# ---- ram_sync_clr ----
**ram_sync_clr: wiring by layer**

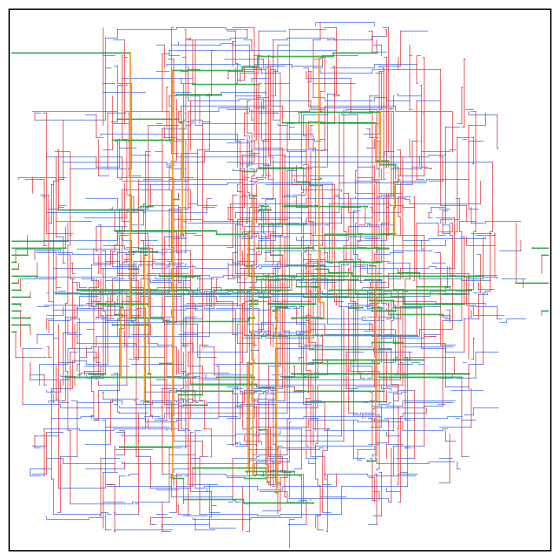

`src/rtl/ram_sync_clr.sv`:
```
// Single-port synchronous RAM with a hardware clear sweep that zeroes every word after reset or a clr request.
// Define RAM_WRITE_FIRST_EN to make a read-during-write return din; the default build returns the pre-write word.
//
// state    | meaning
// ---------+------------------------------------------------------------
// ST_CLEAR | sweeping: zero mem[cnt] each edge, busy=1, requests ignored
// ST_IDLE  | normal access: clr starts a sweep, otherwise read/write
module ram_sync_clr #(
    parameter int DATA_WIDTH = 4,
    parameter int ADDR_WIDTH = 5
) (
    input  logic                  clk,
    input  logic                  reset,
    input  logic                  clr,
    input  logic [ADDR_WIDTH-1:0] address,
    input  logic [DATA_WIDTH-1:0] din,
    input  logic                  wren,
    input  logic                  rden,
    output logic [DATA_WIDTH-1:0] dout,
    output logic                  rd_valid,
    output logic                  busy
);

    localparam int DEPTH = 2 ** ADDR_WIDTH;
    localparam logic [ADDR_WIDTH-1:0] CNT_LAST = ADDR_WIDTH'(DEPTH - 1);

    typedef enum logic {
        ST_CLEAR = 1'b0,
        ST_IDLE  = 1'b1
    } state_t;

    state_t                  state_q, state_d;
    logic [ADDR_WIDTH-1:0]   cnt_q, cnt_d;
    logic [DATA_WIDTH-1:0]   dout_q, dout_d;
    logic                    rd_valid_q, rd_valid_d;
    logic                    busy_q, busy_d;

    logic                    mem_we;
    logic [ADDR_WIDTH-1:0]   mem_waddr;
    logic [DATA_WIDTH-1:0]   mem_wdata;
    logic [DATA_WIDTH-1:0]   mem_rdata;

    // No reset on the array: it is only ever initialised by the sweep.
    logic [DATA_WIDTH-1:0]   mem [DEPTH];

    assign mem_rdata = mem[address];

    always_comb begin
        state_d    = state_q;
        cnt_d      = cnt_q;
        dout_d     = dout_q;
        rd_valid_d = 1'b0;
        mem_we     = 1'b0;
        mem_waddr  = address;
        mem_wdata  = din;

        case (state_q)
            ST_CLEAR: begin
                mem_we    = 1'b1;
                mem_waddr = cnt_q;
                mem_wdata = '0;
                if (cnt_q == CNT_LAST) begin
                    state_d = ST_IDLE;
                    cnt_d   = '0;
                end else begin
                    cnt_d = cnt_q + ADDR_WIDTH'(1);
                end
            end

            ST_IDLE: begin
                if (clr) begin
                    state_d = ST_CLEAR;
                    cnt_d   = '0;
                end else begin
                    mem_we = wren;
                    if (rden) begin
                        rd_valid_d = 1'b1;
`ifdef RAM_WRITE_FIRST_EN
                        dout_d = wren ? din : mem_rdata;
`else
                        dout_d = mem_rdata;
`endif
                    end
                end
            end

            default: begin
                state_d = ST_CLEAR;
                cnt_d   = '0;
            end
        endcase

        busy_d = (state_d == ST_CLEAR);
    end

    always_ff @(posedge clk) begin
        if (reset) begin
            state_q    <= ST_CLEAR;
            cnt_q      <= '0;
            dout_q     <= '0;
            rd_valid_q <= 1'b0;
            busy_q     <= 1'b1;
        end else begin
            state_q    <= state_d;
            cnt_q      <= cnt_d;
            dout_q     <= dout_d;
            rd_valid_q <= rd_valid_d;
            busy_q     <= busy_d;
        end
    end

    always_ff @(posedge clk) begin
        if (mem_we && !reset) begin
            mem[mem_waddr] <= mem_wdata;
        end
    end

    assign dout     = dout_q;
    assign rd_valid = rd_valid_q;
    assign busy     = busy_q;

endmodule
```
`config.mk`:
```
export PLATFORM = sky130hd
export DESIGN_NAME = ram_sync_clr
export DESIGN_NICKNAME = d
export VERILOG_FILES = /design/src/rtl/ram_sync_clr.sv
export SDC_FILE = /design/constraint.sdc
export NUM_CORES = 1
export LEC_CHECK = 0
export CORE_UTILIZATION = 55
export CTS_BUF_LIST = sky130_fd_sc_hd__clkbuf_16
export DETAILED_ROUTE_END_ITERATION = 8
export GPL_TIMING_DRIVEN = 0
export PLACE_DENSITY = 0.8
export SLEW_MARGIN = 10
export SYNTH_ARGS = -nofsm -noshare
export SYNTH_HDL_FRONTEND = slang
export SYNTH_SLANG_ARGS = --single-unit
```
`constraint.sdc`:
```
create_clock -name clk -period 2.5 [get_ports clk]
set_input_delay 0.25 -clock clk [delete_from_list [all_inputs] [get_ports clk]]
set_output_delay 0.25 -clock clk [all_outputs]
set_load 0.01 [all_outputs]
```
# ---- rv32_writeback_unit ----
===== src/rtl/rv32_pkg.sv =====
// =============================================================================
// rv32_pkg : shared writeback encodings and FSM state type
// Rev 1.0
// =============================================================================
`default_nettype none

package rv32_pkg;

  localparam logic [1:0] WB_SEL_ALU  = 2'b00;
  localparam logic [1:0] WB_SEL_LOAD = 2'b01;
  localparam logic [1:0] WB_SEL_PC4  = 2'b10;
  localparam logic [1:0] WB_SEL_IMM  = 2'b11;

  localparam logic [1:0] LOAD_BYTE = 2'b00;
  localparam logic [1:0] LOAD_HALF = 2'b01;
  localparam logic [1:0] LOAD_WORD = 2'b10;

  typedef enum logic [0:0] {
    IDLE      = 1'b0,
    WAIT_LOAD = 1'b1
  } wb_state_t;

endpackage

`default_nettype wire


===== src/rtl/load_align_ext.sv =====
// =============================================================================
// load_align_ext : selects the addressed byte/half of a load word and extends it
// Rev 1.0
// =============================================================================
`default_nettype none

module load_align_ext (
  input  logic [31:0] rdata,
  input  logic [1:0]  offset,
  input  logic [1:0]  size,
  input  logic        is_unsigned,
  output logic [31:0] data
);
  import rv32_pkg::*;

  logic [7:0]  w_byte;
  logic [15:0] w_half;

  always_comb begin
    case (offset)
      2'd0:    w_byte = rdata[7:0];
      2'd1:    w_byte = rdata[15:8];
      2'd2:    w_byte = rdata[23:16];
      default: w_byte = rdata[31:24];
    endcase
    // Misaligned halfwords never reach this point, so only offset[1] matters.
    w_half = offset[1] ? rdata[31:16] : rdata[15:0];
  end

  always_comb begin
    data = rdata;
    case (size)
      LOAD_BYTE: data = {{24{~is_unsigned & w_byte[7]}}, w_byte};
      LOAD_HALF: data = {{16{~is_unsigned & w_half[15]}}, w_half};
      default:   data = rdata;
    endcase
  end

endmodule

`default_nettype wire


===== src/rtl/rv32_writeback_unit.sv =====
// =============================================================================
// rv32_writeback_unit : retires MEM-stage instructions into the register file
// Rev 1.0
// =============================================================================
`default_nettype none

module rv32_writeback_unit #(
  parameter int LOAD_TIMEOUT = 16,
  parameter int XLEN         = 32
) (
  input  logic            clk_in,
  input  logic            rst_in,
  input  logic            wb_valid_in,
  output logic            wb_ready_out,
  input  logic [4:0]      rd_addr_in,
  input  logic            rd_we_in,
  input  logic [1:0]      wb_sel_in,
  input  logic [XLEN-1:0] alu_result_in,
  input  logic [XLEN-1:0] pc_in,
  input  logic [XLEN-1:0] imm_in,
  input  logic [1:0]      load_size_in,
  input  logic            load_unsigned_in,
  input  logic            dmem_rvalid_in,
  input  logic [XLEN-1:0] dmem_rdata_in,
  input  logic            flush_in,
  output logic            wr_en_out,
  output logic [4:0]      rd_addr_out,
  output logic [XLEN-1:0] rd_data_out,
  output logic            busy_out,
  output logic            err_out
);
  import rv32_pkg::*;

  localparam logic [7:0] C_CNT_LAST = 8'(LOAD_TIMEOUT - 1);

  wb_state_t       r_state, w_state_nxt;
  logic [7:0]      r_cnt, w_cnt_nxt;
  logic [4:0]      r_ld_rd;
  logic            r_ld_we;
  logic [1:0]      r_ld_size;
  logic            r_ld_uns;
  logic [1:0]      r_ld_off;

  logic            w_accept;
  logic            w_capture;
  logic [XLEN-1:0] w_result;
  logic [XLEN-1:0] w_load_data;
  logic            w_wr_en_nxt;
  logic [4:0]      w_rd_addr_nxt;
  logic [XLEN-1:0] w_rd_data_nxt;
  logic            w_err_nxt;

  assign wb_ready_out = (r_state == IDLE) && !rst_in;
  assign busy_out     = (r_state == WAIT_LOAD);
  assign w_accept     = wb_valid_in && wb_ready_out && !flush_in;

  always_comb begin
    case (wb_sel_in)
      WB_SEL_PC4: w_result = pc_in + XLEN'(4);
      WB_SEL_IMM: w_result = imm_in;
      default:    w_result = alu_result_in;
    endcase
  end

  load_align_ext u_align (
    .rdata       (dmem_rdata_in),
    .offset      (r_ld_off),
    .size        (r_ld_size),
    .is_unsigned (r_ld_uns),
    .data        (w_load_data)
  );

  always_comb begin
    w_state_nxt   = r_state;
    w_cnt_nxt     = r_cnt;
    w_capture     = 1'b0;
    w_wr_en_nxt   = 1'b0;
    w_rd_addr_nxt = rd_addr_out;
    w_rd_data_nxt = rd_data_out;
    w_err_nxt     = err_out;
    case (r_state)
      IDLE: begin
        if (w_accept) begin
          if (wb_sel_in == WB_SEL_LOAD) begin
            w_state_nxt = WAIT_LOAD;
            w_cnt_nxt   = 8'd0;
            w_capture   = 1'b1;
          end else begin
            w_wr_en_nxt   = rd_we_in && (rd_addr_in != 5'd0);
            w_rd_addr_nxt = rd_addr_in;
            w_rd_data_nxt = w_result;
          end
        end
      end
      WAIT_LOAD: begin
        // Flush wins over a same-cycle response; response wins over timeout.
        if (flush_in) begin
          w_state_nxt = IDLE;
        end else if (dmem_rvalid_in) begin
          w_state_nxt   = IDLE;
          w_wr_en_nxt   = r_ld_we && (r_ld_rd != 5'd0);
          w_rd_addr_nxt = r_ld_rd;
          w_rd_data_nxt = w_load_data;
        end else if (r_cnt == C_CNT_LAST) begin
          w_state_nxt = IDLE;
          w_err_nxt   = 1'b1;
        end else begin
          w_cnt_nxt = r_cnt + 8'd1;
        end
      end
      default: w_state_nxt = IDLE;
    endcase
  end

  always_ff @(posedge clk_in) begin
    if (rst_in) begin
      r_state     <= IDLE;
      r_cnt       <= 8'd0;
      wr_en_out   <= 1'b0;
      rd_addr_out <= 5'd0;
      rd_data_out <= '0;
      err_out     <= 1'b0;
    end else begin
      r_state     <= w_state_nxt;
      r_cnt       <= w_cnt_nxt;
      wr_en_out   <= w_wr_en_nxt;
      rd_addr_out <= w_rd_addr_nxt;
      rd_data_out <= w_rd_data_nxt;
      err_out     <= w_err_nxt;
    end
  end

  always_ff @(posedge clk_in) begin
    if (rst_in) begin
      r_ld_rd   <= 5'd0;
      r_ld_we   <= 1'b0;
      r_ld_size <= LOAD_WORD;
      r_ld_uns  <= 1'b0;
      r_ld_off  <= 2'd0;
    end else if (w_capture) begin
      r_ld_rd   <= rd_addr_in;
      r_ld_we   <= rd_we_in;
      r_ld_size <= load_size_in;
      r_ld_uns  <= load_unsigned_in;
      r_ld_off  <= alu_result_in[1:0];
    end
  end

endmodule

`default_nettype wire


===== config.mk =====
export PLATFORM = sky130hd
export DESIGN_NAME = rv32_writeback_unit
export DESIGN_NICKNAME = d
export VERILOG_FILES = /design/src/rtl/rv32_pkg.sv /design/src/rtl/load_align_ext.sv /design/src/rtl/rv32_writeback_unit.sv
export SDC_FILE = /design/constraint.sdc
export NUM_CORES = 1
export LEC_CHECK = 0
export ABC_CLOCK_PERIOD_IN_PS = 4200
export CORE_UTILIZATION = 35
export DETAILED_ROUTE_END_ITERATION = 10
export PLACE_DENSITY = 0.65
export SYNTH_ARGS = -nofsm -noshare
export SYNTH_HDL_FRONTEND = slang
export SYNTH_HIERARCHICAL = 1
export SYNTH_SLANG_ARGS = --single-unit

===== constraint.sdc =====
create_clock -name clk_in -period 4.2 [get_ports clk_in]
set_input_delay 0.63 -clock clk_in [delete_from_list [all_inputs] [get_ports clk_in]]
set_output_delay 0.63 -clock clk_in [all_outputs]
set_load 0.01 [all_outputs]

# ---- fifo_ctrl_mc ----
**config.mk**
```make
export PLATFORM = sky130hd
export DESIGN_NAME = fifo_ctrl_mc
export DESIGN_NICKNAME = d
export VERILOG_FILES = /design/src/rtl/fifo_ctrl_pkg.sv /design/src/rtl/fifo_ctrl_ch.sv /design/src/rtl/fifo_ctrl_mc.sv
export SDC_FILE = /design/constraint.sdc
export NUM_CORES = 1
export LEC_CHECK = 0
export CORE_MARGIN = 2
export CORE_UTILIZATION = 38
export CTS_CLUSTER_SIZE = 20
export DETAILED_ROUTE_END_ITERATION = 12
export GPL_TIMING_DRIVEN = 0
export PLACE_DENSITY = 0.71
export SYNTH_ARGS = -nofsm -noshare
export SYNTH_HDL_FRONTEND = slang
export SYNTH_SLANG_ARGS = --single-unit
```
**constraint.sdc**
```tcl
create_clock -name clk -period 3.8 [get_ports clk]
set_input_delay 0.95 -clock clk [delete_from_list [all_inputs] [get_ports clk]]
set_output_delay 0.95 -clock clk [all_outputs]
set_load 0.01 [all_outputs]
```
**src/rtl/fifo_ctrl_pkg.sv**
```systemverilog
// fifo_ctrl_pkg
//   Shared definitions for the multi-channel FIFO controller.
//   - DEFAULT_DEPTH / DEFAULT_NUM_CH : default geometry
//   - clog2()                        : constant function for pointer and
//                                      counter widths
//   - ST_* localparams               : bit positions in the per-channel
//                                      packed status vector
package fifo_ctrl_pkg;

    localparam int DEFAULT_DEPTH  = 8;
    localparam int DEFAULT_NUM_CH = 4;

    // Status vector layout produced by fifo_ctrl_ch.
    localparam int ST_FULL   = 0;
    localparam int ST_EMPTY  = 1;
    localparam int ST_AFULL  = 2;
    localparam int ST_AEMPTY = 3;
    localparam int ST_OVF    = 4;
    localparam int ST_UDF    = 5;
    localparam int ST_W      = 6;

    // Smallest r with 2**r >= v (returns 0 for v <= 1).
    function automatic int clog2(input int v);
        int r;
        r = 0;
        for (int i = 0; i < 31; i++) begin
            if ((1 << i) < v) r = i + 1;
        end
        return r;
    endfunction

endpackage

```
**src/rtl/fifo_ctrl_ch.sv**
```systemverilog
// fifo_ctrl_ch
//   Control logic for one FIFO channel: access qualification, occupancy
//   counter, wrapping read/write pointers, status flags and error flags.
//   Build option: FIFO_CTRL_STICKY_ERR_EN makes overflow/underflow sticky
//   until err_clr; otherwise they are one-cycle pulses.
// Ports
//   clk, reset                      clock, asynchronous active-low reset
//   fifo_wr, fifo_rd                write / read requests
//   full_threshold, empty_threshold almost-full / almost-empty levels
//   err_clr                         clears sticky errors
//   wr_en, rd_en                    qualified accesses (combinational)
//   wr_ptr, rd_ptr                  memory addresses
//   count                           occupancy
//   status                          packed flags, layout ST_* in package
module fifo_ctrl_ch
    import fifo_ctrl_pkg::*;
#(
    parameter int DEPTH = DEFAULT_DEPTH,
    parameter int PTR   = clog2(DEPTH),
    parameter int CW    = clog2(DEPTH + 1)
) (
    input  logic            clk,
    input  logic            reset,
    input  logic            fifo_wr,
    input  logic            fifo_rd,
    input  logic [CW-1:0]   full_threshold,
    input  logic [CW-1:0]   empty_threshold,
    input  logic            err_clr,
    output logic            wr_en,
    output logic            rd_en,
    output logic [PTR-1:0]  wr_ptr,
    output logic [PTR-1:0]  rd_ptr,
    output logic [CW-1:0]   count,
    output logic [ST_W-1:0] status
);

    localparam logic [CW-1:0]  DEPTH_C  = CW'(DEPTH);
    localparam logic [PTR-1:0] LAST_PTR = PTR'(DEPTH - 1);

    logic full;
    logic empty;
    logic ovf_evt;
    logic udf_evt;
    logic ovf_q;
    logic udf_q;

    assign full  = (count == DEPTH_C);
    assign empty = (count == '0);

    // A full channel can still take a write when a read drains it in the
    // same cycle; an empty channel never grants a read.
    assign rd_en = fifo_rd & ~empty;
    assign wr_en = fifo_wr & (~full | fifo_rd);

    assign ovf_evt = fifo_wr & ~wr_en;
    assign udf_evt = fifo_rd & ~rd_en;

    always_ff @(posedge clk or negedge reset) begin
        if (!reset) begin
            count <= '0;
        end else if (wr_en & ~rd_en) begin
            count <= count + CW'(1);
        end else if (rd_en & ~wr_en) begin
            count <= count - CW'(1);
        end
    end

    // Pointers wrap explicitly at DEPTH-1 so any depth works.
    always_ff @(posedge clk or negedge reset) begin
        if (!reset) begin
            wr_ptr <= '0;
            rd_ptr <= '0;
        end else begin
            if (wr_en) wr_ptr <= (wr_ptr == LAST_PTR) ? '0 : wr_ptr + PTR'(1);
            if (rd_en) rd_ptr <= (rd_ptr == LAST_PTR) ? '0 : rd_ptr + PTR'(1);
        end
    end

`ifdef FIFO_CTRL_STICKY_ERR_EN
    // New event takes priority over a simultaneous clear.
    always_ff @(posedge clk or negedge reset) begin
        if (!reset) begin
            ovf_q <= 1'b0;
            udf_q <= 1'b0;
        end else begin
            if (ovf_evt)      ovf_q <= 1'b1;
            else if (err_clr) ovf_q <= 1'b0;
            if (udf_evt)      udf_q <= 1'b1;
            else if (err_clr) udf_q <= 1'b0;
        end
    end
`else
    logic unused_err_clr;
    assign unused_err_clr = err_clr;

    always_ff @(posedge clk or negedge reset) begin
        if (!reset) begin
            ovf_q <= 1'b0;
            udf_q <= 1'b0;
        end else begin
            ovf_q <= ovf_evt;
            udf_q <= udf_evt;
        end
    end
`endif

    always_comb begin
        status            = '0;
        status[ST_FULL]   = full;
        status[ST_EMPTY]  = empty;
        status[ST_AFULL]  = (count >= full_threshold);
        status[ST_AEMPTY] = (count <= empty_threshold);
        status[ST_OVF]    = ovf_q;
        status[ST_UDF]    = udf_q;
    end

endmodule

```
**src/rtl/fifo_ctrl_mc.sv**
```systemverilog
// fifo_ctrl_mc
//   Multi-channel FIFO controller: NUM_CH independent channels, each with
//   its own counter and pointers into a shared external memory.
//   Build option: FIFO_CTRL_STICKY_ERR_EN (sticky overflow/underflow).
// Handshake: fifo_wr/fifo_rd are per-channel requests, wr_en/rd_en are the
//   combinational grants in the same cycle; an access takes effect on the
//   rising edge where request and grant are both high. A refused request is
//   dropped (no hold required) and reported as overflow/underflow.
// Ports
//   clk, reset                      clock, asynchronous active-low reset
//   fifo_wr, fifo_rd [NUM_CH]       requests
//   full_threshold, empty_threshold shared almost-full/empty levels
//   err_clr                         clears sticky errors
//   wr_en, rd_en [NUM_CH]           qualified accesses
//   wr_ptr, rd_ptr [NUM_CH*PTR]     addresses, channel c at [c*PTR +: PTR]
//   count [NUM_CH*CW]               occupancy, channel c at [c*CW +: CW]
//   fifo_full, fifo_empty, almost_full, almost_empty [NUM_CH]
//   overflow, underflow [NUM_CH]    error flags
//   error                           OR of all error flags
module fifo_ctrl_mc
    import fifo_ctrl_pkg::*;
#(
    parameter int NUM_CH = DEFAULT_NUM_CH,
    parameter int DEPTH  = DEFAULT_DEPTH,
    parameter int PTR    = clog2(DEPTH),
    parameter int CW     = clog2(DEPTH + 1)
) (
    input  logic                  clk,
    input  logic                  reset,
    input  logic [NUM_CH-1:0]     fifo_wr,
    input  logic [NUM_CH-1:0]     fifo_rd,
    input  logic [CW-1:0]         full_threshold,
    input  logic [CW-1:0]         empty_threshold,
    input  logic                  err_clr,
    output logic [NUM_CH-1:0]     wr_en,
    output logic [NUM_CH-1:0]     rd_en,
    output logic [NUM_CH*PTR-1:0] wr_ptr,
    output logic [NUM_CH*PTR-1:0] rd_ptr,
    output logic [NUM_CH*CW-1:0]  count,
    output logic [NUM_CH-1:0]     fifo_full,
    output logic [NUM_CH-1:0]     fifo_empty,
    output logic [NUM_CH-1:0]     almost_full,
    output logic [NUM_CH-1:0]     almost_empty,
    output logic [NUM_CH-1:0]     overflow,
    output logic [NUM_CH-1:0]     underflow,
    output logic                  error
);

    for (genvar c = 0; c < NUM_CH; c++) begin : g_ch
        logic [ST_W-1:0] st;

        fifo_ctrl_ch #(
            .DEPTH (DEPTH),
            .PTR   (PTR),
            .CW    (CW)
        ) u_ch (
            .clk             (clk),
            .reset           (reset),
            .fifo_wr         (fifo_wr[c]),
            .fifo_rd         (fifo_rd[c]),
            .full_threshold  (full_threshold),
            .empty_threshold (empty_threshold),
            .err_clr         (err_clr),
            .wr_en           (wr_en[c]),
            .rd_en           (rd_en[c]),
            .wr_ptr          (wr_ptr[c*PTR +: PTR]),
            .rd_ptr          (rd_ptr[c*PTR +: PTR]),
            .count           (count[c*CW +: CW]),
            .status          (st)
        );

        assign fifo_full[c]    = st[ST_FULL];
        assign fifo_empty[c]   = st[ST_EMPTY];
        assign almost_full[c]  = st[ST_AFULL];
        assign almost_empty[c] = st[ST_AEMPTY];
        assign overflow[c]     = st[ST_OVF];
        assign underflow[c]    = st[ST_UDF];
    end

    assign error = |{overflow, underflow};

endmodule

```
# ---- key_debounce ----
==> src/rtl/key_pkg.sv <==
// Shared types and timing helpers for the pushbutton input path.
package key_pkg;

  typedef enum logic [1:0] {
    RELEASED     = 2'd0,
    PRESS_WAIT   = 2'd1,
    PRESSED      = 2'd2,
    RELEASE_WAIT = 2'd3
  } key_state_t;

  localparam int CLK_HZ = 50_000_000;

  function automatic int ms_to_cycles(input int ms);
    return (CLK_HZ / 1000) * ms;
  endfunction

endpackage

==> src/rtl/key_debounce_ch.sv <==
// One key channel: 2-flop synchroniser, debounce FSM, press/release strobes.
// Optional auto-repeat strobe when KEY_REPEAT_EN is defined.
module key_debounce_ch
  import key_pkg::*;
#(
  parameter int DEBOUNCE_COUNT = 500000,
  parameter int REPEAT_DELAY   = 25000000,
  parameter int REPEAT_PERIOD  = 5000000
) (
  input  logic clk,
  input  logic rst,
  input  logic key_n,
  output logic key_level,
  output logic key_press,
  output logic key_release,
  output logic key_repeat
);

  localparam int CNT_W = $clog2(DEBOUNCE_COUNT + 1);

  if (DEBOUNCE_COUNT < 1 || REPEAT_DELAY < 1 || REPEAT_PERIOD < 1) begin : g_bad_cfg
    $error("key_debounce_ch: counts must be >= 1");
  end

  logic             meta_q, meta_d;
  logic             sync_q, sync_d;
  logic             synced;
  key_state_t       state_q, state_d;
  logic [CNT_W-1:0] cnt_q, cnt_d;
  logic             level_q, level_d;
  logic             press_q, press_d;
  logic             release_q, release_d;

  // Raw pin is active-low; flops hold the raw level so reset means "released".
  assign meta_d = key_n;
  assign sync_d = meta_q;
  assign synced = ~sync_q;

  always_comb begin
    state_d   = state_q;
    cnt_d     = cnt_q;
    level_d   = level_q;
    press_d   = 1'b0;
    release_d = 1'b0;
    case (state_q)
      RELEASED: if (synced) begin
        state_d = PRESS_WAIT;
        cnt_d   = CNT_W'(1);
      end
      PRESS_WAIT: begin
        if (!synced) begin
          state_d = RELEASED;
          cnt_d   = '0;
        end else if (cnt_q == CNT_W'(DEBOUNCE_COUNT)) begin
          state_d = PRESSED;
          cnt_d   = '0;
          level_d = 1'b1;
          press_d = 1'b1;
        end else begin
          cnt_d = cnt_q + 1'b1;
        end
      end
      PRESSED: if (!synced) begin
        state_d = RELEASE_WAIT;
        cnt_d   = CNT_W'(1);
      end
      RELEASE_WAIT: begin
        if (synced) begin
          state_d = PRESSED;
          cnt_d   = '0;
        end else if (cnt_q == CNT_W'(DEBOUNCE_COUNT)) begin
          state_d   = RELEASED;
          cnt_d     = '0;
          level_d   = 1'b0;
          release_d = 1'b1;
        end else begin
          cnt_d = cnt_q + 1'b1;
        end
      end
      default: begin
        state_d = RELEASED;
        cnt_d   = '0;
      end
    endcase
  end

  always_ff @(posedge clk) begin
    if (rst) begin
      meta_q    <= 1'b1;
      sync_q    <= 1'b1;
      state_q   <= RELEASED;
      cnt_q     <= '0;
      level_q   <= 1'b0;
      press_q   <= 1'b0;
      release_q <= 1'b0;
    end else begin
      meta_q    <= meta_d;
      sync_q    <= sync_d;
      state_q   <= state_d;
      cnt_q     <= cnt_d;
      level_q   <= level_d;
      press_q   <= press_d;
      release_q <= release_d;
    end
  end

  assign key_level   = level_q;
  assign key_press   = press_q;
  assign key_release = release_q;

`ifdef KEY_REPEAT_EN
  localparam int RPT_MAX = (REPEAT_DELAY > REPEAT_PERIOD) ? REPEAT_DELAY : REPEAT_PERIOD;
  localparam int RPT_W   = $clog2(RPT_MAX + 1);

  logic [RPT_W-1:0] rpt_cnt_q, rpt_cnt_d;
  logic             rpt_first_q, rpt_first_d;
  logic             repeat_q, repeat_d;

  // Counter is 1 on the key_press cycle; first target is the delay, then the period.
  always_comb begin
    rpt_cnt_d   = rpt_cnt_q;
    rpt_first_d = rpt_first_q;
    repeat_d    = 1'b0;
    if (state_d == PRESSED && state_q != PRESSED) begin
      rpt_cnt_d   = RPT_W'(1);
      rpt_first_d = 1'b1;
    end else if (state_d == PRESSED && state_q == PRESSED) begin
      if (rpt_cnt_q == (rpt_first_q ? RPT_W'(REPEAT_DELAY) : RPT_W'(REPEAT_PERIOD))) begin
        repeat_d    = 1'b1;
        rpt_cnt_d   = RPT_W'(1);
        rpt_first_d = 1'b0;
      end else begin
        rpt_cnt_d = rpt_cnt_q + 1'b1;
      end
    end else begin
      rpt_cnt_d   = '0;
      rpt_first_d = 1'b1;
    end
  end

  always_ff @(posedge clk) begin
    if (rst) begin
      rpt_cnt_q   <= '0;
      rpt_first_q <= 1'b1;
      repeat_q    <= 1'b0;
    end else begin
      rpt_cnt_q   <= rpt_cnt_d;
      rpt_first_q <= rpt_first_d;
      repeat_q    <= repeat_d;
    end
  end

  assign key_repeat = repeat_q;
`else
  assign key_repeat = 1'b0;
`endif

endmodule

==> src/rtl/key_debounce.sv <==
// Debounced active-low pushbutton bank with press/release strobes.
// Define KEY_REPEAT_EN to add auto-repeat strobes on held keys.
module key_debounce
  import key_pkg::*;
#(
  parameter int NUM_KEYS       = 2,
  parameter int DEBOUNCE_COUNT = ms_to_cycles(10),
  parameter int REPEAT_DELAY   = 25000000,
  parameter int REPEAT_PERIOD  = 5000000
) (
  input  logic                CLOCK_50,
  input  logic                rst,
  input  logic [NUM_KEYS-1:0] KEY,
  output logic [NUM_KEYS-1:0] key_level,
  output logic [NUM_KEYS-1:0] key_press,
  output logic [NUM_KEYS-1:0] key_release,
  output logic [NUM_KEYS-1:0] key_repeat
);

  for (genvar i = 0; i < NUM_KEYS; i++) begin : g_ch
    key_debounce_ch #(
      .DEBOUNCE_COUNT(DEBOUNCE_COUNT),
      .REPEAT_DELAY  (REPEAT_DELAY),
      .REPEAT_PERIOD (REPEAT_PERIOD)
    ) u_ch (
      .clk        (CLOCK_50),
      .rst        (rst),
      .key_n      (KEY[i]),
      .key_level  (key_level[i]),
      .key_press  (key_press[i]),
      .key_release(key_release[i]),
      .key_repeat (key_repeat[i])
    );
  end

endmodule
==> config.mk <==
export PLATFORM = sky130hd
export DESIGN_NAME = key_debounce
export DESIGN_NICKNAME = d
export VERILOG_FILES = /design/src/rtl/key_pkg.sv /design/src/rtl/key_debounce_ch.sv /design/src/rtl/key_debounce.sv
export SDC_FILE = /design/constraint.sdc
export NUM_CORES = 1
export LEC_CHECK = 0
export CAP_MARGIN = 20
export CORE_ASPECT_RATIO = 1.4
export CORE_UTILIZATION = 30
export CTS_CLUSTER_DIAMETER = 60
export CTS_CLUSTER_SIZE = 30
export DETAILED_ROUTE_END_ITERATION = 10
export MAX_ROUTING_LAYER = met4
export SETUP_SLACK_MARGIN = 0.5
export SYNTH_ARGS = -nofsm -noshare
export SYNTH_HDL_FRONTEND = slang
export SYNTH_SLANG_ARGS = --single-unit
==> constraint.sdc <==
create_clock -name CLOCK_50 -period 2.15 [get_ports CLOCK_50]
set_input_delay 0.43 -clock CLOCK_50 [delete_from_list [all_inputs] [get_ports CLOCK_50]]
set_output_delay 0.43 -clock CLOCK_50 [all_outputs]
set_load 0.01 [all_outputs]
**key_debounce: routing congestion map**

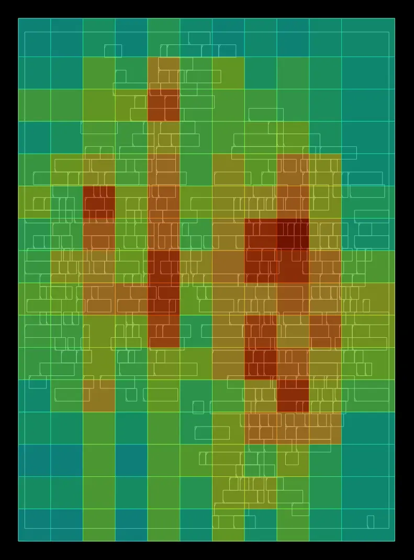
met2 usage in global routing: 23.7%
met1 Usage GRT: 14.7%
busiest metal layer after global routing: met2
GRT Util Overall: 13.7%
GRT met3 Usage: 3.52%

==> changes_impl.md, key_debounce <==
### Metrics

- Non-clk invs: 17
- Result of the run: finished clean
- Clk Latency, worst-skew pair: 0.29 ns
- Dominant combinational family: simple AND/OR/NAND/NOR gates
- Root Buffer: clkbuf_16
- Sequential cell area share: 30.9%
- DPL Wire Length: around 4000 um
- Number of logic gates: ~230
- WHS: ~0.42 ns
- DR WL met3: between 150 and 200 um
- Crit-path cells: or4b_4 -> nor3_4 -> a31oi_4 -> buf_6 -> buf_4 -> a21oi_1 -> a31oi_1
- Die ar.: roughly 9000 sq um
- Reg2Reg Setup Slack: 0.23 ns
- Combinational Power: approximately 0.10 mW
- Final cell utilization of the core: 41.7%
- Bufs and invs on worst path: 2
- First-pass GRT wire length: between 9000 and 10000 um
- Crit path DRT: approximately 2.3 ns
- Metal-1 WL: between 2000 and 3000 um
- Ys flop type: dfxtp_1
- Synth Area in Compound Gates: between 10 and 15%
- Synth top area cells: dfxtp_1 40%, xnor2_1 5.8%, nor2_1 5.1%
- Tightest Pin Transition: ~0.62 ns
- NonClk Buf Share: a little over a tenth
- # Taps: around 100
- Sequential power: 0.979 mW
- Max reg flops: 38
- Chip area in the Yosys report: between 2000 and 3000 sq um
- Final Power: 1.98 mW
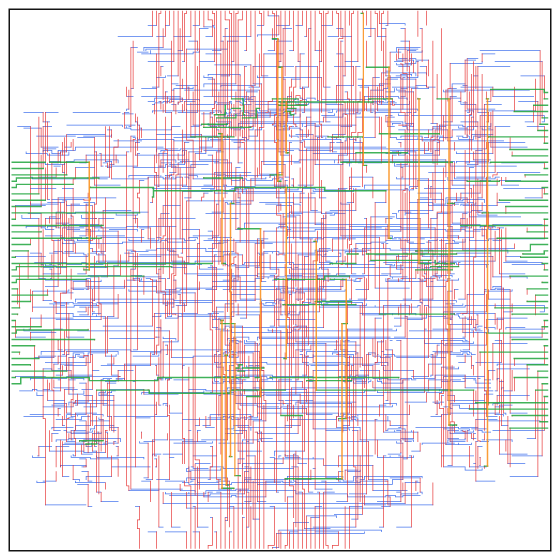
**Above:** rv32_writeback_unit (wiring by layer).
| layer | colour | wire length |
|---|---|---|
| met1 | blue | 7330 um |
| met3 | green | 1310 um |
| met4 | orange | 688 um |
| met2 | red | 8570 um |
per-cell routed wire length: 19.7 um
DR vias: 5232
GRT Util Overall: 26.4%
final WL: 17900 um

==> changes_impl.md, rv32_writeback_unit <==
### Metrics

- Result of the run: finished clean
- H-tree Lvls: 3
- Bufs and invs on worst path: 1
- Crit-path cells: or2_1 -> buf_4 -> or3_1 -> o211ai_2 -> a22oi_1 -> nor2_1 -> a21oi_1 -> o32ai_1
- Most numerous logic cells after layout: 183 x clkdlybuf4s50_1, 58 x dfxtp_1, 54 x nor2_1, 44 x nand2_1, 37 x a21oi_1
- Fin area: 6740 sq um
- DR WL met3: around 1300 um
- CTS Buf Count: 9
- Critical Path End Type: flop
- Cell Count Post-Placement: around 890
- Ys flop type: dfxtp_1
- GRT met3 Usage: 7.32%
- Total core area: approximately 13000 sq um
- Met2 usage in global routing: 45.5%
- Peak supply drop: about 0.25 mV
- Area leader share: ~26%
- # DRC: 0
- Detail Route Antenna Nets: 0
- Clock power share: between 40% and 50%
- Max-Cap Viols: 0
- Yosys xor share: ~5.6%
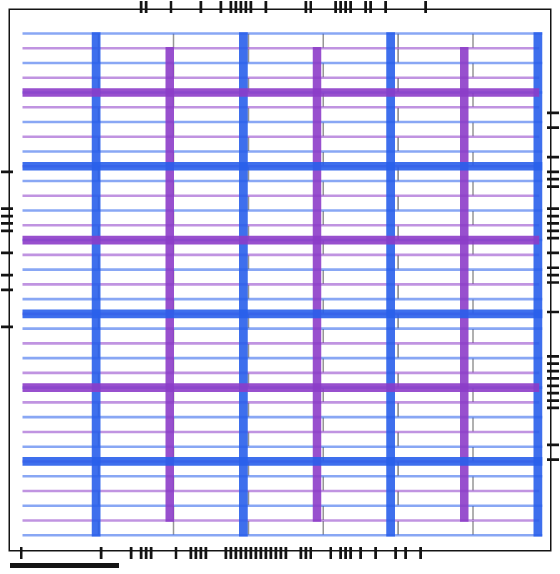
**Above:** fifo_ctrl_mc (floorplan with the power grid).
Scale bar: 20 um. Pins as bars on the die edge. Tap cells in grey.
| net | colour |
|---|---|
| VDD | purple |
| VSS | blue |
met4 straps: 7
met5 straps: 6

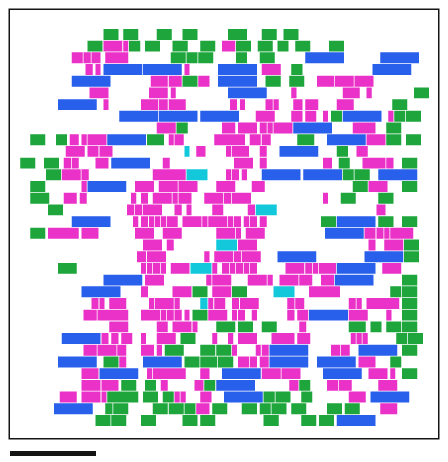
**Above:** fifo_ctrl_mc (cell classes on the final placement).
Scale bar: 20 um.
| class | colour | cells |
|---|---|---|
| all other logic | magenta | 256 |
| clock drivers and dummy loads | cyan | 7 |
| flip-flops | blue | 48 |
| other buffers and delay cells | green | 119 |
sequential cell area share: 26.0%
Cell Rows: 34
total core area: 8810 sq um

==> changes_impl.md, fifo_ctrl_mc <==
### Metrics

- Vias in the first global route: between 2000 and 3000
- And+or+nand+nor area frac: 11.7%
- Critical path depth: 7
- 1st-pass router iterations: 4
- Synth Area in Compound Gates: 9.09%
- Number of logic gates: about 220
- # Cells Yosys: approximately 330
- Period minus WS final: around 3.7 ns
- DR top layer: met4
- Area grow syn2layout: 33.0%
- Hold_sp: g_ch[1].u_ch.rd_ptr[1]$_DFFE_PN0P_
- Via/cell ratio: ~4.9
- Min-delay worst type: reg2reg
- Area leader share: 34.6%
- Bufs and invs on worst path: 3
- Final Power: ~3.6 mW
- Cell Type Count: 29
- Result of the run: finished clean
- Detail Route Antenna Nets: 0
- Reg2Reg Setup Slack: about 1.3 ns
- DPL Wire Length: ~5800 um
- Fin crit share: 97.4%
- Clock group total power: roughly 0.3 mW
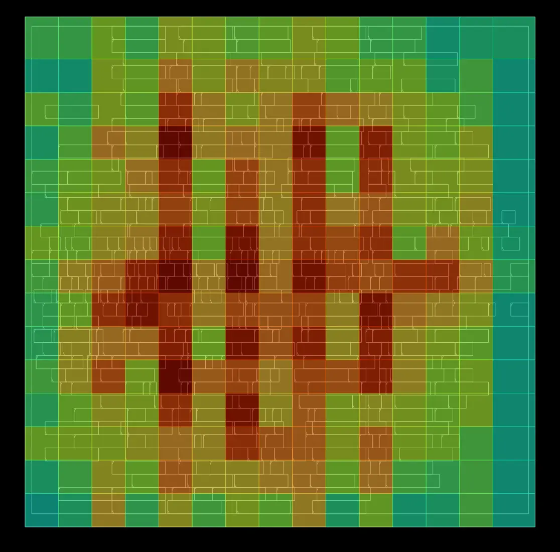
**Above:** ram_sync_clr (routing congestion map).
per-cell routed wire length: 21.7 um
GRT met3 Usage: 6.74%

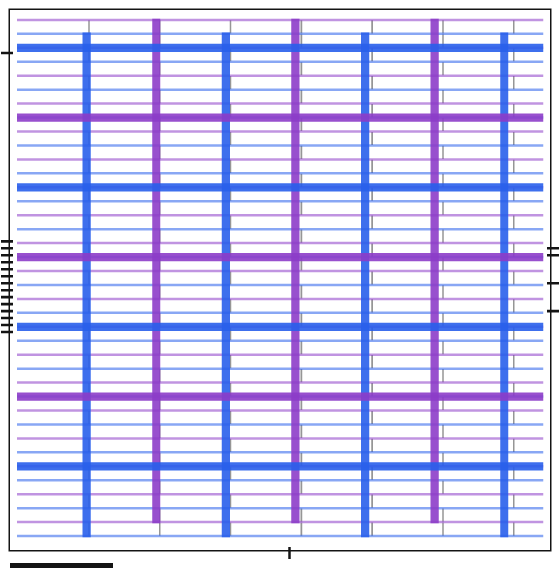
**Above:** ram_sync_clr (floorplan with the power grid).
Scale bar: 20 um. Pins as bars on the die edge. Tap cells in grey.
| net | colour |
|---|---|
| VDD | purple |
| VSS | blue |
rows: 37
met1 rails: 38

About 'wiring by layer' of ram_sync_clr:
| layer | colour | wire length |
|---|---|---|
| met4 | orange | 468 um |
| met2 | red | 5900 um |
| met3 | green | 1100 um |
| met1 | blue | 5010 um |
DR vias: 3470
GRT Util Overall: 24.8%
final WL: 12500 um

==> changes_impl.md, ram_sync_clr <==
### Metrics

- Result of the run: finished clean
- Critical Path End Type: flop
- NonClk Buf Share: 4.94%
- Endpoint, Worst Hold: rd_valid$_SDFF_PP0_
- Die width: 105 um
- Crit-path cells: clkdlybuf4s50_1 -> nor2_1 -> clkbuf_1 -> a22oi_1 -> a21oi_1 -> or4_1 -> a211oi_2
- Period minus WS final: between 2 and 2.5 ns
- Antenna diodes: 0
- # DRC: 0
- Cell Count Post-Placement: 544
- Seq. cell area: between 4000 and 5000 sq um
- 1st-pass router iterations: 5
- Post-synth seq share: 69.6%
- Slowest stage delay, CP: ~0.60 ns
- Synth Area in Compound Gates: under 10%
- Cell Int Power: between 4 and 5 mW
- Critical path class: in2reg
- Logic area: 1630 sq um

# ---- pc_sequencer ----
**pc_sequencer: wiring by layer**

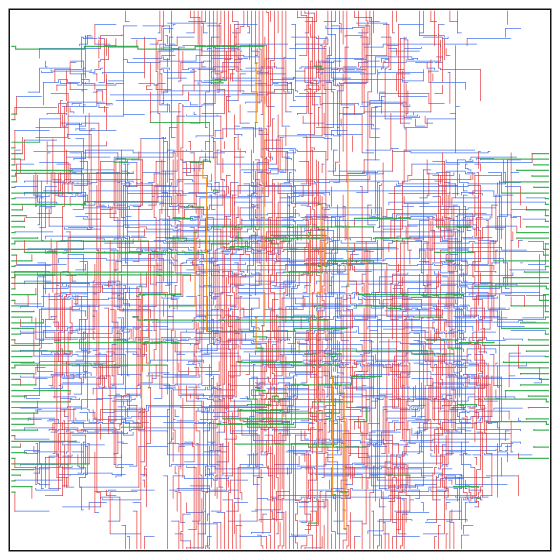

## src/rtl/pc_sequencer.sv

```systemverilog
// pc_sequencer
//   Owns the architectural program counter and sequences the fetch address:
//   sequential PC+INC on an accepted fetch, taken-branch redirect (with a
//   one-cycle flush bubble), stall/backpressure hold, and halt.
//
// Ports
//   i_clk          sole clock, rising edge
//   i_rst_n        asynchronous active-low reset
//   i_fetch_ready  instruction memory accepts o_pc this cycle
//   i_stall        decode/execute hazard, hold the PC
//   i_redirect     taken branch or jump from execute
//   i_target       redirect target address
//   i_halt         stop fetching (HLT/WFI)
//   o_pc           registered fetch address
//   o_fetch_valid  o_pc is a valid fetch request
//   o_pc_plus4     o_pc + INC, combinational, for the link register
//   o_flush        one-cycle kill of younger in-flight instructions
//   o_fault        one-cycle pulse for a misaligned redirect target
//   o_fetch_cnt    count of accepted fetches (wraps)

module pc_sequencer #(
  parameter int                ADDR_W       = 64,
  parameter int                INC          = 4,
  parameter logic [ADDR_W-1:0] RESET_VECTOR = '0,
  parameter logic [ADDR_W-1:0] EXC_VECTOR   = 64'h200,
  parameter int                CNT_W        = 32
) (
  input  logic              i_clk,
  input  logic              i_rst_n,
  input  logic              i_fetch_ready,
  input  logic              i_stall,
  input  logic              i_redirect,
  input  logic [ADDR_W-1:0] i_target,
  input  logic              i_halt,
  output logic [ADDR_W-1:0] o_pc,
  output logic              o_fetch_valid,
  output logic [ADDR_W-1:0] o_pc_plus4,
  output logic              o_flush,
  output logic              o_fault,
  output logic [CNT_W-1:0]  o_fetch_cnt
);

  typedef enum logic [1:0] {
    ST_BOOT,
    ST_FETCH,
    ST_REDIRECT,
    ST_HALT
  } state_t;

  state_t state;
  state_t state_next;

  logic take_redirect;
  logic misaligned;
  logic accept;

  // BOOT ignores every control input; elsewhere redirect has top priority.
  assign take_redirect = i_redirect && (state != ST_BOOT);
  assign misaligned    = (i_target[1:0] != 2'b00);

  // A fetch is only accepted when nothing of higher priority pre-empts it,
  // so a redirect or halt in the same cycle drops the pending fetch.
  assign accept = (state == ST_FETCH) && i_fetch_ready && !i_stall &&
                  !i_halt && !i_redirect;

  assign o_pc_plus4 = o_pc + ADDR_W'(INC);

  always_ff @(posedge i_clk or negedge i_rst_n) begin
    if (!i_rst_n) begin
      state <= ST_BOOT;
    end else begin
      state <= state_next;
    end
  end

  always_comb begin
    state_next = state;
    case (state)
      ST_BOOT: begin
        state_next = ST_FETCH;
      end
      ST_FETCH: begin
        if (i_redirect)  state_next = ST_REDIRECT;
        else if (i_halt) state_next = ST_HALT;
        else             state_next = ST_FETCH;
      end
      ST_REDIRECT: begin
        // A second redirect restarts the bubble so the flush stays high.
        if (i_redirect)  state_next = ST_REDIRECT;
        else if (i_halt) state_next = ST_HALT;
        else             state_next = ST_FETCH;
      end
      ST_HALT: begin
        if (i_redirect) state_next = ST_REDIRECT;
        else            state_next = ST_HALT;
      end
      default: begin
        state_next = ST_BOOT;
      end
    endcase
  end

  always_comb begin
    o_fetch_valid = 1'b0;
    o_flush       = 1'b0;
    case (state)
      ST_FETCH:    o_fetch_valid = 1'b1;
      ST_REDIRECT: o_flush       = 1'b1;
      default: begin
        o_fetch_valid = 1'b0;
        o_flush       = 1'b0;
      end
    endcase
  end

  // A misaligned target is replaced by the exception vector and flagged on
  // the same cycle the redirect bubble is visible.
  always_ff @(posedge i_clk or negedge i_rst_n) begin
    if (!i_rst_n) begin
      o_pc        <= RESET_VECTOR;
      o_fault     <= 1'b0;
      o_fetch_cnt <= '0;
    end else begin
      o_fault <= take_redirect && misaligned;
      if (take_redirect) begin
        o_pc <= misaligned ? EXC_VECTOR : i_target;
      end else if (accept) begin
        o_pc <= o_pc + ADDR_W'(INC);
      end
      if (accept) begin
        o_fetch_cnt <= o_fetch_cnt + 1'b1;
      end
    end
  end

endmodule

```

## config.mk

```make
export PLATFORM = sky130hd
export DESIGN_NAME = pc_sequencer
export DESIGN_NICKNAME = d
export VERILOG_FILES = /design/src/rtl/pc_sequencer.sv
export SDC_FILE = /design/constraint.sdc
export NUM_CORES = 1
export LEC_CHECK = 0
export CAP_MARGIN = 20
export CORE_MARGIN = 2
export CORE_UTILIZATION = 40
export CTS_BUF_LIST = sky130_fd_sc_hd__clkbuf_4
export CTS_CLUSTER_DIAMETER = 40
export CTS_CLUSTER_SIZE = 12
export DETAILED_ROUTE_END_ITERATION = 8
export HOLD_SLACK_MARGIN = 0.05
export PLACE_DENSITY_LB_ADDON = 0.2
export SLEW_MARGIN = 20
export SYNTH_ARGS = -nofsm -noshare
export SYNTH_HDL_FRONTEND = slang
export SYNTH_SLANG_ARGS = --single-unit
export TNS_END_PERCENT = 50
```

## constraint.sdc

```tcl
create_clock -name i_clk -period 2.86 [get_ports i_clk]
set_input_delay 0.572 -clock i_clk [delete_from_list [all_inputs] [get_ports i_clk]]
set_output_delay 0.572 -clock i_clk [all_outputs]
set_load 0.02 [all_outputs]
```

# ---- cache_tag_store_nway ----
$ cat src/rtl/cache_tag_store_nway.sv
// N-way set-associative tag store: registered lookup with tag compare, tree-PLRU victim
// selection, fill/invalidate writes and a flush sequencer. Optional macro: TAG_PARITY_EN.
module cache_tag_store_nway #(
    parameter int unsigned AWIDTH = 3,
    parameter int unsigned TWIDTH = 14,
    parameter int unsigned WAYS   = 2,
    localparam int unsigned WW    = (WAYS > 1) ? $clog2(WAYS) : 1
) (
    input  logic              clock,
    input  logic              reset_n,
    output logic              ready,
    input  logic              lookup_req,
    input  logic [AWIDTH-1:0] lookup_index,
    input  logic [TWIDTH-1:0] lookup_tag,
    output logic              rsp_valid,
    output logic              rsp_hit,
    output logic [WW-1:0]     rsp_way,
    output logic [WW-1:0]     rsp_victim,
`ifdef TAG_PARITY_EN
    output logic              rsp_perr,
`endif
    input  logic              fill_req,
    input  logic [AWIDTH-1:0] fill_index,
    input  logic [WW-1:0]     fill_way,
    input  logic [TWIDTH-1:0] fill_tag,
    input  logic              inval_req,
    input  logic [AWIDTH-1:0] inval_index,
    input  logic [WW-1:0]     inval_way
);

    localparam int unsigned DEPTH = 1 << AWIDTH;
    localparam int unsigned PW    = (WAYS > 1) ? WAYS - 1 : 1;
    localparam logic [AWIDTH:0] LastSet = (AWIDTH + 1)'(DEPTH - 1);

    typedef enum logic {StFlush, StRun} state_e;

    state_e              state_q, state_d;
    logic [AWIDTH:0]     flush_cnt_q, flush_cnt_d;
    logic [TWIDTH-1:0]   tag_q   [DEPTH][WAYS];
    logic [WAYS-1:0]     valid_q [DEPTH];
    logic [WAYS-1:0]     valid_d [DEPTH];
    logic [PW-1:0]       plru_q  [DEPTH];
    logic [PW-1:0]       plru_d  [DEPTH];

    logic                rsp_valid_q;
    logic [AWIDTH-1:0]   lk_index_q;
    logic [TWIDTH-1:0]   lk_tag_q;
    logic                hit_q;
    logic [WW-1:0]       way_q, victim_q;

    logic                hit, inv_found, perr;
    logic [WW-1:0]       hit_way, inv_way, victim;
    logic [WAYS-1:0]     par_bad;

    // Tree layout for 4 ways: bit0 = root, bit1 = ways 0/1, bit2 = ways 2/3; 0 selects left.
    function automatic logic [WW-1:0] plru_victim(input logic [PW-1:0] p);
        logic [2:0] t;
        logic [1:0] v;
        t = 3'(p);
        v = 2'b00;
        if (WAYS == 2) v = {1'b0, t[0]};
        else if (WAYS == 4) v = t[0] ? {1'b1, t[2]} : {1'b0, t[1]};
        return WW'(v);
    endfunction

    function automatic logic [PW-1:0] plru_touch(input logic [PW-1:0] p, input logic [WW-1:0] w);
        logic [2:0] t;
        logic [1:0] x;
        t = 3'(p);
        x = 2'(w);
        if (WAYS == 2) begin
            t[0] = ~x[0];
        end else if (WAYS == 4) begin
            t[0] = ~x[1];
            if (x[1]) t[2] = ~x[0];
            else      t[1] = ~x[0];
        end
        return PW'(t);
    endfunction

    assign ready = (state_q == StRun);

`ifdef TAG_PARITY_EN
    logic par_q [DEPTH][WAYS];

    always_ff @(posedge clock) begin
        if (fill_req && ready) par_q[fill_index][fill_way] <= ^fill_tag;
    end

    always_comb begin
        par_bad = '0;
        for (int w = 0; w < int'(WAYS); w++) begin
            par_bad[w] = par_q[lk_index_q][w] != ^tag_q[lk_index_q][w];
        end
    end
`else
    assign par_bad = '0;
`endif

    // Compare against the array as it stands in the response cycle, so same-cycle writes
    // land afterwards (read-before-write).
    always_comb begin
        hit       = 1'b0;
        hit_way   = '0;
        inv_found = 1'b0;
        inv_way   = '0;
        for (int w = int'(WAYS) - 1; w >= 0; w--) begin
            if (valid_q[lk_index_q][w] && !par_bad[w] && tag_q[lk_index_q][w] == lk_tag_q) begin
                hit     = 1'b1;
                hit_way = WW'(w);
            end
            if (!valid_q[lk_index_q][w]) begin
                inv_found = 1'b1;
                inv_way   = WW'(w);
            end
        end
        victim = inv_found ? inv_way : plru_victim(plru_q[lk_index_q]);
        perr   = |(par_bad & valid_q[lk_index_q]);
    end

    always_comb begin
        state_d     = state_q;
        flush_cnt_d = flush_cnt_q;
        valid_d     = valid_q;
        plru_d      = plru_q;
        unique case (state_q)
            StFlush: begin
                valid_d[flush_cnt_q[AWIDTH-1:0]] = '0;
                plru_d[flush_cnt_q[AWIDTH-1:0]]  = '0;
                flush_cnt_d = flush_cnt_q + 1'b1;
                if (flush_cnt_q == LastSet) state_d = StRun;
            end
            StRun: begin
                if (rsp_valid_q && hit) begin
                    plru_d[lk_index_q] = plru_touch(plru_q[lk_index_q], hit_way);
                end
                if (inval_req) valid_d[inval_index][inval_way] = 1'b0;
                // Applied last so a fill overrides both invalidate and the hit update.
                if (fill_req) begin
                    valid_d[fill_index][fill_way] = 1'b1;
                    plru_d[fill_index] = plru_touch(plru_q[fill_index], fill_way);
                end
            end
            default: state_d = StFlush;
        endcase
    end

    always_ff @(posedge clock) begin
        if (!reset_n) begin
            state_q     <= StFlush;
            flush_cnt_q <= '0;
            rsp_valid_q <= 1'b0;
            lk_index_q  <= '0;
            lk_tag_q    <= '0;
            hit_q       <= 1'b0;
            way_q       <= '0;
            victim_q    <= '0;
        end else begin
            state_q     <= state_d;
            flush_cnt_q <= flush_cnt_d;
            rsp_valid_q <= lookup_req && ready;
            if (lookup_req && ready) begin
                lk_index_q <= lookup_index;
                lk_tag_q   <= lookup_tag;
            end
            if (rsp_valid_q) begin
                hit_q    <= hit;
                way_q    <= hit_way;
                victim_q <= victim;
            end
        end
    end

    // Valid/PLRU need no reset of their own: the flush sequencer clears them.
    always_ff @(posedge clock) begin
        valid_q <= valid_d;
        plru_q  <= plru_d;
        if (fill_req && ready) tag_q[fill_index][fill_way] <= fill_tag;
    end

    assign rsp_valid  = rsp_valid_q;
    assign rsp_hit    = rsp_valid_q ? hit     : hit_q;
    assign rsp_way    = rsp_valid_q ? hit_way : way_q;
    assign rsp_victim = rsp_valid_q ? victim  : victim_q;
`ifdef TAG_PARITY_EN
    assign rsp_perr   = rsp_valid_q & perr;
`endif

endmodule

$ cat config.mk
export PLATFORM = sky130hd
export DESIGN_NAME = cache_tag_store_nway
export DESIGN_NICKNAME = d
export VERILOG_FILES = /design/src/rtl/cache_tag_store_nway.sv
export SDC_FILE = /design/constraint.sdc
export NUM_CORES = 1
export LEC_CHECK = 0
export CAP_MARGIN = 20
export CORE_MARGIN = 2
export CORE_UTILIZATION = 55
export DETAILED_ROUTE_END_ITERATION = 8
export PLACE_DENSITY = 0.87
export SETUP_SLACK_MARGIN = 0.15
export SLEW_MARGIN = 20
export SYNTH_ARGS = -nofsm -noshare
export SYNTH_HDL_FRONTEND = slang
export SYNTH_SLANG_ARGS = --single-unit
$ cat constraint.sdc
create_clock -name clock -period 2.8 [get_ports clock]
set_input_delay 0.56 -clock clock [delete_from_list [all_inputs] [get_ports clock]]
set_output_delay 0.56 -clock clock [all_outputs]
set_load 0.005 [all_outputs]
**cache_tag_store_nway: clock wires, drivers and flops**

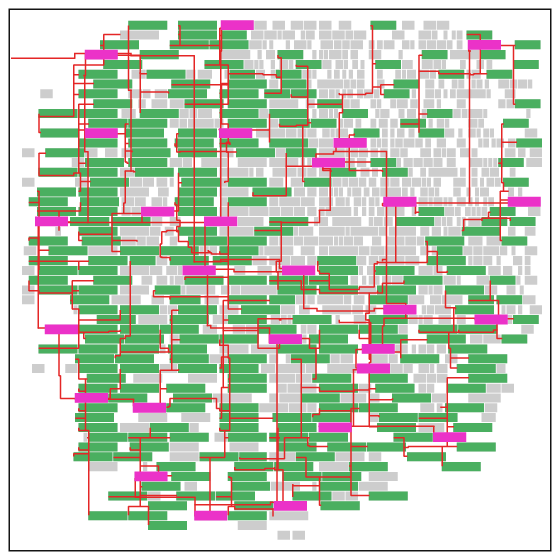
[flip-flops] green | count: 277
[clock wires] red | length: 3150 um
[cells driving clock nets] magenta | count: 27
flops lie: widely spread
routed clock nets: 28

==> changes_impl.md, cache_tag_store_nway <==
### Metrics

- Cell Rows: 53
- And+or+nand+nor area frac: ~9%
- Net Sw Frac: 20.6%
- Clock-cell share: a little over 6%
- Result of the run: complete, but fails checks
- Slew headroom: 55.2%
- Failing checks: negative setup slack
- Dominant combinational family: multiplexers
- CP startpoint kind: flop
- Non-clk invs: 8
- Number of logic gates: 457
- Ys Warns: 0
- Reg2Reg Setup Slack: -0.71 ns
- Setup ws final: -1.02 ns
- Endpoints failing setup: 11
- Top cell excl fill/tap: edfxtp_1
- Synth Area in Compound Gates: 6.51%
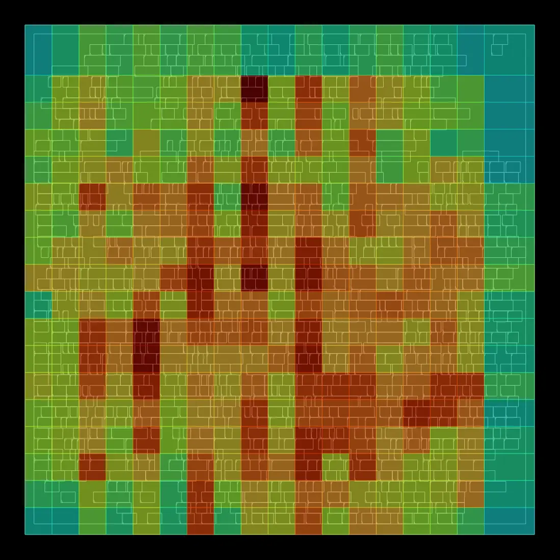
**Above:** pc_sequencer (routing congestion map).
GRT met3 Usage: 5.54%
met2 usage in global routing: 45.3%

## Picture notes: 'wiring by layer' of pc_sequencer
| layer | colour | wire length |
|---|---|---|
| met3 | green | 1780 um |
| met2 | red | 11900 um |
| met4 | orange | 402 um |
| met1 | blue | 10100 um |

==> changes_impl.md, pc_sequencer <==
### Metrics

- Largest area class, layout: combinational gates
- Count leader, synth: nand2_1
- Via/cell ratio: 5.30
- Place WS: -0.261 ns
- Crit path capture: o_pc_plus4[60]
- Busiest metal layer after global routing: met2
- Fin. max-slew vios: 0
- DPL Wire Length: approximately 18000 um
- Endpoints failing setup: 35
- Clk_skew: ~0.027 ns
- Result of the run: complete, but fails checks
- Setup ws final: -0.329 ns
- Ys flop type: dfrtp_1
- Seq. cell area: between 2000 and 2500 sq um
- Sequential cell area share: between 20% and 30%
- Tool warnings: 32
- Failing checks: negative setup slack

## Gallery

Floorplan with the power grid.
Scale bar: 50 um. Pins as bars on the die edge. Tap cells in grey.
picture 1
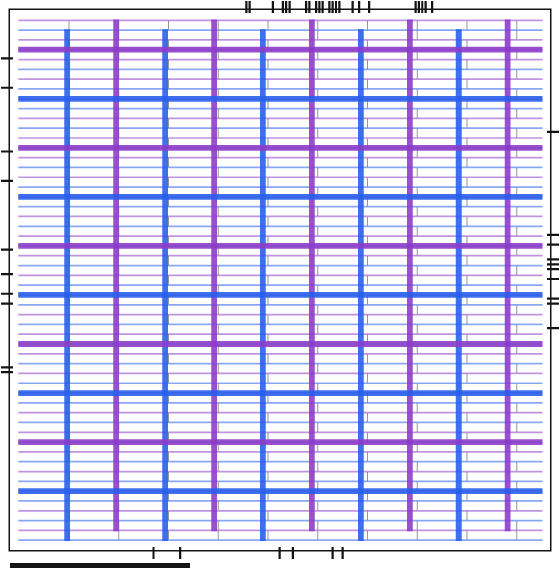
picture 2
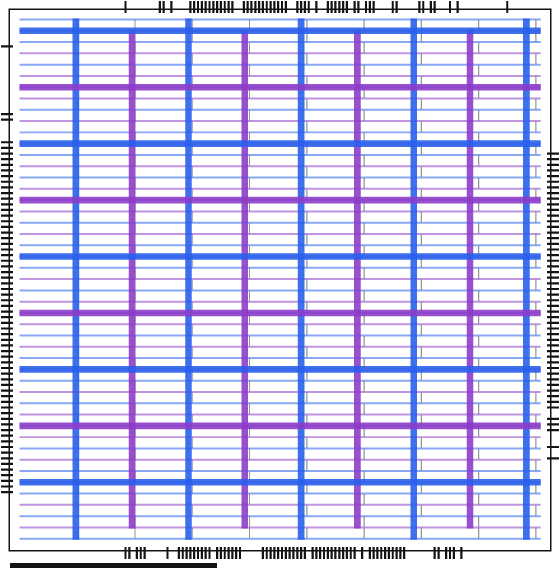
cache_tag_store_nway -> picture 1
pc_sequencer -> picture 2


# ---- sfp_norm_seq ----
**sfp_norm_seq: floorplan with the power grid**

Scale bar: 50 um. Pins as bars on the die edge. Tap cells in grey.
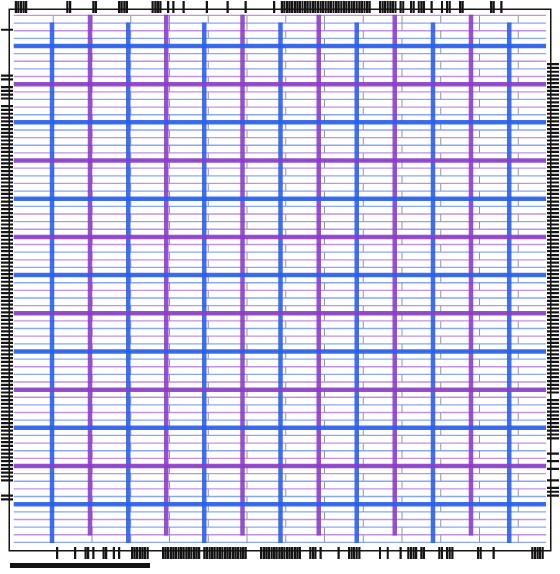

## src/rtl/sfp_norm_seq.sv

```systemverilog
// Normalization sequencer: sums a vector of N lanes, then drives the shared iterative
// divider once per lane to form lane*2^FRAC/sum. Define SFP_NORM_SIGNED_EN for two's-complement lanes.
module sfp_norm_seq #(
  parameter int unsigned N    = 8,
  parameter int unsigned DW   = 20,
  parameter int unsigned FRAC = 8
) (
  input  logic              clk,
  input  logic              rst,
  input  logic              in_valid,
  output logic              in_ready,
  input  logic [N*DW-1:0]   in_data,
  output logic              div_start,
  output logic [DW-1:0]     div_a,
  output logic [DW-1:0]     div_b,
  input  logic              div_busy,
  input  logic              div_done,
  input  logic              div_valid,
  input  logic [DW-1:0]     div_val,
  output logic              out_valid,
  input  logic              out_ready,
  output logic [N*DW-1:0]   out_data,
  output logic              out_err
);

  localparam int unsigned IW = $clog2(N);
  localparam int unsigned AW = DW + IW;
  localparam logic [IW-1:0] LAST = IW'(N - 1);

  localparam logic [2:0] S_IDLE  = 3'd0;
  localparam logic [2:0] S_SUM   = 3'd1;
  localparam logic [2:0] S_ISSUE = 3'd2;
  localparam logic [2:0] S_WAIT  = 3'd3;
  localparam logic [2:0] S_OUT   = 3'd4;

  logic [2:0]        state, state_d;
  logic [IW-1:0]     idx, idx_d;
  logic [AW-1:0]     acc, acc_d;
  logic [N*DW-1:0]   lanes, lanes_d;
  logic [N*DW-1:0]   out_data_d;
  logic              out_err_d, out_valid_d, div_start_d, in_ready_q, in_ready_d;
  logic [DW-1:0]     div_a_d, div_b_d;
  logic [DW-1:0]     cur_lane, cur_mag, div_b_c, q_store;
  logic [AW-1:0]     shifted;

`ifdef SFP_NORM_SIGNED_EN
  logic [N-1:0]      sgn, sgn_d;

  // Magnitude of a two's-complement lane; the most negative value saturates.
  function automatic logic [DW-1:0] lane_mag(input logic [DW-1:0] v);
    if (!v[DW-1]) return v;
    if (v == {1'b1, {(DW-1){1'b0}}}) return {1'b0, {(DW-1){1'b1}}};
    return ~v + DW'(1);
  endfunction
`else
  function automatic logic [DW-1:0] lane_mag(input logic [DW-1:0] v);
    return v;
  endfunction
`endif

  assign in_ready = in_ready_q & ~rst;
  assign cur_lane = lanes[idx*DW +: DW];
  assign cur_mag  = lane_mag(cur_lane);

  // Divisor: sum prescaled by 2^FRAC, clamped into [1, 2^DW-1].
  assign shifted = acc >> FRAC;
  always_comb begin
    div_b_c = shifted[DW-1:0];
    if (|shifted[AW-1:DW])
      div_b_c = {DW{1'b1}};
    else if (shifted[DW-1:0] == '0)
      div_b_c = DW'(1);
  end

  always_comb begin
    q_store = div_val;
`ifdef SFP_NORM_SIGNED_EN
    if (sgn[idx]) q_store = ~div_val + DW'(1);
`endif
    if (!div_valid) q_store = {DW{1'b1}};
  end

  always_comb begin
    state_d     = state;
    idx_d       = idx;
    acc_d       = acc;
    lanes_d     = lanes;
    out_data_d  = out_data;
    out_err_d   = out_err;
    out_valid_d = out_valid;
    div_start_d = 1'b0;
    div_a_d     = div_a;
    div_b_d     = div_b;
    in_ready_d  = 1'b0;
`ifdef SFP_NORM_SIGNED_EN
    sgn_d       = sgn;
`endif
    case (state)
      S_IDLE: begin
        in_ready_d = 1'b1;
        if (in_valid) begin
          lanes_d    = in_data;
          acc_d      = '0;
          idx_d      = '0;
          out_data_d = '0;
          out_err_d  = 1'b0;
          in_ready_d = 1'b0;
          state_d    = S_SUM;
`ifdef SFP_NORM_SIGNED_EN
          for (int k = 0; k < int'(N); k++) sgn_d[k] = in_data[k*DW + DW - 1];
`endif
        end
      end
      S_SUM: begin
        acc_d = acc + AW'(cur_mag);
        if (idx == LAST) begin
          idx_d   = '0;
          state_d = S_ISSUE;
        end else begin
          idx_d = idx + 1'b1;
        end
      end
      S_ISSUE: begin
        if (idx == '0 && acc == '0) begin
          out_err_d   = 1'b1;
          out_data_d  = '0;
          out_valid_d = 1'b1;
          state_d     = S_OUT;
        end else if (!div_busy) begin
          div_a_d     = cur_mag;
          div_b_d     = div_b_c;
          div_start_d = 1'b1;
          state_d     = S_WAIT;
        end
      end
      S_WAIT: begin
        // The done seen alongside our own start pulse belongs to an earlier operation.
        if (div_done && !div_start) begin
          out_data_d[idx*DW +: DW] = q_store;
          if (!div_valid) out_err_d = 1'b1;
          if (idx == LAST) begin
            out_valid_d = 1'b1;
            state_d     = S_OUT;
          end else begin
            idx_d   = idx + 1'b1;
            state_d = S_ISSUE;
          end
        end
      end
      S_OUT: begin
        if (out_ready) begin
          out_valid_d = 1'b0;
          in_ready_d  = 1'b1;
          state_d     = S_IDLE;
        end
      end
      default: begin
        state_d    = S_IDLE;
        in_ready_d = 1'b1;
      end
    endcase
  end

  always_ff @(posedge clk) begin
    if (rst) begin
      state      <= S_IDLE;
      idx        <= '0;
      acc        <= '0;
      lanes      <= '0;
      out_data   <= '0;
      out_err    <= 1'b0;
      out_valid  <= 1'b0;
      div_start  <= 1'b0;
      div_a      <= '0;
      div_b      <= '0;
      in_ready_q <= 1'b1;
`ifdef SFP_NORM_SIGNED_EN
      sgn        <= '0;
`endif
    end else begin
      state      <= state_d;
      idx        <= idx_d;
      acc        <= acc_d;
      lanes      <= lanes_d;
      out_data   <= out_data_d;
      out_err    <= out_err_d;
      out_valid  <= out_valid_d;
      div_start  <= div_start_d;
      div_a      <= div_a_d;
      div_b      <= div_b_d;
      in_ready_q <= in_ready_d;
`ifdef SFP_NORM_SIGNED_EN
      sgn        <= sgn_d;
`endif
    end
  end

endmodule
```

## config.mk

```make
export PLATFORM = sky130hd
export DESIGN_NAME = sfp_norm_seq
export DESIGN_NICKNAME = d
export VERILOG_FILES = /design/src/rtl/sfp_norm_seq.sv
export SDC_FILE = /design/constraint.sdc
export NUM_CORES = 1
export LEC_CHECK = 0
export CAP_MARGIN = 30
export CORE_UTILIZATION = 52
export DETAILED_ROUTE_END_ITERATION = 10
export PLACE_DENSITY_LB_ADDON = 0.08
export SYNTH_ARGS = -nofsm -noshare
export SYNTH_HDL_FRONTEND = slang
export SYNTH_SLANG_ARGS = --single-unit
```

## constraint.sdc

```tcl
create_clock -name clk -period 4.8 [get_ports clk]
set_clock_uncertainty 0.15 [all_clocks]
set_input_delay 0.96 -clock clk [delete_from_list [all_inputs] [get_ports clk]]
set_output_delay 0.96 -clock clk [all_outputs]
set_load 0.1 [all_outputs]
```

# ---- skeleton_stream_driver ----
$ cat src/rtl/skeleton_stream_driver.sv
// Stream sequencer feeding a filter test skeleton: input FIFO -> skeleton -> output FIFO.
// Optional per-sample latency measurement is enabled by defining SKELETON_STREAM_LAT_MEAS_EN.

module skeleton_stream_fifo #(
  parameter int W  = 16,
  parameter int AW = 4
) (
  input  logic          clk_i,
  input  logic          rst_n_i,
  input  logic          push_i,
  input  logic [W-1:0]  data_i,
  input  logic          pop_i,
  output logic [W-1:0]  head_o,
  output logic          full_o,
  output logic          empty_o
);
  localparam logic [AW:0]   DEPTH_C = {1'b1, {AW{1'b0}}};
  localparam logic [AW:0]   CNT_ONE = {{AW{1'b0}}, 1'b1};
  localparam logic [AW-1:0] PTR_ONE = {{(AW-1){1'b0}}, 1'b1};

  logic [W-1:0]  mem_q [2**AW];
  logic [AW-1:0] wr_q, rd_q;
  logic [AW:0]   cnt_q, cnt_d;
  logic          full_q, empty_q;
  logic          push_ok, pop_ok;

  assign push_ok = push_i && !full_q;
  assign pop_ok  = pop_i && !empty_q;

  always_comb begin
    cnt_d = cnt_q;
    if (push_ok && !pop_ok)
      cnt_d = cnt_q + CNT_ONE;
    else if (!push_ok && pop_ok)
      cnt_d = cnt_q - CNT_ONE;
  end

  always_ff @(posedge clk_i or negedge rst_n_i) begin
    if (!rst_n_i) begin
      wr_q    <= '0;
      rd_q    <= '0;
      cnt_q   <= '0;
      full_q  <= 1'b0;
      empty_q <= 1'b1;
    end else begin
      if (push_ok) wr_q <= wr_q + PTR_ONE;
      if (pop_ok)  rd_q <= rd_q + PTR_ONE;
      cnt_q   <= cnt_d;
      full_q  <= (cnt_d == DEPTH_C);
      empty_q <= (cnt_d == '0);
    end
  end

  // Storage carries no reset; the pointers alone define what is valid.
  always_ff @(posedge clk_i) begin
    if (push_ok) mem_q[wr_q] <= data_i;
  end

  assign head_o  = mem_q[rd_q];
  assign full_o  = full_q;
  assign empty_o = empty_q;
endmodule

// state | meaning
// IDLE  | waiting for EN and a queued sample
// LOAD  | pop input word into DUT_DIN
// START | one-cycle trigger to the skeleton
// WAIT  | waiting for a DUT_RDY rising edge or timeout
// STORE | pushing the result, stalls while the output FIFO is full
module skeleton_stream_driver #(
  parameter int BITWIDTH_SYS = 16,
  parameter int FIFO_AW      = 4,
  parameter int TIMEOUT_CYC  = 1024
) (
  input  logic                    CLK_SYS,
  input  logic                    nRST,
  input  logic                    EN,
  input  logic                    WR_EN,
  input  logic [BITWIDTH_SYS-1:0] WR_DATA,
  output logic                    IN_FULL,
  input  logic                    RD_EN,
  output logic [BITWIDTH_SYS-1:0] RD_DATA,
  output logic                    OUT_EMPTY,
  output logic                    DUT_START,
  output logic [BITWIDTH_SYS-1:0] DUT_DIN,
  input  logic [BITWIDTH_SYS-1:0] DUT_DOUT,
  input  logic                    DUT_RDY,
  output logic                    BUSY,
  output logic                    TIMEOUT_ERR,
  output logic [15:0]             LAT_LAST
);
  localparam int TW = $clog2(TIMEOUT_CYC);
  localparam logic [TW-1:0] TMO_LAST = TW'(TIMEOUT_CYC - 1);
  localparam logic [TW-1:0] TMO_ONE  = {{(TW-1){1'b0}}, 1'b1};

  typedef enum logic [2:0] {S_IDLE, S_LOAD, S_START, S_WAIT, S_STORE} state_t;

  state_t                  state_q, state_d;
  logic                    rdy_q;
  logic [TW-1:0]           tmo_cnt_q;
  logic                    tmo_err_q;
  logic [BITWIDTH_SYS-1:0] din_q, res_q, rd_data_q;

  logic                    in_pop, out_push, capture, tmo_set, rdy_rise;
  logic [BITWIDTH_SYS-1:0] in_head, out_head;
  logic                    in_empty, out_full;

  skeleton_stream_fifo #(.W(BITWIDTH_SYS), .AW(FIFO_AW)) u_in_fifo (
    .clk_i   (CLK_SYS),
    .rst_n_i (nRST),
    .push_i  (WR_EN),
    .data_i  (WR_DATA),
    .pop_i   (in_pop),
    .head_o  (in_head),
    .full_o  (IN_FULL),
    .empty_o (in_empty)
  );

  skeleton_stream_fifo #(.W(BITWIDTH_SYS), .AW(FIFO_AW)) u_out_fifo (
    .clk_i   (CLK_SYS),
    .rst_n_i (nRST),
    .push_i  (out_push),
    .data_i  (res_q),
    .pop_i   (RD_EN),
    .head_o  (out_head),
    .full_o  (out_full),
    .empty_o (OUT_EMPTY)
  );

  assign rdy_rise = DUT_RDY && !rdy_q;

  always_comb begin
    state_d  = state_q;
    in_pop   = 1'b0;
    out_push = 1'b0;
    capture  = 1'b0;
    tmo_set  = 1'b0;
    case (state_q)
      S_IDLE:  if (!in_empty) state_d = S_LOAD;
      S_LOAD:  begin
        in_pop  = 1'b1;
        state_d = S_START;
      end
      S_START: state_d = S_WAIT;
      S_WAIT:  begin
        if (rdy_rise) begin
          capture = 1'b1;
          state_d = S_STORE;
        end else if (tmo_cnt_q == TMO_LAST) begin
          tmo_set = 1'b1;
          state_d = S_IDLE;
        end
      end
      S_STORE: begin
        // out_full is registered, so a same-cycle host pop frees the slot one cycle later
        if (!out_full) begin
          out_push = 1'b1;
          state_d  = S_IDLE;
        end
      end
      default: state_d = S_IDLE;
    endcase
    if (!EN) begin
      state_d  = S_IDLE;
      in_pop   = 1'b0;
      out_push = 1'b0;
      capture  = 1'b0;
      tmo_set  = 1'b0;
    end
  end

  always_ff @(posedge CLK_SYS or negedge nRST) begin
    if (!nRST) begin
      state_q   <= S_IDLE;
      rdy_q     <= 1'b0;
      tmo_cnt_q <= '0;
      tmo_err_q <= 1'b0;
      din_q     <= '0;
      res_q     <= '0;
      rd_data_q <= '0;
    end else begin
      state_q <= state_d;
      rdy_q   <= DUT_RDY;
      if (state_q == S_START)
        tmo_cnt_q <= '0;
      else if (state_q == S_WAIT && tmo_cnt_q != TMO_LAST)
        tmo_cnt_q <= tmo_cnt_q + TMO_ONE;
      if (!EN)
        tmo_err_q <= 1'b0;
      else if (tmo_set)
        tmo_err_q <= 1'b1;
      if (in_pop)  din_q <= in_head;
      if (capture) res_q <= DUT_DOUT;
      if (RD_EN && !OUT_EMPTY) rd_data_q <= out_head;
    end
  end

`ifdef SKELETON_STREAM_LAT_MEAS_EN
  logic [15:0] lat_cnt_q, lat_last_q;

  always_ff @(posedge CLK_SYS or negedge nRST) begin
    if (!nRST) begin
      lat_cnt_q  <= '0;
      lat_last_q <= '0;
    end else begin
      if (state_q == S_START)
        lat_cnt_q <= '0;
      else if (state_q == S_WAIT && lat_cnt_q != 16'hFFFF)
        lat_cnt_q <= lat_cnt_q + 16'd1;
      if (capture)
        lat_last_q <= (lat_cnt_q == 16'hFFFF) ? 16'hFFFF : lat_cnt_q + 16'd1;
    end
  end

  assign LAT_LAST = lat_last_q;
`else
  assign LAT_LAST = '0;
`endif

  assign DUT_START   = (state_q == S_START);
  assign DUT_DIN     = din_q;
  assign RD_DATA     = rd_data_q;
  assign BUSY        = (state_q != S_IDLE);
  assign TIMEOUT_ERR = tmo_err_q;
endmodule

$ cat config.mk
export PLATFORM = sky130hd
export DESIGN_NAME = skeleton_stream_driver
export DESIGN_NICKNAME = d
export VERILOG_FILES = /design/src/rtl/skeleton_stream_driver.sv
export SDC_FILE = /design/constraint.sdc
export NUM_CORES = 1
export LEC_CHECK = 0
export CORE_MARGIN = 2
export CORE_UTILIZATION = 28
export CTS_CLUSTER_SIZE = 12
export DETAILED_ROUTE_END_ITERATION = 10
export HOLD_SLACK_MARGIN = 0.06
export PLACE_DENSITY = 0.47
export REMOVE_ABC_BUFFERS = 1
export SKIP_CTS_REPAIR_TIMING = 1
export SYNTH_ARGS = -nofsm -noshare
export SYNTH_HDL_FRONTEND = slang
export SYNTH_HIERARCHICAL = 1
export SYNTH_SLANG_ARGS = --single-unit
$ cat constraint.sdc
create_clock -name CLK_SYS -period 3.2 [get_ports CLK_SYS]
set_clock_uncertainty 0.2 [all_clocks]
set_input_delay 0.64 -clock CLK_SYS [delete_from_list [all_inputs] [get_ports CLK_SYS]]
set_output_delay 0.64 -clock CLK_SYS [all_outputs]
set_load 0.02 [all_outputs]
# ---- uart_tx_scheduler ----
## config.mk

```make
export PLATFORM = sky130hd
export DESIGN_NAME = uart_tx_scheduler
export DESIGN_NICKNAME = d
export VERILOG_FILES = /design/src/rtl/uart_pkg.sv /design/src/rtl/uart_tx_serializer.sv /design/src/rtl/uart_tx_scheduler.sv
export SDC_FILE = /design/constraint.sdc
export NUM_CORES = 1
export LEC_CHECK = 0
export ABC_AREA = 0
export ABC_CLOCK_PERIOD_IN_PS = 3500
export CAP_MARGIN = 10
export CELL_PAD_IN_SITES_DETAIL_PLACEMENT = 1
export CELL_PAD_IN_SITES_GLOBAL_PLACEMENT = 1
export CORE_ASPECT_RATIO = 0.5
export CORE_MARGIN = 2
export CORE_UTILIZATION = 39
export DETAILED_ROUTE_END_ITERATION = 7
export PLACE_DENSITY_LB_ADDON = 0.1
export SETUP_SLACK_MARGIN = 0.5
export SYNTH_ARGS = -nofsm -noshare
export SYNTH_HDL_FRONTEND = slang
export SYNTH_SLANG_ARGS = --single-unit
export TNS_END_PERCENT = 1
```

## constraint.sdc

```tcl
create_clock -name clk -period 3.5 [get_ports clk]
set_clock_uncertainty 0.15 [all_clocks]
set_input_delay 0.7 -clock clk [delete_from_list [all_inputs] [get_ports clk]]
set_output_delay 0.7 -clock clk [all_outputs]
set_load 0.01 [all_outputs]
```

## src/rtl/uart_pkg.sv

```systemverilog
// Shared definitions for the UART transmit scheduler: FSM encodings, frame
// geometry and the frame bit lookup used by the serializer.
package uart_pkg;

    typedef enum logic {
        IDLE = 1'b0,
        SEND = 1'b1
    } sched_state_e;

    localparam int UART_FRAME_BITS      = 10;
    localparam int DEFAULT_CLKS_PER_BIT = 44;

    // Line level for frame position idx: start bit, eight data bits LSB first, stop bit.
    function automatic logic frame_bit(input logic [7:0] data, input logic [3:0] idx);
        logic bit_v;
        if (idx == 4'd0) begin
            bit_v = 1'b0;
        end else if (idx <= 4'd8) begin
            bit_v = data[3'(idx - 4'd1)];
        end else begin
            bit_v = 1'b1;
        end
        return bit_v;
    endfunction

endpackage

```

## src/rtl/uart_tx_serializer.sv

```systemverilog
// 8N1 serializer: one frame per accepted start, start ignored while a frame
// is active. data must be held stable by the caller for the whole frame.
module uart_tx_serializer
    import uart_pkg::*;
#(
    parameter int CLKS_PER_BIT = DEFAULT_CLKS_PER_BIT
) (
    input  logic       clk,
    input  logic       rst,
    input  logic       start,
    input  logic [7:0] data,
    output logic       txd,
    output logic       done
);

    localparam int                BAUD_W    = $clog2(CLKS_PER_BIT);
    localparam logic [BAUD_W-1:0] BAUD_LAST = BAUD_W'(CLKS_PER_BIT - 1);
    localparam logic [3:0]        BIT_LAST  = 4'(UART_FRAME_BITS - 1);

    logic              r_active;
    logic [BAUD_W-1:0] r_baud;
    logic [3:0]        r_bit;
    logic              r_txd;

    // Baud and bit counters; txd is registered so the start bit appears on the accepting edge.
    always_ff @(posedge clk) begin
        if (!rst) begin
            r_active <= 1'b0;
            r_baud   <= '0;
            r_bit    <= 4'd0;
            r_txd    <= 1'b1;
        end else if (!r_active) begin
            if (start) begin
                r_active <= 1'b1;
                r_baud   <= '0;
                r_bit    <= 4'd0;
                r_txd    <= 1'b0;
            end else begin
                r_txd    <= 1'b1;
            end
        end else if (r_baud == BAUD_LAST) begin
            r_baud <= '0;
            if (r_bit == BIT_LAST) begin
                r_active <= 1'b0;
                r_bit    <= 4'd0;
                r_txd    <= 1'b1;
            end else begin
                r_bit    <= r_bit + 4'd1;
                r_txd    <= frame_bit(data, r_bit + 4'd1);
            end
        end else begin
            r_baud <= r_baud + BAUD_W'(1);
        end
    end

    assign txd  = r_txd;
    assign done = r_active && (r_bit == BIT_LAST) && (r_baud == BAUD_LAST);

endmodule

```

## src/rtl/uart_tx_scheduler.sv

```systemverilog
// Round-robin scheduler sharing one UART transmit line between NUM_REQ byte
// requesters; one byte per grant, serialized 8N1.
module uart_tx_scheduler
    import uart_pkg::*;
#(
    parameter int NUM_REQ      = 4,
    parameter int CLKS_PER_BIT = DEFAULT_CLKS_PER_BIT
) (
    input  logic                 clk,
    input  logic                 rst,
    input  logic [NUM_REQ-1:0]   req,
    input  logic [8*NUM_REQ-1:0] req_data,
    output logic [NUM_REQ-1:0]   ack,
    output logic                 busy,
    output logic                 usb_rs232_txd
);

    localparam int PTR_W = (NUM_REQ > 1) ? $clog2(NUM_REQ) : 1;

    sched_state_e       r_state;
    sched_state_e       w_state_nxt;
    logic [PTR_W-1:0]   r_ptr;
    logic [PTR_W-1:0]   w_ptr_nxt;
    logic [NUM_REQ-1:0] r_ack;
    logic [NUM_REQ-1:0] w_ack_nxt;
    logic               r_busy;
    logic               w_busy_nxt;
    logic [7:0]         r_data;
    logic [7:0]         w_data_nxt;
    logic [PTR_W-1:0]   w_gnt_idx;
    logic               w_gnt_vld;
    logic               w_start;
    logic               w_done;
    logic               w_txd;

    // First requester at or after the priority pointer, wrapping modulo NUM_REQ.
    always_comb begin
        logic [PTR_W-1:0] v_idx;
        logic             v_hit;
        w_gnt_vld = 1'b0;
        w_gnt_idx = '0;
        v_idx     = '0;
        v_hit     = 1'b0;
        for (int k = 0; k < NUM_REQ; k++) begin
            v_idx     = PTR_W'((int'(r_ptr) + k) % NUM_REQ);
            v_hit     = !w_gnt_vld && req[v_idx];
            w_gnt_idx = v_hit ? v_idx : w_gnt_idx;
            w_gnt_vld = w_gnt_vld || v_hit;
        end
    end

    // Next-state logic: grant in IDLE, wait for the serializer in SEND.
    always_comb begin
        w_state_nxt = r_state;
        w_ptr_nxt   = r_ptr;
        w_ack_nxt   = '0;
        w_busy_nxt  = r_busy;
        w_data_nxt  = r_data;
        w_start     = 1'b0;
        case (r_state)
            IDLE: begin
                if (w_gnt_vld) begin
                    w_start     = 1'b1;
                    w_ack_nxt   = NUM_REQ'(1) << w_gnt_idx;
                    w_data_nxt  = req_data[{w_gnt_idx, 3'b000} +: 8];
                    w_ptr_nxt   = (w_gnt_idx == PTR_W'(NUM_REQ - 1)) ? '0 : w_gnt_idx + PTR_W'(1);
                    w_busy_nxt  = 1'b1;
                    w_state_nxt = SEND;
                end else begin
                    w_busy_nxt  = 1'b0;
                end
            end
            SEND: begin
                if (w_done) begin
                    w_busy_nxt  = 1'b0;
                    w_state_nxt = IDLE;
                end else begin
                    w_busy_nxt  = 1'b1;
                end
            end
            default: begin
                w_busy_nxt  = 1'b0;
                w_state_nxt = IDLE;
            end
        endcase
    end

    // State, pointer, ack pulse, busy flag and granted byte.
    always_ff @(posedge clk) begin
        if (!rst) begin
            r_state <= IDLE;
            r_ptr   <= '0;
            r_ack   <= '0;
            r_busy  <= 1'b0;
            r_data  <= 8'h00;
        end else begin
            r_state <= w_state_nxt;
            r_ptr   <= w_ptr_nxt;
            r_ack   <= w_ack_nxt;
            r_busy  <= w_busy_nxt;
            r_data  <= w_data_nxt;
        end
    end

    uart_tx_serializer #(
        .CLKS_PER_BIT(CLKS_PER_BIT)
    ) u_ser (
        .clk  (clk),
        .rst  (rst),
        .start(w_start),
        .data (r_data),
        .txd  (w_txd),
        .done (w_done)
    );

    assign ack           = r_ack;
    assign busy          = r_busy;
    assign usb_rs232_txd = w_txd;

endmodule

```

**uart_tx_scheduler: floorplan with the power grid**

Scale bar: 20 um. Pins as bars on the die edge. Tap cells in grey.
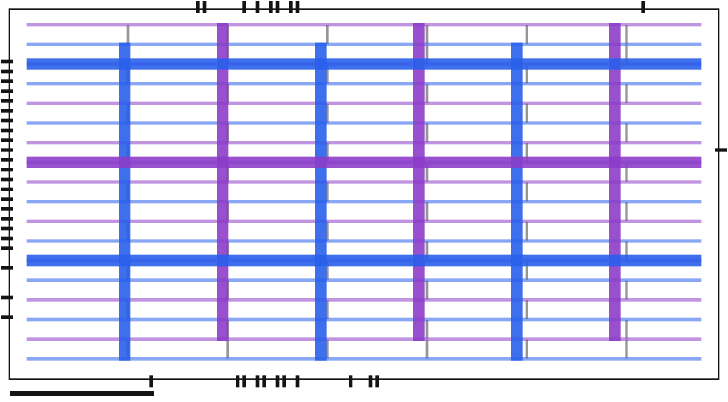
| net | colour |
|---|---|
| VSS | blue |
| VDD | purple |
rows: 17
tap cells: 57
total core area: 4320 sq um
die height: 51 um

==> changes_impl.md, uart_tx_scheduler <==
### Metrics

- Vias in the first global route: between 1500 and 2000
- Largest register by flop count: r_data
- Max reg flops: 8
- H-tree Lvls: 1
- Top cell excl fill/tap: clkdlybuf4s50_1
- Hold Path Cell Cnt: 2
- Synth Area in Adders: under 10%
- Max Freq: ~360 MHz
- Count leader, synth: dfxtp_1
- Syn Inst Count: 193
- 1st-pass router iterations: 4
- Reg-to-reg startpoint: u_ser.r_bit[0]$_SDFFE_PN0P_
- Via/cell ratio: between 5 and 6
- GRT Util Overall: ~20%
- Detail Route Antenna Nets: 0
- Combinational Power: roughly 0.31 mW
- Crit-path cells: clkdlybuf4s50_1 -> nor2_2 -> or4_4 -> and2_4 -> a221oi_1 -> o32ai_1
- Result of the run: finished clean
- Initial antenna violation count: 0
- Met1 Usage GRT: about 25%
- Max stage delay cell, worst path: or4_4
- Cell Count Post-Placement: between 200 and 300
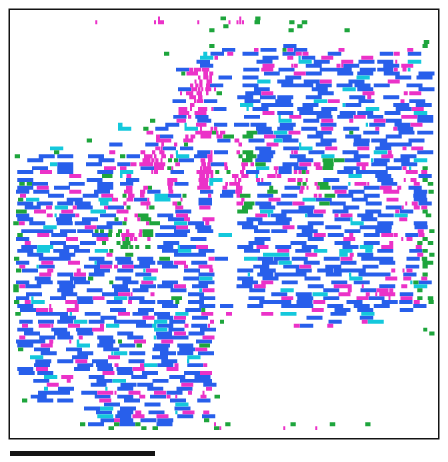
**Above:** skeleton_stream_driver (cell classes on the final placement).
Scale bar: 100 um.
| class | colour | cells |
|---|---|---|
| flip-flops | blue | 605 |
| clock drivers and dummy loads | cyan | 121 |
| all other logic | magenta | 535 |
| other buffers and delay cells | green | 150 |
fin area: 28700 sq um
Cell Rows: 106
sequential cell area share: 61.8%

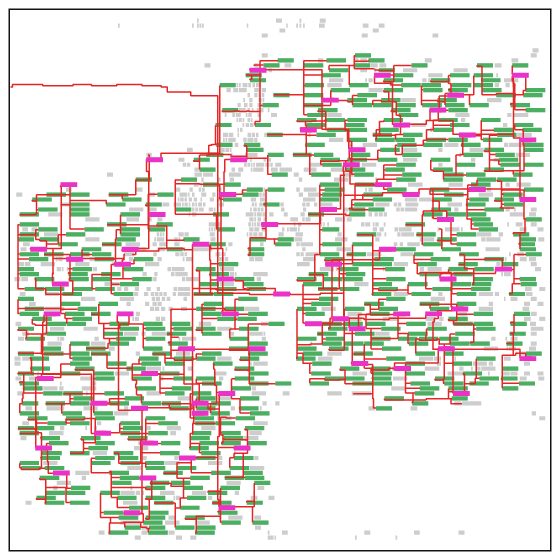
**Above:** skeleton_stream_driver (clock wires, drivers and flops).
[clock wires] red | length: 7820 um
[flip-flops] green | count: 605
[cells driving clock nets] magenta | count: 68
routed clock nets: 69

==> changes_impl.md, skeleton_stream_driver <==
### Metrics

- Result of the run: finished clean
- Clock-cell share: roughly 7.4%
- Min-delay worst type: reg2reg
- Final Power: between 20 and 25 mW
- Non-filler cells, final: about 2500
- Period minus WS final: between 3 and 4 ns
- Logic area: 5660 sq um
- LEAKAGE: 9.53 nW
- Endpoint, Worst Hold: u_in_fifo/cnt_q[4]$_DFF_PN0_
- Clock-pin slew on the worst setup and hold paths: roughly 0.06 ns
- Sequential power: 10.7 mW
- Largest net degree at the start of global routing: between 40 and 50
- Cell Type Count: 53
- Synthesized area per cell: 19.9 sq um
- Comb pwr share: between 20% and 30%
- Tightest Pin Transition: ~0.85 ns
- # Taps: roughly 1100
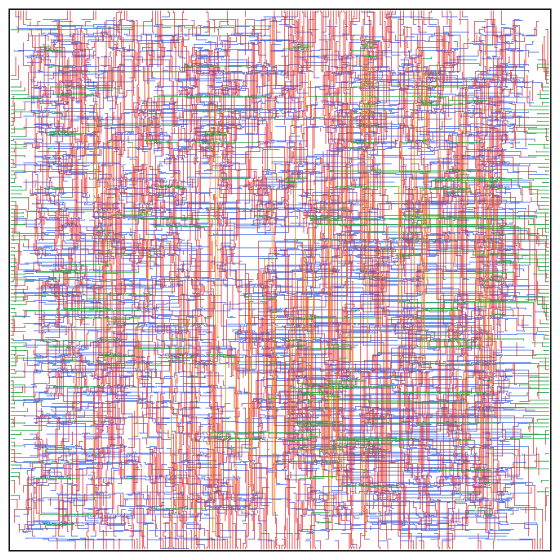
**Above:** sfp_norm_seq (wiring by layer).
| layer | colour | wire length |
|---|---|---|
| met1 | blue | 26.1 mm |
| met4 | orange | 3760 um |
| met2 | red | 31.4 mm |
| met3 | green | 5290 um |
final WL: 66600 um
per-cell routed wire length: 21.0 um

About 'floorplan with the power grid' of sfp_norm_seq:
| net | colour |
|---|---|
| VSS | blue |
| VDD | purple |
signal pins: 391
rows: 69
met5 straps: 13

==> changes_impl.md, sfp_norm_seq <==
### Metrics

- R2r worst-path depth: 13
- Place WS: between 0.5 and 0.6 ns
- Number of hold buffers added after cts: 0
- Dominant combinational family: simple AND/OR/NAND/NOR gates
- Endpoint, Worst Hold: lanes[65]$_SDFFE_PP0P_
- Cell Int Power: 7.09 mW
- Fin nets: just under 3000
- Detail Route Antenna Nets: 0
- Clk sinks: about 390
- Hold Path Cell Cnt: 2
- Cell Area, Synth: approximately 19000 sq um
- Initial antenna violation count: 0
- Root Buffer: clkbuf_16
- Metal-1 WL: around 26000 um
- Result of the run: finished clean
- Clock-cell share: under 10%

# ---- pcounter_stack ----
**pcounter_stack: routing congestion map**

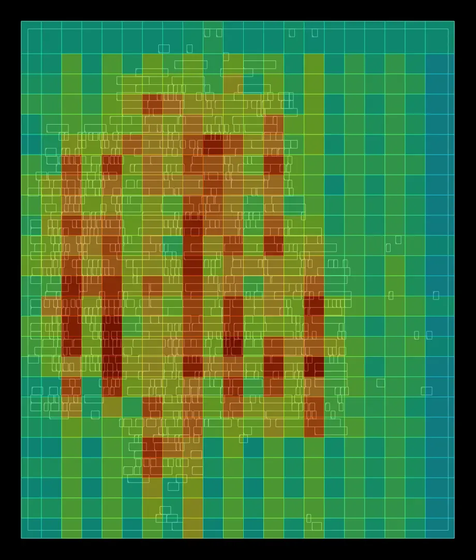

`config.mk`:
```
export PLATFORM = sky130hd
export DESIGN_NAME = pcounter_stack
export DESIGN_NICKNAME = d
export VERILOG_FILES = /design/src/rtl/pcounter_stack.sv
export SDC_FILE = /design/constraint.sdc
export NUM_CORES = 1
export LEC_CHECK = 0
export ABC_AREA = 1
export CORE_ASPECT_RATIO = 1.2
export CORE_MARGIN = 2
export CORE_UTILIZATION = 25
export DETAILED_ROUTE_END_ITERATION = 10
export SLEW_MARGIN = 30
export SYNTH_ARGS = -nofsm -noshare
export SYNTH_HDL_FRONTEND = slang
export SYNTH_SLANG_ARGS = --single-unit
```
`constraint.sdc`:
```
create_clock -name clk -period 2.7 [get_ports clk]
set_clock_uncertainty 0.1 [all_clocks]
set_input_delay 0.27 -clock clk [delete_from_list [all_inputs] [get_ports clk]]
set_output_delay 0.27 -clock clk [all_outputs]
set_load 0.02 [all_outputs]
```
`src/rtl/pcounter_stack.sv`:
```
// rtl/pcounter_stack.sv - program counter with hardware call/return stack
// Optional build macro: PC_STACK_PROTECT_EN (reject CALL while full instead of
// overwriting the oldest return address).
module pcounter_stack #(
  parameter int              PC_W      = 13,
  parameter int              DEPTH     = 8,
  parameter logic [PC_W-1:0] RESET_VEC = '0
) (
  input  logic                     clk,
  input  logic                     reset,
  input  logic                     en,
  input  logic [2:0]               op,
  input  logic [PC_W-1:0]          target,
  output logic [PC_W-1:0]          counter,
  output logic [$clog2(DEPTH):0]   sp,
  output logic [PC_W-1:0]          tos,
  output logic                     full,
  output logic                     empty,
  output logic                     overflow,
  output logic                     underflow
);

  localparam int IDX_W = $clog2(DEPTH);
  localparam int SP_W  = IDX_W + 1;
  localparam logic [SP_W-1:0] SP_FULL = SP_W'(DEPTH);

  localparam logic [2:0] OP_INC  = 3'b000;
  localparam logic [2:0] OP_SKIP = 3'b001;
  localparam logic [2:0] OP_JUMP = 3'b010;
  localparam logic [2:0] OP_CALL = 3'b011;
  localparam logic [2:0] OP_RET  = 3'b100;

  logic [PC_W-1:0]  stack_mem [DEPTH];
  logic [IDX_W-1:0] wr;
  logic [IDX_W-1:0] wr_prev;
  logic [PC_W-1:0]  pc_inc;
  logic [PC_W-1:0]  pc_skip;

  logic [PC_W-1:0]  counter_n;
  logic [SP_W-1:0]  sp_n;
  logic [IDX_W-1:0] wr_n;
  logic             overflow_n;
  logic             underflow_n;
  logic             push;

  // Wrapping address arithmetic; wr_prev indexes the newest entry.
  assign pc_inc  = counter + PC_W'(1);
  assign pc_skip = counter + PC_W'(2);
  assign wr_prev = wr - IDX_W'(1);

  assign full  = (sp == SP_FULL);
  assign empty = (sp == '0);
  assign tos   = empty ? '0 : stack_mem[wr_prev];

  // Next-state decode of the requested operation.
  always_comb begin
    counter_n   = counter;
    sp_n        = sp;
    wr_n        = wr;
    overflow_n  = overflow;
    underflow_n = underflow;
    push        = 1'b0;
    if (en) begin
      case (op)
        OP_INC:  counter_n = pc_inc;
        OP_SKIP: counter_n = pc_skip;
        OP_JUMP: counter_n = target;
        OP_CALL: begin
`ifdef PC_STACK_PROTECT_EN
          if (full) begin
            counter_n  = pc_inc;
            overflow_n = 1'b1;
          end else begin
            push      = 1'b1;
            wr_n      = wr + IDX_W'(1);
            sp_n      = sp + SP_W'(1);
            counter_n = target;
          end
`else
          // Circular overwrite: when full the write lands on the oldest slot.
          push      = 1'b1;
          wr_n      = wr + IDX_W'(1);
          counter_n = target;
          if (full) overflow_n = 1'b1;
          else      sp_n       = sp + SP_W'(1);
`endif
        end
        OP_RET: begin
          if (empty) begin
            counter_n   = pc_inc;
            underflow_n = 1'b1;
          end else begin
            counter_n = stack_mem[wr_prev];
            wr_n      = wr_prev;
            sp_n      = sp - SP_W'(1);
          end
        end
        default: counter_n = pc_inc;
      endcase
    end
  end

  // Counter, pointers and sticky flags; reset overrides any pending operation.
  always_ff @(posedge clk) begin
    if (!reset) begin
      counter   <= RESET_VEC;
      sp        <= '0;
      wr        <= '0;
      overflow  <= 1'b0;
      underflow <= 1'b0;
    end else begin
      counter   <= counter_n;
      sp        <= sp_n;
      wr        <= wr_n;
      overflow  <= overflow_n;
      underflow <= underflow_n;
    end
  end

  // Stack storage is not cleared; entries beyond sp are never observed.
  always_ff @(posedge clk) begin
    if (reset && push) stack_mem[wr] <= pc_inc;
  end

endmodule

```
# ---- dmem_arbiter_flat ----
## config.mk

```make
export PLATFORM = sky130hd
export DESIGN_NAME = dmem_arbiter_flat
export DESIGN_NICKNAME = d
export VERILOG_FILES = /design/src/rtl/dmem_arbiter_if.sv /design/src/rtl/dmem_arbiter.sv /design/src/flat_wrapper.sv
export SDC_FILE = /design/constraint.sdc
export NUM_CORES = 1
export LEC_CHECK = 0
export CAP_MARGIN = 20
export CORE_UTILIZATION = 39
export CTS_CLUSTER_DIAMETER = 150
export DETAILED_ROUTE_END_ITERATION = 12
export PLACE_DENSITY = 0.83
export SLEW_MARGIN = 20
export SYNTH_ARGS = -nofsm -noshare
export SYNTH_HDL_FRONTEND = slang
export SYNTH_SLANG_ARGS = --single-unit
```

## constraint.sdc

```tcl
create_clock -name clk -period 1.6 [get_ports clk]
set_input_delay 0.48 -clock clk [delete_from_list [all_inputs] [get_ports clk]]
set_output_delay 0.48 -clock clk [all_outputs]
set_load 0.02 [all_outputs]
```

## src/rtl/dmem_arbiter_if.sv

```systemverilog
// One requester's view of the data-memory arbiter: request fields in, completion/status/read data out.
// Byte addresses and data use MSB-first bus numbering ([0] = MSB).
interface dmem_arbiter_if #(
    parameter int AW = 32,
    parameter int DW = 32
);
    logic          req;
    logic [0:AW-1] addr;
    logic [0:DW-1] wdata;
    logic          we;
    logic [1:0]    size;
    logic          done;
    logic          err;
    logic [0:DW-1] rdata;

    modport master (
        output req, addr, wdata, we, size,
        input  done, err, rdata
    );

    modport slave (
        input  req, addr, wdata, we, size,
        output done, err, rdata
    );
endinterface

```

## src/rtl/dmem_arbiter.sv

```systemverilog
// Two-port arbiter in front of the single data memory: port 0 = CPU LSU, port 1 = loader/debug.
// Optional feature macro ARB_LOCK_EN adds lock0/lock1 so the last owner can keep the memory for atomic sequences.
module dmem_arbiter #(
    parameter int AW        = 32,
    parameter int DW        = 32,
    parameter int FIXED_PRI = 0
) (
    input  logic          clk,
    input  logic          rst_n,
`ifdef ARB_LOCK_EN
    input  logic          lock0,
    input  logic          lock1,
`endif
    dmem_arbiter_if.slave p0,
    dmem_arbiter_if.slave p1,
    output logic [0:AW-1] daddr,
    output logic [0:DW-1] dwdata,
    output logic          dwrite,
    output logic [1:0]    dsize,
    input  logic [0:DW-1] drdata
);

    typedef enum logic [1:0] {
        ST_IDLE   = 2'b00,
        ST_ACCESS = 2'b01,
        ST_DONE   = 2'b10
    } state_t;

    state_t        state_r;
    logic          owner_r;
    logic          rr_r;
    logic          we_r;
    logic          legal_r;
    logic [1:0]    done_r;
    logic [1:0]    err_r;
    logic [0:DW-1] rdata0_r;
    logic [0:DW-1] rdata1_r;

    logic          req_any_s;
    logic          lock_hold_s;
    logic          win_s;
    logic [0:AW-1] sel_addr_s;
    logic [0:DW-1] sel_wdata_s;
    logic          sel_we_s;
    logic [1:0]    sel_size_s;
    logic          sel_legal_s;

    // Reserved size, odd half-word, or word not on a 4-byte boundary never reaches dmem.
    function automatic logic access_legal(input logic [0:AW-1] a, input logic [1:0] s);
        logic ok;
        case (s)
            2'b00:   ok = 1'b1;
            2'b01:   ok = (a[AW-1] == 1'b0);
            2'b10:   ok = (a[AW-2:AW-1] == 2'b00);
            default: ok = 1'b0;
        endcase
        return ok;
    endfunction

    // Lock hold: the last owner keeps the memory while it holds both lock and req.
`ifdef ARB_LOCK_EN
    always_comb begin
        lock_hold_s = 1'b0;
        if (rr_r) begin
            lock_hold_s = lock1 & p1.req;
        end else begin
            lock_hold_s = lock0 & p0.req;
        end
    end
`else
    assign lock_hold_s = 1'b0;
`endif

    // Winner selection and request-field mux for the IDLE decision.
    always_comb begin
        req_any_s = p0.req | p1.req;
        win_s     = 1'b0;
        if (p0.req && p1.req) begin
            if (lock_hold_s) begin
                win_s = rr_r;
            end else if (FIXED_PRI != 0) begin
                win_s = 1'b0;
            end else begin
                win_s = ~rr_r;
            end
        end else if (lock_hold_s) begin
            win_s = rr_r;
        end else if (p1.req) begin
            win_s = 1'b1;
        end else begin
            win_s = 1'b0;
        end

        if (win_s) begin
            sel_addr_s  = p1.addr;
            sel_wdata_s = p1.wdata;
            sel_we_s    = p1.we;
            sel_size_s  = p1.size;
        end else begin
            sel_addr_s  = p0.addr;
            sel_wdata_s = p0.wdata;
            sel_we_s    = p0.we;
            sel_size_s  = p0.size;
        end
        sel_legal_s = access_legal(sel_addr_s, sel_size_s);
    end

    // Access sequencer: IDLE latches the winner, ACCESS drives dmem, DONE reports and moves the rr pointer.
    always_ff @(posedge clk) begin
        if (!rst_n) begin
            state_r  <= ST_IDLE;
            owner_r  <= 1'b0;
            rr_r     <= 1'b1;
            we_r     <= 1'b0;
            legal_r  <= 1'b0;
            done_r   <= 2'b00;
            err_r    <= 2'b00;
            rdata0_r <= {DW{1'b0}};
            rdata1_r <= {DW{1'b0}};
            daddr    <= {AW{1'b0}};
            dwdata   <= {DW{1'b0}};
            dsize    <= 2'b00;
            dwrite   <= 1'b0;
        end else begin
            case (state_r)
                ST_IDLE: begin
                    done_r <= 2'b00;
                    err_r  <= 2'b00;
                    if (req_any_s) begin
                        owner_r <= win_s;
                        daddr   <= sel_addr_s;
                        dwdata  <= sel_wdata_s;
                        dsize   <= sel_size_s;
                        we_r    <= sel_we_s;
                        legal_r <= sel_legal_s;
                        dwrite  <= sel_we_s & sel_legal_s;
                        state_r <= ST_ACCESS;
                    end else begin
                        dwrite  <= 1'b0;
                        state_r <= ST_IDLE;
                    end
                end
                ST_ACCESS: begin
                    dwrite          <= 1'b0;
                    done_r[owner_r] <= 1'b1;
                    err_r[owner_r]  <= ~legal_r;
                    if (legal_r && !we_r) begin
                        if (owner_r) begin
                            rdata1_r <= drdata;
                        end else begin
                            rdata0_r <= drdata;
                        end
                    end
                    state_r <= ST_DONE;
                end
                ST_DONE: begin
                    done_r  <= 2'b00;
                    err_r   <= 2'b00;
                    dwrite  <= 1'b0;
                    rr_r    <= owner_r;
                    state_r <= ST_IDLE;
                end
                default: begin
                    done_r  <= 2'b00;
                    err_r   <= 2'b00;
                    dwrite  <= 1'b0;
                    state_r <= ST_IDLE;
                end
            endcase
        end
    end

    assign p0.done  = done_r[0];
    assign p0.err   = err_r[0];
    assign p0.rdata = rdata0_r;
    assign p1.done  = done_r[1];
    assign p1.err   = err_r[1];
    assign p1.rdata = rdata1_r;

endmodule

```

## src/flat_wrapper.sv

```systemverilog
// flat-port wrapper written by rule: the top's interface ports become plain ports
module dmem_arbiter_flat 
#(
    parameter int AW        = 32,
    parameter int DW        = 32,
    parameter int FIXED_PRI = 0
)
  (clk, rst_n, daddr, dwdata, dwrite, dsize, drdata, p0_req, p0_addr, p0_wdata, p0_we, p0_size, p0_done, p0_err, p0_rdata, p1_req, p1_addr, p1_wdata, p1_we, p1_size, p1_done, p1_err, p1_rdata);
  dmem_arbiter_if #(.AW(AW), .DW(DW)) p0_i ();
  dmem_arbiter_if #(.AW(AW), .DW(DW)) p1_i ();
  input  logic clk;
  input  logic rst_n;
  output logic [0:AW-1] daddr;
  output logic [0:DW-1] dwdata;
  output logic dwrite;
  output logic [1:0] dsize;
  input  logic [0:DW-1] drdata;
  input wire logic [$bits(p0_i.req)-1:0] p0_req;
  input wire logic [$bits(p0_i.addr)-1:0] p0_addr;
  input wire logic [$bits(p0_i.wdata)-1:0] p0_wdata;
  input wire logic [$bits(p0_i.we)-1:0] p0_we;
  input wire logic [$bits(p0_i.size)-1:0] p0_size;
  output wire logic [$bits(p0_i.done)-1:0] p0_done;
  output wire logic [$bits(p0_i.err)-1:0] p0_err;
  output wire logic [$bits(p0_i.rdata)-1:0] p0_rdata;
  input wire logic [$bits(p1_i.req)-1:0] p1_req;
  input wire logic [$bits(p1_i.addr)-1:0] p1_addr;
  input wire logic [$bits(p1_i.wdata)-1:0] p1_wdata;
  input wire logic [$bits(p1_i.we)-1:0] p1_we;
  input wire logic [$bits(p1_i.size)-1:0] p1_size;
  output wire logic [$bits(p1_i.done)-1:0] p1_done;
  output wire logic [$bits(p1_i.err)-1:0] p1_err;
  output wire logic [$bits(p1_i.rdata)-1:0] p1_rdata;
  assign p0_i.req = p0_req;
  assign p0_i.addr = p0_addr;
  assign p0_i.wdata = p0_wdata;
  assign p0_i.we = p0_we;
  assign p0_i.size = p0_size;
  assign p0_done = p0_i.done;
  assign p0_err = p0_i.err;
  assign p0_rdata = p0_i.rdata;
  assign p1_i.req = p1_req;
  assign p1_i.addr = p1_addr;
  assign p1_i.wdata = p1_wdata;
  assign p1_i.we = p1_we;
  assign p1_i.size = p1_size;
  assign p1_done = p1_i.done;
  assign p1_err = p1_i.err;
  assign p1_rdata = p1_i.rdata;
  dmem_arbiter #(.AW(AW), .DW(DW), .FIXED_PRI(FIXED_PRI)) u_core (.clk(clk), .rst_n(rst_n), .p0(p0_i), .p1(p1_i), .daddr(daddr), .dwdata(dwdata), .dwrite(dwrite), .dsize(dsize), .drdata(drdata));
endmodule
```

# ---- des_buffer_arbiter ----
===== src/rtl/desbuf_pkg.sv =====
`default_nettype none
//============================================================================
// Module   : desbuf_pkg
// Desc     : Shared types and constants for the 3DES output buffer arbiter.
// Revision : 1.0 - initial release
//============================================================================
package desbuf_pkg;

  // Per-cycle owner of the single SRAM address port.
  typedef enum logic [1:0] {
    GNT_NONE = 2'd0,
    GNT_WR   = 2'd1,
    GNT_RD   = 2'd2
  } grant_t;

  // Deepest SRAM read latency the return pipe is built to track.
  localparam int DESBUF_MAX_RD_LATENCY = 3;

endpackage : desbuf_pkg
`default_nettype wire


===== src/rtl/desbuf_rd_pipe.sv =====
`default_nettype none
//============================================================================
// Module   : desbuf_rd_pipe
// Desc     : Valid-token shift register that tracks issued SRAM reads until
//            their data is due on sram_q. A synchronous kill drops every
//            token in flight.
// Revision : 1.0 - initial release
//============================================================================
module desbuf_rd_pipe #(
  parameter int LATENCY = 1
) (
  input  logic clk,
  input  logic reset_n,
  input  logic kill,
  input  logic in_valid,
  output logic out_valid
);
  import desbuf_pkg::*;

  // Depth is clamped to the supported range so a bad override still builds.
  localparam int c_pipe_depth = (LATENCY < 1) ? 1 :
                                (LATENCY > DESBUF_MAX_RD_LATENCY) ? DESBUF_MAX_RD_LATENCY :
                                LATENCY;

  logic [c_pipe_depth-1:0] r_stage;

  generate
    if (c_pipe_depth == 1) begin : g_single
      // Single stage: capture the token, or drop it on kill.
      always_ff @(posedge clk or negedge reset_n) begin
        if (!reset_n) begin
          r_stage <= '0;
        end else if (kill) begin
          r_stage <= '0;
        end else begin
          r_stage <= in_valid;
        end
      end
    end else begin : g_shift
      // Multi stage: shift tokens toward the output, clear all on kill.
      always_ff @(posedge clk or negedge reset_n) begin
        if (!reset_n) begin
          r_stage <= '0;
        end else if (kill) begin
          r_stage <= '0;
        end else begin
          r_stage <= {r_stage[c_pipe_depth-2:0], in_valid};
        end
      end
    end
  endgenerate

  assign out_valid = r_stage[c_pipe_depth-1];

endmodule : desbuf_rd_pipe
`default_nettype wire


===== src/rtl/des_buffer_arbiter.sv =====
`default_nettype none
//============================================================================
// Module   : des_buffer_arbiter
// Desc     : Ring-buffer controller for the single-port 3DES ciphertext
//            SRAM. Arbitrates each cycle between the DES output stream
//            (writer) and the host CSR drain (reader), round-robin when both
//            are eligible, and tracks pointers, occupancy and status flags.
//            Optional macro DESBUF_WATERMARK_EN enables the sticky level_irq.
// Revision : 1.0 - initial release
//============================================================================
module des_buffer_arbiter #(
  parameter int ADDRSIZE     = 14,
  parameter int SRAMWIDTH    = 64,
  parameter int RD_LATENCY   = 1,
  parameter int AFULL_MARGIN = 4
) (
  input  logic                 clk,
  input  logic                 reset_n,
  input  logic                 flush,
  input  logic                 wr_valid,
  input  logic [SRAMWIDTH-1:0] wr_data,
  output logic                 wr_ready,
  input  logic                 rd_req,
  output logic                 rd_ack,
  output logic                 rd_valid,
  output logic [SRAMWIDTH-1:0] rd_data,
  output logic [ADDRSIZE-1:0]  sram_addr,
  output logic [SRAMWIDTH-1:0] sram_wdata,
  output logic                 sram_we,
  output logic                 sram_re,
  input  logic [SRAMWIDTH-1:0] sram_q,
  output logic [ADDRSIZE:0]    count,
  output logic                 full,
  output logic                 empty,
  output logic                 almost_full,
  input  logic [ADDRSIZE:0]    watermark,
  input  logic                 irq_clr,
  output logic                 level_irq
);
  import desbuf_pkg::*;

  localparam int c_depth_i = 2 ** ADDRSIZE;
  localparam int c_afull_i = c_depth_i - AFULL_MARGIN;
  localparam logic [ADDRSIZE:0]   c_depth   = c_depth_i[ADDRSIZE:0];
  localparam logic [ADDRSIZE:0]   c_afull   = c_afull_i[ADDRSIZE:0];
  localparam logic [ADDRSIZE-1:0] c_ptr_one = {{(ADDRSIZE-1){1'b0}}, 1'b1};
  localparam logic [ADDRSIZE:0]   c_cnt_one = {{ADDRSIZE{1'b0}}, 1'b1};

  logic [ADDRSIZE-1:0]  r_wr_ptr;
  logic [ADDRSIZE-1:0]  r_rd_ptr;
  logic [ADDRSIZE-1:0]  r_addr_hold;
  logic [ADDRSIZE:0]    r_count;
  logic [ADDRSIZE:0]    w_count_nxt;
  logic                 r_full;
  logic                 r_empty;
  logic                 r_afull;
  grant_t               r_last_grant;
  grant_t               w_grant;
  logic                 w_wr_elig;
  logic                 w_rd_elig;
  logic                 w_pipe_out;
  logic                 r_rd_valid;
  logic [SRAMWIDTH-1:0] r_rd_data;

  assign w_wr_elig = wr_valid && !r_full;
  assign w_rd_elig = rd_req && !r_empty;

  // Pick one port owner per cycle; flush and reset suppress every grant.
  always_comb begin
    w_grant = GNT_NONE;
    if (reset_n && !flush) begin
      if (w_wr_elig && w_rd_elig) begin
        w_grant = (r_last_grant == GNT_WR) ? GNT_RD : GNT_WR;
      end else if (w_wr_elig) begin
        w_grant = GNT_WR;
      end else if (w_rd_elig) begin
        w_grant = GNT_RD;
      end
    end
  end

  // Drive the SRAM port and handshakes straight from the grant.
  always_comb begin
    wr_ready    = 1'b0;
    rd_ack      = 1'b0;
    sram_we     = 1'b0;
    sram_re     = 1'b0;
    sram_addr   = r_addr_hold;
    w_count_nxt = r_count;
    case (w_grant)
      GNT_WR: begin
        wr_ready    = 1'b1;
        sram_we     = 1'b1;
        sram_addr   = r_wr_ptr;
        w_count_nxt = r_count + c_cnt_one;
      end
      GNT_RD: begin
        rd_ack      = 1'b1;
        sram_re     = 1'b1;
        sram_addr   = r_rd_ptr;
        w_count_nxt = r_count - c_cnt_one;
      end
      default: ;
    endcase
  end

  assign sram_wdata = wr_data;

  // Pointers, occupancy, status flags and arbitration history.
  always_ff @(posedge clk or negedge reset_n) begin
    if (!reset_n) begin
      r_wr_ptr     <= '0;
      r_rd_ptr     <= '0;
      r_addr_hold  <= '0;
      r_count      <= '0;
      r_full       <= 1'b0;
      r_empty      <= 1'b1;
      r_afull      <= 1'b0;
      r_last_grant <= GNT_RD;
    end else if (flush) begin
      r_wr_ptr <= '0;
      r_rd_ptr <= '0;
      r_count  <= '0;
      r_full   <= 1'b0;
      r_empty  <= 1'b1;
      r_afull  <= 1'b0;
    end else begin
      if (w_grant == GNT_WR) begin
        r_wr_ptr     <= r_wr_ptr + c_ptr_one;
        r_addr_hold  <= r_wr_ptr;
        r_last_grant <= GNT_WR;
      end else if (w_grant == GNT_RD) begin
        r_rd_ptr     <= r_rd_ptr + c_ptr_one;
        r_addr_hold  <= r_rd_ptr;
        r_last_grant <= GNT_RD;
      end
      r_count <= w_count_nxt;
      r_full  <= (w_count_nxt == c_depth);
      r_empty <= (w_count_nxt == '0);
      r_afull <= (w_count_nxt >= c_afull);
    end
  end

  desbuf_rd_pipe #(
    .LATENCY (RD_LATENCY)
  ) u_rd_pipe (
    .clk       (clk),
    .reset_n   (reset_n),
    .kill      (flush),
    .in_valid  (w_grant == GNT_RD),
    .out_valid (w_pipe_out)
  );

  // Capture returning SRAM data when its token leaves the pipe.
  always_ff @(posedge clk or negedge reset_n) begin
    if (!reset_n) begin
      r_rd_valid <= 1'b0;
      r_rd_data  <= '0;
    end else begin
      r_rd_valid <= w_pipe_out && !flush;
      if (w_pipe_out && !flush) begin
        r_rd_data <= sram_q;
      end
    end
  end

`ifdef DESBUF_WATERMARK_EN
  logic r_level_irq;

  // Sticky level flag; a set condition outranks a same-cycle clear.
  always_ff @(posedge clk or negedge reset_n) begin
    if (!reset_n) begin
      r_level_irq <= 1'b0;
    end else if ((watermark != '0) && (r_count >= watermark)) begin
      r_level_irq <= 1'b1;
    end else if (irq_clr) begin
      r_level_irq <= 1'b0;
    end
  end

  assign level_irq = r_level_irq;
`else
  logic w_unused_wm;
  assign w_unused_wm = ^{watermark, irq_clr};
  assign level_irq   = 1'b0;
`endif

  assign rd_valid    = r_rd_valid;
  assign rd_data     = r_rd_data;
  assign count       = r_count;
  assign full        = r_full;
  assign empty       = r_empty;
  assign almost_full = r_afull;

endmodule : des_buffer_arbiter
`default_nettype wire


===== config.mk =====
export PLATFORM = sky130hd
export DESIGN_NAME = des_buffer_arbiter
export DESIGN_NICKNAME = d
export VERILOG_FILES = /design/src/rtl/desbuf_pkg.sv /design/src/rtl/desbuf_rd_pipe.sv /design/src/rtl/des_buffer_arbiter.sv
export SDC_FILE = /design/constraint.sdc
export NUM_CORES = 1
export LEC_CHECK = 0
export ABC_AREA = 1
export ABC_CLOCK_PERIOD_IN_PS = 5300
export CELL_PAD_IN_SITES_DETAIL_PLACEMENT = 1
export CELL_PAD_IN_SITES_GLOBAL_PLACEMENT = 1
export CORE_AREA = 2 2 151 153
export CTS_BUF_LIST = sky130_fd_sc_hd__clkbuf_8
export CTS_CLUSTER_SIZE = 40
export DETAILED_ROUTE_END_ITERATION = 8
export DIE_AREA = 0 0 153 155
export PLACE_DENSITY = 0.85
export SYNTH_ARGS = -nofsm -noshare
export SYNTH_HDL_FRONTEND = slang
export SYNTH_SLANG_ARGS = --single-unit
export TNS_END_PERCENT = 1

===== constraint.sdc =====
create_clock -name clk -period 5.3 [get_ports clk]
set_input_delay 1.325 -clock clk [delete_from_list [all_inputs] [get_ports clk]]
set_output_delay 1.325 -clock clk [all_outputs]
set_load 0.05 [all_outputs]


==> layout pictures side by side <==
Floorplan with the power grid.
panel A
Scale bar: 50 um. Pins as bars on the die edge. Tap cells in grey.
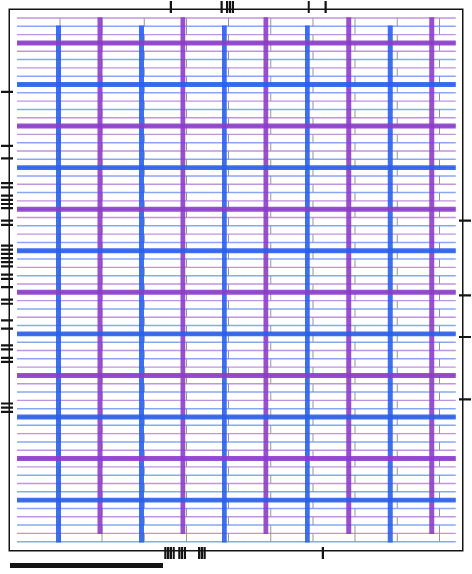
panel B
Scale bar: 50 um. Pins as bars on the die edge. Tap cells in grey.
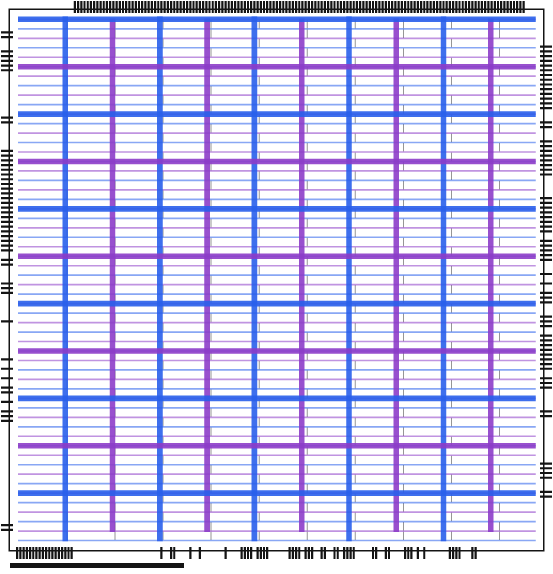
panel C
Scale bar: 20 um. Pins as bars on the die edge. Tap cells in grey.
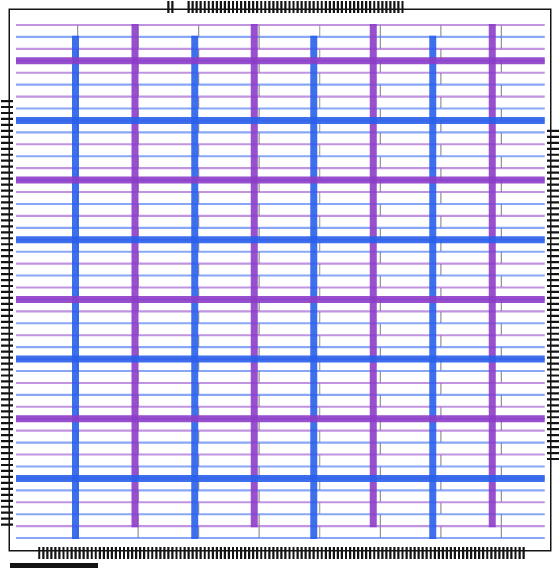
| from | picture |
|---|---|
| dmem_arbiter_flat | panel C |
| pcounter_stack | panel A |
| des_buffer_arbiter | panel B |

Key to panel C:
| net | colour |
|---|---|
| VSS | blue |
| VDD | purple |
signal pins: 305
met1 rails: 44
met5 straps: 8
rows: 43

**des_buffer_arbiter: routing congestion map**

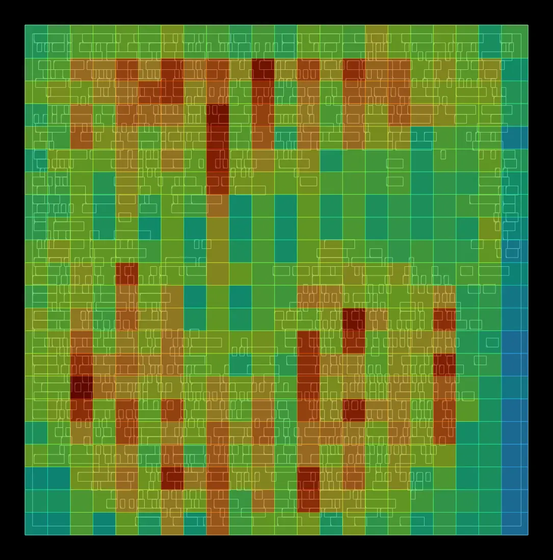
busiest metal layer after global routing: met2
per-cell routed wire length: 15.9 um
met1 Usage GRT: 21.9%

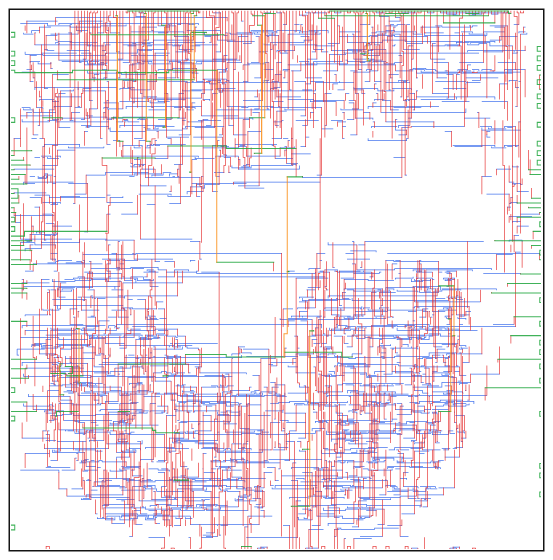
**Above:** des_buffer_arbiter (wiring by layer).
| layer | colour | wire length |
|---|---|---|
| met3 | green | 908 um |
| met1 | blue | 8970 um |
| met4 | orange | 469 um |
| met2 | red | 10900 um |

==> changes_impl.md, des_buffer_arbiter <==
### Metrics

- Non-filler cells, final: ~1300
- Synth Net Count: between 1000 and 1500
- WHS: 0.477 ns
- # resized after CTS: 0
- Seq. cell area: 3210 sq um
- CP startpoint kind: input port
- Die height: about 160 um
- Synth Area in Compound Gates: under 10%
- Result of the run: finished clean
- Hold_sp: r_last_grant[1]$_DFFE_PN1P_
- Met2 usage in global routing: 31.7%
- Final WL: around 21000 um
- NonClk Buf Share: a little over a fifth
- Fin area: about 9000 sq um
- Worst EP arrival: 3.57 ns
- Cell Area, Synth: 7160 sq um
- Bufs and invs on worst path: 4
- Clk_skew: 0.0165 ns
- Sequential cell area share: 34.7%
- Critical Path Fanout Max: 24
- Clock group total power: ~0.90 mW
- GP Congestion: roughly 0.8
- Clock power share: between 20% and 30%
- Yosys xor share: less than 1%
- Slew headroom: roughly a quarter
- Crit-path cells: clkdlybuf4s50_1 -> inv_1 -> nand2_1 -> a211oi_1 -> ha_1 -> inv_2 -> nor2_1 -> a31oi_1 -> buf_12
- Syn Inst Count: between 900 and 1000
- And+or+nand+nor area frac: between 20% and 30%
- Fill cells: around 2700
- RSZ-0062 raised after global routing: false
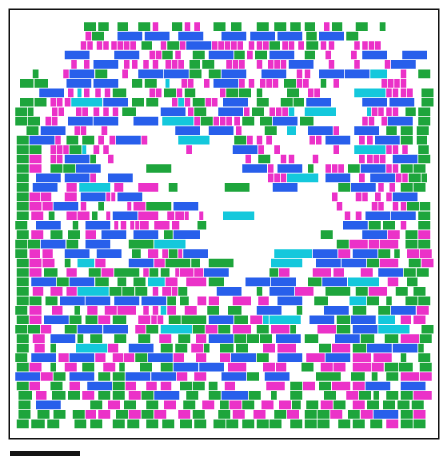
**Above:** dmem_arbiter_flat (cell classes on the final placement).
Scale bar: 20 um.
| class | colour | cells |
|---|---|---|
| other buffers and delay cells | green | 330 |
| clock drivers and dummy loads | cyan | 32 |
| flip-flops | blue | 141 |
| all other logic | magenta | 363 |
total core area: 14100 sq um
final cell utilization of the core: 67.1%
sequential cell area share: 29.9%

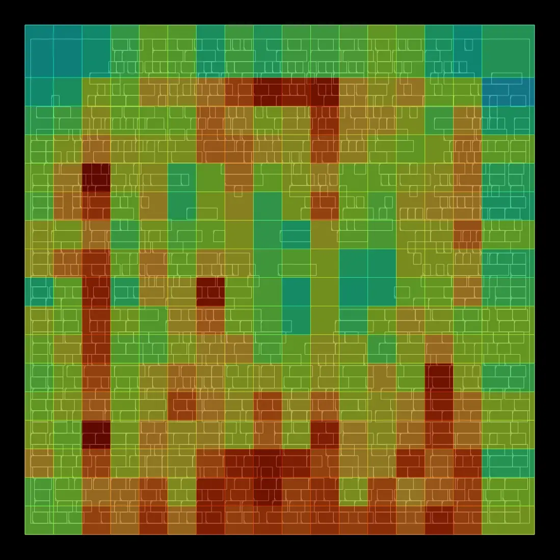
**Above:** dmem_arbiter_flat (routing congestion map).
GRT met3 Usage: 7.43%
busiest metal layer after global routing: met2
per-cell routed wire length: 18.1 um
met1 Usage GRT: 29.7%

==> changes_impl.md, dmem_arbiter_flat <==
### Metrics

- Result of the run: finished clean
- Worst EP arrival: ~1.1 ns
- Synthesized area per cell: just over 10 sq um
- Area leader, netlist: dfxtp_1
- Crit-path cells: dlygate4sd2_1
- Period minus WS final: 1.57 ns
- Final WL: roughly 19000 um
- Most numerous logic cells after layout: 168 x clkdlybuf4s50_1, 139 x dfxtp_1, 68 x a21oi_1, 68 x mux2i_1, 65 x o21ai_0
- DR top layer: met4
- Largest area class, layout: buffers
- Reg2Reg Setup Slack: 0.22 ns
- Cell Type Count: 29
- Dominant combinational family: AND-OR/OR-AND gates
- Place WS: -0.512 ns
- Max stage delay cell, worst path: dlygate4sd2_1
- Clk Latency, worst-skew pair: approximately 0.42 ns
- Critical path class: reg2out
- Io pins: 305
- # DRC: 0
- Endpoint, Worst Hold: u_core.dwdata[6]$_SDFFE_PN0P_
- Critical Path End Type: primary output
- Ys flop type: dfxtp_1
- R2r worst-path depth: 4
- Clkbuf count: 26
- Endpoints failing setup: 0
- First-pass GRT wire length: 29100 um
- Post-CTS setup buffer count: 0
- Final hold viol count: 0
- Critical Path Start: u_core.p1.rdata[23]$_SDFFE_PN0P_
- Multi-input gate share of total cell area: a little over a quarter
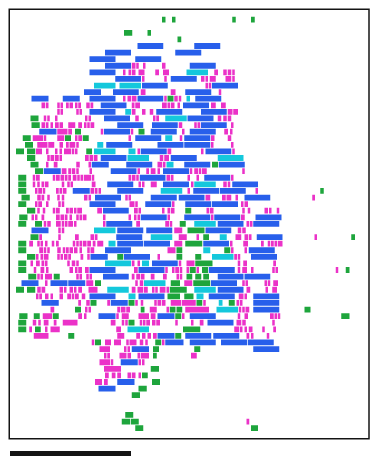
**Above:** pcounter_stack (cell classes on the final placement).
Scale bar: 50 um.
| class | colour | cells |
|---|---|---|
| other buffers and delay cells | green | 103 |
| flip-flops | blue | 126 |
| clock drivers and dummy loads | cyan | 32 |
| all other logic | magenta | 526 |

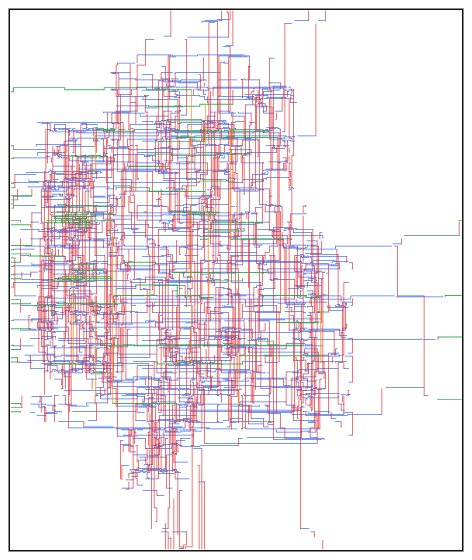
**Above:** pcounter_stack (wiring by layer).
| layer | colour | wire length |
|---|---|---|
| met2 | red | 8640 um |
| met4 | orange | 344 um |
| met1 | blue | 7650 um |
| met3 | green | 998 um |

About 'routing congestion map' of pcounter_stack:
met2 usage in global routing: 23.6%
met1 Usage GRT: 17.5%
busiest metal layer after global routing: met2
GRT met3 Usage: 3.09%
final cell utilization of the core: 32.8%

==> changes_impl.md, pcounter_stack <==
### Metrics

- Result of the run: finished clean
- Fp_density: around a quarter
- Number of hold buffers added after cts: 0
- Min-delay worst type: reg2reg
- Largest register by flop count: stack_mem
- Tightest Pin Transition: about 0.67 ns
- Period minus WS final: 2.58 ns
- Fraction of registers with async set/reset: 0%
- Count leader, synth: nand2_1
- Fin. max-slew vios: 0
- DR WL met3: 997 um
- Net Sw Frac: between 20% and 30%
- Sequential power: around 2.2 mW
- Synth Area in Compound Gates: approximately a tenth
- Top cells by count: 126 x nand2_1, 120 x nor2_1, 104 x edfxtp_1, 58 x o21ai_0, 50 x inv_1
- # DRC: 0
- Post-synth regs: between 100 and 150
- Crit path top cell by count: o21ai_0
- Detail Route Antenna Nets: 0
- Multi-input gate share of total cell area: between 20 and 30%
- H-tree Lvls: 4
- GP Congestion: roughly 0.83
- Via/cell ratio: ~4.6
- Clock-cell share: ~7.3%
- WL met2: approximately 8600 um
- Critical Path Start: wr[0]$_SDFFE_PN0P_

# ---- seq_mult_ctrl_dp ----
===== config.mk =====
export PLATFORM = sky130hd
export DESIGN_NAME = seq_mult_ctrl_dp
export DESIGN_NICKNAME = d
export VERILOG_FILES = /design/src/rtl/seq_mult_pkg.sv /design/src/rtl/seq_mult_fsm.sv /design/src/rtl/seq_mult_ctrl_dp.sv
export SDC_FILE = /design/constraint.sdc
export NUM_CORES = 1
export LEC_CHECK = 0
export CELL_PAD_IN_SITES_DETAIL_PLACEMENT = 1
export CELL_PAD_IN_SITES_GLOBAL_PLACEMENT = 1
export CORE_MARGIN = 3
export CORE_UTILIZATION = 37
export DETAILED_ROUTE_END_ITERATION = 8
export GPL_ROUTABILITY_DRIVEN = 0
export PLACE_DENSITY_LB_ADDON = 0.1
export SLEW_MARGIN = 20
export SYNTH_ARGS = -nofsm -noshare
export SYNTH_HDL_FRONTEND = slang
export SYNTH_SLANG_ARGS = --single-unit
export TNS_END_PERCENT = 30

===== constraint.sdc =====
create_clock -name Clk -period 2.9 [get_ports Clk]
set_input_delay 0.58 -clock Clk [delete_from_list [all_inputs] [get_ports Clk]]
set_output_delay 0.58 -clock Clk [all_outputs]
set_load 0.1 [all_outputs]

===== src/rtl/seq_mult_pkg.sv =====
// Shared types and helpers for the sequential shift-add multiplier.
// Optional build macro: SEQ_MULT_ADDSHIFT_EN (fused add+shift, fixed latency).
package seq_mult_pkg;

  typedef enum logic [1:0] {
    IDLE  = 2'd0,
    ADD   = 2'd1,
    SHIFT = 2'd2,
    DONE  = 2'd3
  } state_t;

  // Bits needed for a counter that reaches WIDTH without wrapping.
  function automatic int cnt_width(input int width);
    return $clog2(width + 1);
  endfunction

endpackage


===== src/rtl/seq_mult_fsm.sv =====
// Control FSM for the sequential multiplier: state register, bit counter,
// next-state logic and datapath strobes.
// Optional build macro: SEQ_MULT_ADDSHIFT_EN removes the ADD state and
// performs the conditional add inside SHIFT.
module seq_mult_fsm
  import seq_mult_pkg::*;
#(
  parameter int WIDTH = 8
) (
  input  logic clk,
  input  logic rst_n,
  input  logic start,
  input  logic mode,
  input  logic cur_bit,     // multiplier bit currently in B[0]
`ifndef SEQ_MULT_ADDSHIFT_EN
  input  logic next_bit,    // multiplier bit that lands in B[0] on the next edge
`endif
  output logic ld_op,
  output logic add_en,
  output logic sub_en,
  output logic shift_en,
  output logic done,        // final SHIFT: result is registered on this edge
  output logic busy
);

  localparam int CW = cnt_width(WIDTH);

  state_t          state_r;
  state_t          state_nxt_s;
  logic [CW-1:0]   cnt_r;
  logic            last_s;

  assign last_s = (cnt_r == CW'(WIDTH - 1));

  // State register.
  always_ff @(posedge clk or negedge rst_n) begin
    if (!rst_n) begin
      state_r <= IDLE;
    end else begin
      state_r <= state_nxt_s;
    end
  end

  // Bit counter: cleared on accept, advanced once per shift.
  always_ff @(posedge clk or negedge rst_n) begin
    if (!rst_n) begin
      cnt_r <= '0;
    end else if (ld_op) begin
      cnt_r <= '0;
    end else if (shift_en) begin
      cnt_r <= cnt_r + CW'(1);
    end else begin
      cnt_r <= cnt_r;
    end
  end

  // Next-state logic.
  always_comb begin
    state_nxt_s = state_r;
    case (state_r)
      IDLE: begin
        if (start) begin
`ifdef SEQ_MULT_ADDSHIFT_EN
          state_nxt_s = SHIFT;
`else
          state_nxt_s = next_bit ? ADD : SHIFT;
`endif
        end else begin
          state_nxt_s = IDLE;
        end
      end
      ADD: begin
        state_nxt_s = SHIFT;
      end
      SHIFT: begin
        if (last_s) begin
          state_nxt_s = DONE;
        end else begin
`ifdef SEQ_MULT_ADDSHIFT_EN
          state_nxt_s = SHIFT;
`else
          state_nxt_s = next_bit ? ADD : SHIFT;
`endif
        end
      end
      DONE: begin
        state_nxt_s = IDLE;
      end
      default: begin
        state_nxt_s = IDLE;
      end
    endcase
  end

  // Datapath strobes decoded from the current state.
  always_comb begin
    ld_op    = (state_r == IDLE) && start;
    shift_en = (state_r == SHIFT);
`ifdef SEQ_MULT_ADDSHIFT_EN
    add_en   = (state_r == SHIFT) && cur_bit;
`else
    // ADD is only entered with B[0]=1; qualifying keeps a stray entry harmless.
    add_en   = (state_r == ADD) && cur_bit;
`endif
    // The last multiplier bit carries negative weight in two's complement.
    sub_en   = add_en && mode && last_s;
    done     = (state_r == SHIFT) && last_s;
    busy     = (state_r != IDLE);
  end

endmodule


===== src/rtl/seq_mult_ctrl_dp.sv =====
// Parametrised sequential shift-add multiplier with signed/unsigned mode,
// start/busy/done handshake and registered product. Holds the M, A, B, X
// and Product registers plus the adder/subtractor; control is in seq_mult_fsm.
// Optional build macro: SEQ_MULT_ADDSHIFT_EN (fused add+shift, fixed latency).
module seq_mult_ctrl_dp
  import seq_mult_pkg::*;
#(
  parameter int WIDTH = 8
) (
  input  logic                 Clk,
  input  logic                 Reset_n,
  input  logic                 Start,
  input  logic                 Signed_mode,
  input  logic [WIDTH-1:0]     Mcand,
  input  logic [WIDTH-1:0]     Mplier,
  output logic                 Busy,
  output logic                 Done,
  output logic [2*WIDTH-1:0]   Product,
  output logic                 X_bit
);

  logic [WIDTH-1:0]   m_r;
  logic [WIDTH-1:0]   a_r;
  logic [WIDTH-1:0]   b_r;
  logic               x_r;
  logic               mode_r;
  logic               done_r;
  logic [2*WIDTH-1:0] product_r;

  logic               ld_op_s;
  logic               add_en_s;
  logic               sub_en_s;
  logic               shift_en_s;
  logic               done_s;
  logic               busy_s;

  logic [WIDTH:0]     ext_a_s;
  logic [WIDTH:0]     ext_m_s;
  logic [WIDTH:0]     sum_s;
  logic               pre_x_s;
  logic [WIDTH-1:0]   pre_a_s;
  logic               sh_x_s;
  logic [WIDTH-1:0]   sh_a_s;
  logic [WIDTH-1:0]   sh_b_s;

  seq_mult_fsm #(.WIDTH(WIDTH)) u_fsm (
    .clk      (Clk),
    .rst_n    (Reset_n),
    .start    (Start),
    .mode     (mode_r),
    .cur_bit  (b_r[0]),
`ifndef SEQ_MULT_ADDSHIFT_EN
    // In IDLE the next bit is the incoming operand; while busy it is B[1].
    .next_bit (busy_s ? b_r[1] : Mplier[0]),
`endif
    .ld_op    (ld_op_s),
    .add_en   (add_en_s),
    .sub_en   (sub_en_s),
    .shift_en (shift_en_s),
    .done     (done_s),
    .busy     (busy_s)
  );

  // WIDTH+1-bit add/subtract; the extra bit becomes X (sign or carry).
  always_comb begin
    ext_a_s = mode_r ? {a_r[WIDTH-1], a_r} : {1'b0, a_r};
    ext_m_s = mode_r ? {m_r[WIDTH-1], m_r} : {1'b0, m_r};
    if (sub_en_s) begin
      sum_s = ext_a_s - ext_m_s;
    end else begin
      sum_s = ext_a_s + ext_m_s;
    end
  end

  // Right shift of {X,A,B}; arithmetic in signed mode, logical otherwise.
  always_comb begin
`ifdef SEQ_MULT_ADDSHIFT_EN
    if (add_en_s) begin
      pre_x_s = sum_s[WIDTH];
      pre_a_s = sum_s[WIDTH-1:0];
    end else begin
      pre_x_s = x_r;
      pre_a_s = a_r;
    end
`else
    pre_x_s = x_r;
    pre_a_s = a_r;
`endif
    sh_x_s = mode_r ? pre_x_s : 1'b0;
    sh_a_s = {pre_x_s, pre_a_s[WIDTH-1:1]};
    sh_b_s = {pre_a_s[0], b_r[WIDTH-1:1]};
  end

  // Operand capture and {X,A,B} working registers.
  always_ff @(posedge Clk or negedge Reset_n) begin
    if (!Reset_n) begin
      m_r    <= '0;
      a_r    <= '0;
      b_r    <= '0;
      x_r    <= 1'b0;
      mode_r <= 1'b0;
    end else if (ld_op_s) begin
      m_r    <= Mcand;
      a_r    <= '0;
      b_r    <= Mplier;
      x_r    <= 1'b0;
      mode_r <= Signed_mode;
    end else if (shift_en_s) begin
      x_r    <= sh_x_s;
      a_r    <= sh_a_s;
      b_r    <= sh_b_s;
    end else if (add_en_s) begin
      x_r    <= sum_s[WIDTH];
      a_r    <= sum_s[WIDTH-1:0];
    end else begin
      x_r    <= x_r;
      a_r    <= a_r;
    end
  end

  // Result and Done register on the edge entering DONE so they are valid together.
  always_ff @(posedge Clk or negedge Reset_n) begin
    if (!Reset_n) begin
      done_r    <= 1'b0;
      product_r <= '0;
    end else if (done_s) begin
      done_r    <= 1'b1;
      product_r <= {sh_a_s, sh_b_s};
    end else begin
      done_r    <= 1'b0;
      product_r <= product_r;
    end
  end

  assign Busy    = busy_s;
  assign Done    = done_r;
  assign Product = product_r;
  assign X_bit   = x_r;

endmodule


# ---- range_averager ----
## config.mk

```make
export PLATFORM = sky130hd
export DESIGN_NAME = range_averager
export DESIGN_NICKNAME = d
export VERILOG_FILES = /design/src/rtl/range_averager.sv
export SDC_FILE = /design/constraint.sdc
export NUM_CORES = 1
export LEC_CHECK = 0
export ABC_CLOCK_PERIOD_IN_PS = 5700
export CAP_MARGIN = 20
export CORE_MARGIN = 8
export CORE_UTILIZATION = 55
export CTS_BUF_LIST = sky130_fd_sc_hd__clkbuf_2 sky130_fd_sc_hd__clkbuf_4 sky130_fd_sc_hd__clkbuf_8
export DETAILED_ROUTE_END_ITERATION = 10
export HOLD_SLACK_MARGIN = 0.15
export PLACE_DENSITY_LB_ADDON = 0.12
export SYNTH_ARGS = -nofsm -noshare
export SYNTH_HDL_FRONTEND = slang
export SYNTH_SLANG_ARGS = --single-unit
```

## constraint.sdc

```tcl
create_clock -name clk -period 5.7 [get_ports clk]
set_clock_uncertainty 0.15 [all_clocks]
set_input_delay 0.855 -clock clk [delete_from_list [all_inputs] [get_ports clk]]
set_output_delay 0.855 -clock clk [all_outputs]
set_load 0.01 [all_outputs]
```

## src/rtl/range_averager.sv

```systemverilog
// Moving average of ultrasonic echo widths over a DEPTH-sample window with a
// ready/valid output. Define RANGE_AVERAGER_OUTLIER_REJECT_EN to enable outlier rejection.
module range_averager #(
  parameter int WIDTH    = 12,
  parameter int DEPTH    = 4,
  parameter int MAX_JUMP = 444
) (
  input  logic             clk,
  input  logic             reset,
  input  logic             in_valid,
  input  logic [WIDTH-1:0] in_width,
  input  logic             in_timeout,
  output logic             out_valid,
  input  logic             out_ready,
  output logic [WIDTH-1:0] out_avg,
  output logic [7:0]       miss_count,
  output logic             overrun
);

  localparam int LOG    = $clog2(DEPTH);
  localparam int SUM_W  = WIDTH + LOG;
  localparam int FILL_W = $clog2(DEPTH + 1);
  localparam logic [FILL_W-1:0] FULL = FILL_W'(DEPTH);

  logic [WIDTH-1:0]  buffer [DEPTH];
  logic [LOG-1:0]    ptr;
  logic [FILL_W-1:0] fill;
  logic [SUM_W-1:0]  sum;
  logic              stage_valid;
  logic              full;
  logic [WIDTH-1:0]  evicted;
  logic [WIDTH-1:0]  avg_now;
  logic              reject;
  logic              take;
  logic              discard;

  // Entries beyond the fill count were never written, so they count as zero.
  assign full    = (fill == FULL);
  assign evicted = full ? buffer[ptr] : '0;
  assign avg_now = sum[SUM_W-1:LOG];

`ifdef RANGE_AVERAGER_OUTLIER_REJECT_EN
  localparam logic [WIDTH-1:0] JUMP = WIDTH'(MAX_JUMP);
  logic [1:0]       reject_run;
  logic [WIDTH-1:0] dist;

  always_comb begin
    dist   = (in_width >= avg_now) ? (in_width - avg_now) : (avg_now - in_width);
    reject = full && (dist > JUMP) && (reject_run != 2'd3);
  end

  // A fourth consecutive outlier is taken as a genuine change of range.
  always_ff @(posedge clk or posedge reset) begin
    if (reset) begin
      reject_run <= 2'd0;
    end else if (take) begin
      reject_run <= 2'd0;
    end else if (in_valid && !in_timeout && reject) begin
      reject_run <= reject_run + 2'd1;
    end
  end
`else
  logic [31:0] unused_max_jump;
  assign unused_max_jump = MAX_JUMP;
  assign reject          = 1'b0;
`endif

  assign take    = in_valid && !in_timeout && !reject;
  assign discard = in_valid && (in_timeout || reject);

  always_ff @(posedge clk) begin
    if (take) begin
      buffer[ptr] <= in_width;
    end
  end

  always_ff @(posedge clk or posedge reset) begin
    if (reset) begin
      sum         <= '0;
      ptr         <= '0;
      fill        <= '0;
      stage_valid <= 1'b0;
      miss_count  <= 8'd0;
    end else begin
      stage_valid <= take && (fill >= FULL - FILL_W'(1));
      if (take) begin
        sum <= sum - SUM_W'(evicted) + SUM_W'(in_width);
        ptr <= (ptr == LOG'(DEPTH - 1)) ? '0 : ptr + LOG'(1);
        if (!full) begin
          fill <= fill + FILL_W'(1);
        end
      end
      if (discard && (miss_count != 8'hFF)) begin
        miss_count <= miss_count + 8'd1;
      end
    end
  end

  // Output register: a fresh result always wins over a pending handshake.
  always_ff @(posedge clk or posedge reset) begin
    if (reset) begin
      out_valid <= 1'b0;
      out_avg   <= '0;
      overrun   <= 1'b0;
    end else if (stage_valid) begin
      out_valid <= 1'b1;
      out_avg   <= avg_now;
      if (out_valid && !out_ready) begin
        overrun <= 1'b1;
      end
    end else if (out_valid && out_ready) begin
      out_valid <= 1'b0;
    end
  end

endmodule

```

# ---- otter_alu_mx_flat ----
===== config.mk =====
export PLATFORM = sky130hd
export DESIGN_NAME = otter_alu_mx_flat
export DESIGN_NICKNAME = d
export VERILOG_FILES = /design/src/rtl/otter_alu_mx_if.sv /design/src/rtl/otter_alu_mx.sv /design/src/flat_wrapper.sv
export SDC_FILE = /design/constraint.sdc
export NUM_CORES = 1
export LEC_CHECK = 0
export CAP_MARGIN = 40
export CORE_MARGIN = 3
export CORE_UTILIZATION = 45
export DETAILED_ROUTE_END_ITERATION = 16
export GPL_ROUTABILITY_DRIVEN = 0
export PLACE_DENSITY = 0.71
export SLEW_MARGIN = 20
export SYNTH_ARGS = -nofsm -noshare
export SYNTH_HDL_FRONTEND = slang
export SYNTH_SLANG_ARGS = --single-unit

===== constraint.sdc =====
create_clock -name CLK -period 10.71 [get_ports CLK]
set_input_delay 2.142 -clock CLK [delete_from_list [all_inputs] [get_ports CLK]]
set_output_delay 2.142 -clock CLK [all_outputs]
set_load 0.1 [all_outputs]

===== src/rtl/otter_alu_mx_if.sv =====
// Handshake bundle between the control unit (master) and the execute-stage ALU (slave).
interface otter_alu_mx_if #(
  parameter int WIDTH = 32
);
  logic             in_valid;
  logic             in_ready;
  logic [4:0]       op;
  logic [WIDTH-1:0] srcA;
  logic [WIDTH-1:0] srcB;
  logic             out_valid;
  logic             out_ready;
  logic [WIDTH-1:0] result;
  logic             busy;

  modport master (
    output in_valid, op, srcA, srcB, out_ready,
    input  in_ready, out_valid, result, busy
  );

  modport slave (
    input  in_valid, op, srcA, srcB, out_ready,
    output in_ready, out_valid, result, busy
  );
endinterface


===== src/rtl/otter_alu_mx.sv =====
// Handshaked OTTER ALU: single-cycle RV32I base ops, iterative RV32M mul/div/rem.
// One shared 2*WIDTH accumulator serves both the shift-add multiplier
// ({partial product, multiplier}) and the restoring divider ({remainder, quotient}).
module otter_alu_mx #(
  parameter int WIDTH = 32
) (
  input  logic            CLK,
  input  logic            RST_N,
  input  logic            flush,
  otter_alu_mx_if.slave   bus
);
  localparam int SHW = $clog2(WIDTH);
  localparam logic [WIDTH-1:0] ONES = {WIDTH{1'b1}};
  localparam logic [WIDTH-1:0] MIN  = {1'b1, {(WIDTH-1){1'b0}}};

  typedef enum logic [1:0] {IDLE, MUL, DIV, DONE} state_t;

  state_t             state;
  logic [SHW-1:0]     cnt;
  logic [2*WIDTH-1:0] acc;
  logic [WIDTH-1:0]   opnd;      // multiplicand magnitude or divisor magnitude
  logic [1:0]         op_sel;
  logic               neg_q;     // negate product / quotient at the end
  logic               neg_r;     // negate remainder at the end
  logic [WIDTH-1:0]   res;
  logic               res_valid;

  logic accept;

  assign bus.in_ready  = (state == IDLE) || (state == DONE && bus.out_ready);
  assign bus.out_valid = res_valid;
  assign bus.result    = res;
  assign bus.busy      = (state == MUL) || (state == DIV);
  assign accept        = bus.in_valid && bus.in_ready && !flush;

  // Single-cycle base operation result from the live operands.
  logic [WIDTH-1:0] base_val;
  logic [SHW-1:0]   sh;
  assign sh = bus.srcB[SHW-1:0];
  always_comb begin
    base_val = WIDTH'(42);
    case (bus.op[3:0])
      4'b0000: base_val = bus.srcA + bus.srcB;
      4'b1000: base_val = bus.srcA - bus.srcB;
      4'b0110: base_val = bus.srcA | bus.srcB;
      4'b0111: base_val = bus.srcA & bus.srcB;
      4'b0100: base_val = bus.srcA ^ bus.srcB;
      4'b0101: base_val = bus.srcA >> sh;
      4'b0001: base_val = bus.srcA << sh;
      4'b1101: base_val = WIDTH'($signed(bus.srcA) >>> sh);
      4'b0010: base_val = {{(WIDTH-1){1'b0}}, ($signed(bus.srcA) < $signed(bus.srcB))};
      4'b0011: base_val = {{(WIDTH-1){1'b0}}, (bus.srcA < bus.srcB)};
      4'b1001: base_val = bus.srcA;
      default: base_val = WIDTH'(42);
    endcase
  end

  // M-op setup: operand signedness, magnitudes and the divide special cases.
  logic             is_div, sgn_en_a, sgn_en_b, sa, sb, fast;
  logic [WIDTH-1:0] mag_a, mag_b, fast_val;
  always_comb begin
    is_div   = bus.op[2];
    sgn_en_a = is_div ? !bus.op[0] : (bus.op[1] ^ bus.op[0]);
    sgn_en_b = is_div ? !bus.op[0] : (bus.op[1:0] == 2'b01);
    sa       = sgn_en_a && bus.srcA[WIDTH-1];
    sb       = sgn_en_b && bus.srcB[WIDTH-1];
    mag_a    = sa ? -bus.srcA : bus.srcA;
    mag_b    = sb ? -bus.srcB : bus.srcB;
    fast     = 1'b0;
    fast_val = '0;
    if (is_div && bus.srcB == '0) begin
      fast     = 1'b1;
      fast_val = bus.op[1] ? bus.srcA : ONES;
    end else if (is_div && !bus.op[0] && bus.srcA == MIN && bus.srcB == ONES) begin
      fast     = 1'b1;
      fast_val = bus.op[1] ? '0 : MIN;
    end
  end

  // One iteration step of each engine plus the final sign fix-up.
  logic [WIDTH:0]     mul_sum, div_shift;
  logic [2*WIDTH-1:0] mul_next, div_next, mul_prod;
  logic [WIDTH-1:0]   div_diff, div_rem, div_q, div_r, mul_res, div_res;
  logic               div_ge;
  always_comb begin
    mul_sum   = {1'b0, acc[2*WIDTH-1:WIDTH]} + (acc[0] ? {1'b0, opnd} : '0);
    mul_next  = {mul_sum, acc[WIDTH-1:1]};
    mul_prod  = neg_q ? -mul_next : mul_next;
    mul_res   = (op_sel == 2'b00) ? mul_prod[WIDTH-1:0] : mul_prod[2*WIDTH-1:WIDTH];
    div_shift = {acc[2*WIDTH-1:WIDTH], acc[WIDTH-1]};
    div_ge    = div_shift >= {1'b0, opnd};
    div_diff  = div_shift[WIDTH-1:0] - opnd;
    div_rem   = div_ge ? div_diff : div_shift[WIDTH-1:0];
    div_next  = {div_rem, acc[WIDTH-2:0], div_ge};
    div_q     = div_next[WIDTH-1:0];
    div_r     = div_next[2*WIDTH-1:WIDTH];
    div_res   = op_sel[1] ? (neg_r ? -div_r : div_r) : (neg_q ? -div_q : div_q);
  end

  // Control FSM with the datapath registers it owns.
  always_ff @(posedge CLK or negedge RST_N) begin
    if (!RST_N) begin
      state     <= IDLE;
      cnt       <= '0;
      acc       <= '0;
      opnd      <= '0;
      op_sel    <= '0;
      neg_q     <= 1'b0;
      neg_r     <= 1'b0;
      res       <= '0;
      res_valid <= 1'b0;
    end else if (flush) begin
      state     <= IDLE;
      res_valid <= 1'b0;
      cnt       <= '0;
    end else begin
      case (state)
        IDLE, DONE: begin
          if (accept) begin
            if (!bus.op[4]) begin
              res       <= base_val;
              res_valid <= 1'b1;
              state     <= DONE;
            end else if (fast) begin
              res       <= fast_val;
              res_valid <= 1'b1;
              state     <= DONE;
            end else begin
              res_valid <= 1'b0;
              cnt       <= SHW'(WIDTH-1);
              op_sel    <= bus.op[1:0];
              neg_q     <= sa ^ sb;
              neg_r     <= sa;
              if (is_div) begin
                acc   <= {{WIDTH{1'b0}}, mag_a};
                opnd  <= mag_b;
                state <= DIV;
              end else begin
                acc   <= {{WIDTH{1'b0}}, mag_b};
                opnd  <= mag_a;
                state <= MUL;
              end
            end
          end else if (state == DONE && bus.out_ready) begin
            state     <= IDLE;
            res_valid <= 1'b0;
          end
        end
        MUL: begin
          acc <= mul_next;
          if (cnt == '0) begin
            res       <= mul_res;
            res_valid <= 1'b1;
            state     <= DONE;
          end else begin
            cnt <= cnt - 1'b1;
          end
        end
        DIV: begin
          acc <= div_next;
          if (cnt == '0) begin
            res       <= div_res;
            res_valid <= 1'b1;
            state     <= DONE;
          end else begin
            cnt <= cnt - 1'b1;
          end
        end
        default: state <= IDLE;
      endcase
    end
  end
endmodule


===== src/flat_wrapper.sv =====
// flat-port wrapper written by rule: the top's interface ports become plain ports
module otter_alu_mx_flat 
#(
  parameter int WIDTH = 32
)
  (CLK, RST_N, flush, bus_in_valid, bus_op, bus_srcA, bus_srcB, bus_out_ready, bus_in_ready, bus_out_valid, bus_result, bus_busy);
  otter_alu_mx_if #(.WIDTH(WIDTH)) bus_i ();
  input  logic CLK;
  input  logic RST_N;
  input  logic flush;
  input wire logic [$bits(bus_i.in_valid)-1:0] bus_in_valid;
  input wire logic [$bits(bus_i.op)-1:0] bus_op;
  input wire logic [$bits(bus_i.srcA)-1:0] bus_srcA;
  input wire logic [$bits(bus_i.srcB)-1:0] bus_srcB;
  input wire logic [$bits(bus_i.out_ready)-1:0] bus_out_ready;
  output wire logic [$bits(bus_i.in_ready)-1:0] bus_in_ready;
  output wire logic [$bits(bus_i.out_valid)-1:0] bus_out_valid;
  output wire logic [$bits(bus_i.result)-1:0] bus_result;
  output wire logic [$bits(bus_i.busy)-1:0] bus_busy;
  assign bus_i.in_valid = bus_in_valid;
  assign bus_i.op = bus_op;
  assign bus_i.srcA = bus_srcA;
  assign bus_i.srcB = bus_srcB;
  assign bus_i.out_ready = bus_out_ready;
  assign bus_in_ready = bus_i.in_ready;
  assign bus_out_valid = bus_i.out_valid;
  assign bus_result = bus_i.result;
  assign bus_busy = bus_i.busy;
  otter_alu_mx #(.WIDTH(WIDTH)) u_core (.CLK(CLK), .RST_N(RST_N), .flush(flush), .bus(bus_i));
endmodule

# ---- if_pc_fetch_stage ----
### src/rtl/if_pc_fetch_stage.sv
// MIPS instruction-fetch stage: PC register, imem request handshake, IF/ID register with skid buffer.
// Optional perf counters (stall/flush cycles) are enabled by defining IF_PERF_CNT_EN.
module if_pc_fetch_stage #(
    parameter int unsigned      WIDTH    = 32,
    parameter logic [WIDTH-1:0] RESET_PC = '0,
    parameter int unsigned      PC_STEP  = 4
) (
    input  logic             clk,
    input  logic             rst_n,
    input  logic [WIDTH-1:0] next_pc,
    output logic [WIDTH-1:0] pc_plus4,
    input  logic             stall,
    input  logic             flush,
    output logic             imem_req,
    output logic [WIDTH-1:0] imem_addr,
    input  logic             imem_ready,
    input  logic [WIDTH-1:0] imem_rdata,
    output logic [WIDTH-1:0] if_id_pc,
    output logic [WIDTH-1:0] if_id_pc4,
    output logic [WIDTH-1:0] if_id_instr,
    output logic             if_id_valid
`ifdef IF_PERF_CNT_EN
    ,
    output logic [31:0]      perf_stall_cnt,
    output logic [31:0]      perf_flush_cnt
`endif
);

    localparam logic [1:0]       S_BOOT  = 2'd0;
    localparam logic [1:0]       S_FETCH = 2'd1;
    localparam logic [1:0]       S_HOLD  = 2'd2;
    localparam logic [WIDTH-1:0] STEP    = WIDTH'(PC_STEP);

    logic [1:0]       state_q, state_d;
    logic             req_q, req_d;
    logic [WIDTH-1:0] pc_q, pc_d;
    logic             kill_q, kill_d;
    logic [WIDTH-1:0] redir_q, redir_d;
    logic [WIDTH-1:0] skid_pc_q, skid_pc_d;
    logic [WIDTH-1:0] skid_instr_q, skid_instr_d;
    logic [WIDTH-1:0] id_pc_q, id_pc_d;
    logic [WIDTH-1:0] id_pc4_q, id_pc4_d;
    logic [WIDTH-1:0] id_instr_q, id_instr_d;
    logic             id_valid_q, id_valid_d;

    assign pc_plus4    = pc_q + STEP;
    assign imem_req    = req_q;
    assign imem_addr   = pc_q;
    assign if_id_pc    = id_pc_q;
    assign if_id_pc4   = id_pc4_q;
    assign if_id_instr = id_instr_q;
    assign if_id_valid = id_valid_q;

    // Next-state and datapath control; flush outranks stall, kill drops the in-flight response.
    always_comb begin
        state_d      = state_q;
        pc_d         = pc_q;
        kill_d       = kill_q;
        redir_d      = redir_q;
        skid_pc_d    = skid_pc_q;
        skid_instr_d = skid_instr_q;
        id_pc_d      = id_pc_q;
        id_pc4_d     = id_pc4_q;
        id_instr_d   = id_instr_q;
        id_valid_d   = id_valid_q;
        case (state_q)
            S_BOOT: begin
                state_d = S_FETCH;
            end
            S_FETCH: begin
                if (flush) begin
                    id_valid_d   = 1'b0;
                    skid_pc_d    = '0;
                    skid_instr_d = '0;
                    if (imem_ready) begin
                        pc_d   = next_pc;
                        kill_d = 1'b0;
                    end else begin
                        redir_d = next_pc;
                        kill_d  = 1'b1;
                    end
                end else if (!imem_ready) begin
                    if (!stall) id_valid_d = 1'b0;
                end else if (kill_q) begin
                    pc_d   = redir_q;
                    kill_d = 1'b0;
                    if (!stall) id_valid_d = 1'b0;
                end else if (stall) begin
                    skid_pc_d    = pc_q;
                    skid_instr_d = imem_rdata;
                    state_d      = S_HOLD;
                end else begin
                    id_pc_d    = pc_q;
                    id_pc4_d   = pc_q + STEP;
                    id_instr_d = imem_rdata;
                    id_valid_d = 1'b1;
                    pc_d       = next_pc;
                end
            end
            S_HOLD: begin
                if (flush) begin
                    id_valid_d   = 1'b0;
                    skid_pc_d    = '0;
                    skid_instr_d = '0;
                    pc_d         = next_pc;
                    state_d      = S_FETCH;
                end else if (!stall) begin
                    id_pc_d      = skid_pc_q;
                    id_pc4_d     = skid_pc_q + STEP;
                    id_instr_d   = skid_instr_q;
                    id_valid_d   = 1'b1;
                    skid_pc_d    = '0;
                    skid_instr_d = '0;
                    pc_d         = next_pc;
                    state_d      = S_FETCH;
                end
            end
            default: begin
                state_d = S_BOOT;
            end
        endcase
        req_d = (state_d == S_FETCH);
    end

    always_ff @(posedge clk) begin
        if (!rst_n) begin
            state_q      <= S_BOOT;
            req_q        <= 1'b0;
            pc_q         <= RESET_PC;
            kill_q       <= 1'b0;
            redir_q      <= '0;
            skid_pc_q    <= '0;
            skid_instr_q <= '0;
            id_pc_q      <= '0;
            id_pc4_q     <= '0;
            id_instr_q   <= '0;
            id_valid_q   <= 1'b0;
        end else begin
            state_q      <= state_d;
            req_q        <= req_d;
            pc_q         <= pc_d;
            kill_q       <= kill_d;
            redir_q      <= redir_d;
            skid_pc_q    <= skid_pc_d;
            skid_instr_q <= skid_instr_d;
            id_pc_q      <= id_pc_d;
            id_pc4_q     <= id_pc4_d;
            id_instr_q   <= id_instr_d;
            id_valid_q   <= id_valid_d;
        end
    end

`ifdef IF_PERF_CNT_EN
    logic [31:0] stall_cnt_q, stall_cnt_d;
    logic [31:0] flush_cnt_q, flush_cnt_d;

    // Saturating event counters; the BOOT cycle is not counted.
    always_comb begin
        stall_cnt_d = stall_cnt_q;
        flush_cnt_d = flush_cnt_q;
        if (state_q != S_BOOT) begin
            if (stall && (stall_cnt_q != 32'hFFFF_FFFF)) stall_cnt_d = stall_cnt_q + 32'd1;
            if (flush && (flush_cnt_q != 32'hFFFF_FFFF)) flush_cnt_d = flush_cnt_q + 32'd1;
        end
    end

    always_ff @(posedge clk) begin
        if (!rst_n) begin
            stall_cnt_q <= '0;
            flush_cnt_q <= '0;
        end else begin
            stall_cnt_q <= stall_cnt_d;
            flush_cnt_q <= flush_cnt_d;
        end
    end

    assign perf_stall_cnt = stall_cnt_q;
    assign perf_flush_cnt = flush_cnt_q;
`endif

endmodule

### config.mk
export PLATFORM = sky130hd
export DESIGN_NAME = if_pc_fetch_stage
export DESIGN_NICKNAME = d
export VERILOG_FILES = /design/src/rtl/if_pc_fetch_stage.sv
export SDC_FILE = /design/constraint.sdc
export NUM_CORES = 1
export LEC_CHECK = 0
export ABC_AREA = 1
export CORE_UTILIZATION = 50
export CTS_CLUSTER_SIZE = 40
export DETAILED_ROUTE_END_ITERATION = 8
export GPL_TIMING_DRIVEN = 0
export PLACE_DENSITY = 0.83
export SLEW_MARGIN = 15
export SYNTH_ARGS = -nofsm -noshare
export SYNTH_HDL_FRONTEND = slang
export SYNTH_SLANG_ARGS = --single-unit
### constraint.sdc
create_clock -name clk -period 3 [get_ports clk]
set_clock_uncertainty 0.2 [all_clocks]
set_input_delay 0.45 -clock clk [delete_from_list [all_inputs] [get_ports clk]]
set_output_delay 0.45 -clock clk [all_outputs]
set_load 0.02 [all_outputs]

==> layout pictures side by side <==
Routing congestion map.
Plate I
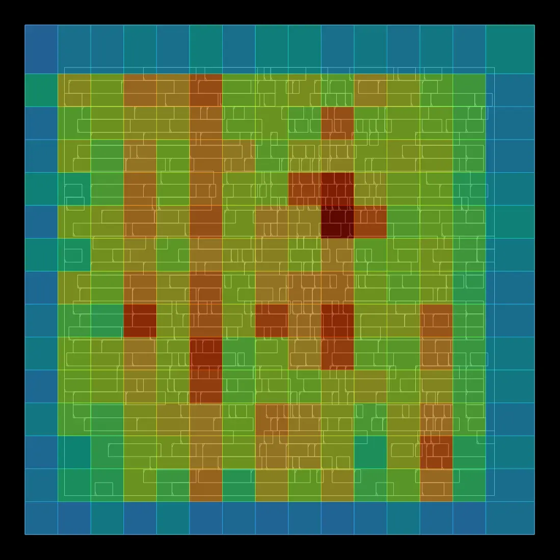
Plate II
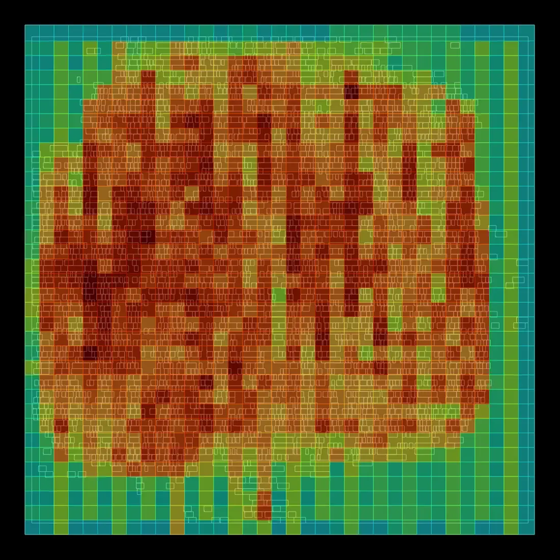
Plate III
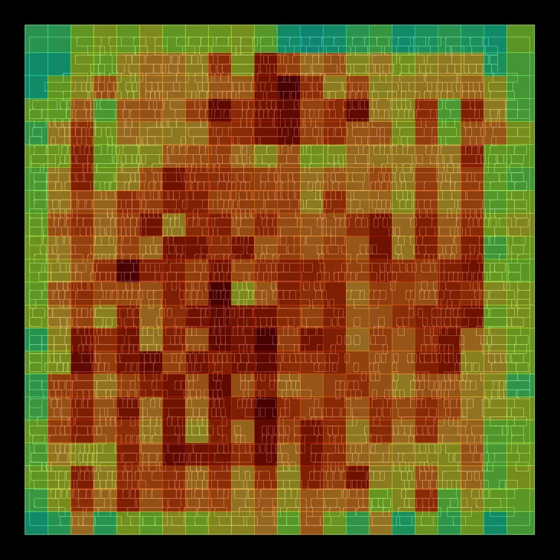
Plate IV
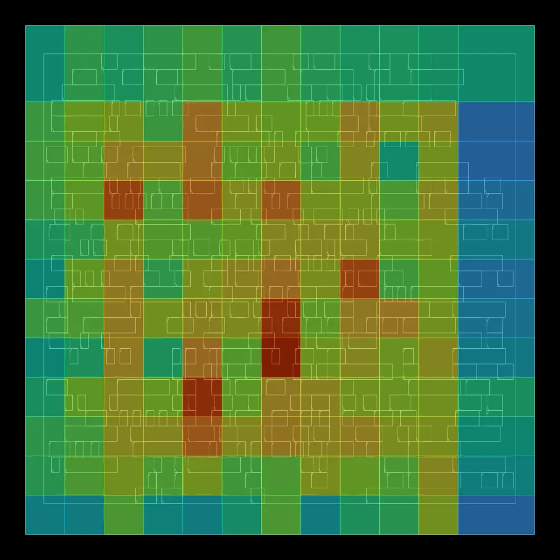
- Plate IV = seq_mult_ctrl_dp
- Plate III = if_pc_fetch_stage
- Plate I = range_averager
- Plate II = otter_alu_mx_flat

**if_pc_fetch_stage: floorplan with the power grid**

Scale bar: 50 um. Pins as bars on the die edge. Tap cells in grey.
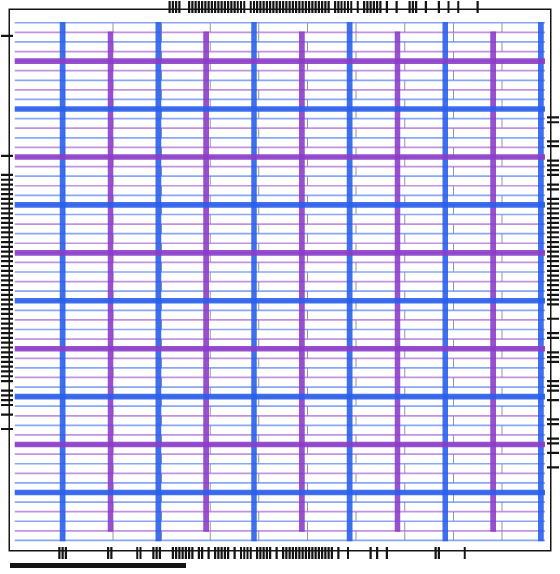
| net | colour |
|---|---|
| VDD | purple |
| VSS | blue |
met1 rails: 55
met5 straps: 10
rows: 54
signal pins: 231
tap cells: 280

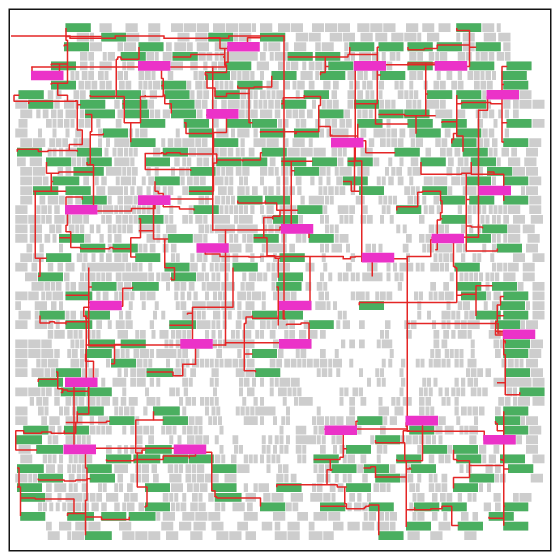
**Above:** if_pc_fetch_stage (clock wires, drivers and flops).
[cells driving clock nets] magenta | count: 26
[clock wires] red | length: 2900 um
[flip-flops] green | count: 227
routed clock nets: 27

==> changes_impl.md, if_pc_fetch_stage <==
### Metrics

- Clock-cell share: between 6 and 7%
- Critical path depth: 8
- Yosys xor share: between 1 and 1.5%
- Final hold viol count: 0
- Area grow syn2layout: 33.4%
- Top cells by count: 425 x nand2_1, 228 x o21ai_0, 227 x dfxtp_1, 206 x nor2_1, 112 x nand3_1
- Cell Area, Synth: 11400 sq um
- 1st-pass router iterations: 9
- Critical path class: reg2out
- Synth Area in Adders: less than 1%
- Place WS: -0.253 ns
- H-tree Lvls: 1
- CTS Buf Count: 26
- Largest area class, layout: combinational gates
- Synth Net Count: 1796
- Total core area: between 20000 and 25000 sq um
- Most numerous logic cells after layout: 422 x nand2_1, 226 x o21ai_0, 206 x dfxtp_1, 203 x clkdlybuf4s50_1, 196 x nor2_1
- Fin nets: between 2000 and 2500
- Fin crit share: between 90 and 100%
- Result of the run: finished clean
- Seq. cell area: ~4600 sq um
- Die ar.: 23500 sq um
- Fill cells: about 1900
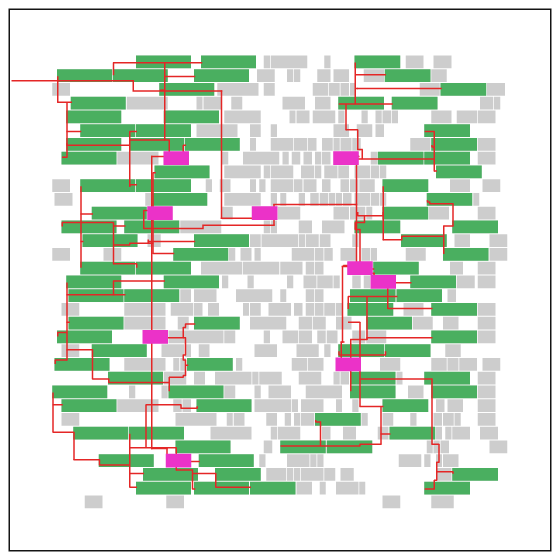
**Above:** range_averager (clock wires, drivers and flops).
[clock wires] red | length: 972 um
[flip-flops] green | count: 90
[cells driving clock nets] magenta | count: 9
flops lie: widely spread
routed clock nets: 10
Clk Latency, worst-skew pair: 0.35 ns

==> changes_impl.md, range_averager <==
### Metrics

- Critical Path Start: ptr[0]$_DFFE_PP0P_
- H-tree Lvls: 3
- Result of the run: finished clean
- Ratio of cells with drive above 1 in the final layout: 12.8%
- Count leader, synth: inv_1
- Crit path top cell by count: o21ai_1
- Dominant combinational family: adder cells
- Clk buf depth: 2
- # DRC: 0
- Crit path DRT: 5.76 ns
- Clkbuf count: 9
- MUX share of area: between 9 and 10%
- Total core area: around 8100 sq um
- Crit path capture: sum[10]$_DFFE_PP0P_
- Max reg flops: 48
- Yosys xor share: under 10%
- Most numerous logic cells after layout: 58 x inv_1, 48 x edfxtp_1, 42 x dfrtp_1, 38 x clkdlybuf4s50_1, 22 x ha_1
- Max stage delay cell, worst path: dfrtp_1
- Met2 usage in global routing: between 20 and 25%
- Largest register by flop count: buffer
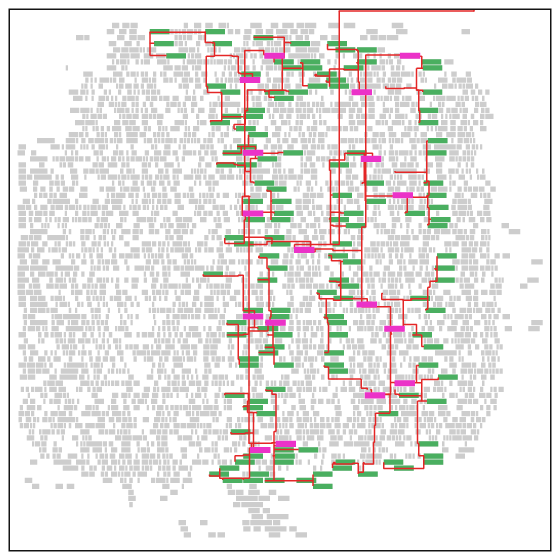
**Above:** otter_alu_mx_flat (clock wires, drivers and flops).
[flip-flops] green | count: 140
[cells driving clock nets] magenta | count: 17
[clock wires] red | length: 2210 um
routed clock nets: 18
Clk Latency, worst-skew pair: 0.46 ns
clk_skew: 0.0124 ns

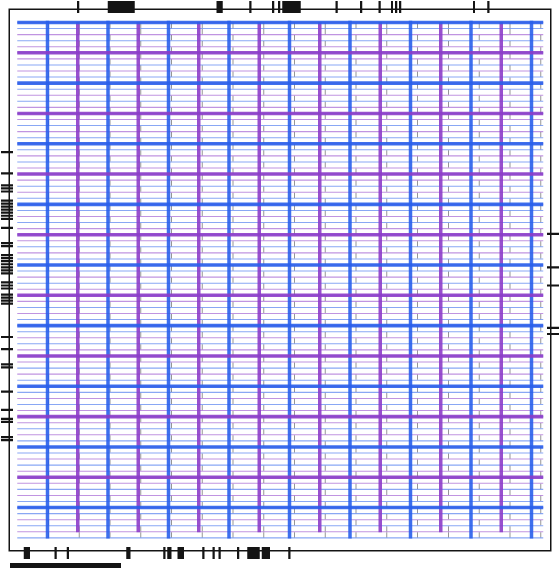
**Above:** otter_alu_mx_flat (floorplan with the power grid).
Scale bar: 50 um. Pins as bars on the die edge. Tap cells in grey.
| net | colour |
|---|---|
| VDD | purple |
| VSS | blue |
met5 straps: 17
tap cells: 739
rows: 85
met1 rails: 86

==> changes_impl.md, otter_alu_mx_flat <==
### Metrics

- Result of the run: finished clean
- Place WS: 3.07 ns
- Count leader, synth: o21ai_0
- Chip area in the Yosys report: ~25000 sq um
- Critical Path End Type: flop
- Synth top area cells: dfrtp_1 14%, ha_1 8.8%, o21ai_0 8.5%
- Synth Area in Compound Gates: between 30% and 40%
- Clk sinks: 140
- FF-to-FF End: u_core.bus.result[26]$_DFFE_PN0P_
- Seq cells: around 140
- Area leader share: between 10% and 20%
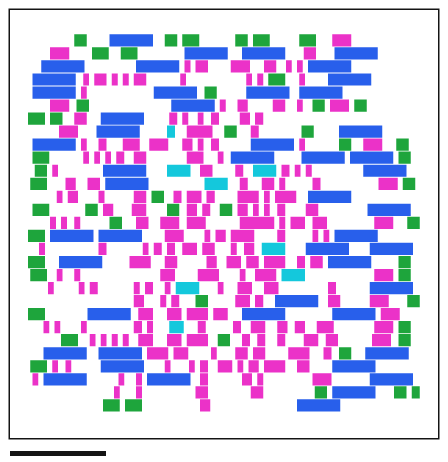
**Above:** seq_mult_ctrl_dp (cell classes on the final placement).
Scale bar: 20 um.
| class | colour | cells |
|---|---|---|
| other buffers and delay cells | green | 50 |
| flip-flops | blue | 49 |
| all other logic | magenta | 201 |
| clock drivers and dummy loads | cyan | 8 |
sequential cell area share: 38.8%
fin area: 3160 sq um
total core area: 6530 sq um
Cell Rows: 29
final cell utilization of the core: 48.4%

==> changes_impl.md, seq_mult_ctrl_dp <==
### Metrics

- Cell Area, Synth: around 2600 sq um
- Post-CTS setup buffer count: 0
- Chip area in the Yosys report: roughly 2600 sq um
- Critical path class: reg2reg
- CTS Buf Count: 5
- Logic area: 1290 sq um
- RSZ-0062 raised after global routing: true
- Cell Type Count: about 44
- Clk_skew: between 0.007 and 0.008 ns
- Post-synth seq share: between 40% and 50%
- Seq cells: between 40 and 50
- Top cells by count: 49 x dfrtp_1, 47 x nand2_1, 19 x o21ai_0, 17 x mux2_2, 14 x nor2_1
- Result of the run: finished clean
- Fp_density: 39.3%
- R2r worst-path depth: 11
- Synth Area in Adders: approximately 5.7%
- Final hold viol count: 0
- Area leader, netlist: dfrtp_1
- Clkbuf count: 6

# ---- log_arbiter ----
**src/rtl/log_arbiter.sv**
```systemverilog
// Round-robin front end that shares one signed LOG core between NREQ requesters.
// One operation in flight; non-positive operands are answered locally with an error.
module log_arbiter #(
  parameter int M    = 4,
  parameter int N    = 10,
  parameter int NREQ = 4
) (
  input  logic                  clock,
  input  logic                  reset,
  input  logic [NREQ-1:0]       req_valid,
  output logic [NREQ-1:0]       req_ready,
  input  logic [NREQ*(M+N+1)-1:0] req_data,
  output logic [NREQ-1:0]       resp_valid,
  input  logic [NREQ-1:0]       resp_ready,
  output logic [M+N:0]          resp_data,
  output logic                  resp_err,
  output logic                  busy,
  output logic [M+N:0]          log_number,
  output logic                  log_iValid,
  input  logic                  log_iReady,
  input  logic [M+N:0]          log_logNumber,
  input  logic                  log_oValid,
  output logic                  log_oReady
);

  localparam int W  = M + N + 1;
  localparam int GW = (NREQ > 1) ? $clog2(NREQ) : 1;

  typedef enum logic [1:0] {
    S_IDLE   = 2'd0,
    S_ISSUE  = 2'd1,
    S_WAIT   = 2'd2,
    S_RETURN = 2'd3
  } state_t;

  state_t          state_r;
  logic [GW-1:0]   last_grant_r;
  logic [GW-1:0]   gnt_r;
  logic [GW-1:0]   grant_s;
  logic            found_s;
  logic [W-1:0]    sel_data_s;
  logic            positive_s;
  logic [W-1:0]    data_arr_s [NREQ];

  function automatic logic [NREQ-1:0] onehot(input logic [GW-1:0] idx);
    onehot = {{(NREQ-1){1'b0}}, 1'b1} << idx;
  endfunction

  for (genvar gi = 0; gi < NREQ; gi++) begin : g_unpack
    assign data_arr_s[gi] = req_data[gi*W +: W];
  end

  // Round-robin search starting just after the last served requester.
  always_comb begin
    logic [GW-1:0] cand;
    logic          hit;
    grant_s = last_grant_r;
    found_s = 1'b0;
    cand    = {GW{1'b0}};
    hit     = 1'b0;
    for (int k = 1; k <= NREQ; k++) begin
      cand    = GW'((int'(last_grant_r) + k) % NREQ);
      hit     = req_valid[cand] && !found_s;
      grant_s = hit ? cand : grant_s;
      found_s = found_s | hit;
    end
    sel_data_s = data_arr_s[grant_s];
    positive_s = !sel_data_s[W-1] && (sel_data_s != {W{1'b0}});
  end

  // Arbitration / LOG handshake FSM with registered outputs.
  always_ff @(posedge clock) begin
    if (reset) begin
      state_r      <= S_IDLE;
      last_grant_r <= GW'(NREQ - 1);
      gnt_r        <= {GW{1'b0}};
      req_ready    <= {NREQ{1'b0}};
      resp_valid   <= {NREQ{1'b0}};
      resp_data    <= {W{1'b0}};
      resp_err     <= 1'b0;
      busy         <= 1'b0;
      log_number   <= {W{1'b0}};
      log_iValid   <= 1'b0;
      log_oReady   <= 1'b0;
    end else begin
      req_ready <= {NREQ{1'b0}};
      case (state_r)
        S_IDLE: begin
          if (found_s) begin
            req_ready  <= onehot(grant_s);
            gnt_r      <= grant_s;
            log_number <= sel_data_s;
            busy       <= 1'b1;
            if (positive_s) begin
              log_iValid <= 1'b1;
              state_r    <= S_ISSUE;
            end else begin
              resp_data  <= {W{1'b0}};
              resp_err   <= 1'b1;
              resp_valid <= onehot(grant_s);
              state_r    <= S_RETURN;
            end
          end else begin
            busy <= 1'b0;
          end
        end
        S_ISSUE: begin
          if (log_iValid && log_iReady) begin
            log_iValid <= 1'b0;
            log_oReady <= 1'b1;
            state_r    <= S_WAIT;
          end
        end
        S_WAIT: begin
          if (log_oValid && log_oReady) begin
            log_oReady <= 1'b0;
            resp_data  <= log_logNumber;
            resp_err   <= 1'b0;
            resp_valid <= onehot(gnt_r);
            state_r    <= S_RETURN;
          end
        end
        S_RETURN: begin
          // Only the granted requester's ready completes the response.
          if (resp_ready[gnt_r]) begin
            resp_valid   <= {NREQ{1'b0}};
            last_grant_r <= gnt_r;
            busy         <= 1'b0;
            state_r      <= S_IDLE;
          end
        end
        default: begin
          state_r    <= S_IDLE;
          resp_valid <= {NREQ{1'b0}};
          log_iValid <= 1'b0;
          log_oReady <= 1'b0;
          busy       <= 1'b0;
        end
      endcase
    end
  end

endmodule

```
**config.mk**
```make
export PLATFORM = sky130hd
export DESIGN_NAME = log_arbiter
export DESIGN_NICKNAME = d
export VERILOG_FILES = /design/src/rtl/log_arbiter.sv
export SDC_FILE = /design/constraint.sdc
export NUM_CORES = 1
export LEC_CHECK = 0
export ABC_CLOCK_PERIOD_IN_PS = 3500
export CAP_MARGIN = 10
export CORE_MARGIN = 5
export CORE_UTILIZATION = 43
export CTS_CLUSTER_SIZE = 14
export DETAILED_ROUTE_END_ITERATION = 10
export MAX_ROUTING_LAYER = met4
export PLACE_DENSITY_LB_ADDON = 0.25
export SYNTH_ARGS = -nofsm -noshare
export SYNTH_HDL_FRONTEND = slang
export SYNTH_SLANG_ARGS = --single-unit
```
**constraint.sdc**
```tcl
create_clock -name clock -period 3.5 [get_ports clock]
set_input_delay 0.35 -clock clock [delete_from_list [all_inputs] [get_ports clock]]
set_output_delay 0.35 -clock clock [all_outputs]
set_load 0.1 [all_outputs]
```
# ---- udp_box_receiver_flat ----
### config.mk
export PLATFORM = sky130hd
export DESIGN_NAME = udp_box_receiver_flat
export DESIGN_NICKNAME = d
export VERILOG_FILES = /design/src/rtl/udp_box_receiver_if.sv /design/src/rtl/udp_box_receiver.sv /design/src/flat_wrapper.sv
export SDC_FILE = /design/constraint.sdc
export NUM_CORES = 1
export LEC_CHECK = 0
export ABC_AREA = 1
export CELL_PAD_IN_SITES_DETAIL_PLACEMENT = 0
export CELL_PAD_IN_SITES_GLOBAL_PLACEMENT = 2
export CORE_MARGIN = 5
export CORE_UTILIZATION = 28
export DETAILED_ROUTE_END_ITERATION = 6
export GPL_ROUTABILITY_DRIVEN = 0
export PLACE_DENSITY = 0.73
export SLEW_MARGIN = 10
export SYNTH_ARGS = -nofsm -noshare
export SYNTH_HDL_FRONTEND = slang
export SYNTH_SLANG_ARGS = --single-unit
### constraint.sdc
create_clock -name clk -period 3.2 [get_ports clk]
set_input_delay 0.32 -clock clk [delete_from_list [all_inputs] [get_ports clk]]
set_output_delay 0.32 -clock clk [all_outputs]
set_load 0.05 [all_outputs]
### src/rtl/udp_box_receiver_if.sv
// rtl/udp_box_receiver_if.sv - byte-stream in / box-data out bundle for udp_box_receiver
//
// Purpose: groups the rx payload stream and the parser-facing result signals.
// Signals:
//   valid   - rx payload byte strobe, high for the whole packet, low between packets
//   i_data  - rx payload byte, qualified by valid
//   i_len   - UDP payload length of the current packet, stable while valid is high
//   o_data  - last committed box data (N_BOX*48 bits, first payload byte in the MSBs)
//   update  - one-cycle pulse when o_data is committed
//   err     - one-cycle pulse when a packet is rejected
// Modports: master drives the stream (rx side), slave is the receiver.
interface udp_box_receiver_if #(
  parameter int N_BOX = 1
) ();
  logic                 valid;
  logic [7:0]           i_data;
  logic [15:0]          i_len;
  logic [N_BOX*48-1:0]  o_data;
  logic                 update;
  logic                 err;

  modport master (
    output valid, i_data, i_len,
    input  o_data, update, err
  );

  modport slave (
    input  valid, i_data, i_len,
    output o_data, update, err
  );
endinterface

### src/rtl/udp_box_receiver.sv
// rtl/udp_box_receiver.sv - validates UDP draw-box command packets and commits their payload
//
// Purpose: watches the rx payload byte stream, checks the leading MAGIC byte and
// the UDP length, collects N_BOX*6 box bytes into a shadow register and, when the
// packet ends with exactly the expected byte count, commits them to o_data.
// Any malformed packet (bad magic, wrong length field, short, overlong) raises err.
// Ports:
//   clk - rx byte clock, rising edge
//   rst - asynchronous, active-high reset
//   bus - udp_box_receiver_if.slave (valid, i_data, i_len in; o_data, update, err out)
// Optional feature: define BOX_RX_CHECKSUM_EN to require a trailing XOR checksum
// byte (XOR of every preceding byte, MAGIC included); it never enters o_data.
module udp_box_receiver #(
  parameter int         N_BOX = 1,
  parameter logic [7:0] MAGIC = 8'hA5
) (
  input logic               clk,
  input logic               rst,
  udp_box_receiver_if.slave bus
);
  localparam int DATA_W     = 48 * N_BOX;
  localparam int DATA_BYTES = 6 * N_BOX;
`ifdef BOX_RX_CHECKSUM_EN
  localparam int EXP = 2 + DATA_BYTES;
`else
  localparam int EXP = 1 + DATA_BYTES;
`endif
  localparam int               CNT_W     = $clog2(EXP + 1);
  localparam logic [CNT_W-1:0] EXP_CNT   = CNT_W'(EXP);
  // Counter value of the last box byte; anything after it is the checksum byte.
  localparam logic [CNT_W-1:0] LAST_DATA = CNT_W'(DATA_BYTES);

  typedef enum logic [1:0] {SYNC, IDLE, PAYLOAD, DRAIN} state_t;

  state_t            state;
  logic [CNT_W-1:0]  cnt;
  logic [DATA_W-1:0] shadow;
  logic              frame_ok;

`ifdef BOX_RX_CHECKSUM_EN
  // Running XOR over every byte including the checksum: a good packet folds to zero.
  logic [7:0] csum;
  assign frame_ok = (cnt == EXP_CNT) && (csum == 8'h00);
`else
  assign frame_ok = (cnt == EXP_CNT);
`endif

  always_ff @(posedge clk or posedge rst) begin
    if (rst) begin
      state      <= SYNC;
      cnt        <= '0;
      shadow     <= '0;
      bus.o_data <= '0;
      bus.update <= 1'b0;
      bus.err    <= 1'b0;
`ifdef BOX_RX_CHECKSUM_EN
      csum       <= 8'h00;
`endif
    end else begin
      bus.update <= 1'b0;
      bus.err    <= 1'b0;
      case (state)
        // Reset may land mid-packet: wait for a gap so the tail is silently dropped.
        SYNC: begin
          if (!bus.valid) state <= IDLE;
        end
        IDLE: begin
          if (bus.valid) begin
            if (bus.i_data == MAGIC && bus.i_len == 16'(EXP)) begin
              state <= PAYLOAD;
              cnt   <= CNT_W'(1);  // MAGIC counts as the first byte
`ifdef BOX_RX_CHECKSUM_EN
              csum  <= bus.i_data;
`endif
            end else begin
              state <= DRAIN;
            end
          end
        end
        PAYLOAD: begin
          if (bus.valid) begin
            if (cnt == EXP_CNT) begin
              state <= DRAIN;  // overlong
            end else begin
              cnt <= cnt + 1'b1;
              if (cnt <= LAST_DATA) shadow <= {shadow[DATA_W-9:0], bus.i_data};
`ifdef BOX_RX_CHECKSUM_EN
              csum <= csum ^ bus.i_data;
`endif
            end
          end else begin
            state <= IDLE;
            if (frame_ok) begin
              bus.o_data <= shadow;
              bus.update <= 1'b1;
            end else begin
              bus.err <= 1'b1;
            end
          end
        end
        DRAIN: begin
          if (!bus.valid) begin
            state   <= IDLE;
            bus.err <= 1'b1;
          end
        end
        default: state <= SYNC;
      endcase
    end
  end
endmodule

### src/flat_wrapper.sv
// flat-port wrapper written by rule: the top's interface ports become plain ports
module udp_box_receiver_flat 
#(
  parameter int         N_BOX = 1,
  parameter logic [7:0] MAGIC = 8'hA5
)
  (clk, rst, bus_valid, bus_i_data, bus_i_len, bus_o_data, bus_update, bus_err);
  udp_box_receiver_if #(.N_BOX(N_BOX)) bus_i ();
  input logic clk;
  input logic rst;
  input wire logic [$bits(bus_i.valid)-1:0] bus_valid;
  input wire logic [$bits(bus_i.i_data)-1:0] bus_i_data;
  input wire logic [$bits(bus_i.i_len)-1:0] bus_i_len;
  output wire logic [$bits(bus_i.o_data)-1:0] bus_o_data;
  output wire logic [$bits(bus_i.update)-1:0] bus_update;
  output wire logic [$bits(bus_i.err)-1:0] bus_err;
  assign bus_i.valid = bus_valid;
  assign bus_i.i_data = bus_i_data;
  assign bus_i.i_len = bus_i_len;
  assign bus_o_data = bus_i.o_data;
  assign bus_update = bus_i.update;
  assign bus_err = bus_i.err;
  udp_box_receiver #(.N_BOX(N_BOX), .MAGIC(MAGIC)) u_core (.clk(clk), .rst(rst), .bus(bus_i));
endmodule
# ---- digit_scan_mux ----
File: config.mk
export PLATFORM = sky130hd
export DESIGN_NAME = digit_scan_mux
export DESIGN_NICKNAME = d
export VERILOG_FILES = /design/src/rtl/disp_pkg.sv /design/src/rtl/refresh_prescaler.sv /design/src/rtl/digit_scan_mux.sv
export SDC_FILE = /design/constraint.sdc
export NUM_CORES = 1
export LEC_CHECK = 0
export ABC_AREA = 1
export CORE_MARGIN = 2
export CORE_UTILIZATION = 45
export DETAILED_ROUTE_END_ITERATION = 8
export GPL_ROUTABILITY_DRIVEN = 0
export GPL_TIMING_DRIVEN = 0
export PLACE_DENSITY = 0.68
export SYNTH_ARGS = -nofsm -noshare
export SYNTH_HDL_FRONTEND = slang
export SYNTH_SLANG_ARGS = --single-unit
File: constraint.sdc
create_clock -name clk -period 2.1 [get_ports clk]
set_input_delay 0.21 -clock clk [delete_from_list [all_inputs] [get_ports clk]]
set_output_delay 0.21 -clock clk [all_outputs]
set_load 0.02 [all_outputs]
File: src/rtl/disp_pkg.sv
// Shared definitions for the seven-segment display scanner: index width,
// default refresh divider and the one-hot select helper.
package disp_pkg;

  localparam int DEFAULT_REFRESH_DIV = 100000;

  // Width of an index over n entries; never narrower than one bit.
  function automatic int idx_w(input int n);
    return (n <= 2) ? 1 : $clog2(n);
  endfunction

  // One bit of a one-hot vector: set when position pos is the selected index.
  function automatic logic onehot_bit(input int idx, input int pos);
    return idx == pos;
  endfunction

endpackage

File: src/rtl/refresh_prescaler.sv
// Enable-gated modulo-DIV counter; tick_o is high during the last count of
// each period (the advance cycle) and only while en_i is high.
module refresh_prescaler
  import disp_pkg::*;
#(
  parameter int DIV = DEFAULT_REFRESH_DIV
) (
  input  logic clk,
  input  logic rst_n,
  input  logic en_i,
  output logic tick_o
);

  localparam int CNT_W = idx_w(DIV);
  localparam logic [CNT_W-1:0] LAST = CNT_W'(DIV - 1);

  logic [CNT_W-1:0] cnt_q, cnt_d;

  assign tick_o = en_i && (cnt_q == LAST);

  always_comb begin
    cnt_d = cnt_q;
    if (en_i) cnt_d = tick_o ? '0 : cnt_q + 1'b1;
  end

  always_ff @(posedge clk or negedge rst_n) begin
    if (!rst_n) cnt_q <= '0;
    else        cnt_q <= cnt_d;
  end

endmodule

File: src/rtl/digit_scan_mux.sv
// Time-multiplexed multi-digit display scanner with frame snapshot, per-digit
// blanking and frame-start pulse. Optional feature: LEADING_ZERO_BLANK_EN.
module digit_scan_mux
  import disp_pkg::*;
#(
  parameter int NUM_DIGITS  = 4,
  parameter int DIGIT_W     = 4,
  parameter int REFRESH_DIV = DEFAULT_REFRESH_DIV
) (
  input  logic                          clk,
  input  logic                          rst_n,
  input  logic                          en,
  input  logic [NUM_DIGITS*DIGIT_W-1:0] value,
  input  logic [NUM_DIGITS-1:0]         dp_mask,
  input  logic [NUM_DIGITS-1:0]         blank_mask,
  output logic [NUM_DIGITS-1:0]         sel,
  output logic [DIGIT_W-1:0]            digit,
  output logic                          dp,
  output logic [idx_w(NUM_DIGITS)-1:0]  digit_idx,
  output logic                          frame_tick
);

  localparam int IDX_W = idx_w(NUM_DIGITS);
  localparam int VAL_W = NUM_DIGITS * DIGIT_W;
  localparam logic [IDX_W-1:0] LAST_IDX = IDX_W'(NUM_DIGITS - 1);

  logic                  advance;
  logic                  wrap, load;
  logic                  first_q;
  logic [IDX_W-1:0]      idx_q, idx_d;
  logic [VAL_W-1:0]      snap_q, snap_d;
  logic [NUM_DIGITS-1:0] snap_dp_q, snap_dp_d;
  logic [NUM_DIGITS-1:0] snap_blank_q, snap_blank_d;
  logic [NUM_DIGITS-1:0] sel_q, sel_d;
  logic [DIGIT_W-1:0]    digit_q, digit_d;
  logic                  dp_q, dp_d;
  logic                  frame_tick_q, frame_tick_d;
  logic                  blank_bit, dp_bit, lit, shown;

  refresh_prescaler #(
    .DIV (REFRESH_DIV)
  ) u_prescaler (
    .clk    (clk),
    .rst_n  (rst_n),
    .en_i   (en),
    .tick_o (advance)
  );

  // Index advance and snapshot capture; first_q forces a load on the edge
  // right after reset so digit 0 shows live data without waiting a frame.
  always_comb begin
    wrap  = advance && (idx_q == LAST_IDX);
    idx_d = idx_q;
    if (advance) idx_d = wrap ? '0 : idx_q + 1'b1;
    load         = wrap || first_q;
    snap_d       = load ? value      : snap_q;
    snap_dp_d    = load ? dp_mask    : snap_dp_q;
    snap_blank_d = load ? blank_mask : snap_blank_q;
  end

`ifdef LEADING_ZERO_BLANK_EN
  logic [IDX_W-1:0] msd_q, msd_d, msd_new;

  always_comb begin
    msd_new = '0;
    for (int i = 1; i < NUM_DIGITS; i++) begin
      if (value[i*DIGIT_W +: DIGIT_W] != '0) msd_new = IDX_W'(i);
    end
    msd_d = load ? msd_new : msd_q;
  end

  always_ff @(posedge clk or negedge rst_n) begin
    if (!rst_n) msd_q <= '0;
    else        msd_q <= msd_d;
  end

  assign lit = (idx_d <= msd_d);
`else
  assign lit = 1'b1;
`endif

  // Outputs are looked up with the next-state index so they move with idx.
  always_comb begin
    digit_d   = '0;
    blank_bit = 1'b0;
    dp_bit    = 1'b0;
    for (int i = 0; i < NUM_DIGITS; i++) begin
      if (idx_d == IDX_W'(i)) begin
        digit_d   = snap_d[i*DIGIT_W +: DIGIT_W];
        blank_bit = snap_blank_d[i];
        dp_bit    = snap_dp_d[i];
      end
    end
    shown = en && !blank_bit && lit;
    for (int i = 0; i < NUM_DIGITS; i++) begin
      sel_d[i] = shown && onehot_bit(int'(idx_d), i);
    end
    dp_d         = dp_bit && shown;
    frame_tick_d = wrap;
  end

  always_ff @(posedge clk or negedge rst_n) begin
    if (!rst_n) begin
      first_q      <= 1'b1;
      idx_q        <= '0;
      snap_q       <= '0;
      snap_dp_q    <= '0;
      snap_blank_q <= '0;
      sel_q        <= NUM_DIGITS'(1);
      digit_q      <= '0;
      dp_q         <= 1'b0;
      frame_tick_q <= 1'b0;
    end else begin
      first_q      <= 1'b0;
      idx_q        <= idx_d;
      snap_q       <= snap_d;
      snap_dp_q    <= snap_dp_d;
      snap_blank_q <= snap_blank_d;
      sel_q        <= sel_d;
      digit_q      <= digit_d;
      dp_q         <= dp_d;
      frame_tick_q <= frame_tick_d;
    end
  end

  assign sel        = sel_q;
  assign digit      = digit_q;
  assign dp         = dp_q;
  assign digit_idx  = idx_q;
  assign frame_tick = frame_tick_q;

endmodule


==> notes/layouts.md <==
Pictures saved along the way, in no particular order.

Routing congestion map.
shot_01.png
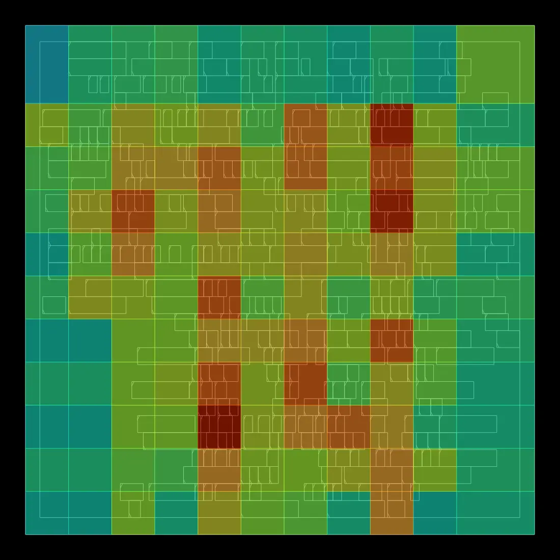
shot_02.png
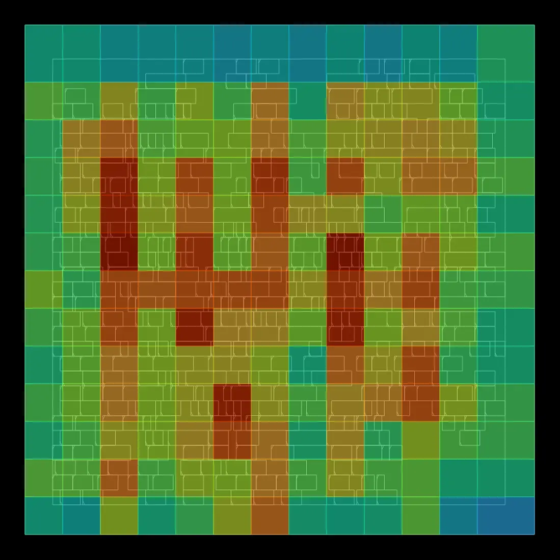
shot_03.png
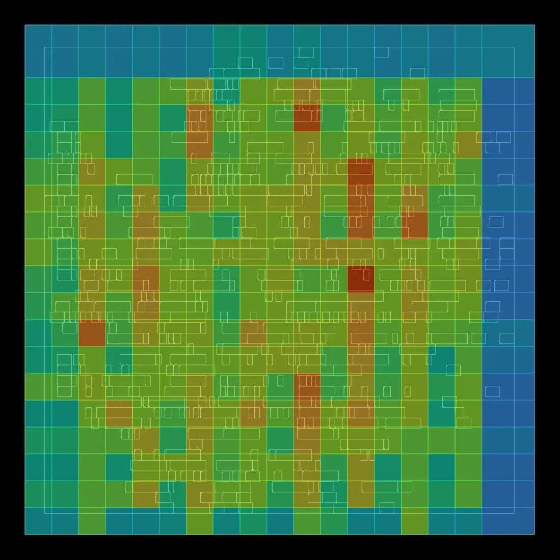
Of these, highest track usage: shot_02.png
log_arbiter -> shot_02.png
udp_box_receiver_flat -> shot_03.png
digit_scan_mux -> shot_01.png

**log_arbiter: floorplan with the power grid**

Scale bar: 20 um. Pins as bars on the die edge. Tap cells in grey.
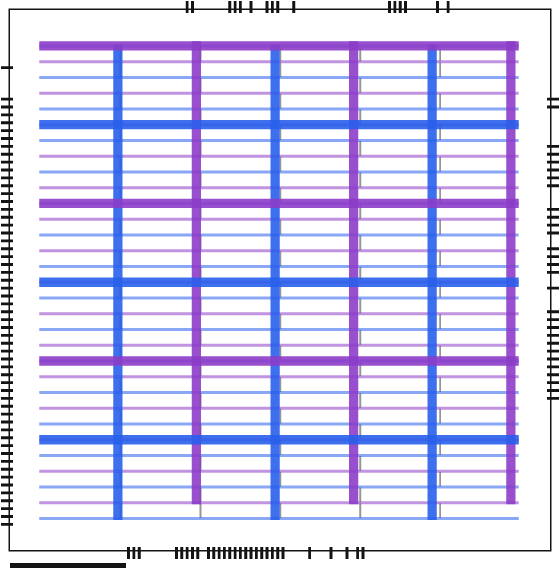
| net | colour |
|---|---|
| VDD | purple |
| VSS | blue |
rows: 30
met1 rails: 31
signal pins: 129
met4 straps: 6

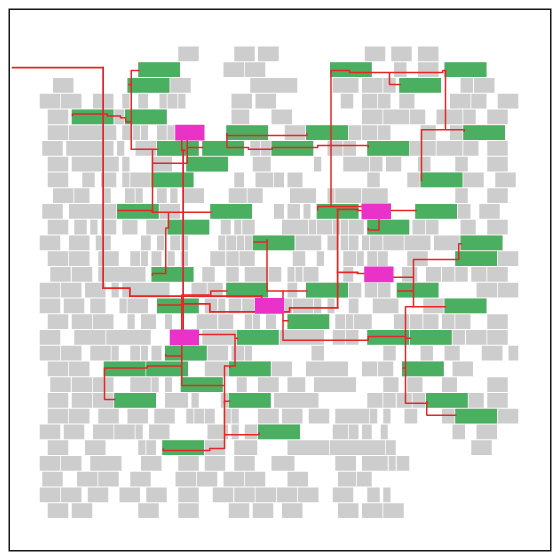
**Above:** log_arbiter (clock wires, drivers and flops).
[clock wires] red | length: 629 um
[cells driving clock nets] magenta | count: 5
[flip-flops] green | count: 48
routed clock nets: 6

==> changes_impl.md, log_arbiter <==
### Metrics

- Reg2Reg Setup Slack: roughly 0.46 ns
- GRT Util Overall: 21.2%
- WL met2: roughly 4300 um
- Max Freq: approximately 320 MHz
- Critical Path End Type: flop
- Syn Inst Count: about 330
- Synth Net Count: roughly 420
- Slew headroom: 31.4%
- Post-synth seq share: 32.2%
- Register share of total power: 24.6%
- Detail Route Antenna Nets: 0
- GRT Residual Overflow: 0
- GP Congestion: around 0.85
- Top cells by count: 48 x dfxtp_1, 33 x nand2_1, 27 x a21oi_1, 23 x mux2i_1, 23 x nor2_1
- # resized after CTS: 0
- Result of the run: finished clean
- Clk_skew: around 0.011 ns
- Clk sinks: 48
- Fin crit share: 90.2%
- Setup ws final: between 0.3 and 0.4 ns
- Cell Area, Synth: 2980 sq um
- # DRC: 0
- Largest area class, layout: combinational gates
- CTS tree: built
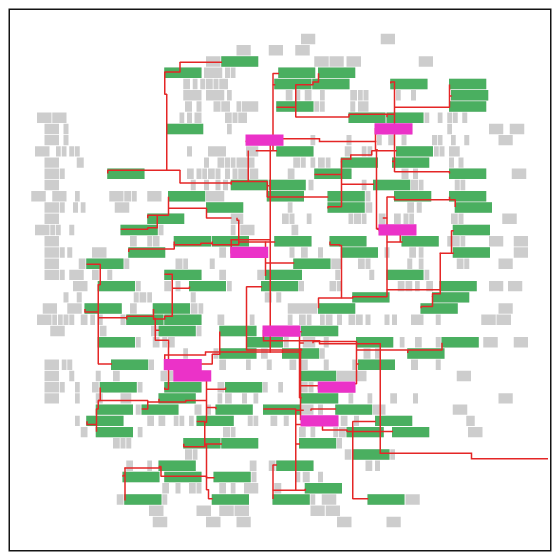
**Above:** udp_box_receiver_flat (clock wires, drivers and flops).
[cells driving clock nets] magenta | count: 9
[clock wires] red | length: 1260 um
[flip-flops] green | count: 103
routed clock nets: 10

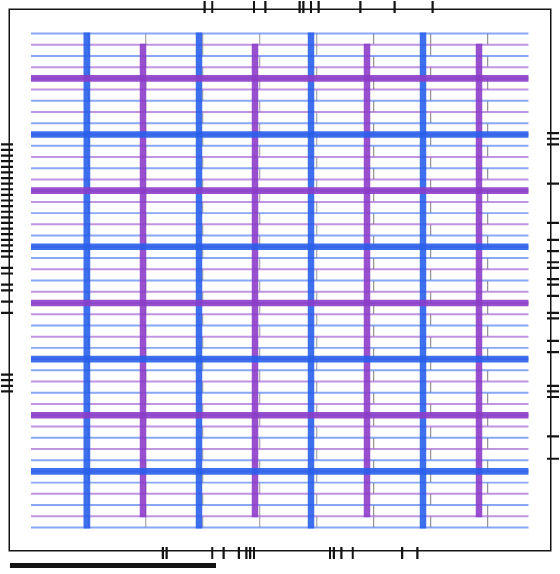
**Above:** udp_box_receiver_flat (floorplan with the power grid).
Scale bar: 50 um. Pins as bars on the die edge. Tap cells in grey.
| net | colour |
|---|---|
| VSS | blue |
| VDD | purple |
met4 straps: 8
met5 straps: 8

==> changes_impl.md, udp_box_receiver_flat <==
### Metrics

- Reg-to-reg startpoint: u_core.cnt[1]$_DFFE_PP0P_
- GRT met3 Usage: ~3.6%
- Result of the run: finished clean
- Sequential power: between 1.5 and 2 mW
- DR vias: 2923
- Area grow syn2layout: 29.7%
- Critical Path Fanout Max: ~46
- Synth Net Count: approximately 470
- Setup TNS Final: 0 ns
- Largest power group: sequential cells
- Per-cell routed wire length: approximately 13 um
- CTS tree: built
- Fp_density: between 20% and 30%
- Final hold viol count: 0
- Crit-path cells: ha_1 -> ha_1 -> nand2_2 -> nor2_4 -> inv_2 -> buf_12 -> nand2_1 -> o21ai_0
- DPL Wire Length: 6320 um
- Via/cell ratio: around 4.2
- LEAKAGE: between 2 and 3 nW
- Clock group total power: roughly 1.0 mW
- Synthesized area per cell: 9.35 sq um
- 1st-pass router iterations: 4
- Fin crit share: ~65%
- Seq cells: just over 100
- Initial antenna violation count: 0
- Min-delay worst type: in2async
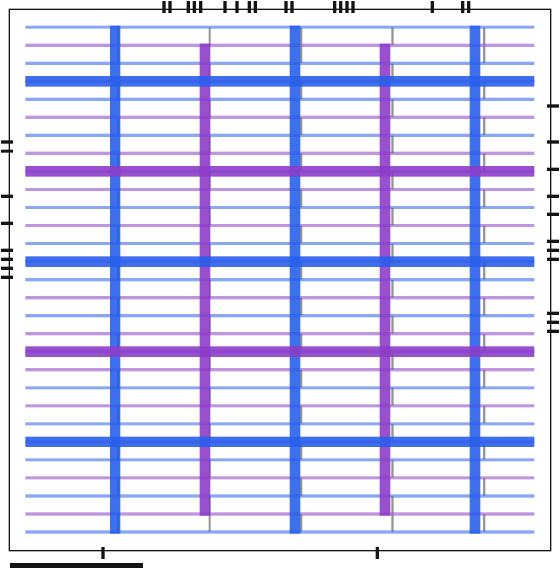
**Above:** digit_scan_mux (floorplan with the power grid).
Scale bar: 20 um. Pins as bars on the die edge. Tap cells in grey.
| net | colour |
|---|---|
| VSS | blue |
| VDD | purple |
signal pins: 39
met1 rails: 29
tap cells: 75
met4 straps: 5
die width: 81.5 um
die height: 81.5 um
Peak supply drop: 0.390 mV

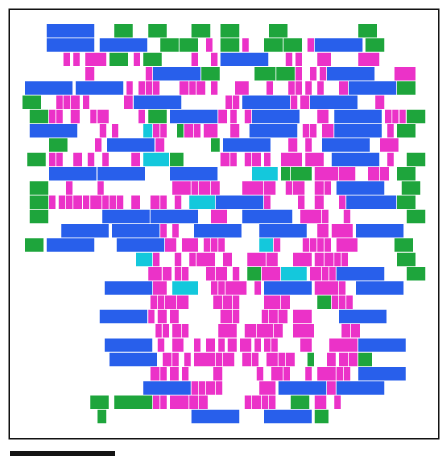
**Above:** digit_scan_mux (cell classes on the final placement).
Scale bar: 20 um.
| class | colour | cells |
|---|---|---|
| clock drivers and dummy loads | cyan | 8 |
| other buffers and delay cells | green | 51 |
| flip-flops | blue | 54 |
| all other logic | magenta | 257 |
Cell Rows: 28
final cell utilization of the core: 57.2%
fin area: 3350 sq um

==> changes_impl.md, digit_scan_mux <==
### Metrics

- Number of enable flip-flop cells: 0
- DPL Wire Length: 3970 um
- Ys flop type: dfrtp_1
- Result of the run: finished clean
- Crit-path cells: ha_2 -> inv_1 -> nor2_2 -> nand3_1 -> nor3_2 -> nand2_1 -> nor2_2 -> nand2_1 -> nor3_2 -> xor2_1
- Number of hold buffers added after cts: 1
- Crit path capture: u_prescaler.cnt_q[14]$_DFFE_PN0P_
- Comb pwr share: between 15 and 20%
- Final hold viol count: 0
- Fill cells: between 500 and 600
- Place WS: -0.0518 ns
- P_sw: between 0.6 and 0.7 mW
- MUX share of area: approximately 1.3%
- GRT Util Overall: 17.7%
- DR WL met3: between 150 and 200 um
- Count leader, synth: nand2_1
- Fraction of registers with async set/reset: 100%
- Critical Path End Type: flop
- Fin crit share: roughly nine tenths
- Non-clk invs: 38
- Yosys xor share: under 10%
- Largest power group: sequential cells
- CTS tree: built

# ---- instr_mem_param_flat ----
**instr_mem_param_flat: clock wires, drivers and flops**

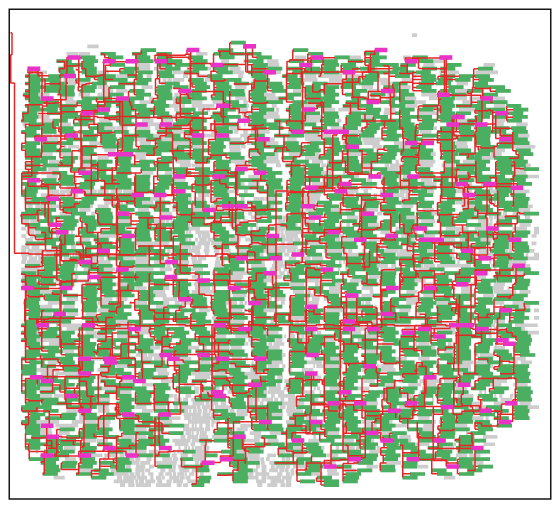

===== src/rtl/imem_pkg.sv =====
// -----------------------------------------------------------------------------
// imem_pkg
// Shared definitions for the parametrised instruction memory:
//   - imem_state_e : clear-sequencer / run state encoding
//   - IMEM_NOP_WORD: default word driven when no valid instruction is present
//   - imem_index() : converts a fetch/programming address into a word index
// -----------------------------------------------------------------------------
package imem_pkg;

  typedef enum logic {
    ST_CLEAR = 1'b0,
    ST_RUN   = 1'b1
  } imem_state_e;

  // Index arithmetic is done at this fixed width so any ADDR_W up to 64
  // zero-extends cleanly and the range compare never truncates.
  localparam int IDX_W = 64;

  localparam logic [31:0] IMEM_NOP_WORD = 32'h0000_0000;

  function automatic logic [IDX_W-1:0] imem_index(input logic [IDX_W-1:0] addr,
                                                  input logic             byte_addr);
    return byte_addr ? (addr >> 2) : addr;
  endfunction

endpackage


===== src/rtl/instr_mem_param_if.sv =====
// -----------------------------------------------------------------------------
// instr_mem_param_if
// Fetch and programming bus of the instruction memory.
//   master : fetch stage / loader (drives requests, receives instr and status)
//   slave  : instruction memory
// Signals:
//   fetch_addr, fetch_en, stall, flush          fetch request and pipeline control
//   instr, instr_valid, addr_fault              registered fetch result
//   init_done                                   clear sequence finished
//   prog_valid, prog_ready, prog_addr, prog_data programming write handshake
//   prog_err                                    dropped out-of-range write pulse
// -----------------------------------------------------------------------------
interface instr_mem_param_if #(
  parameter int ADDR_W = 32,
  parameter int DATA_W = 32
);

  logic [ADDR_W-1:0] fetch_addr;
  logic              fetch_en;
  logic              stall;
  logic              flush;
  logic [DATA_W-1:0] instr;
  logic              instr_valid;
  logic              addr_fault;
  logic              init_done;
  logic              prog_valid;
  logic              prog_ready;
  logic [ADDR_W-1:0] prog_addr;
  logic [DATA_W-1:0] prog_data;
  logic              prog_err;

  modport master (
    output fetch_addr, fetch_en, stall, flush,
    output prog_valid, prog_addr, prog_data,
    input  instr, instr_valid, addr_fault, init_done, prog_ready, prog_err
  );

  modport slave (
    input  fetch_addr, fetch_en, stall, flush,
    input  prog_valid, prog_addr, prog_data,
    output instr, instr_valid, addr_fault, init_done, prog_ready, prog_err
  );

endinterface


===== src/rtl/imem_ram_1r1w.sv =====
// -----------------------------------------------------------------------------
// imem_ram_1r1w
// DEPTH x DATA_W array, one synchronous write port and one synchronous read
// port. Read-first: a read and write of the same word on the same edge returns
// the old contents. rdata holds its value whenever re is low.
// Ports:
//   clk            clock
//   we/waddr/wdata write port
//   re/raddr       read enable / address
//   rdata          registered read data
// -----------------------------------------------------------------------------
module imem_ram_1r1w #(
  parameter int DATA_W = 32,
  parameter int DEPTH  = 64,
  parameter int AW     = 6
) (
  input  logic              clk,
  input  logic              we,
  input  logic [AW-1:0]     waddr,
  input  logic [DATA_W-1:0] wdata,
  input  logic              re,
  input  logic [AW-1:0]     raddr,
  output logic [DATA_W-1:0] rdata
);

  logic [DATA_W-1:0] mem [DEPTH];

  always_ff @(posedge clk) begin
    if (we) mem[waddr] <= wdata;
    if (re) rdata <= mem[raddr];
  end

endmodule


===== src/rtl/instr_mem_param.sv =====
// -----------------------------------------------------------------------------
// instr_mem_param
// Parametrised instruction memory with a 1-cycle fetch port (stall/flush),
// a valid/ready programming port and a post-reset clear sequencer.
// Ports:
//   clk    clock, all state on the rising edge
//   rst_n  asynchronous active-low reset
//   bus    instr_mem_param_if.slave (fetch, programming and status signals)
//
// state    | meaning
// ---------+---------------------------------------------------------------
// ST_CLEAR | zeroing mem[clr_cnt] each cycle; fetches and writes refused
// ST_RUN   | memory usable; fetch port and programming port active
// -----------------------------------------------------------------------------
module instr_mem_param
  import imem_pkg::*;
#(
  parameter int              DATA_W    = 32,
  parameter int              DEPTH     = 64,
  parameter int              ADDR_W    = 32,
  parameter bit              BYTE_ADDR = 1'b1,
  parameter logic [DATA_W-1:0] NOP_WORD = DATA_W'(IMEM_NOP_WORD)
) (
  input  logic               clk,
  input  logic               rst_n,
  instr_mem_param_if.slave   bus
);

  localparam int               AW        = $clog2(DEPTH);
  localparam logic [IDX_W-1:0] DEPTH_IDX = IDX_W'(DEPTH);
  localparam logic [AW-1:0]    CLR_LAST  = AW'(DEPTH - 1);

  imem_state_e       state, state_nxt;
  logic [AW-1:0]     clr_cnt, clr_cnt_nxt;
  logic              run;

  logic [IDX_W-1:0]  fetch_idx, prog_idx;
  logic              fetch_in_range, prog_in_range, prog_acc;

  logic              we, re;
  logic [AW-1:0]     waddr;
  logic [DATA_W-1:0] wdata, rdata;

  logic              valid_q, fault_q, err_q;

  assign run            = (state == ST_RUN);
  assign fetch_idx      = imem_index(IDX_W'(bus.fetch_addr), BYTE_ADDR);
  assign prog_idx       = imem_index(IDX_W'(bus.prog_addr), BYTE_ADDR);
  assign fetch_in_range = (fetch_idx < DEPTH_IDX);
  assign prog_in_range  = (prog_idx < DEPTH_IDX);
  assign prog_acc       = bus.prog_valid && run;

  // Clear sequencer
  always_ff @(posedge clk or negedge rst_n) begin
    if (!rst_n) begin
      state   <= ST_CLEAR;
      clr_cnt <= '0;
    end else begin
      state   <= state_nxt;
      clr_cnt <= clr_cnt_nxt;
    end
  end

  always_comb begin
    state_nxt   = state;
    clr_cnt_nxt = clr_cnt;
    if (state == ST_CLEAR) begin
      clr_cnt_nxt = clr_cnt + AW'(1);
      if (clr_cnt == CLR_LAST) begin
        state_nxt   = ST_RUN;
        clr_cnt_nxt = '0;
      end
    end
  end

  // The sequencer owns the write port during CLEAR; afterwards it belongs to
  // the programming port. Out-of-range writes never reach the array.
  always_comb begin
    we    = 1'b0;
    waddr = '0;
    wdata = '0;
    if (!run) begin
      we    = 1'b1;
      waddr = clr_cnt;
    end else if (prog_acc && prog_in_range) begin
      we    = 1'b1;
      waddr = prog_idx[AW-1:0];
      wdata = bus.prog_data;
    end
  end

  // The RAM read register doubles as the instr data register: it is only
  // loaded on an in-range fetch that wins priority, so it holds under stall.
  assign re = run && !bus.flush && !bus.stall && bus.fetch_en && fetch_in_range;

  imem_ram_1r1w #(
    .DATA_W (DATA_W),
    .DEPTH  (DEPTH),
    .AW     (AW)
  ) u_ram (
    .clk   (clk),
    .we    (we),
    .waddr (waddr),
    .wdata (wdata),
    .re    (re),
    .raddr (fetch_idx[AW-1:0]),
    .rdata (rdata)
  );

  always_ff @(posedge clk or negedge rst_n) begin
    if (!rst_n) begin
      valid_q <= 1'b0;
      fault_q <= 1'b0;
      err_q   <= 1'b0;
    end else begin
      err_q <= prog_acc && !prog_in_range;
      if (!run || bus.flush) begin
        valid_q <= 1'b0;
        fault_q <= 1'b0;
      end else if (bus.stall) begin
        valid_q <= valid_q;
        fault_q <= fault_q;
      end else if (bus.fetch_en) begin
        valid_q <= fetch_in_range;
        fault_q <= !fetch_in_range;
      end else begin
        valid_q <= 1'b0;
        fault_q <= 1'b0;
      end
    end
  end

  // rdata is never reset; masking with valid_q gives NOP_WORD out of reset.
  assign bus.instr       = valid_q ? rdata : NOP_WORD;
  assign bus.instr_valid = valid_q;
  assign bus.addr_fault  = fault_q;
  assign bus.prog_err    = err_q;
  assign bus.prog_ready  = run;
  assign bus.init_done   = run;

endmodule


===== src/flat_wrapper.sv =====
// flat-port wrapper written by rule: the top's interface ports become plain ports
module instr_mem_param_flat import imem_pkg::*;
#(
  parameter int              DATA_W    = 32,
  parameter int              DEPTH     = 64,
  parameter int              ADDR_W    = 32,
  parameter bit              BYTE_ADDR = 1'b1,
  parameter logic [DATA_W-1:0] NOP_WORD = DATA_W'(IMEM_NOP_WORD)
)
  (clk, rst_n, bus_fetch_addr, bus_fetch_en, bus_stall, bus_flush, bus_prog_valid, bus_prog_addr, bus_prog_data, bus_instr, bus_instr_valid, bus_addr_fault, bus_init_done, bus_prog_ready, bus_prog_err);
  instr_mem_param_if #(.ADDR_W(ADDR_W), .DATA_W(DATA_W)) bus_i ();
  input  logic clk;
  input  logic rst_n;
  input wire logic [$bits(bus_i.fetch_addr)-1:0] bus_fetch_addr;
  input wire logic [$bits(bus_i.fetch_en)-1:0] bus_fetch_en;
  input wire logic [$bits(bus_i.stall)-1:0] bus_stall;
  input wire logic [$bits(bus_i.flush)-1:0] bus_flush;
  input wire logic [$bits(bus_i.prog_valid)-1:0] bus_prog_valid;
  input wire logic [$bits(bus_i.prog_addr)-1:0] bus_prog_addr;
  input wire logic [$bits(bus_i.prog_data)-1:0] bus_prog_data;
  output wire logic [$bits(bus_i.instr)-1:0] bus_instr;
  output wire logic [$bits(bus_i.instr_valid)-1:0] bus_instr_valid;
  output wire logic [$bits(bus_i.addr_fault)-1:0] bus_addr_fault;
  output wire logic [$bits(bus_i.init_done)-1:0] bus_init_done;
  output wire logic [$bits(bus_i.prog_ready)-1:0] bus_prog_ready;
  output wire logic [$bits(bus_i.prog_err)-1:0] bus_prog_err;
  assign bus_i.fetch_addr = bus_fetch_addr;
  assign bus_i.fetch_en = bus_fetch_en;
  assign bus_i.stall = bus_stall;
  assign bus_i.flush = bus_flush;
  assign bus_i.prog_valid = bus_prog_valid;
  assign bus_i.prog_addr = bus_prog_addr;
  assign bus_i.prog_data = bus_prog_data;
  assign bus_instr = bus_i.instr;
  assign bus_instr_valid = bus_i.instr_valid;
  assign bus_addr_fault = bus_i.addr_fault;
  assign bus_init_done = bus_i.init_done;
  assign bus_prog_ready = bus_i.prog_ready;
  assign bus_prog_err = bus_i.prog_err;
  instr_mem_param #(.DATA_W(DATA_W), .DEPTH(DEPTH), .ADDR_W(ADDR_W), .BYTE_ADDR(BYTE_ADDR), .NOP_WORD(NOP_WORD)) u_core (.clk(clk), .rst_n(rst_n), .bus(bus_i));
endmodule

===== config.mk =====
export PLATFORM = sky130hd
export DESIGN_NAME = instr_mem_param_flat
export DESIGN_NICKNAME = d
export VERILOG_FILES = /design/src/rtl/imem_pkg.sv /design/src/rtl/instr_mem_param_if.sv /design/src/rtl/imem_ram_1r1w.sv /design/src/rtl/instr_mem_param.sv /design/src/flat_wrapper.sv
export SDC_FILE = /design/constraint.sdc
export NUM_CORES = 2
export LEC_CHECK = 0
export ABC_CLOCK_PERIOD_IN_PS = 5500
export CORE_ASPECT_RATIO = 0.9
export CORE_MARGIN = 8
export CORE_UTILIZATION = 62
export DETAILED_ROUTE_END_ITERATION = 7
export GPL_ROUTABILITY_DRIVEN = 1
export PLACE_DENSITY_LB_ADDON = 0.25
export SYNTH_ARGS = -nofsm -noshare
export SYNTH_HDL_FRONTEND = slang
export SYNTH_SLANG_ARGS = --single-unit

===== constraint.sdc =====
create_clock -name clk -period 5.5 [get_ports clk]
set_input_delay 0.55 -clock clk [delete_from_list [all_inputs] [get_ports clk]]
set_output_delay 0.55 -clock clk [all_outputs]
set_load 0.03 [all_outputs]

# ---- sync_fifo_stream_reader_flat ----
===== src/rtl/sync_fifo_stream_reader_if.sv =====
// Bundles the FIFO read port and the valid/ready output stream of the stream reader.
// master = the reader, slave = the FIFO plus downstream consumer.
interface sync_fifo_stream_reader_if #(
  parameter int DATA_WIDTH = 8
);
  logic                  fifo_empty;
  logic [DATA_WIDTH-1:0] fifo_data;
  logic                  fifo_rd_en;
  logic                  m_valid;
  logic                  m_ready;
  logic [DATA_WIDTH-1:0] m_data;

  modport master (
    input  fifo_empty,
    input  fifo_data,
    output fifo_rd_en,
    output m_valid,
    input  m_ready,
    output m_data
  );

  modport slave (
    output fifo_empty,
    output fifo_data,
    input  fifo_rd_en,
    input  m_valid,
    output m_ready,
    input  m_data
  );
endinterface


===== src/rtl/sync_fifo_stream_reader.sv =====
// Drains a synchronous FIFO (1-cycle read latency) into a valid/ready stream via a 2-entry buffer.
// Optional transfer counter port xfer_cnt is built when macro READ_CNT_EN is defined.
module sync_fifo_stream_reader #(
  parameter int DATA_WIDTH = 8,
  parameter int CNT_WIDTH  = 16
) (
  input  logic                 clk,
  input  logic                 rstn,
  input  logic                 flush,
  sync_fifo_stream_reader_if.master bus
`ifdef READ_CNT_EN
  ,
  output logic [CNT_WIDTH-1:0] xfer_cnt
`endif
);

  typedef enum logic [1:0] {
    EMPTY = 2'd0,
    ONE   = 2'd1,
    TWO   = 2'd2
  } state_t;

  state_t                state_r;
  logic                  inflight_r;
  logic                  m_valid_r;
  logic [DATA_WIDTH-1:0] head_r;
  logic [DATA_WIDTH-1:0] tail_r;

  logic                  pop_s;
  logic                  push_s;
  logic                  rd_en_s;
  logic [1:0]            count_s;
  logic [2:0]            occ_s;

  // Credit check: words held plus the one in flight, minus the word leaving this cycle.
  always_comb begin
    count_s = state_r;
    pop_s   = m_valid_r & bus.m_ready;
    push_s  = inflight_r & ~flush;
    occ_s   = {1'b0, count_s} + {2'b00, inflight_r} - {2'b00, pop_s};
    if (rstn && !flush && !bus.fifo_empty && (occ_s < 3'd2)) begin
      rd_en_s = 1'b1;
    end else begin
      rd_en_s = 1'b0;
    end
  end

  assign bus.fifo_rd_en = rd_en_s;
  assign bus.m_valid    = m_valid_r;
  assign bus.m_data     = head_r;

  // Buffer occupancy FSM with head/tail capture; flush drops held and in-flight words.
  always_ff @(posedge clk) begin
    if (!rstn) begin
      state_r    <= EMPTY;
      inflight_r <= 1'b0;
      m_valid_r  <= 1'b0;
      head_r     <= '0;
      tail_r     <= '0;
    end else if (flush) begin
      state_r    <= EMPTY;
      inflight_r <= 1'b0;
      m_valid_r  <= 1'b0;
    end else begin
      inflight_r <= rd_en_s;
      case (state_r)
        EMPTY: begin
          if (push_s) begin
            state_r   <= ONE;
            head_r    <= bus.fifo_data;
            m_valid_r <= 1'b1;
          end else begin
            state_r   <= EMPTY;
            m_valid_r <= 1'b0;
          end
        end
        ONE: begin
          if (push_s && pop_s) begin
            head_r    <= bus.fifo_data;
            m_valid_r <= 1'b1;
          end else if (push_s) begin
            state_r   <= TWO;
            tail_r    <= bus.fifo_data;
            m_valid_r <= 1'b1;
          end else if (pop_s) begin
            state_r   <= EMPTY;
            m_valid_r <= 1'b0;
          end else begin
            m_valid_r <= 1'b1;
          end
        end
        TWO: begin
          // push without pop cannot happen here: the credit check withholds the read.
          if (pop_s && push_s) begin
            head_r <= tail_r;
            tail_r <= bus.fifo_data;
          end else if (pop_s) begin
            state_r <= ONE;
            head_r  <= tail_r;
          end else begin
            state_r <= TWO;
          end
          m_valid_r <= 1'b1;
        end
        default: begin
          state_r   <= EMPTY;
          m_valid_r <= 1'b0;
        end
      endcase
    end
  end

`ifdef READ_CNT_EN
  logic [CNT_WIDTH-1:0] xfer_cnt_r;

  // Counts accepted handshakes; survives flush and wraps naturally.
  always_ff @(posedge clk) begin
    if (!rstn) begin
      xfer_cnt_r <= '0;
    end else if (pop_s && !flush) begin
      xfer_cnt_r <= xfer_cnt_r + CNT_WIDTH'(1'b1);
    end else begin
      xfer_cnt_r <= xfer_cnt_r;
    end
  end

  assign xfer_cnt = xfer_cnt_r;
`endif

endmodule

===== src/flat_wrapper.sv =====
// flat-port wrapper written by rule: the top's interface ports become plain ports
module sync_fifo_stream_reader_flat 
#(
  parameter int DATA_WIDTH = 8,
  parameter int CNT_WIDTH  = 16
)
  (clk, rstn, flush, bus_fifo_empty, bus_fifo_data, bus_fifo_rd_en, bus_m_valid, bus_m_ready, bus_m_data);
  sync_fifo_stream_reader_if #(.DATA_WIDTH(DATA_WIDTH)) bus_i ();
  input  logic clk;
  input  logic rstn;
  input  logic flush;
  input wire logic [$bits(bus_i.fifo_empty)-1:0] bus_fifo_empty;
  input wire logic [$bits(bus_i.fifo_data)-1:0] bus_fifo_data;
  output wire logic [$bits(bus_i.fifo_rd_en)-1:0] bus_fifo_rd_en;
  output wire logic [$bits(bus_i.m_valid)-1:0] bus_m_valid;
  input wire logic [$bits(bus_i.m_ready)-1:0] bus_m_ready;
  output wire logic [$bits(bus_i.m_data)-1:0] bus_m_data;
  assign bus_i.fifo_empty = bus_fifo_empty;
  assign bus_i.fifo_data = bus_fifo_data;
  assign bus_fifo_rd_en = bus_i.fifo_rd_en;
  assign bus_m_valid = bus_i.m_valid;
  assign bus_i.m_ready = bus_m_ready;
  assign bus_m_data = bus_i.m_data;
  sync_fifo_stream_reader #(.DATA_WIDTH(DATA_WIDTH), .CNT_WIDTH(CNT_WIDTH)) u_core (.clk(clk), .rstn(rstn), .flush(flush), .bus(bus_i));
endmodule

===== config.mk =====
export PLATFORM = sky130hd
export DESIGN_NAME = sync_fifo_stream_reader_flat
export DESIGN_NICKNAME = d
export VERILOG_FILES = /design/src/rtl/sync_fifo_stream_reader_if.sv /design/src/rtl/sync_fifo_stream_reader.sv /design/src/flat_wrapper.sv
export SDC_FILE = /design/constraint.sdc
export NUM_CORES = 1
export LEC_CHECK = 0
export ABC_AREA = 1
export CORE_UTILIZATION = 45
export DETAILED_ROUTE_END_ITERATION = 8
export PLACE_DENSITY = 0.72
export SLEW_MARGIN = 5
export SYNTH_ARGS = -nofsm -noshare
export SYNTH_HDL_FRONTEND = slang
export SYNTH_SLANG_ARGS = --single-unit

===== constraint.sdc =====
create_clock -name clk -period 1.73 [get_ports clk]
set_input_delay 0.346 -clock clk [delete_from_list [all_inputs] [get_ports clk]]
set_output_delay 0.346 -clock clk [all_outputs]
set_load 0.02 [all_outputs]

# ---- id_ex_stage_flat ----
==> config.mk <==
export PLATFORM = sky130hd
export DESIGN_NAME = id_ex_stage_flat
export DESIGN_NICKNAME = d
export VERILOG_FILES = /design/src/rtl/nand_cpu_pkg.sv /design/src/rtl/alu_input_ifc.sv /design/src/rtl/fwd_mux.sv /design/src/rtl/id_ex_stage.sv /design/src/flat_wrapper.sv
export SDC_FILE = /design/constraint.sdc
export NUM_CORES = 1
export LEC_CHECK = 0
export CORE_ASPECT_RATIO = 1.2
export CORE_MARGIN = 4
export CORE_UTILIZATION = 45
export CTS_CLUSTER_DIAMETER = 40
export DETAILED_ROUTE_END_ITERATION = 8
export PLACE_DENSITY = 0.85
export SYNTH_ARGS = -nofsm -noshare
export SYNTH_HDL_FRONTEND = slang
export SYNTH_HIERARCHICAL = 1
export SYNTH_SLANG_ARGS = --single-unit
export TNS_END_PERCENT = 1
==> constraint.sdc <==
create_clock -name clk -period 3.89 [get_ports clk]
set_input_delay 0.5835 -clock clk [delete_from_list [all_inputs] [get_ports clk]]
set_output_delay 0.5835 -clock clk [all_outputs]
set_load 0.01 [all_outputs]
==> src/rtl/nand_cpu_pkg.sv <==
// Shared types for the nand_cpu pipeline.
// Holds ALU op encoding, widths and the ID/EX bundle.
package nand_cpu_pkg;

  localparam int REG_IDX_W = 4;
  localparam int DATA_W    = 16;
  localparam int IMM_W     = 6;

  typedef enum logic [3:0] {
    ALU_CL   = 4'd0,
    ALU_ADD  = 4'd1,
    ALU_SUB  = 4'd2,
    ALU_AND  = 4'd3,
    ALU_OR   = 4'd4,
    ALU_XOR  = 4'd5,
    ALU_NAND = 4'd6,
    ALU_SHL  = 4'd7,
    ALU_SHR  = 4'd8,
    ALU_LI   = 4'd9
  } alu_op_t;

  typedef struct packed {
    alu_op_t              alu_op;
    logic [DATA_W-1:0]    op0;
    logic [DATA_W-1:0]    op1;
    logic [REG_IDX_W-1:0] rd;
    logic                 wr_en;
    logic                 is_load;
  } id_ex_t;

  localparam id_ex_t ID_EX_RST = '{
    alu_op:  ALU_CL,
    op0:     '0,
    op1:     '0,
    rd:      '0,
    wr_en:   1'b0,
    is_load: 1'b0
  };

endpackage

==> src/rtl/alu_input_ifc.sv <==
// Operand bundle from ID/EX register to the ALU.
// Modport out drives op0/op1/alu_op; in consumes them.
interface alu_input_ifc;
  import nand_cpu_pkg::*;

  logic [DATA_W-1:0] op0;
  logic [DATA_W-1:0] op1;
  alu_op_t           alu_op;

  modport out (output op0, output op1, output alu_op);
  modport in  (input op0, input op1, input alu_op);
endinterface

==> src/rtl/fwd_mux.sv <==
// Operand bypass select: mem stage beats wb stage beats rf.
// Ports: rs index, rf data, two fwd sources, selected data.
module fwd_mux
  import nand_cpu_pkg::*;
(
  input  logic [REG_IDX_W-1:0] rs,
  input  logic [DATA_W-1:0]    rf_data,
  input  logic                 mem_fwd_valid,
  input  logic [REG_IDX_W-1:0] mem_fwd_rd,
  input  logic [DATA_W-1:0]    mem_fwd_data,
  input  logic                 wb_fwd_valid,
  input  logic [REG_IDX_W-1:0] wb_fwd_rd,
  input  logic [DATA_W-1:0]    wb_fwd_data,
  output logic [DATA_W-1:0]    data
);

  logic mem_hit;
  logic wb_hit;

  // r0 is an ordinary register here, so no zero-index guard.
  assign mem_hit = mem_fwd_valid && (mem_fwd_rd == rs);
  assign wb_hit  = wb_fwd_valid && (wb_fwd_rd == rs);

  always_comb begin
    data = rf_data;
    if (mem_hit) begin
      data = mem_fwd_data;
    end else if (wb_hit) begin
      data = wb_fwd_data;
    end
  end

endmodule

==> src/rtl/id_ex_stage.sv <==
// ID/EX pipeline register with bypass, load-use stall and flush.
// Ports: decode in (valid/ready), rf data, fwd, flush, ALU out.
module id_ex_stage
  import nand_cpu_pkg::*;
(
  input  logic                 clk,
  input  logic                 rst,

  input  logic                 in_valid,
  output logic                 in_ready,
  input  alu_op_t              in_alu_op,
  input  logic [REG_IDX_W-1:0] in_rs0,
  input  logic [REG_IDX_W-1:0] in_rs1,
  input  logic                 in_use_rs1,
  input  logic                 in_use_imm,
  input  logic [IMM_W-1:0]     in_imm,
  input  logic [REG_IDX_W-1:0] in_rd,
  input  logic                 in_wr_en,
  input  logic                 in_is_load,

  input  logic [DATA_W-1:0]    rf_data0,
  input  logic [DATA_W-1:0]    rf_data1,

  input  logic                 mem_fwd_valid,
  input  logic [REG_IDX_W-1:0] mem_fwd_rd,
  input  logic [DATA_W-1:0]    mem_fwd_data,
  input  logic                 wb_fwd_valid,
  input  logic [REG_IDX_W-1:0] wb_fwd_rd,
  input  logic [DATA_W-1:0]    wb_fwd_data,

  input  logic                 flush,

  output logic                 out_valid,
  input  logic                 out_ready,
  alu_input_ifc.out            alu_in,
  output logic [REG_IDX_W-1:0] out_rd,
  output logic                 out_wr_en,
  output logic                 out_is_load
);

  typedef enum logic {
    EMPTY = 1'b0,
    FULL  = 1'b1
  } state_t;

  state_t state_q;
  state_t state_d;
  id_ex_t q;
  id_ex_t d;

  logic [DATA_W-1:0] fwd0;
  logic [DATA_W-1:0] fwd1;
  logic              rs0_hit;
  logic              rs1_hit;
  logic              hazard;
  logic              accept;

  fwd_mux u_fwd0 (
    .rs            (in_rs0),
    .rf_data       (rf_data0),
    .mem_fwd_valid (mem_fwd_valid),
    .mem_fwd_rd    (mem_fwd_rd),
    .mem_fwd_data  (mem_fwd_data),
    .wb_fwd_valid  (wb_fwd_valid),
    .wb_fwd_rd     (wb_fwd_rd),
    .wb_fwd_data   (wb_fwd_data),
    .data          (fwd0)
  );

  fwd_mux u_fwd1 (
    .rs            (in_rs1),
    .rf_data       (rf_data1),
    .mem_fwd_valid (mem_fwd_valid),
    .mem_fwd_rd    (mem_fwd_rd),
    .mem_fwd_data  (mem_fwd_data),
    .wb_fwd_valid  (wb_fwd_valid),
    .wb_fwd_rd     (wb_fwd_rd),
    .wb_fwd_data   (wb_fwd_data),
    .data          (fwd1)
  );

  assign out_valid = (state_q == FULL);

  // Load data is not yet available to bypass while the load
  // sits in this register; hold the consumer one cycle.
  assign rs0_hit = (q.rd == in_rs0);
  assign rs1_hit = in_use_rs1 && !in_use_imm && (q.rd == in_rs1);
  assign hazard  = out_valid && q.is_load && q.wr_en
                && (rs0_hit || rs1_hit);

  assign in_ready = (!out_valid || out_ready) && !hazard
                 && !flush && !rst;
  assign accept   = in_valid && in_ready;

  always_comb begin
    d         = q;
    d.alu_op  = in_alu_op;
    d.op0     = fwd0;
    d.op1     = in_use_imm ? {{(DATA_W-IMM_W){1'b0}}, in_imm}
                           : fwd1;
    d.rd      = in_rd;
    d.wr_en   = in_wr_en;
    d.is_load = in_is_load;
  end

  always_comb begin
    state_d = EMPTY;
    if (flush) begin
      state_d = EMPTY;
    end else if (accept) begin
      state_d = FULL;
    end else if (out_valid && !out_ready) begin
      state_d = FULL;
    end
  end

  always_ff @(posedge clk) begin
    if (rst) begin
      state_q <= EMPTY;
      q       <= ID_EX_RST;
    end else begin
      state_q <= state_d;
      if (accept) begin
        q <= d;
      end
    end
  end

  assign alu_in.op0    = q.op0;
  assign alu_in.op1    = q.op1;
  assign alu_in.alu_op = q.alu_op;
  assign out_rd        = q.rd;
  assign out_wr_en     = q.wr_en;
  assign out_is_load   = q.is_load;

endmodule

==> src/flat_wrapper.sv <==
// flat-port wrapper written by rule: the top's interface ports become plain ports
module id_ex_stage_flat import nand_cpu_pkg::*;
  (clk, rst, in_valid, in_ready, in_alu_op, in_rs0, in_rs1, in_use_rs1, in_use_imm, in_imm, in_rd, in_wr_en, in_is_load, rf_data0, rf_data1, mem_fwd_valid, mem_fwd_rd, mem_fwd_data, wb_fwd_valid, wb_fwd_rd, wb_fwd_data, flush, out_valid, out_ready, out_rd, out_wr_en, out_is_load, alu_in_op0, alu_in_op1, alu_in_alu_op);
  alu_input_ifc alu_in_i ();
  input  logic clk;
  input  logic rst;
  input  logic in_valid;
  output logic in_ready;
  input  alu_op_t in_alu_op;
  input  logic [REG_IDX_W-1:0] in_rs0;
  input  logic [REG_IDX_W-1:0] in_rs1;
  input  logic in_use_rs1;
  input  logic in_use_imm;
  input  logic [IMM_W-1:0] in_imm;
  input  logic [REG_IDX_W-1:0] in_rd;
  input  logic in_wr_en;
  input  logic in_is_load;
  input  logic [DATA_W-1:0] rf_data0;
  input  logic [DATA_W-1:0] rf_data1;
  input  logic mem_fwd_valid;
  input  logic [REG_IDX_W-1:0] mem_fwd_rd;
  input  logic [DATA_W-1:0] mem_fwd_data;
  input  logic wb_fwd_valid;
  input  logic [REG_IDX_W-1:0] wb_fwd_rd;
  input  logic [DATA_W-1:0] wb_fwd_data;
  input  logic flush;
  output logic out_valid;
  input  logic out_ready;
  output logic [REG_IDX_W-1:0] out_rd;
  output logic out_wr_en;
  output logic out_is_load;
  output wire logic [$bits(alu_in_i.op0)-1:0] alu_in_op0;
  output wire logic [$bits(alu_in_i.op1)-1:0] alu_in_op1;
  output wire logic [$bits(alu_in_i.alu_op)-1:0] alu_in_alu_op;
  assign alu_in_op0 = alu_in_i.op0;
  assign alu_in_op1 = alu_in_i.op1;
  assign alu_in_alu_op = alu_in_i.alu_op;
  id_ex_stage u_core (.clk(clk), .rst(rst), .in_valid(in_valid), .in_ready(in_ready), .in_alu_op(in_alu_op), .in_rs0(in_rs0), .in_rs1(in_rs1), .in_use_rs1(in_use_rs1), .in_use_imm(in_use_imm), .in_imm(in_imm), .in_rd(in_rd), .in_wr_en(in_wr_en), .in_is_load(in_is_load), .rf_data0(rf_data0), .rf_data1(rf_data1), .mem_fwd_valid(mem_fwd_valid), .mem_fwd_rd(mem_fwd_rd), .mem_fwd_data(mem_fwd_data), .wb_fwd_valid(wb_fwd_valid), .wb_fwd_rd(wb_fwd_rd), .wb_fwd_data(wb_fwd_data), .flush(flush), .out_valid(out_valid), .out_ready(out_ready), .alu_in(alu_in_i), .out_rd(out_rd), .out_wr_en(out_wr_en), .out_is_load(out_is_load));
endmodule
# ---- controlador_memoria_dados ----
`config.mk`:
```
export PLATFORM = sky130hd
export DESIGN_NAME = controlador_memoria_dados
export DESIGN_NICKNAME = d
export VERILOG_FILES = /design/src/rtl/controlador_memoria_dados_pkg.sv /design/src/rtl/controlador_memoria_dados_contador_timeout.sv /design/src/rtl/controlador_memoria_dados.sv
export SDC_FILE = /design/constraint.sdc
export NUM_CORES = 1
export LEC_CHECK = 0
export CORE_AREA = 4 4 103 105
export CTS_BUF_LIST = sky130_fd_sc_hd__clkbuf_2 sky130_fd_sc_hd__clkbuf_4 sky130_fd_sc_hd__clkbuf_8
export CTS_CLUSTER_DIAMETER = 150
export DETAILED_ROUTE_END_ITERATION = 12
export DIE_AREA = 0 0 107 109
export GPL_ROUTABILITY_DRIVEN = 0
export PLACE_DENSITY_LB_ADDON = 0.08
export SYNTH_ARGS = -nofsm -noshare
export SYNTH_HDL_FRONTEND = slang
export SYNTH_SLANG_ARGS = --single-unit
```
`constraint.sdc`:
```
create_clock -name clock -period 7.6 [get_ports clock]
set_input_delay 1.52 -clock clock [delete_from_list [all_inputs] [get_ports clock]]
set_output_delay 1.52 -clock clock [all_outputs]
set_load 0.05 [all_outputs]
```
`src/rtl/controlador_memoria_dados_pkg.sv`:
```
// Shared processor definitions: memory-access FSM states and writeback mux selects.
// Latency: none, constants and a pure helper only.
// Backpressure: not applicable.
package pacote_processador;

    typedef enum logic [1:0] {
        OCIOSO    = 2'd0,
        ACESSO    = 2'd1,
        ESPERA    = 2'd2,
        CONCLUIDO = 2'd3
    } estado_t;

    localparam logic SEL_ULA = 1'b0;
    localparam logic SEL_MEM = 1'b1;

    // Word accesses only: the two low byte-address bits must be zero.
    function automatic logic alinhado(input logic [1:0] lsb);
        return lsb == 2'b00;
    endfunction

endpackage

```
`src/rtl/controlador_memoria_dados_contador_timeout.sv`:
```
// Saturating wait counter for the ESPERA state; flags the last permitted wait cycle.
// Latency: expirou is combinational from the registered count.
// Backpressure: none, habilita simply stalls the count.
module contador_timeout #(
    parameter int TIMEOUT = 15
) (
    input  logic clock,
    input  logic reset,
    input  logic limpa,
    input  logic habilita,
    output logic expirou
);

    localparam int LARG = $clog2(TIMEOUT + 1);
    localparam logic [LARG-1:0] ULTIMO = LARG'(TIMEOUT - 1);
    localparam logic [LARG-1:0] SATURA = LARG'(TIMEOUT);

    logic [LARG-1:0] contagem;

    always_ff @(posedge clock or posedge reset) begin
        if (reset) begin
            contagem <= '0;
        end else if (limpa) begin
            contagem <= '0;
        end else if (habilita && (contagem != SATURA)) begin
            contagem <= contagem + 1'b1;
        end
    end

    assign expirou = (contagem >= ULTIMO);

endmodule

```
`src/rtl/controlador_memoria_dados.sv`:
```
// Data-memory access sequencer: one load/store/no-op per inicio, drives memory handshake and writeback select.
// Latency: memory op 3 + N cycles (N = wait for mem_pronta), rejected or no-op request 1 cycle.
// Backpressure: inicio ignored while ocupado; a silent memory is aborted after TIMEOUT wait cycles.
module controlador_memoria_dados
    import pacote_processador::*;
#(
    parameter int LARG_DADOS = 32,
    parameter int LARG_END   = 32,
    parameter int TIMEOUT    = 15
) (
    input  logic                  clock,
    input  logic                  reset,
    input  logic                  inicio,
    input  logic                  op_load,
    input  logic                  op_store,
    input  logic [LARG_END-1:0]   endereco,
    input  logic [LARG_DADOS-1:0] dado_escrita,
    output logic                  mem_en,
    output logic                  mem_we,
    output logic [LARG_END-1:0]   mem_end,
    output logic [LARG_DADOS-1:0] mem_dado_esc,
    input  logic                  mem_pronta,
    input  logic [LARG_DADOS-1:0] mem_dado_lido,
    output logic [LARG_DADOS-1:0] dado_lido,
    output logic                  flag,
    output logic                  ocupado,
    output logic                  concluido,
    output logic                  erro
);

    estado_t estado;
    estado_t prox_estado;

    logic pedido_load;
    logic pedido_store;
    logic aceita;
    logic sem_op;
    logic rejeitado;
    logic expirou;
    logic limpa_cont;
    logic conta;

    assign aceita    = (estado == OCIOSO) && inicio;
    assign sem_op    = !op_load && !op_store;
    assign rejeitado = (op_load && op_store) || !alinhado(endereco[1:0]);

    // Counter sits at zero outside ESPERA, so every wait starts from a clean count.
    assign limpa_cont = (estado != ESPERA);
    assign conta      = (estado == ESPERA) && !mem_pronta;

    contador_timeout #(
        .TIMEOUT (TIMEOUT)
    ) u_contador (
        .clock    (clock),
        .reset    (reset),
        .limpa    (limpa_cont),
        .habilita (conta),
        .expirou  (expirou)
    );

    always_ff @(posedge clock or posedge reset) begin
        if (reset) begin
            estado <= OCIOSO;
        end else begin
            estado <= prox_estado;
        end
    end

    always_comb begin
        prox_estado = estado;
        case (estado)
            OCIOSO: begin
                if (inicio) begin
                    if (sem_op || rejeitado) begin
                        prox_estado = CONCLUIDO;
                    end else begin
                        prox_estado = ACESSO;
                    end
                end
            end
            ACESSO: begin
                prox_estado = ESPERA;
            end
            ESPERA: begin
                // A completion arriving on the last allowed cycle still wins over the abort.
                if (mem_pronta || expirou) begin
                    prox_estado = CONCLUIDO;
                end
            end
            CONCLUIDO: begin
                prox_estado = OCIOSO;
            end
            default: begin
                prox_estado = OCIOSO;
            end
        endcase
    end

    // Memory strobes decode straight from state so an async reset drops them at once.
    always_comb begin
        mem_en    = 1'b0;
        mem_we    = 1'b0;
        ocupado   = (estado != OCIOSO);
        concluido = 1'b0;
        case (estado)
            ACESSO, ESPERA: begin
                mem_en = 1'b1;
                mem_we = pedido_store;
            end
            CONCLUIDO: begin
                concluido = 1'b1;
            end
            default: begin
                mem_en = 1'b0;
            end
        endcase
    end

    always_ff @(posedge clock or posedge reset) begin
        if (reset) begin
            pedido_load  <= 1'b0;
            pedido_store <= 1'b0;
            mem_end      <= '0;
            mem_dado_esc <= '0;
            dado_lido    <= '0;
            flag         <= SEL_ULA;
            erro         <= 1'b0;
        end else if (aceita) begin
            pedido_load  <= op_load;
            pedido_store <= op_store;
            mem_end      <= endereco;
            mem_dado_esc <= dado_escrita;
            flag         <= SEL_ULA;
            erro         <= !sem_op && rejeitado;
        end else if (estado == ESPERA) begin
            if (mem_pronta) begin
                erro <= 1'b0;
                if (pedido_load) begin
                    dado_lido <= mem_dado_lido;
                    flag      <= SEL_MEM;
                end
            end else if (expirou) begin
                erro <= 1'b1;
            end
        end
    end

endmodule

```
**controlador_memoria_dados: clock wires, drivers and flops**

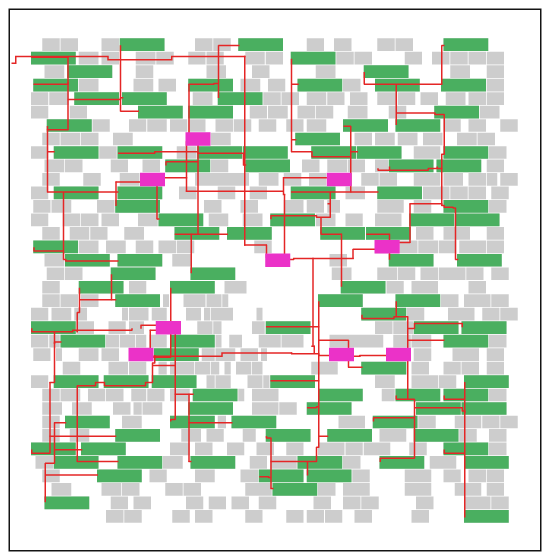
[flip-flops] green | count: 106
[clock wires] red | length: 1220 um
[cells driving clock nets] magenta | count: 9
routed clock nets: 10
clock power share: 10.7%
clock group total power: 0.379 mW
Clk Latency, worst-skew pair: 0.35 ns
clk_skew: 0.0101 ns

==> changes_impl.md, controlador_memoria_dados <==
### Metrics

- Synth Area in Compound Gates: 2.89%
- FF-to-FF End: dado_lido[30]$_DFFE_PP0P_
- Result of the run: finished clean
- Bufs and invs on worst path: 2
- R2r worst-path depth: 6
- Crit-path cells: clkdlybuf4s50_1 -> nand2_2 -> buf_4 -> and4_2 -> mux2_2
- # Cells Yosys: between 200 and 300
- Critical path class: in2reg
- Final Power: roughly 3.5 mW
- Fin nets: between 500 and 600
- Final cell utilization of the core: 68.5%
- Fraction of registers with async set/reset: 100%
- Critical Path Start: inicio
- Min-delay worst type: reg2reg
- Seq cells: 106
- Setup TNS Final: 0 ns
- Combinational Power: about 2.2 mW
- Placed cell area: between 6000 and 7000 sq um
- Crit path capture: dado_lido[30]$_DFFE_PP0P_
- Area grow syn2layout: 55.8%
- Cell Type Count: 28
- Syn Inst Count: ~260
- Cell Count Post-Placement: approximately 590
- Area leader share: between 60 and 70%
- CTS Buf Count: 9
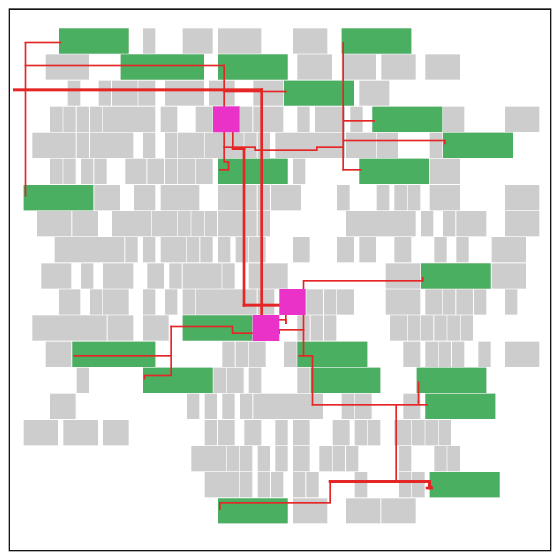
**Above:** sync_fifo_stream_reader_flat (clock wires, drivers and flops).
[clock wires] red | length: 293 um
[flip-flops] green | count: 20
[cells driving clock nets] magenta | count: 3
routed clock nets: 4
flops lie: widely spread

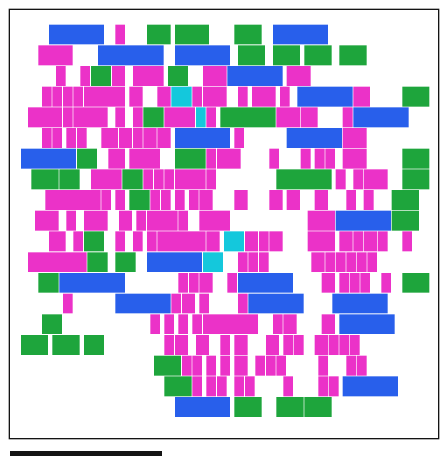
**Above:** sync_fifo_stream_reader_flat (cell classes on the final placement).
Scale bar: 20 um.
| class | colour | cells |
|---|---|---|
| other buffers and delay cells | green | 37 |
| flip-flops | blue | 20 |
| all other logic | magenta | 162 |
| clock drivers and dummy loads | cyan | 4 |
sequential cell area share: 23.8%
Cell Rows: 19

==> changes_impl.md, sync_fifo_stream_reader_flat <==
### Metrics

- Result of the run: complete, but fails checks
- Failing checks: negative setup slack
- DR WL met3: ~100 um
- Total core area: around 2800 sq um
- Place WS: -1.22 ns
- Sequential power: 0.480 mW
- Met1 Usage GRT: a little over a fifth
- RSZ-0062 raised after global routing: true
- Seq. cell area: between 400 and 500 sq um
- NonClk Buf Share: 21.1%
- Post-CTS setup buffer count: 0
- Endpoints failing setup: 1
- Setup ws final: -0.561 ns
- Hold Path Cell Cnt: 2
- R2r worst-path depth: 9
- And+or+nand+nor area frac: between 30% and 40%
- Multi-input gate share of total cell area: between 40 and 50%
- Critical Path End Type: primary output
- Critical path depth: 8
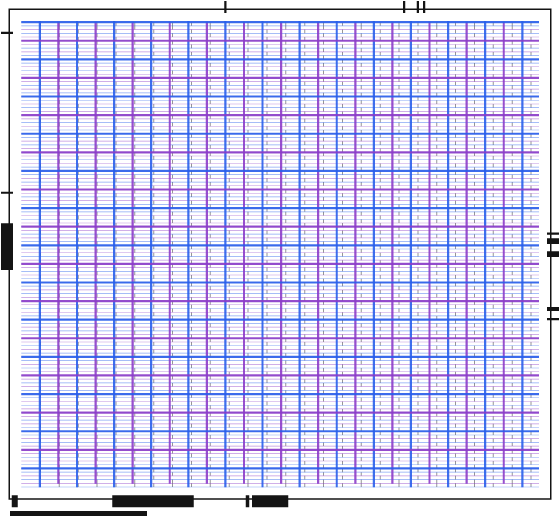
**Above:** instr_mem_param_flat (floorplan with the power grid).
Scale bar: 100 um. Pins as bars on the die edge. Tap cells in grey.
| net | colour |
|---|---|
| VSS | blue |
| VDD | purple |
met4 straps: 27
met1 rails: 126
tap cells: 1714

About 'clock wires, drivers and flops' of instr_mem_param_flat:
[clock wires] red | length: 21.0 mm
[cells driving clock nets] magenta | count: 190
[flip-flops] green | count: 2090
flops lie: widely spread
clk_skew: 0.0264 ns
Clk Latency, worst-skew pair: 0.81 ns
clock group total power: 12.6 mW

==> changes_impl.md, instr_mem_param_flat <==
### Metrics

- DR top layer: met5
- Net Sw Frac: 19.6%
- Busiest metal layer after global routing: met2
- MUX share of area: approximately 17%
- P_sw: 6.00 mW
- Clk buf depth: 3
- WL met2: ~100000 um
- Clock-pin slew on the worst setup and hold paths: ~0.060 ns
- Critical path class: reg2reg
- Yosys xor share: less than 1%
- DR WL met3: ~24000 um
- Period minus WS final: about 3.8 ns
- NonClk Buf Share: 3.15%
- Result of the run: finished clean
- Number of hold buffers added after cts: 0
- First DRT Iteration DRCs: approximately 5700
- GRT met3 Usage: under 10%
- Cell Rows: between 100 and 150
- Die height: about 360 um
- Seq cells: between 2000 and 2500
- Cell Int Power: approximately 25 mW
- R2r worst-path depth: 5
- Max Freq: between 200 and 300 MHz
- Ratio of cells with drive above 1 in the final layout: 28.8%
- # DRC: 0
- Largest net degree at the start of global routing: roughly 130
- Critical path depth: 5
- Largest area class, layout: registers
- Cell Type Count: 58
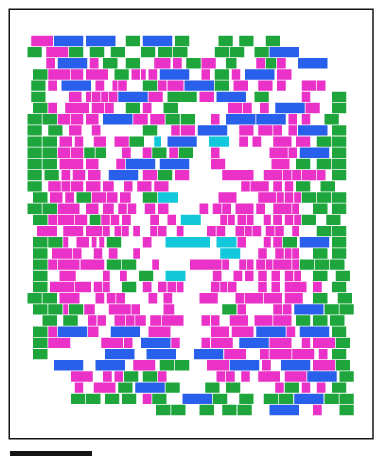
**Above:** id_ex_stage_flat (cell classes on the final placement).
Scale bar: 20 um.
| class | colour | cells |
|---|---|---|
| other buffers and delay cells | green | 154 |
| flip-flops | blue | 43 |
| all other logic | magenta | 289 |
| clock drivers and dummy loads | cyan | 8 |
fin area: 5000 sq um
total core area: 7360 sq um
sequential cell area share: 17.2%

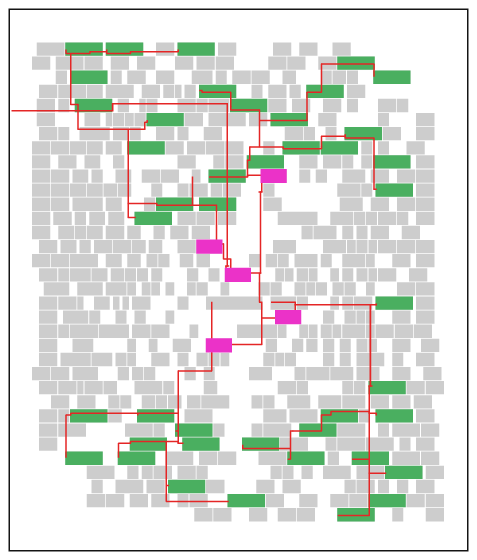
**Above:** id_ex_stage_flat (clock wires, drivers and flops).
[cells driving clock nets] magenta | count: 5
[clock wires] red | length: 581 um
[flip-flops] green | count: 43
flops lie: widely spread
clock power share: 28.3%
clk_skew: 0.00449 ns

==> changes_impl.md, id_ex_stage_flat <==
### Metrics

- Seq. cell area: between 800 and 900 sq um
- First-pass GRT wire length: 17200 um
- Clkbuf count: 6
- Antenna diodes: 0
- GRT met3 Usage: 5.07%
- Result of the run: finished clean
- WHS: between 0.4 and 0.5 ns
- RSZ-0062 raised after global routing: false
- Final Power: between 1 and 1.5 mW
- # Taps: roughly 90
- Clk sinks: between 40 and 50
- MUX share of area: roughly 17%
- Placed cell area: a little under 5000 sq um
- GP Congestion: ~0.95
- Fill cells: between 600 and 700

# ---- plot_buffer ----
**plot_buffer: clock wires, drivers and flops**

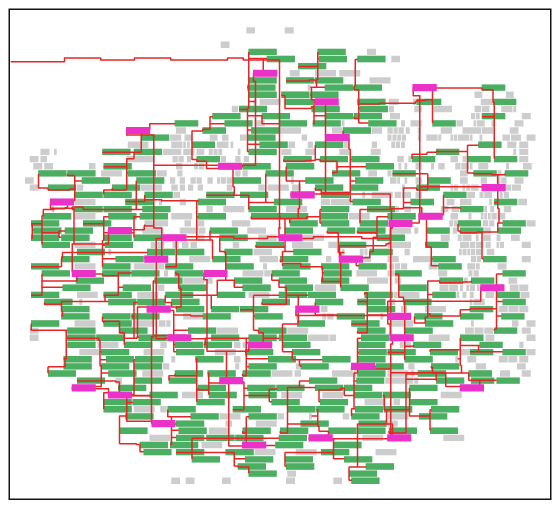

$ cat config.mk
export PLATFORM = sky130hd
export DESIGN_NAME = plot_buffer
export DESIGN_NICKNAME = d
export VERILOG_FILES = /design/src/rtl/plot_buffer.sv
export SDC_FILE = /design/constraint.sdc
export NUM_CORES = 1
export LEC_CHECK = 0
export CAP_MARGIN = 30
export CORE_ASPECT_RATIO = 0.9
export CORE_MARGIN = 5
export CORE_UTILIZATION = 39
export CTS_CLUSTER_DIAMETER = 100
export CTS_CLUSTER_SIZE = 12
export DETAILED_ROUTE_END_ITERATION = 10
export SLEW_MARGIN = 5
export SYNTH_ARGS = -nofsm -noshare
export SYNTH_HDL_FRONTEND = slang
export SYNTH_SLANG_ARGS = --single-unit
$ cat constraint.sdc
create_clock -name clock -period 3.8 [get_ports clock]
set_clock_uncertainty 0.1 [all_clocks]
set_input_delay 0.38 -clock clock [delete_from_list [all_inputs] [get_ports clock]]
set_output_delay 0.38 -clock clock [all_outputs]
set_load 0.05 [all_outputs]
$ cat src/rtl/plot_buffer.sv
// Pixel plot buffer: FIFO between draw sequencers and the VGA adapter.
// Also performs full-screen clear sweeps after reset and on request.
module plot_buffer #(
    parameter int DEPTH  = 16,
    parameter int ADDR_W = 4,
    parameter int X_MAX  = 159,
    parameter int Y_MAX  = 119
) (
    input  logic              clock,
    input  logic              resetn,
    input  logic              in_valid,
    output logic              in_ready,
    input  logic [7:0]        in_x,
    input  logic [6:0]        in_y,
    input  logic [2:0]        in_colour,
    input  logic              clear_req,
    input  logic [2:0]        clear_colour,
    output logic [7:0]        out_x,
    output logic [6:0]        out_y,
    output logic [2:0]        out_colour,
    output logic              out_plot,
    output logic              busy,
    output logic [ADDR_W:0]   count
);

    typedef enum logic {
        CLEAR,
        RUN
    } state_t;

    localparam logic [7:0]      XM       = X_MAX[7:0];
    localparam logic [6:0]      YM       = Y_MAX[6:0];
    localparam logic [ADDR_W:0] FULL_CNT = DEPTH[ADDR_W:0];

    state_t              state;
    state_t              state_next;
    logic [17:0]         mem [DEPTH];
    logic [ADDR_W-1:0]   wr_ptr;
    logic [ADDR_W-1:0]   rd_ptr;
    logic [7:0]          sx;
    logic [6:0]          sy;
    logic [2:0]          fill;
    logic                push;
    logic                wr_en;
    logic                pop;
    logic                sweep_last;

    assign in_ready   = resetn && (count != FULL_CNT);
    assign push       = in_valid && in_ready;
    // Off-screen requests are consumed but never stored
    assign wr_en      = push && (in_x <= XM) && (in_y <= YM);
    assign pop        = (state == RUN) && (count != '0) && !clear_req;
    assign sweep_last = (sx == XM) && (sy == YM);
    assign busy       = (state == CLEAR) || (count != '0);

    always_comb begin
        state_next = state;
        unique case (state)
            CLEAR:   if (sweep_last) state_next = RUN;
            RUN:     if (clear_req) state_next = CLEAR;
            default: state_next = CLEAR;
        endcase
    end

    always_ff @(posedge clock) begin
        if (wr_en) mem[wr_ptr] <= {in_x, in_y, in_colour};
    end

    always_ff @(posedge clock or negedge resetn) begin
        if (!resetn) begin
            state      <= CLEAR;
            wr_ptr     <= '0;
            rd_ptr     <= '0;
            count      <= '0;
            sx         <= '0;
            sy         <= '0;
            fill       <= '0;
            out_x      <= '0;
            out_y      <= '0;
            out_colour <= '0;
            out_plot   <= 1'b0;
        end else begin
            state <= state_next;
            if (wr_en) wr_ptr <= wr_ptr + 1'b1;
            if (pop)   rd_ptr <= rd_ptr + 1'b1;
            count <= count + (ADDR_W+1)'(wr_en) - (ADDR_W+1)'(pop);

            if (state == CLEAR) begin
                out_x      <= sx;
                out_y      <= sy;
                out_colour <= fill;
                out_plot   <= 1'b1;
                if (sx == XM) begin
                    sx <= '0;
                    sy <= sy + 1'b1;
                end else begin
                    sx <= sx + 1'b1;
                end
            end else if (clear_req) begin
                // Arm a new sweep; this edge emits nothing
                fill     <= clear_colour;
                sx       <= '0;
                sy       <= '0;
                out_plot <= 1'b0;
            end else if (pop) begin
                {out_x, out_y, out_colour} <= mem[rd_ptr];
                out_plot <= 1'b1;
            end else begin
                out_plot <= 1'b0;
            end
        end
    end

endmodule

# ---- inst_fetch_unit ----
### config.mk
export PLATFORM = sky130hd
export DESIGN_NAME = inst_fetch_unit
export DESIGN_NICKNAME = d
export VERILOG_FILES = /design/src/rtl/inst_fetch_unit.sv
export SDC_FILE = /design/constraint.sdc
export NUM_CORES = 1
export LEC_CHECK = 0
export ABC_AREA = 0
export CORE_UTILIZATION = 52
export DETAILED_ROUTE_END_ITERATION = 16
export GPL_TIMING_DRIVEN = 0
export PLACE_DENSITY = 0.78
export SETUP_SLACK_MARGIN = 0.4
export SYNTH_ARGS = -nofsm -noshare
export SYNTH_HDL_FRONTEND = slang
export SYNTH_SLANG_ARGS = --single-unit
### constraint.sdc
create_clock -name clk -period 15.4 [get_ports clk]
set_clock_uncertainty 0.15 [all_clocks]
set_input_delay 4.62 -clock clk [delete_from_list [all_inputs] [get_ports clk]]
set_output_delay 4.62 -clock clk [all_outputs]
set_load 0.005 [all_outputs]
### src/rtl/inst_fetch_unit.sv
// rtl/inst_fetch_unit.sv - PC owner and fetch buffer between instruction memory and decode.
// Optional stall counter enabled by defining INST_FETCH_STALL_CNT_EN.
module inst_fetch_unit #(
    parameter int                INST_W    = 48,
    parameter int                ADDR_W    = 48,
    parameter int                MEM_DEPTH = 32,
    parameter int                BUF_DEPTH = 2,
    parameter logic [ADDR_W-1:0] PC_RESET  = '0
) (
    input  logic              clk,
    input  logic              rst,
    output logic [ADDR_W-1:0] mem_addr,
    input  logic [INST_W-1:0] mem_data,
    input  logic              fetch_en,
    input  logic              redirect_valid,
    input  logic [ADDR_W-1:0] redirect_pc,
    output logic              inst_valid,
    input  logic              inst_ready,
    output logic [INST_W-1:0] inst_data,
    output logic [ADDR_W-1:0] inst_pc,
`ifdef INST_FETCH_STALL_CNT_EN
    output logic [15:0]       stall_cnt,
`endif
    output logic              addr_err
);

    localparam int                PTR_W    = $clog2(BUF_DEPTH);
    localparam int                CNT_W    = PTR_W + 1;
    localparam logic [ADDR_W-1:0] LAST_PC  = ADDR_W'(MEM_DEPTH - 1);
    localparam logic [ADDR_W-1:0] DEPTH_A  = ADDR_W'(MEM_DEPTH);
    localparam logic [CNT_W-1:0]  FULL_CNT = CNT_W'(BUF_DEPTH);

    logic [ADDR_W-1:0] pc_q, pc_d;
    logic [PTR_W-1:0]  rd_ptr_q, rd_ptr_d;
    logic [PTR_W-1:0]  wr_ptr_q, wr_ptr_d;
    logic [CNT_W-1:0]  count_q, count_d;
    logic              addr_err_q, addr_err_d;
    logic [INST_W-1:0] hold_data_q;
    logic [ADDR_W-1:0] hold_pc_q;

    logic [INST_W-1:0] buf_data_q [BUF_DEPTH];
    logic [ADDR_W-1:0] buf_pc_q   [BUF_DEPTH];

    logic              deq;
    logic              full;
    logic              fetch;
    logic [ADDR_W-1:0] pc_seq;
    logic [INST_W-1:0] head_data;
    logic [ADDR_W-1:0] head_pc;

    assign inst_valid = (count_q != '0);
    assign head_data  = buf_data_q[rd_ptr_q];
    assign head_pc    = buf_pc_q[rd_ptr_q];
    assign deq        = inst_valid & inst_ready;
    assign full       = (count_q == FULL_CNT);
    assign fetch      = fetch_en & ~redirect_valid & (~full | deq);
    assign pc_seq     = (pc_q == LAST_PC) ? '0 : pc_q + ADDR_W'(1);

    // When empty, the last head shown to decode is held on the outputs.
    assign inst_data  = inst_valid ? head_data : hold_data_q;
    assign inst_pc    = inst_valid ? head_pc   : hold_pc_q;
    assign mem_addr   = pc_q;
    assign addr_err   = addr_err_q;

    always_comb begin
        pc_d       = pc_q;
        rd_ptr_d   = rd_ptr_q;
        wr_ptr_d   = wr_ptr_q;
        count_d    = count_q;
        addr_err_d = 1'b0;
        if (redirect_valid) begin
            rd_ptr_d = '0;
            wr_ptr_d = '0;
            count_d  = '0;
            if (redirect_pc < DEPTH_A) begin
                pc_d = redirect_pc;
            end else begin
                pc_d       = '0;
                addr_err_d = 1'b1;
            end
        end else begin
            if (fetch) begin
                pc_d     = pc_seq;
                wr_ptr_d = wr_ptr_q + PTR_W'(1);
            end
            if (deq) begin
                rd_ptr_d = rd_ptr_q + PTR_W'(1);
            end
            case ({fetch, deq})
                2'b10:   count_d = count_q + CNT_W'(1);
                2'b01:   count_d = count_q - CNT_W'(1);
                default: count_d = count_q;
            endcase
        end
    end

    always_ff @(posedge clk) begin
        if (rst) begin
            pc_q        <= PC_RESET;
            rd_ptr_q    <= '0;
            wr_ptr_q    <= '0;
            count_q     <= '0;
            addr_err_q  <= 1'b0;
            hold_data_q <= '0;
            hold_pc_q   <= '0;
        end else begin
            pc_q       <= pc_d;
            rd_ptr_q   <= rd_ptr_d;
            wr_ptr_q   <= wr_ptr_d;
            count_q    <= count_d;
            addr_err_q <= addr_err_d;
            if (inst_valid) begin
                hold_data_q <= head_data;
                hold_pc_q   <= head_pc;
            end
        end
    end

    always_ff @(posedge clk) begin
        if (!rst && fetch) begin
            buf_data_q[wr_ptr_q] <= mem_data;
            buf_pc_q[wr_ptr_q]   <= pc_q;
        end
    end

`ifdef INST_FETCH_STALL_CNT_EN
    logic [15:0] stall_cnt_q;

    always_ff @(posedge clk) begin
        if (rst) begin
            stall_cnt_q <= '0;
        end else if (fetch_en && !redirect_valid && full && !deq && stall_cnt_q != 16'hFFFF) begin
            stall_cnt_q <= stall_cnt_q + 16'd1;
        end
    end

    assign stall_cnt = stall_cnt_q;
`endif

endmodule


==> notes/layouts.md <==
Pictures saved along the way, in no particular order.

Floorplan with the power grid.
Scale bar: 50 um. Pins as bars on the die edge. Tap cells in grey.
(a)
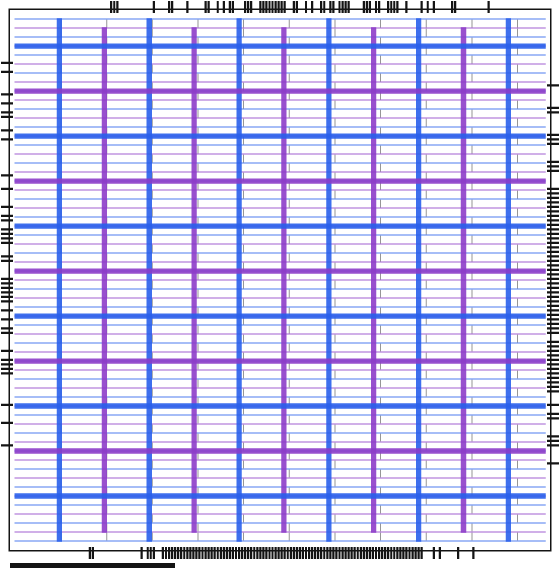
(b)
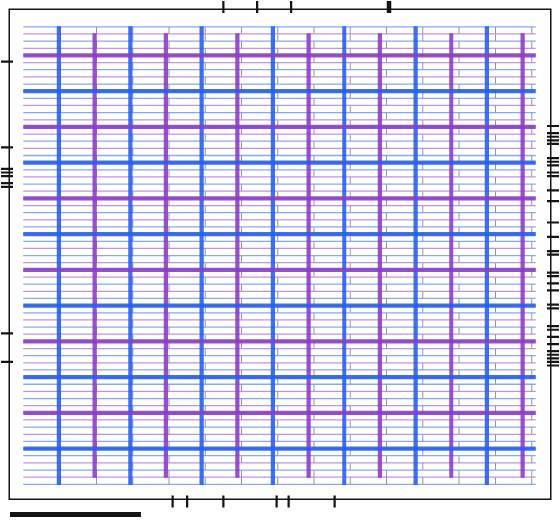
plot_buffer: (b)
inst_fetch_unit: (a)

**plot_buffer: routing congestion map**

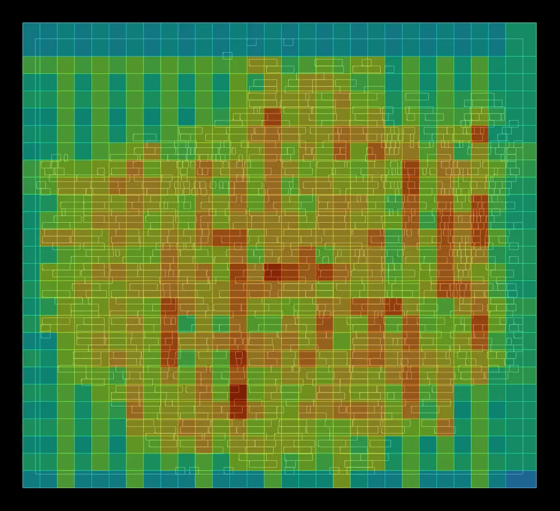
per-cell routed wire length: 23.1 um
met1 Usage GRT: 23.8%
met2 usage in global routing: 23.5%
busiest metal layer after global routing: met1

## Picture notes: 'clock wires, drivers and flops' of plot_buffer
[flip-flops] green | count: 339
[cells driving clock nets] magenta | count: 34
[clock wires] red | length: 4000 um
routed clock nets: 35
clock power share: 39.1%
clock group total power: 3.16 mW
Clk Latency, worst-skew pair: 0.51 ns

==> changes_impl.md, plot_buffer <==
### Metrics

- Result of the run: finished clean
- Synth top area cells: edfxtp_1 64%, mux4_2 11%, dfrtp_1 9.5%
- Worst EP arrival: ~3.6 ns
- Io pins: approximately 51
- GP Congestion: around 0.78
- Clock-cell share: 6.51%
- GRT Util Overall: between 10% and 20%
- Post-synth seq share: 74.0%
- Top Registers: mem: 288 flops, out_x: 8 flops, sx: 8 flops
- Count leader, synth: edfxtp_1
- Crit path top cell by count: inv_1
- Antenna diodes: 0
- Fraction of registers with async set/reset: between 10% and 20%
- Min-delay worst type: in2reg
- # DRC: 0
- Placed cell area: roughly 15000 sq um
- Seq. cell area: just under 10000 sq um
- Largest register by flop count: mem
- MUX share of area: 13.1%
- Register share of total power: a little over half
- Setup TNS Final: 0 ns
- Fp_density: 39.5%
- Cell Rows: about 64
- Place WS: around 0.54 ns
- Synthesized area per cell: around 19 sq um
- First DRT Iteration DRCs: ~710
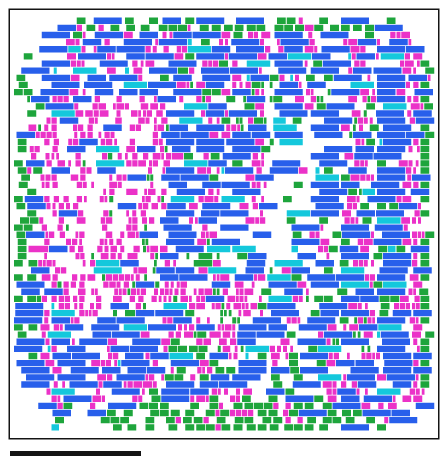
**Above:** inst_fetch_unit (cell classes on the final placement).
Scale bar: 50 um.
| class | colour | cells |
|---|---|---|
| all other logic | magenta | 728 |
| clock drivers and dummy loads | cyan | 63 |
| flip-flops | blue | 342 |
| other buffers and delay cells | green | 333 |
fin area: 17800 sq um
final cell utilization of the core: 70.1%
Cell Rows: 58
total core area: 25300 sq um
sequential cell area share: 49.4%

==> changes_impl.md, inst_fetch_unit <==
### Metrics

- RSZ-0062 raised after global routing: false
- Endpoint, Worst Hold: buf_pc_q[0][14]$_DFFE_PP_
- # resized after CTS: 0
- Setup ws final: just over 7 ns
- Fp_density: 53.4%
- Synth Area in Adders: 0.0926%
- Top Registers: buf_data_q: 96 flops, buf_pc_q: 96 flops
- Critical Path Start: count_q[0]$_SDFFE_PP0P_
- Largest power group: sequential cells
- Clk sinks: between 300 and 400
- Result of the run: finished clean
- Ys Warns: 0
- Tool warnings: 26
- Clock group total power: 0.889 mW
- Clock power share: 43.9%
- Fill cells: approximately 1800
- FF-to-FF End: buf_data_q[1][15]$_DFFE_PP_
- Area leader share: 42.7%
- Critical Path End Type: primary output
- Number of logic gates: about 720
- LEAKAGE: 5.88 nW
- Register share of total power: between 40% and 50%


==> notes/layouts.md <==
Pictures saved along the way, in no particular order.

Wiring by layer.
image #1
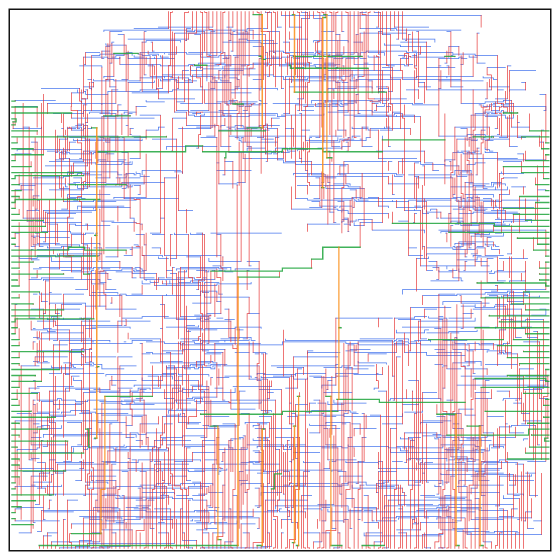
image #2
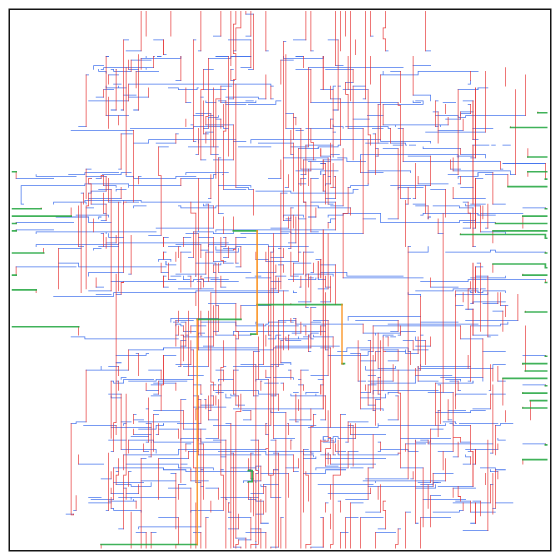
image #3
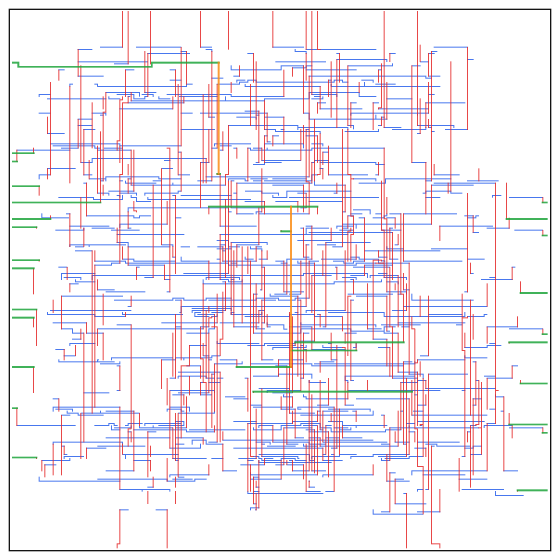
image #4
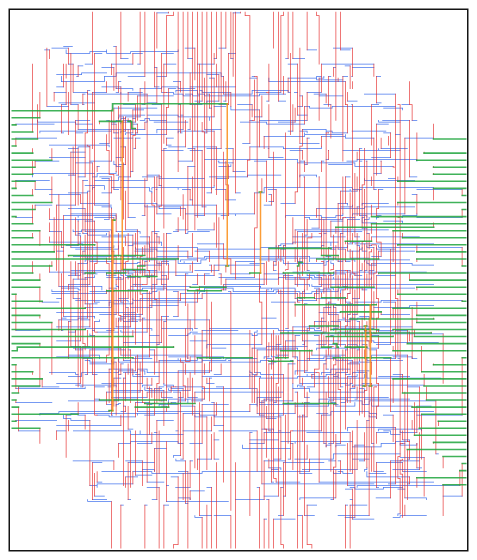
image #5
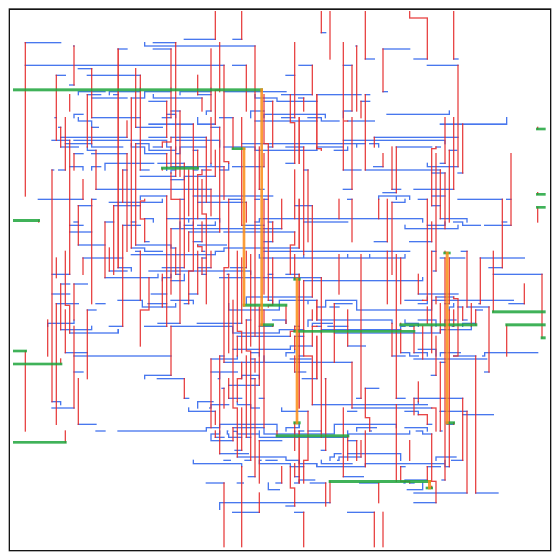
image #6
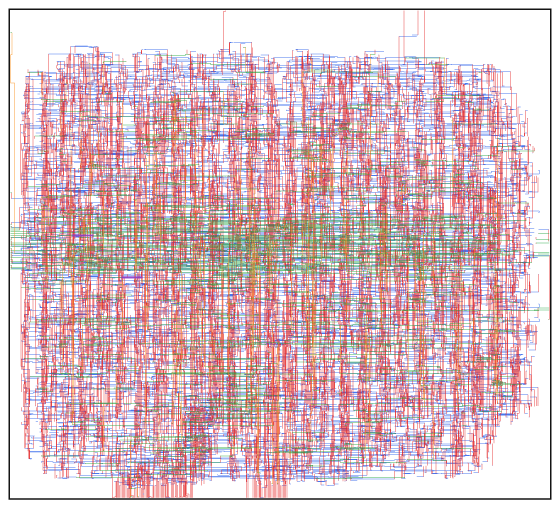
image #4: id_ex_stage_flat
image #1: dmem_arbiter_flat
image #5: sync_fifo_stream_reader_flat
image #3: seq_mult_ctrl_dp
image #6: instr_mem_param_flat
image #2: fifo_ctrl_mc
Of these, most wire: image #6
Of these, least wire: image #5

Key to image #4:
| layer | colour | wire length |
|---|---|---|
| met2 | red | 5530 um |
| met4 | orange | 139 um |
| met3 | green | 1110 um |
| met1 | blue | 4100 um |


## Gallery

Floorplan with the power grid.
Scale bar: 20 um. Pins as bars on the die edge. Tap cells in grey.
picture 1
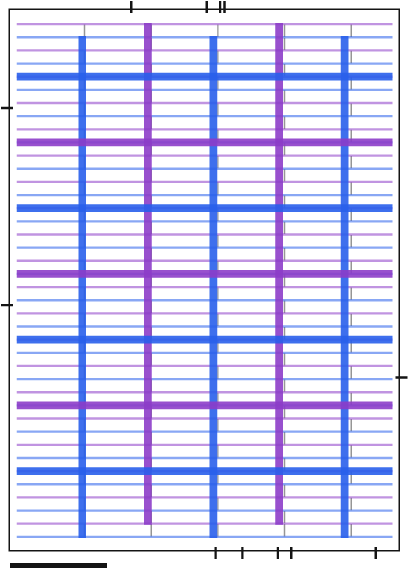
picture 2
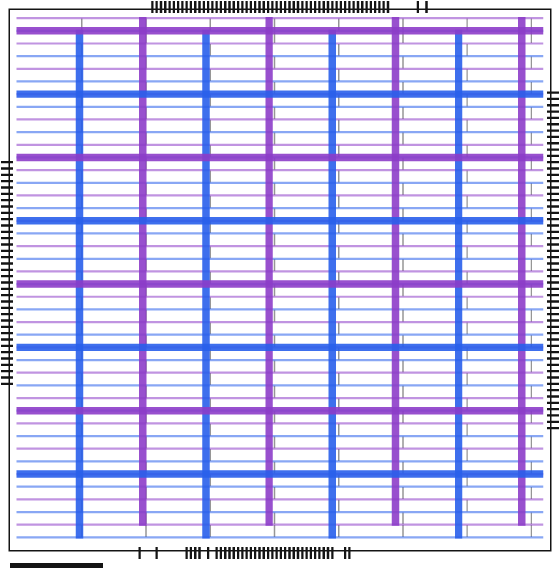
picture 3
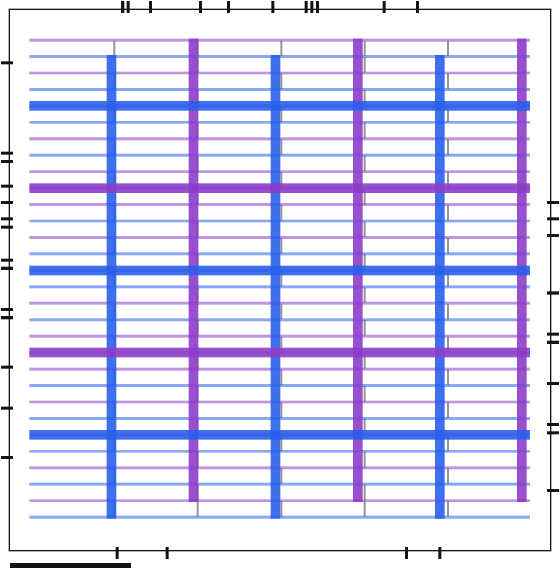
picture 4
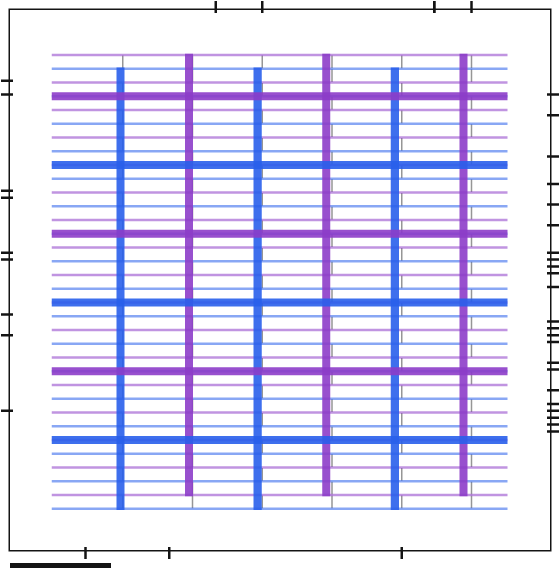
picture 5
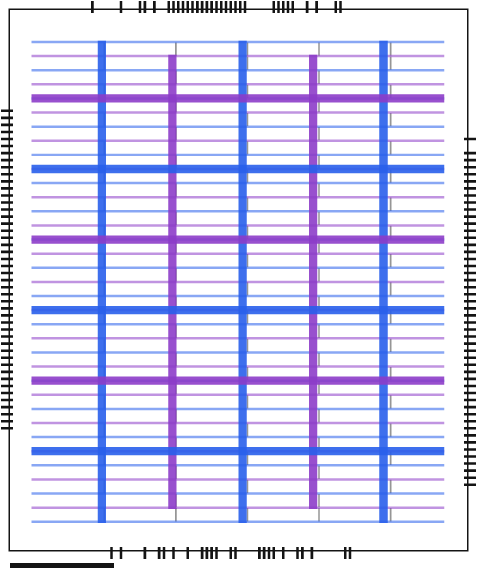
key_debounce is picture 1.
seq_mult_ctrl_dp is picture 3.
range_averager is picture 4.
id_ex_stage_flat is picture 5.
rv32_writeback_unit is picture 2.
The one with the fewest pins is picture 1.
The one with the largest die is picture 2.

Key to picture 3:
| net | colour |
|---|---|
| VDD | purple |
| VSS | blue |
met4 straps: 6
signal pins: 39
met5 straps: 5
rows: 29

No activity file was given, so power comes from the tool's default toggle rates.
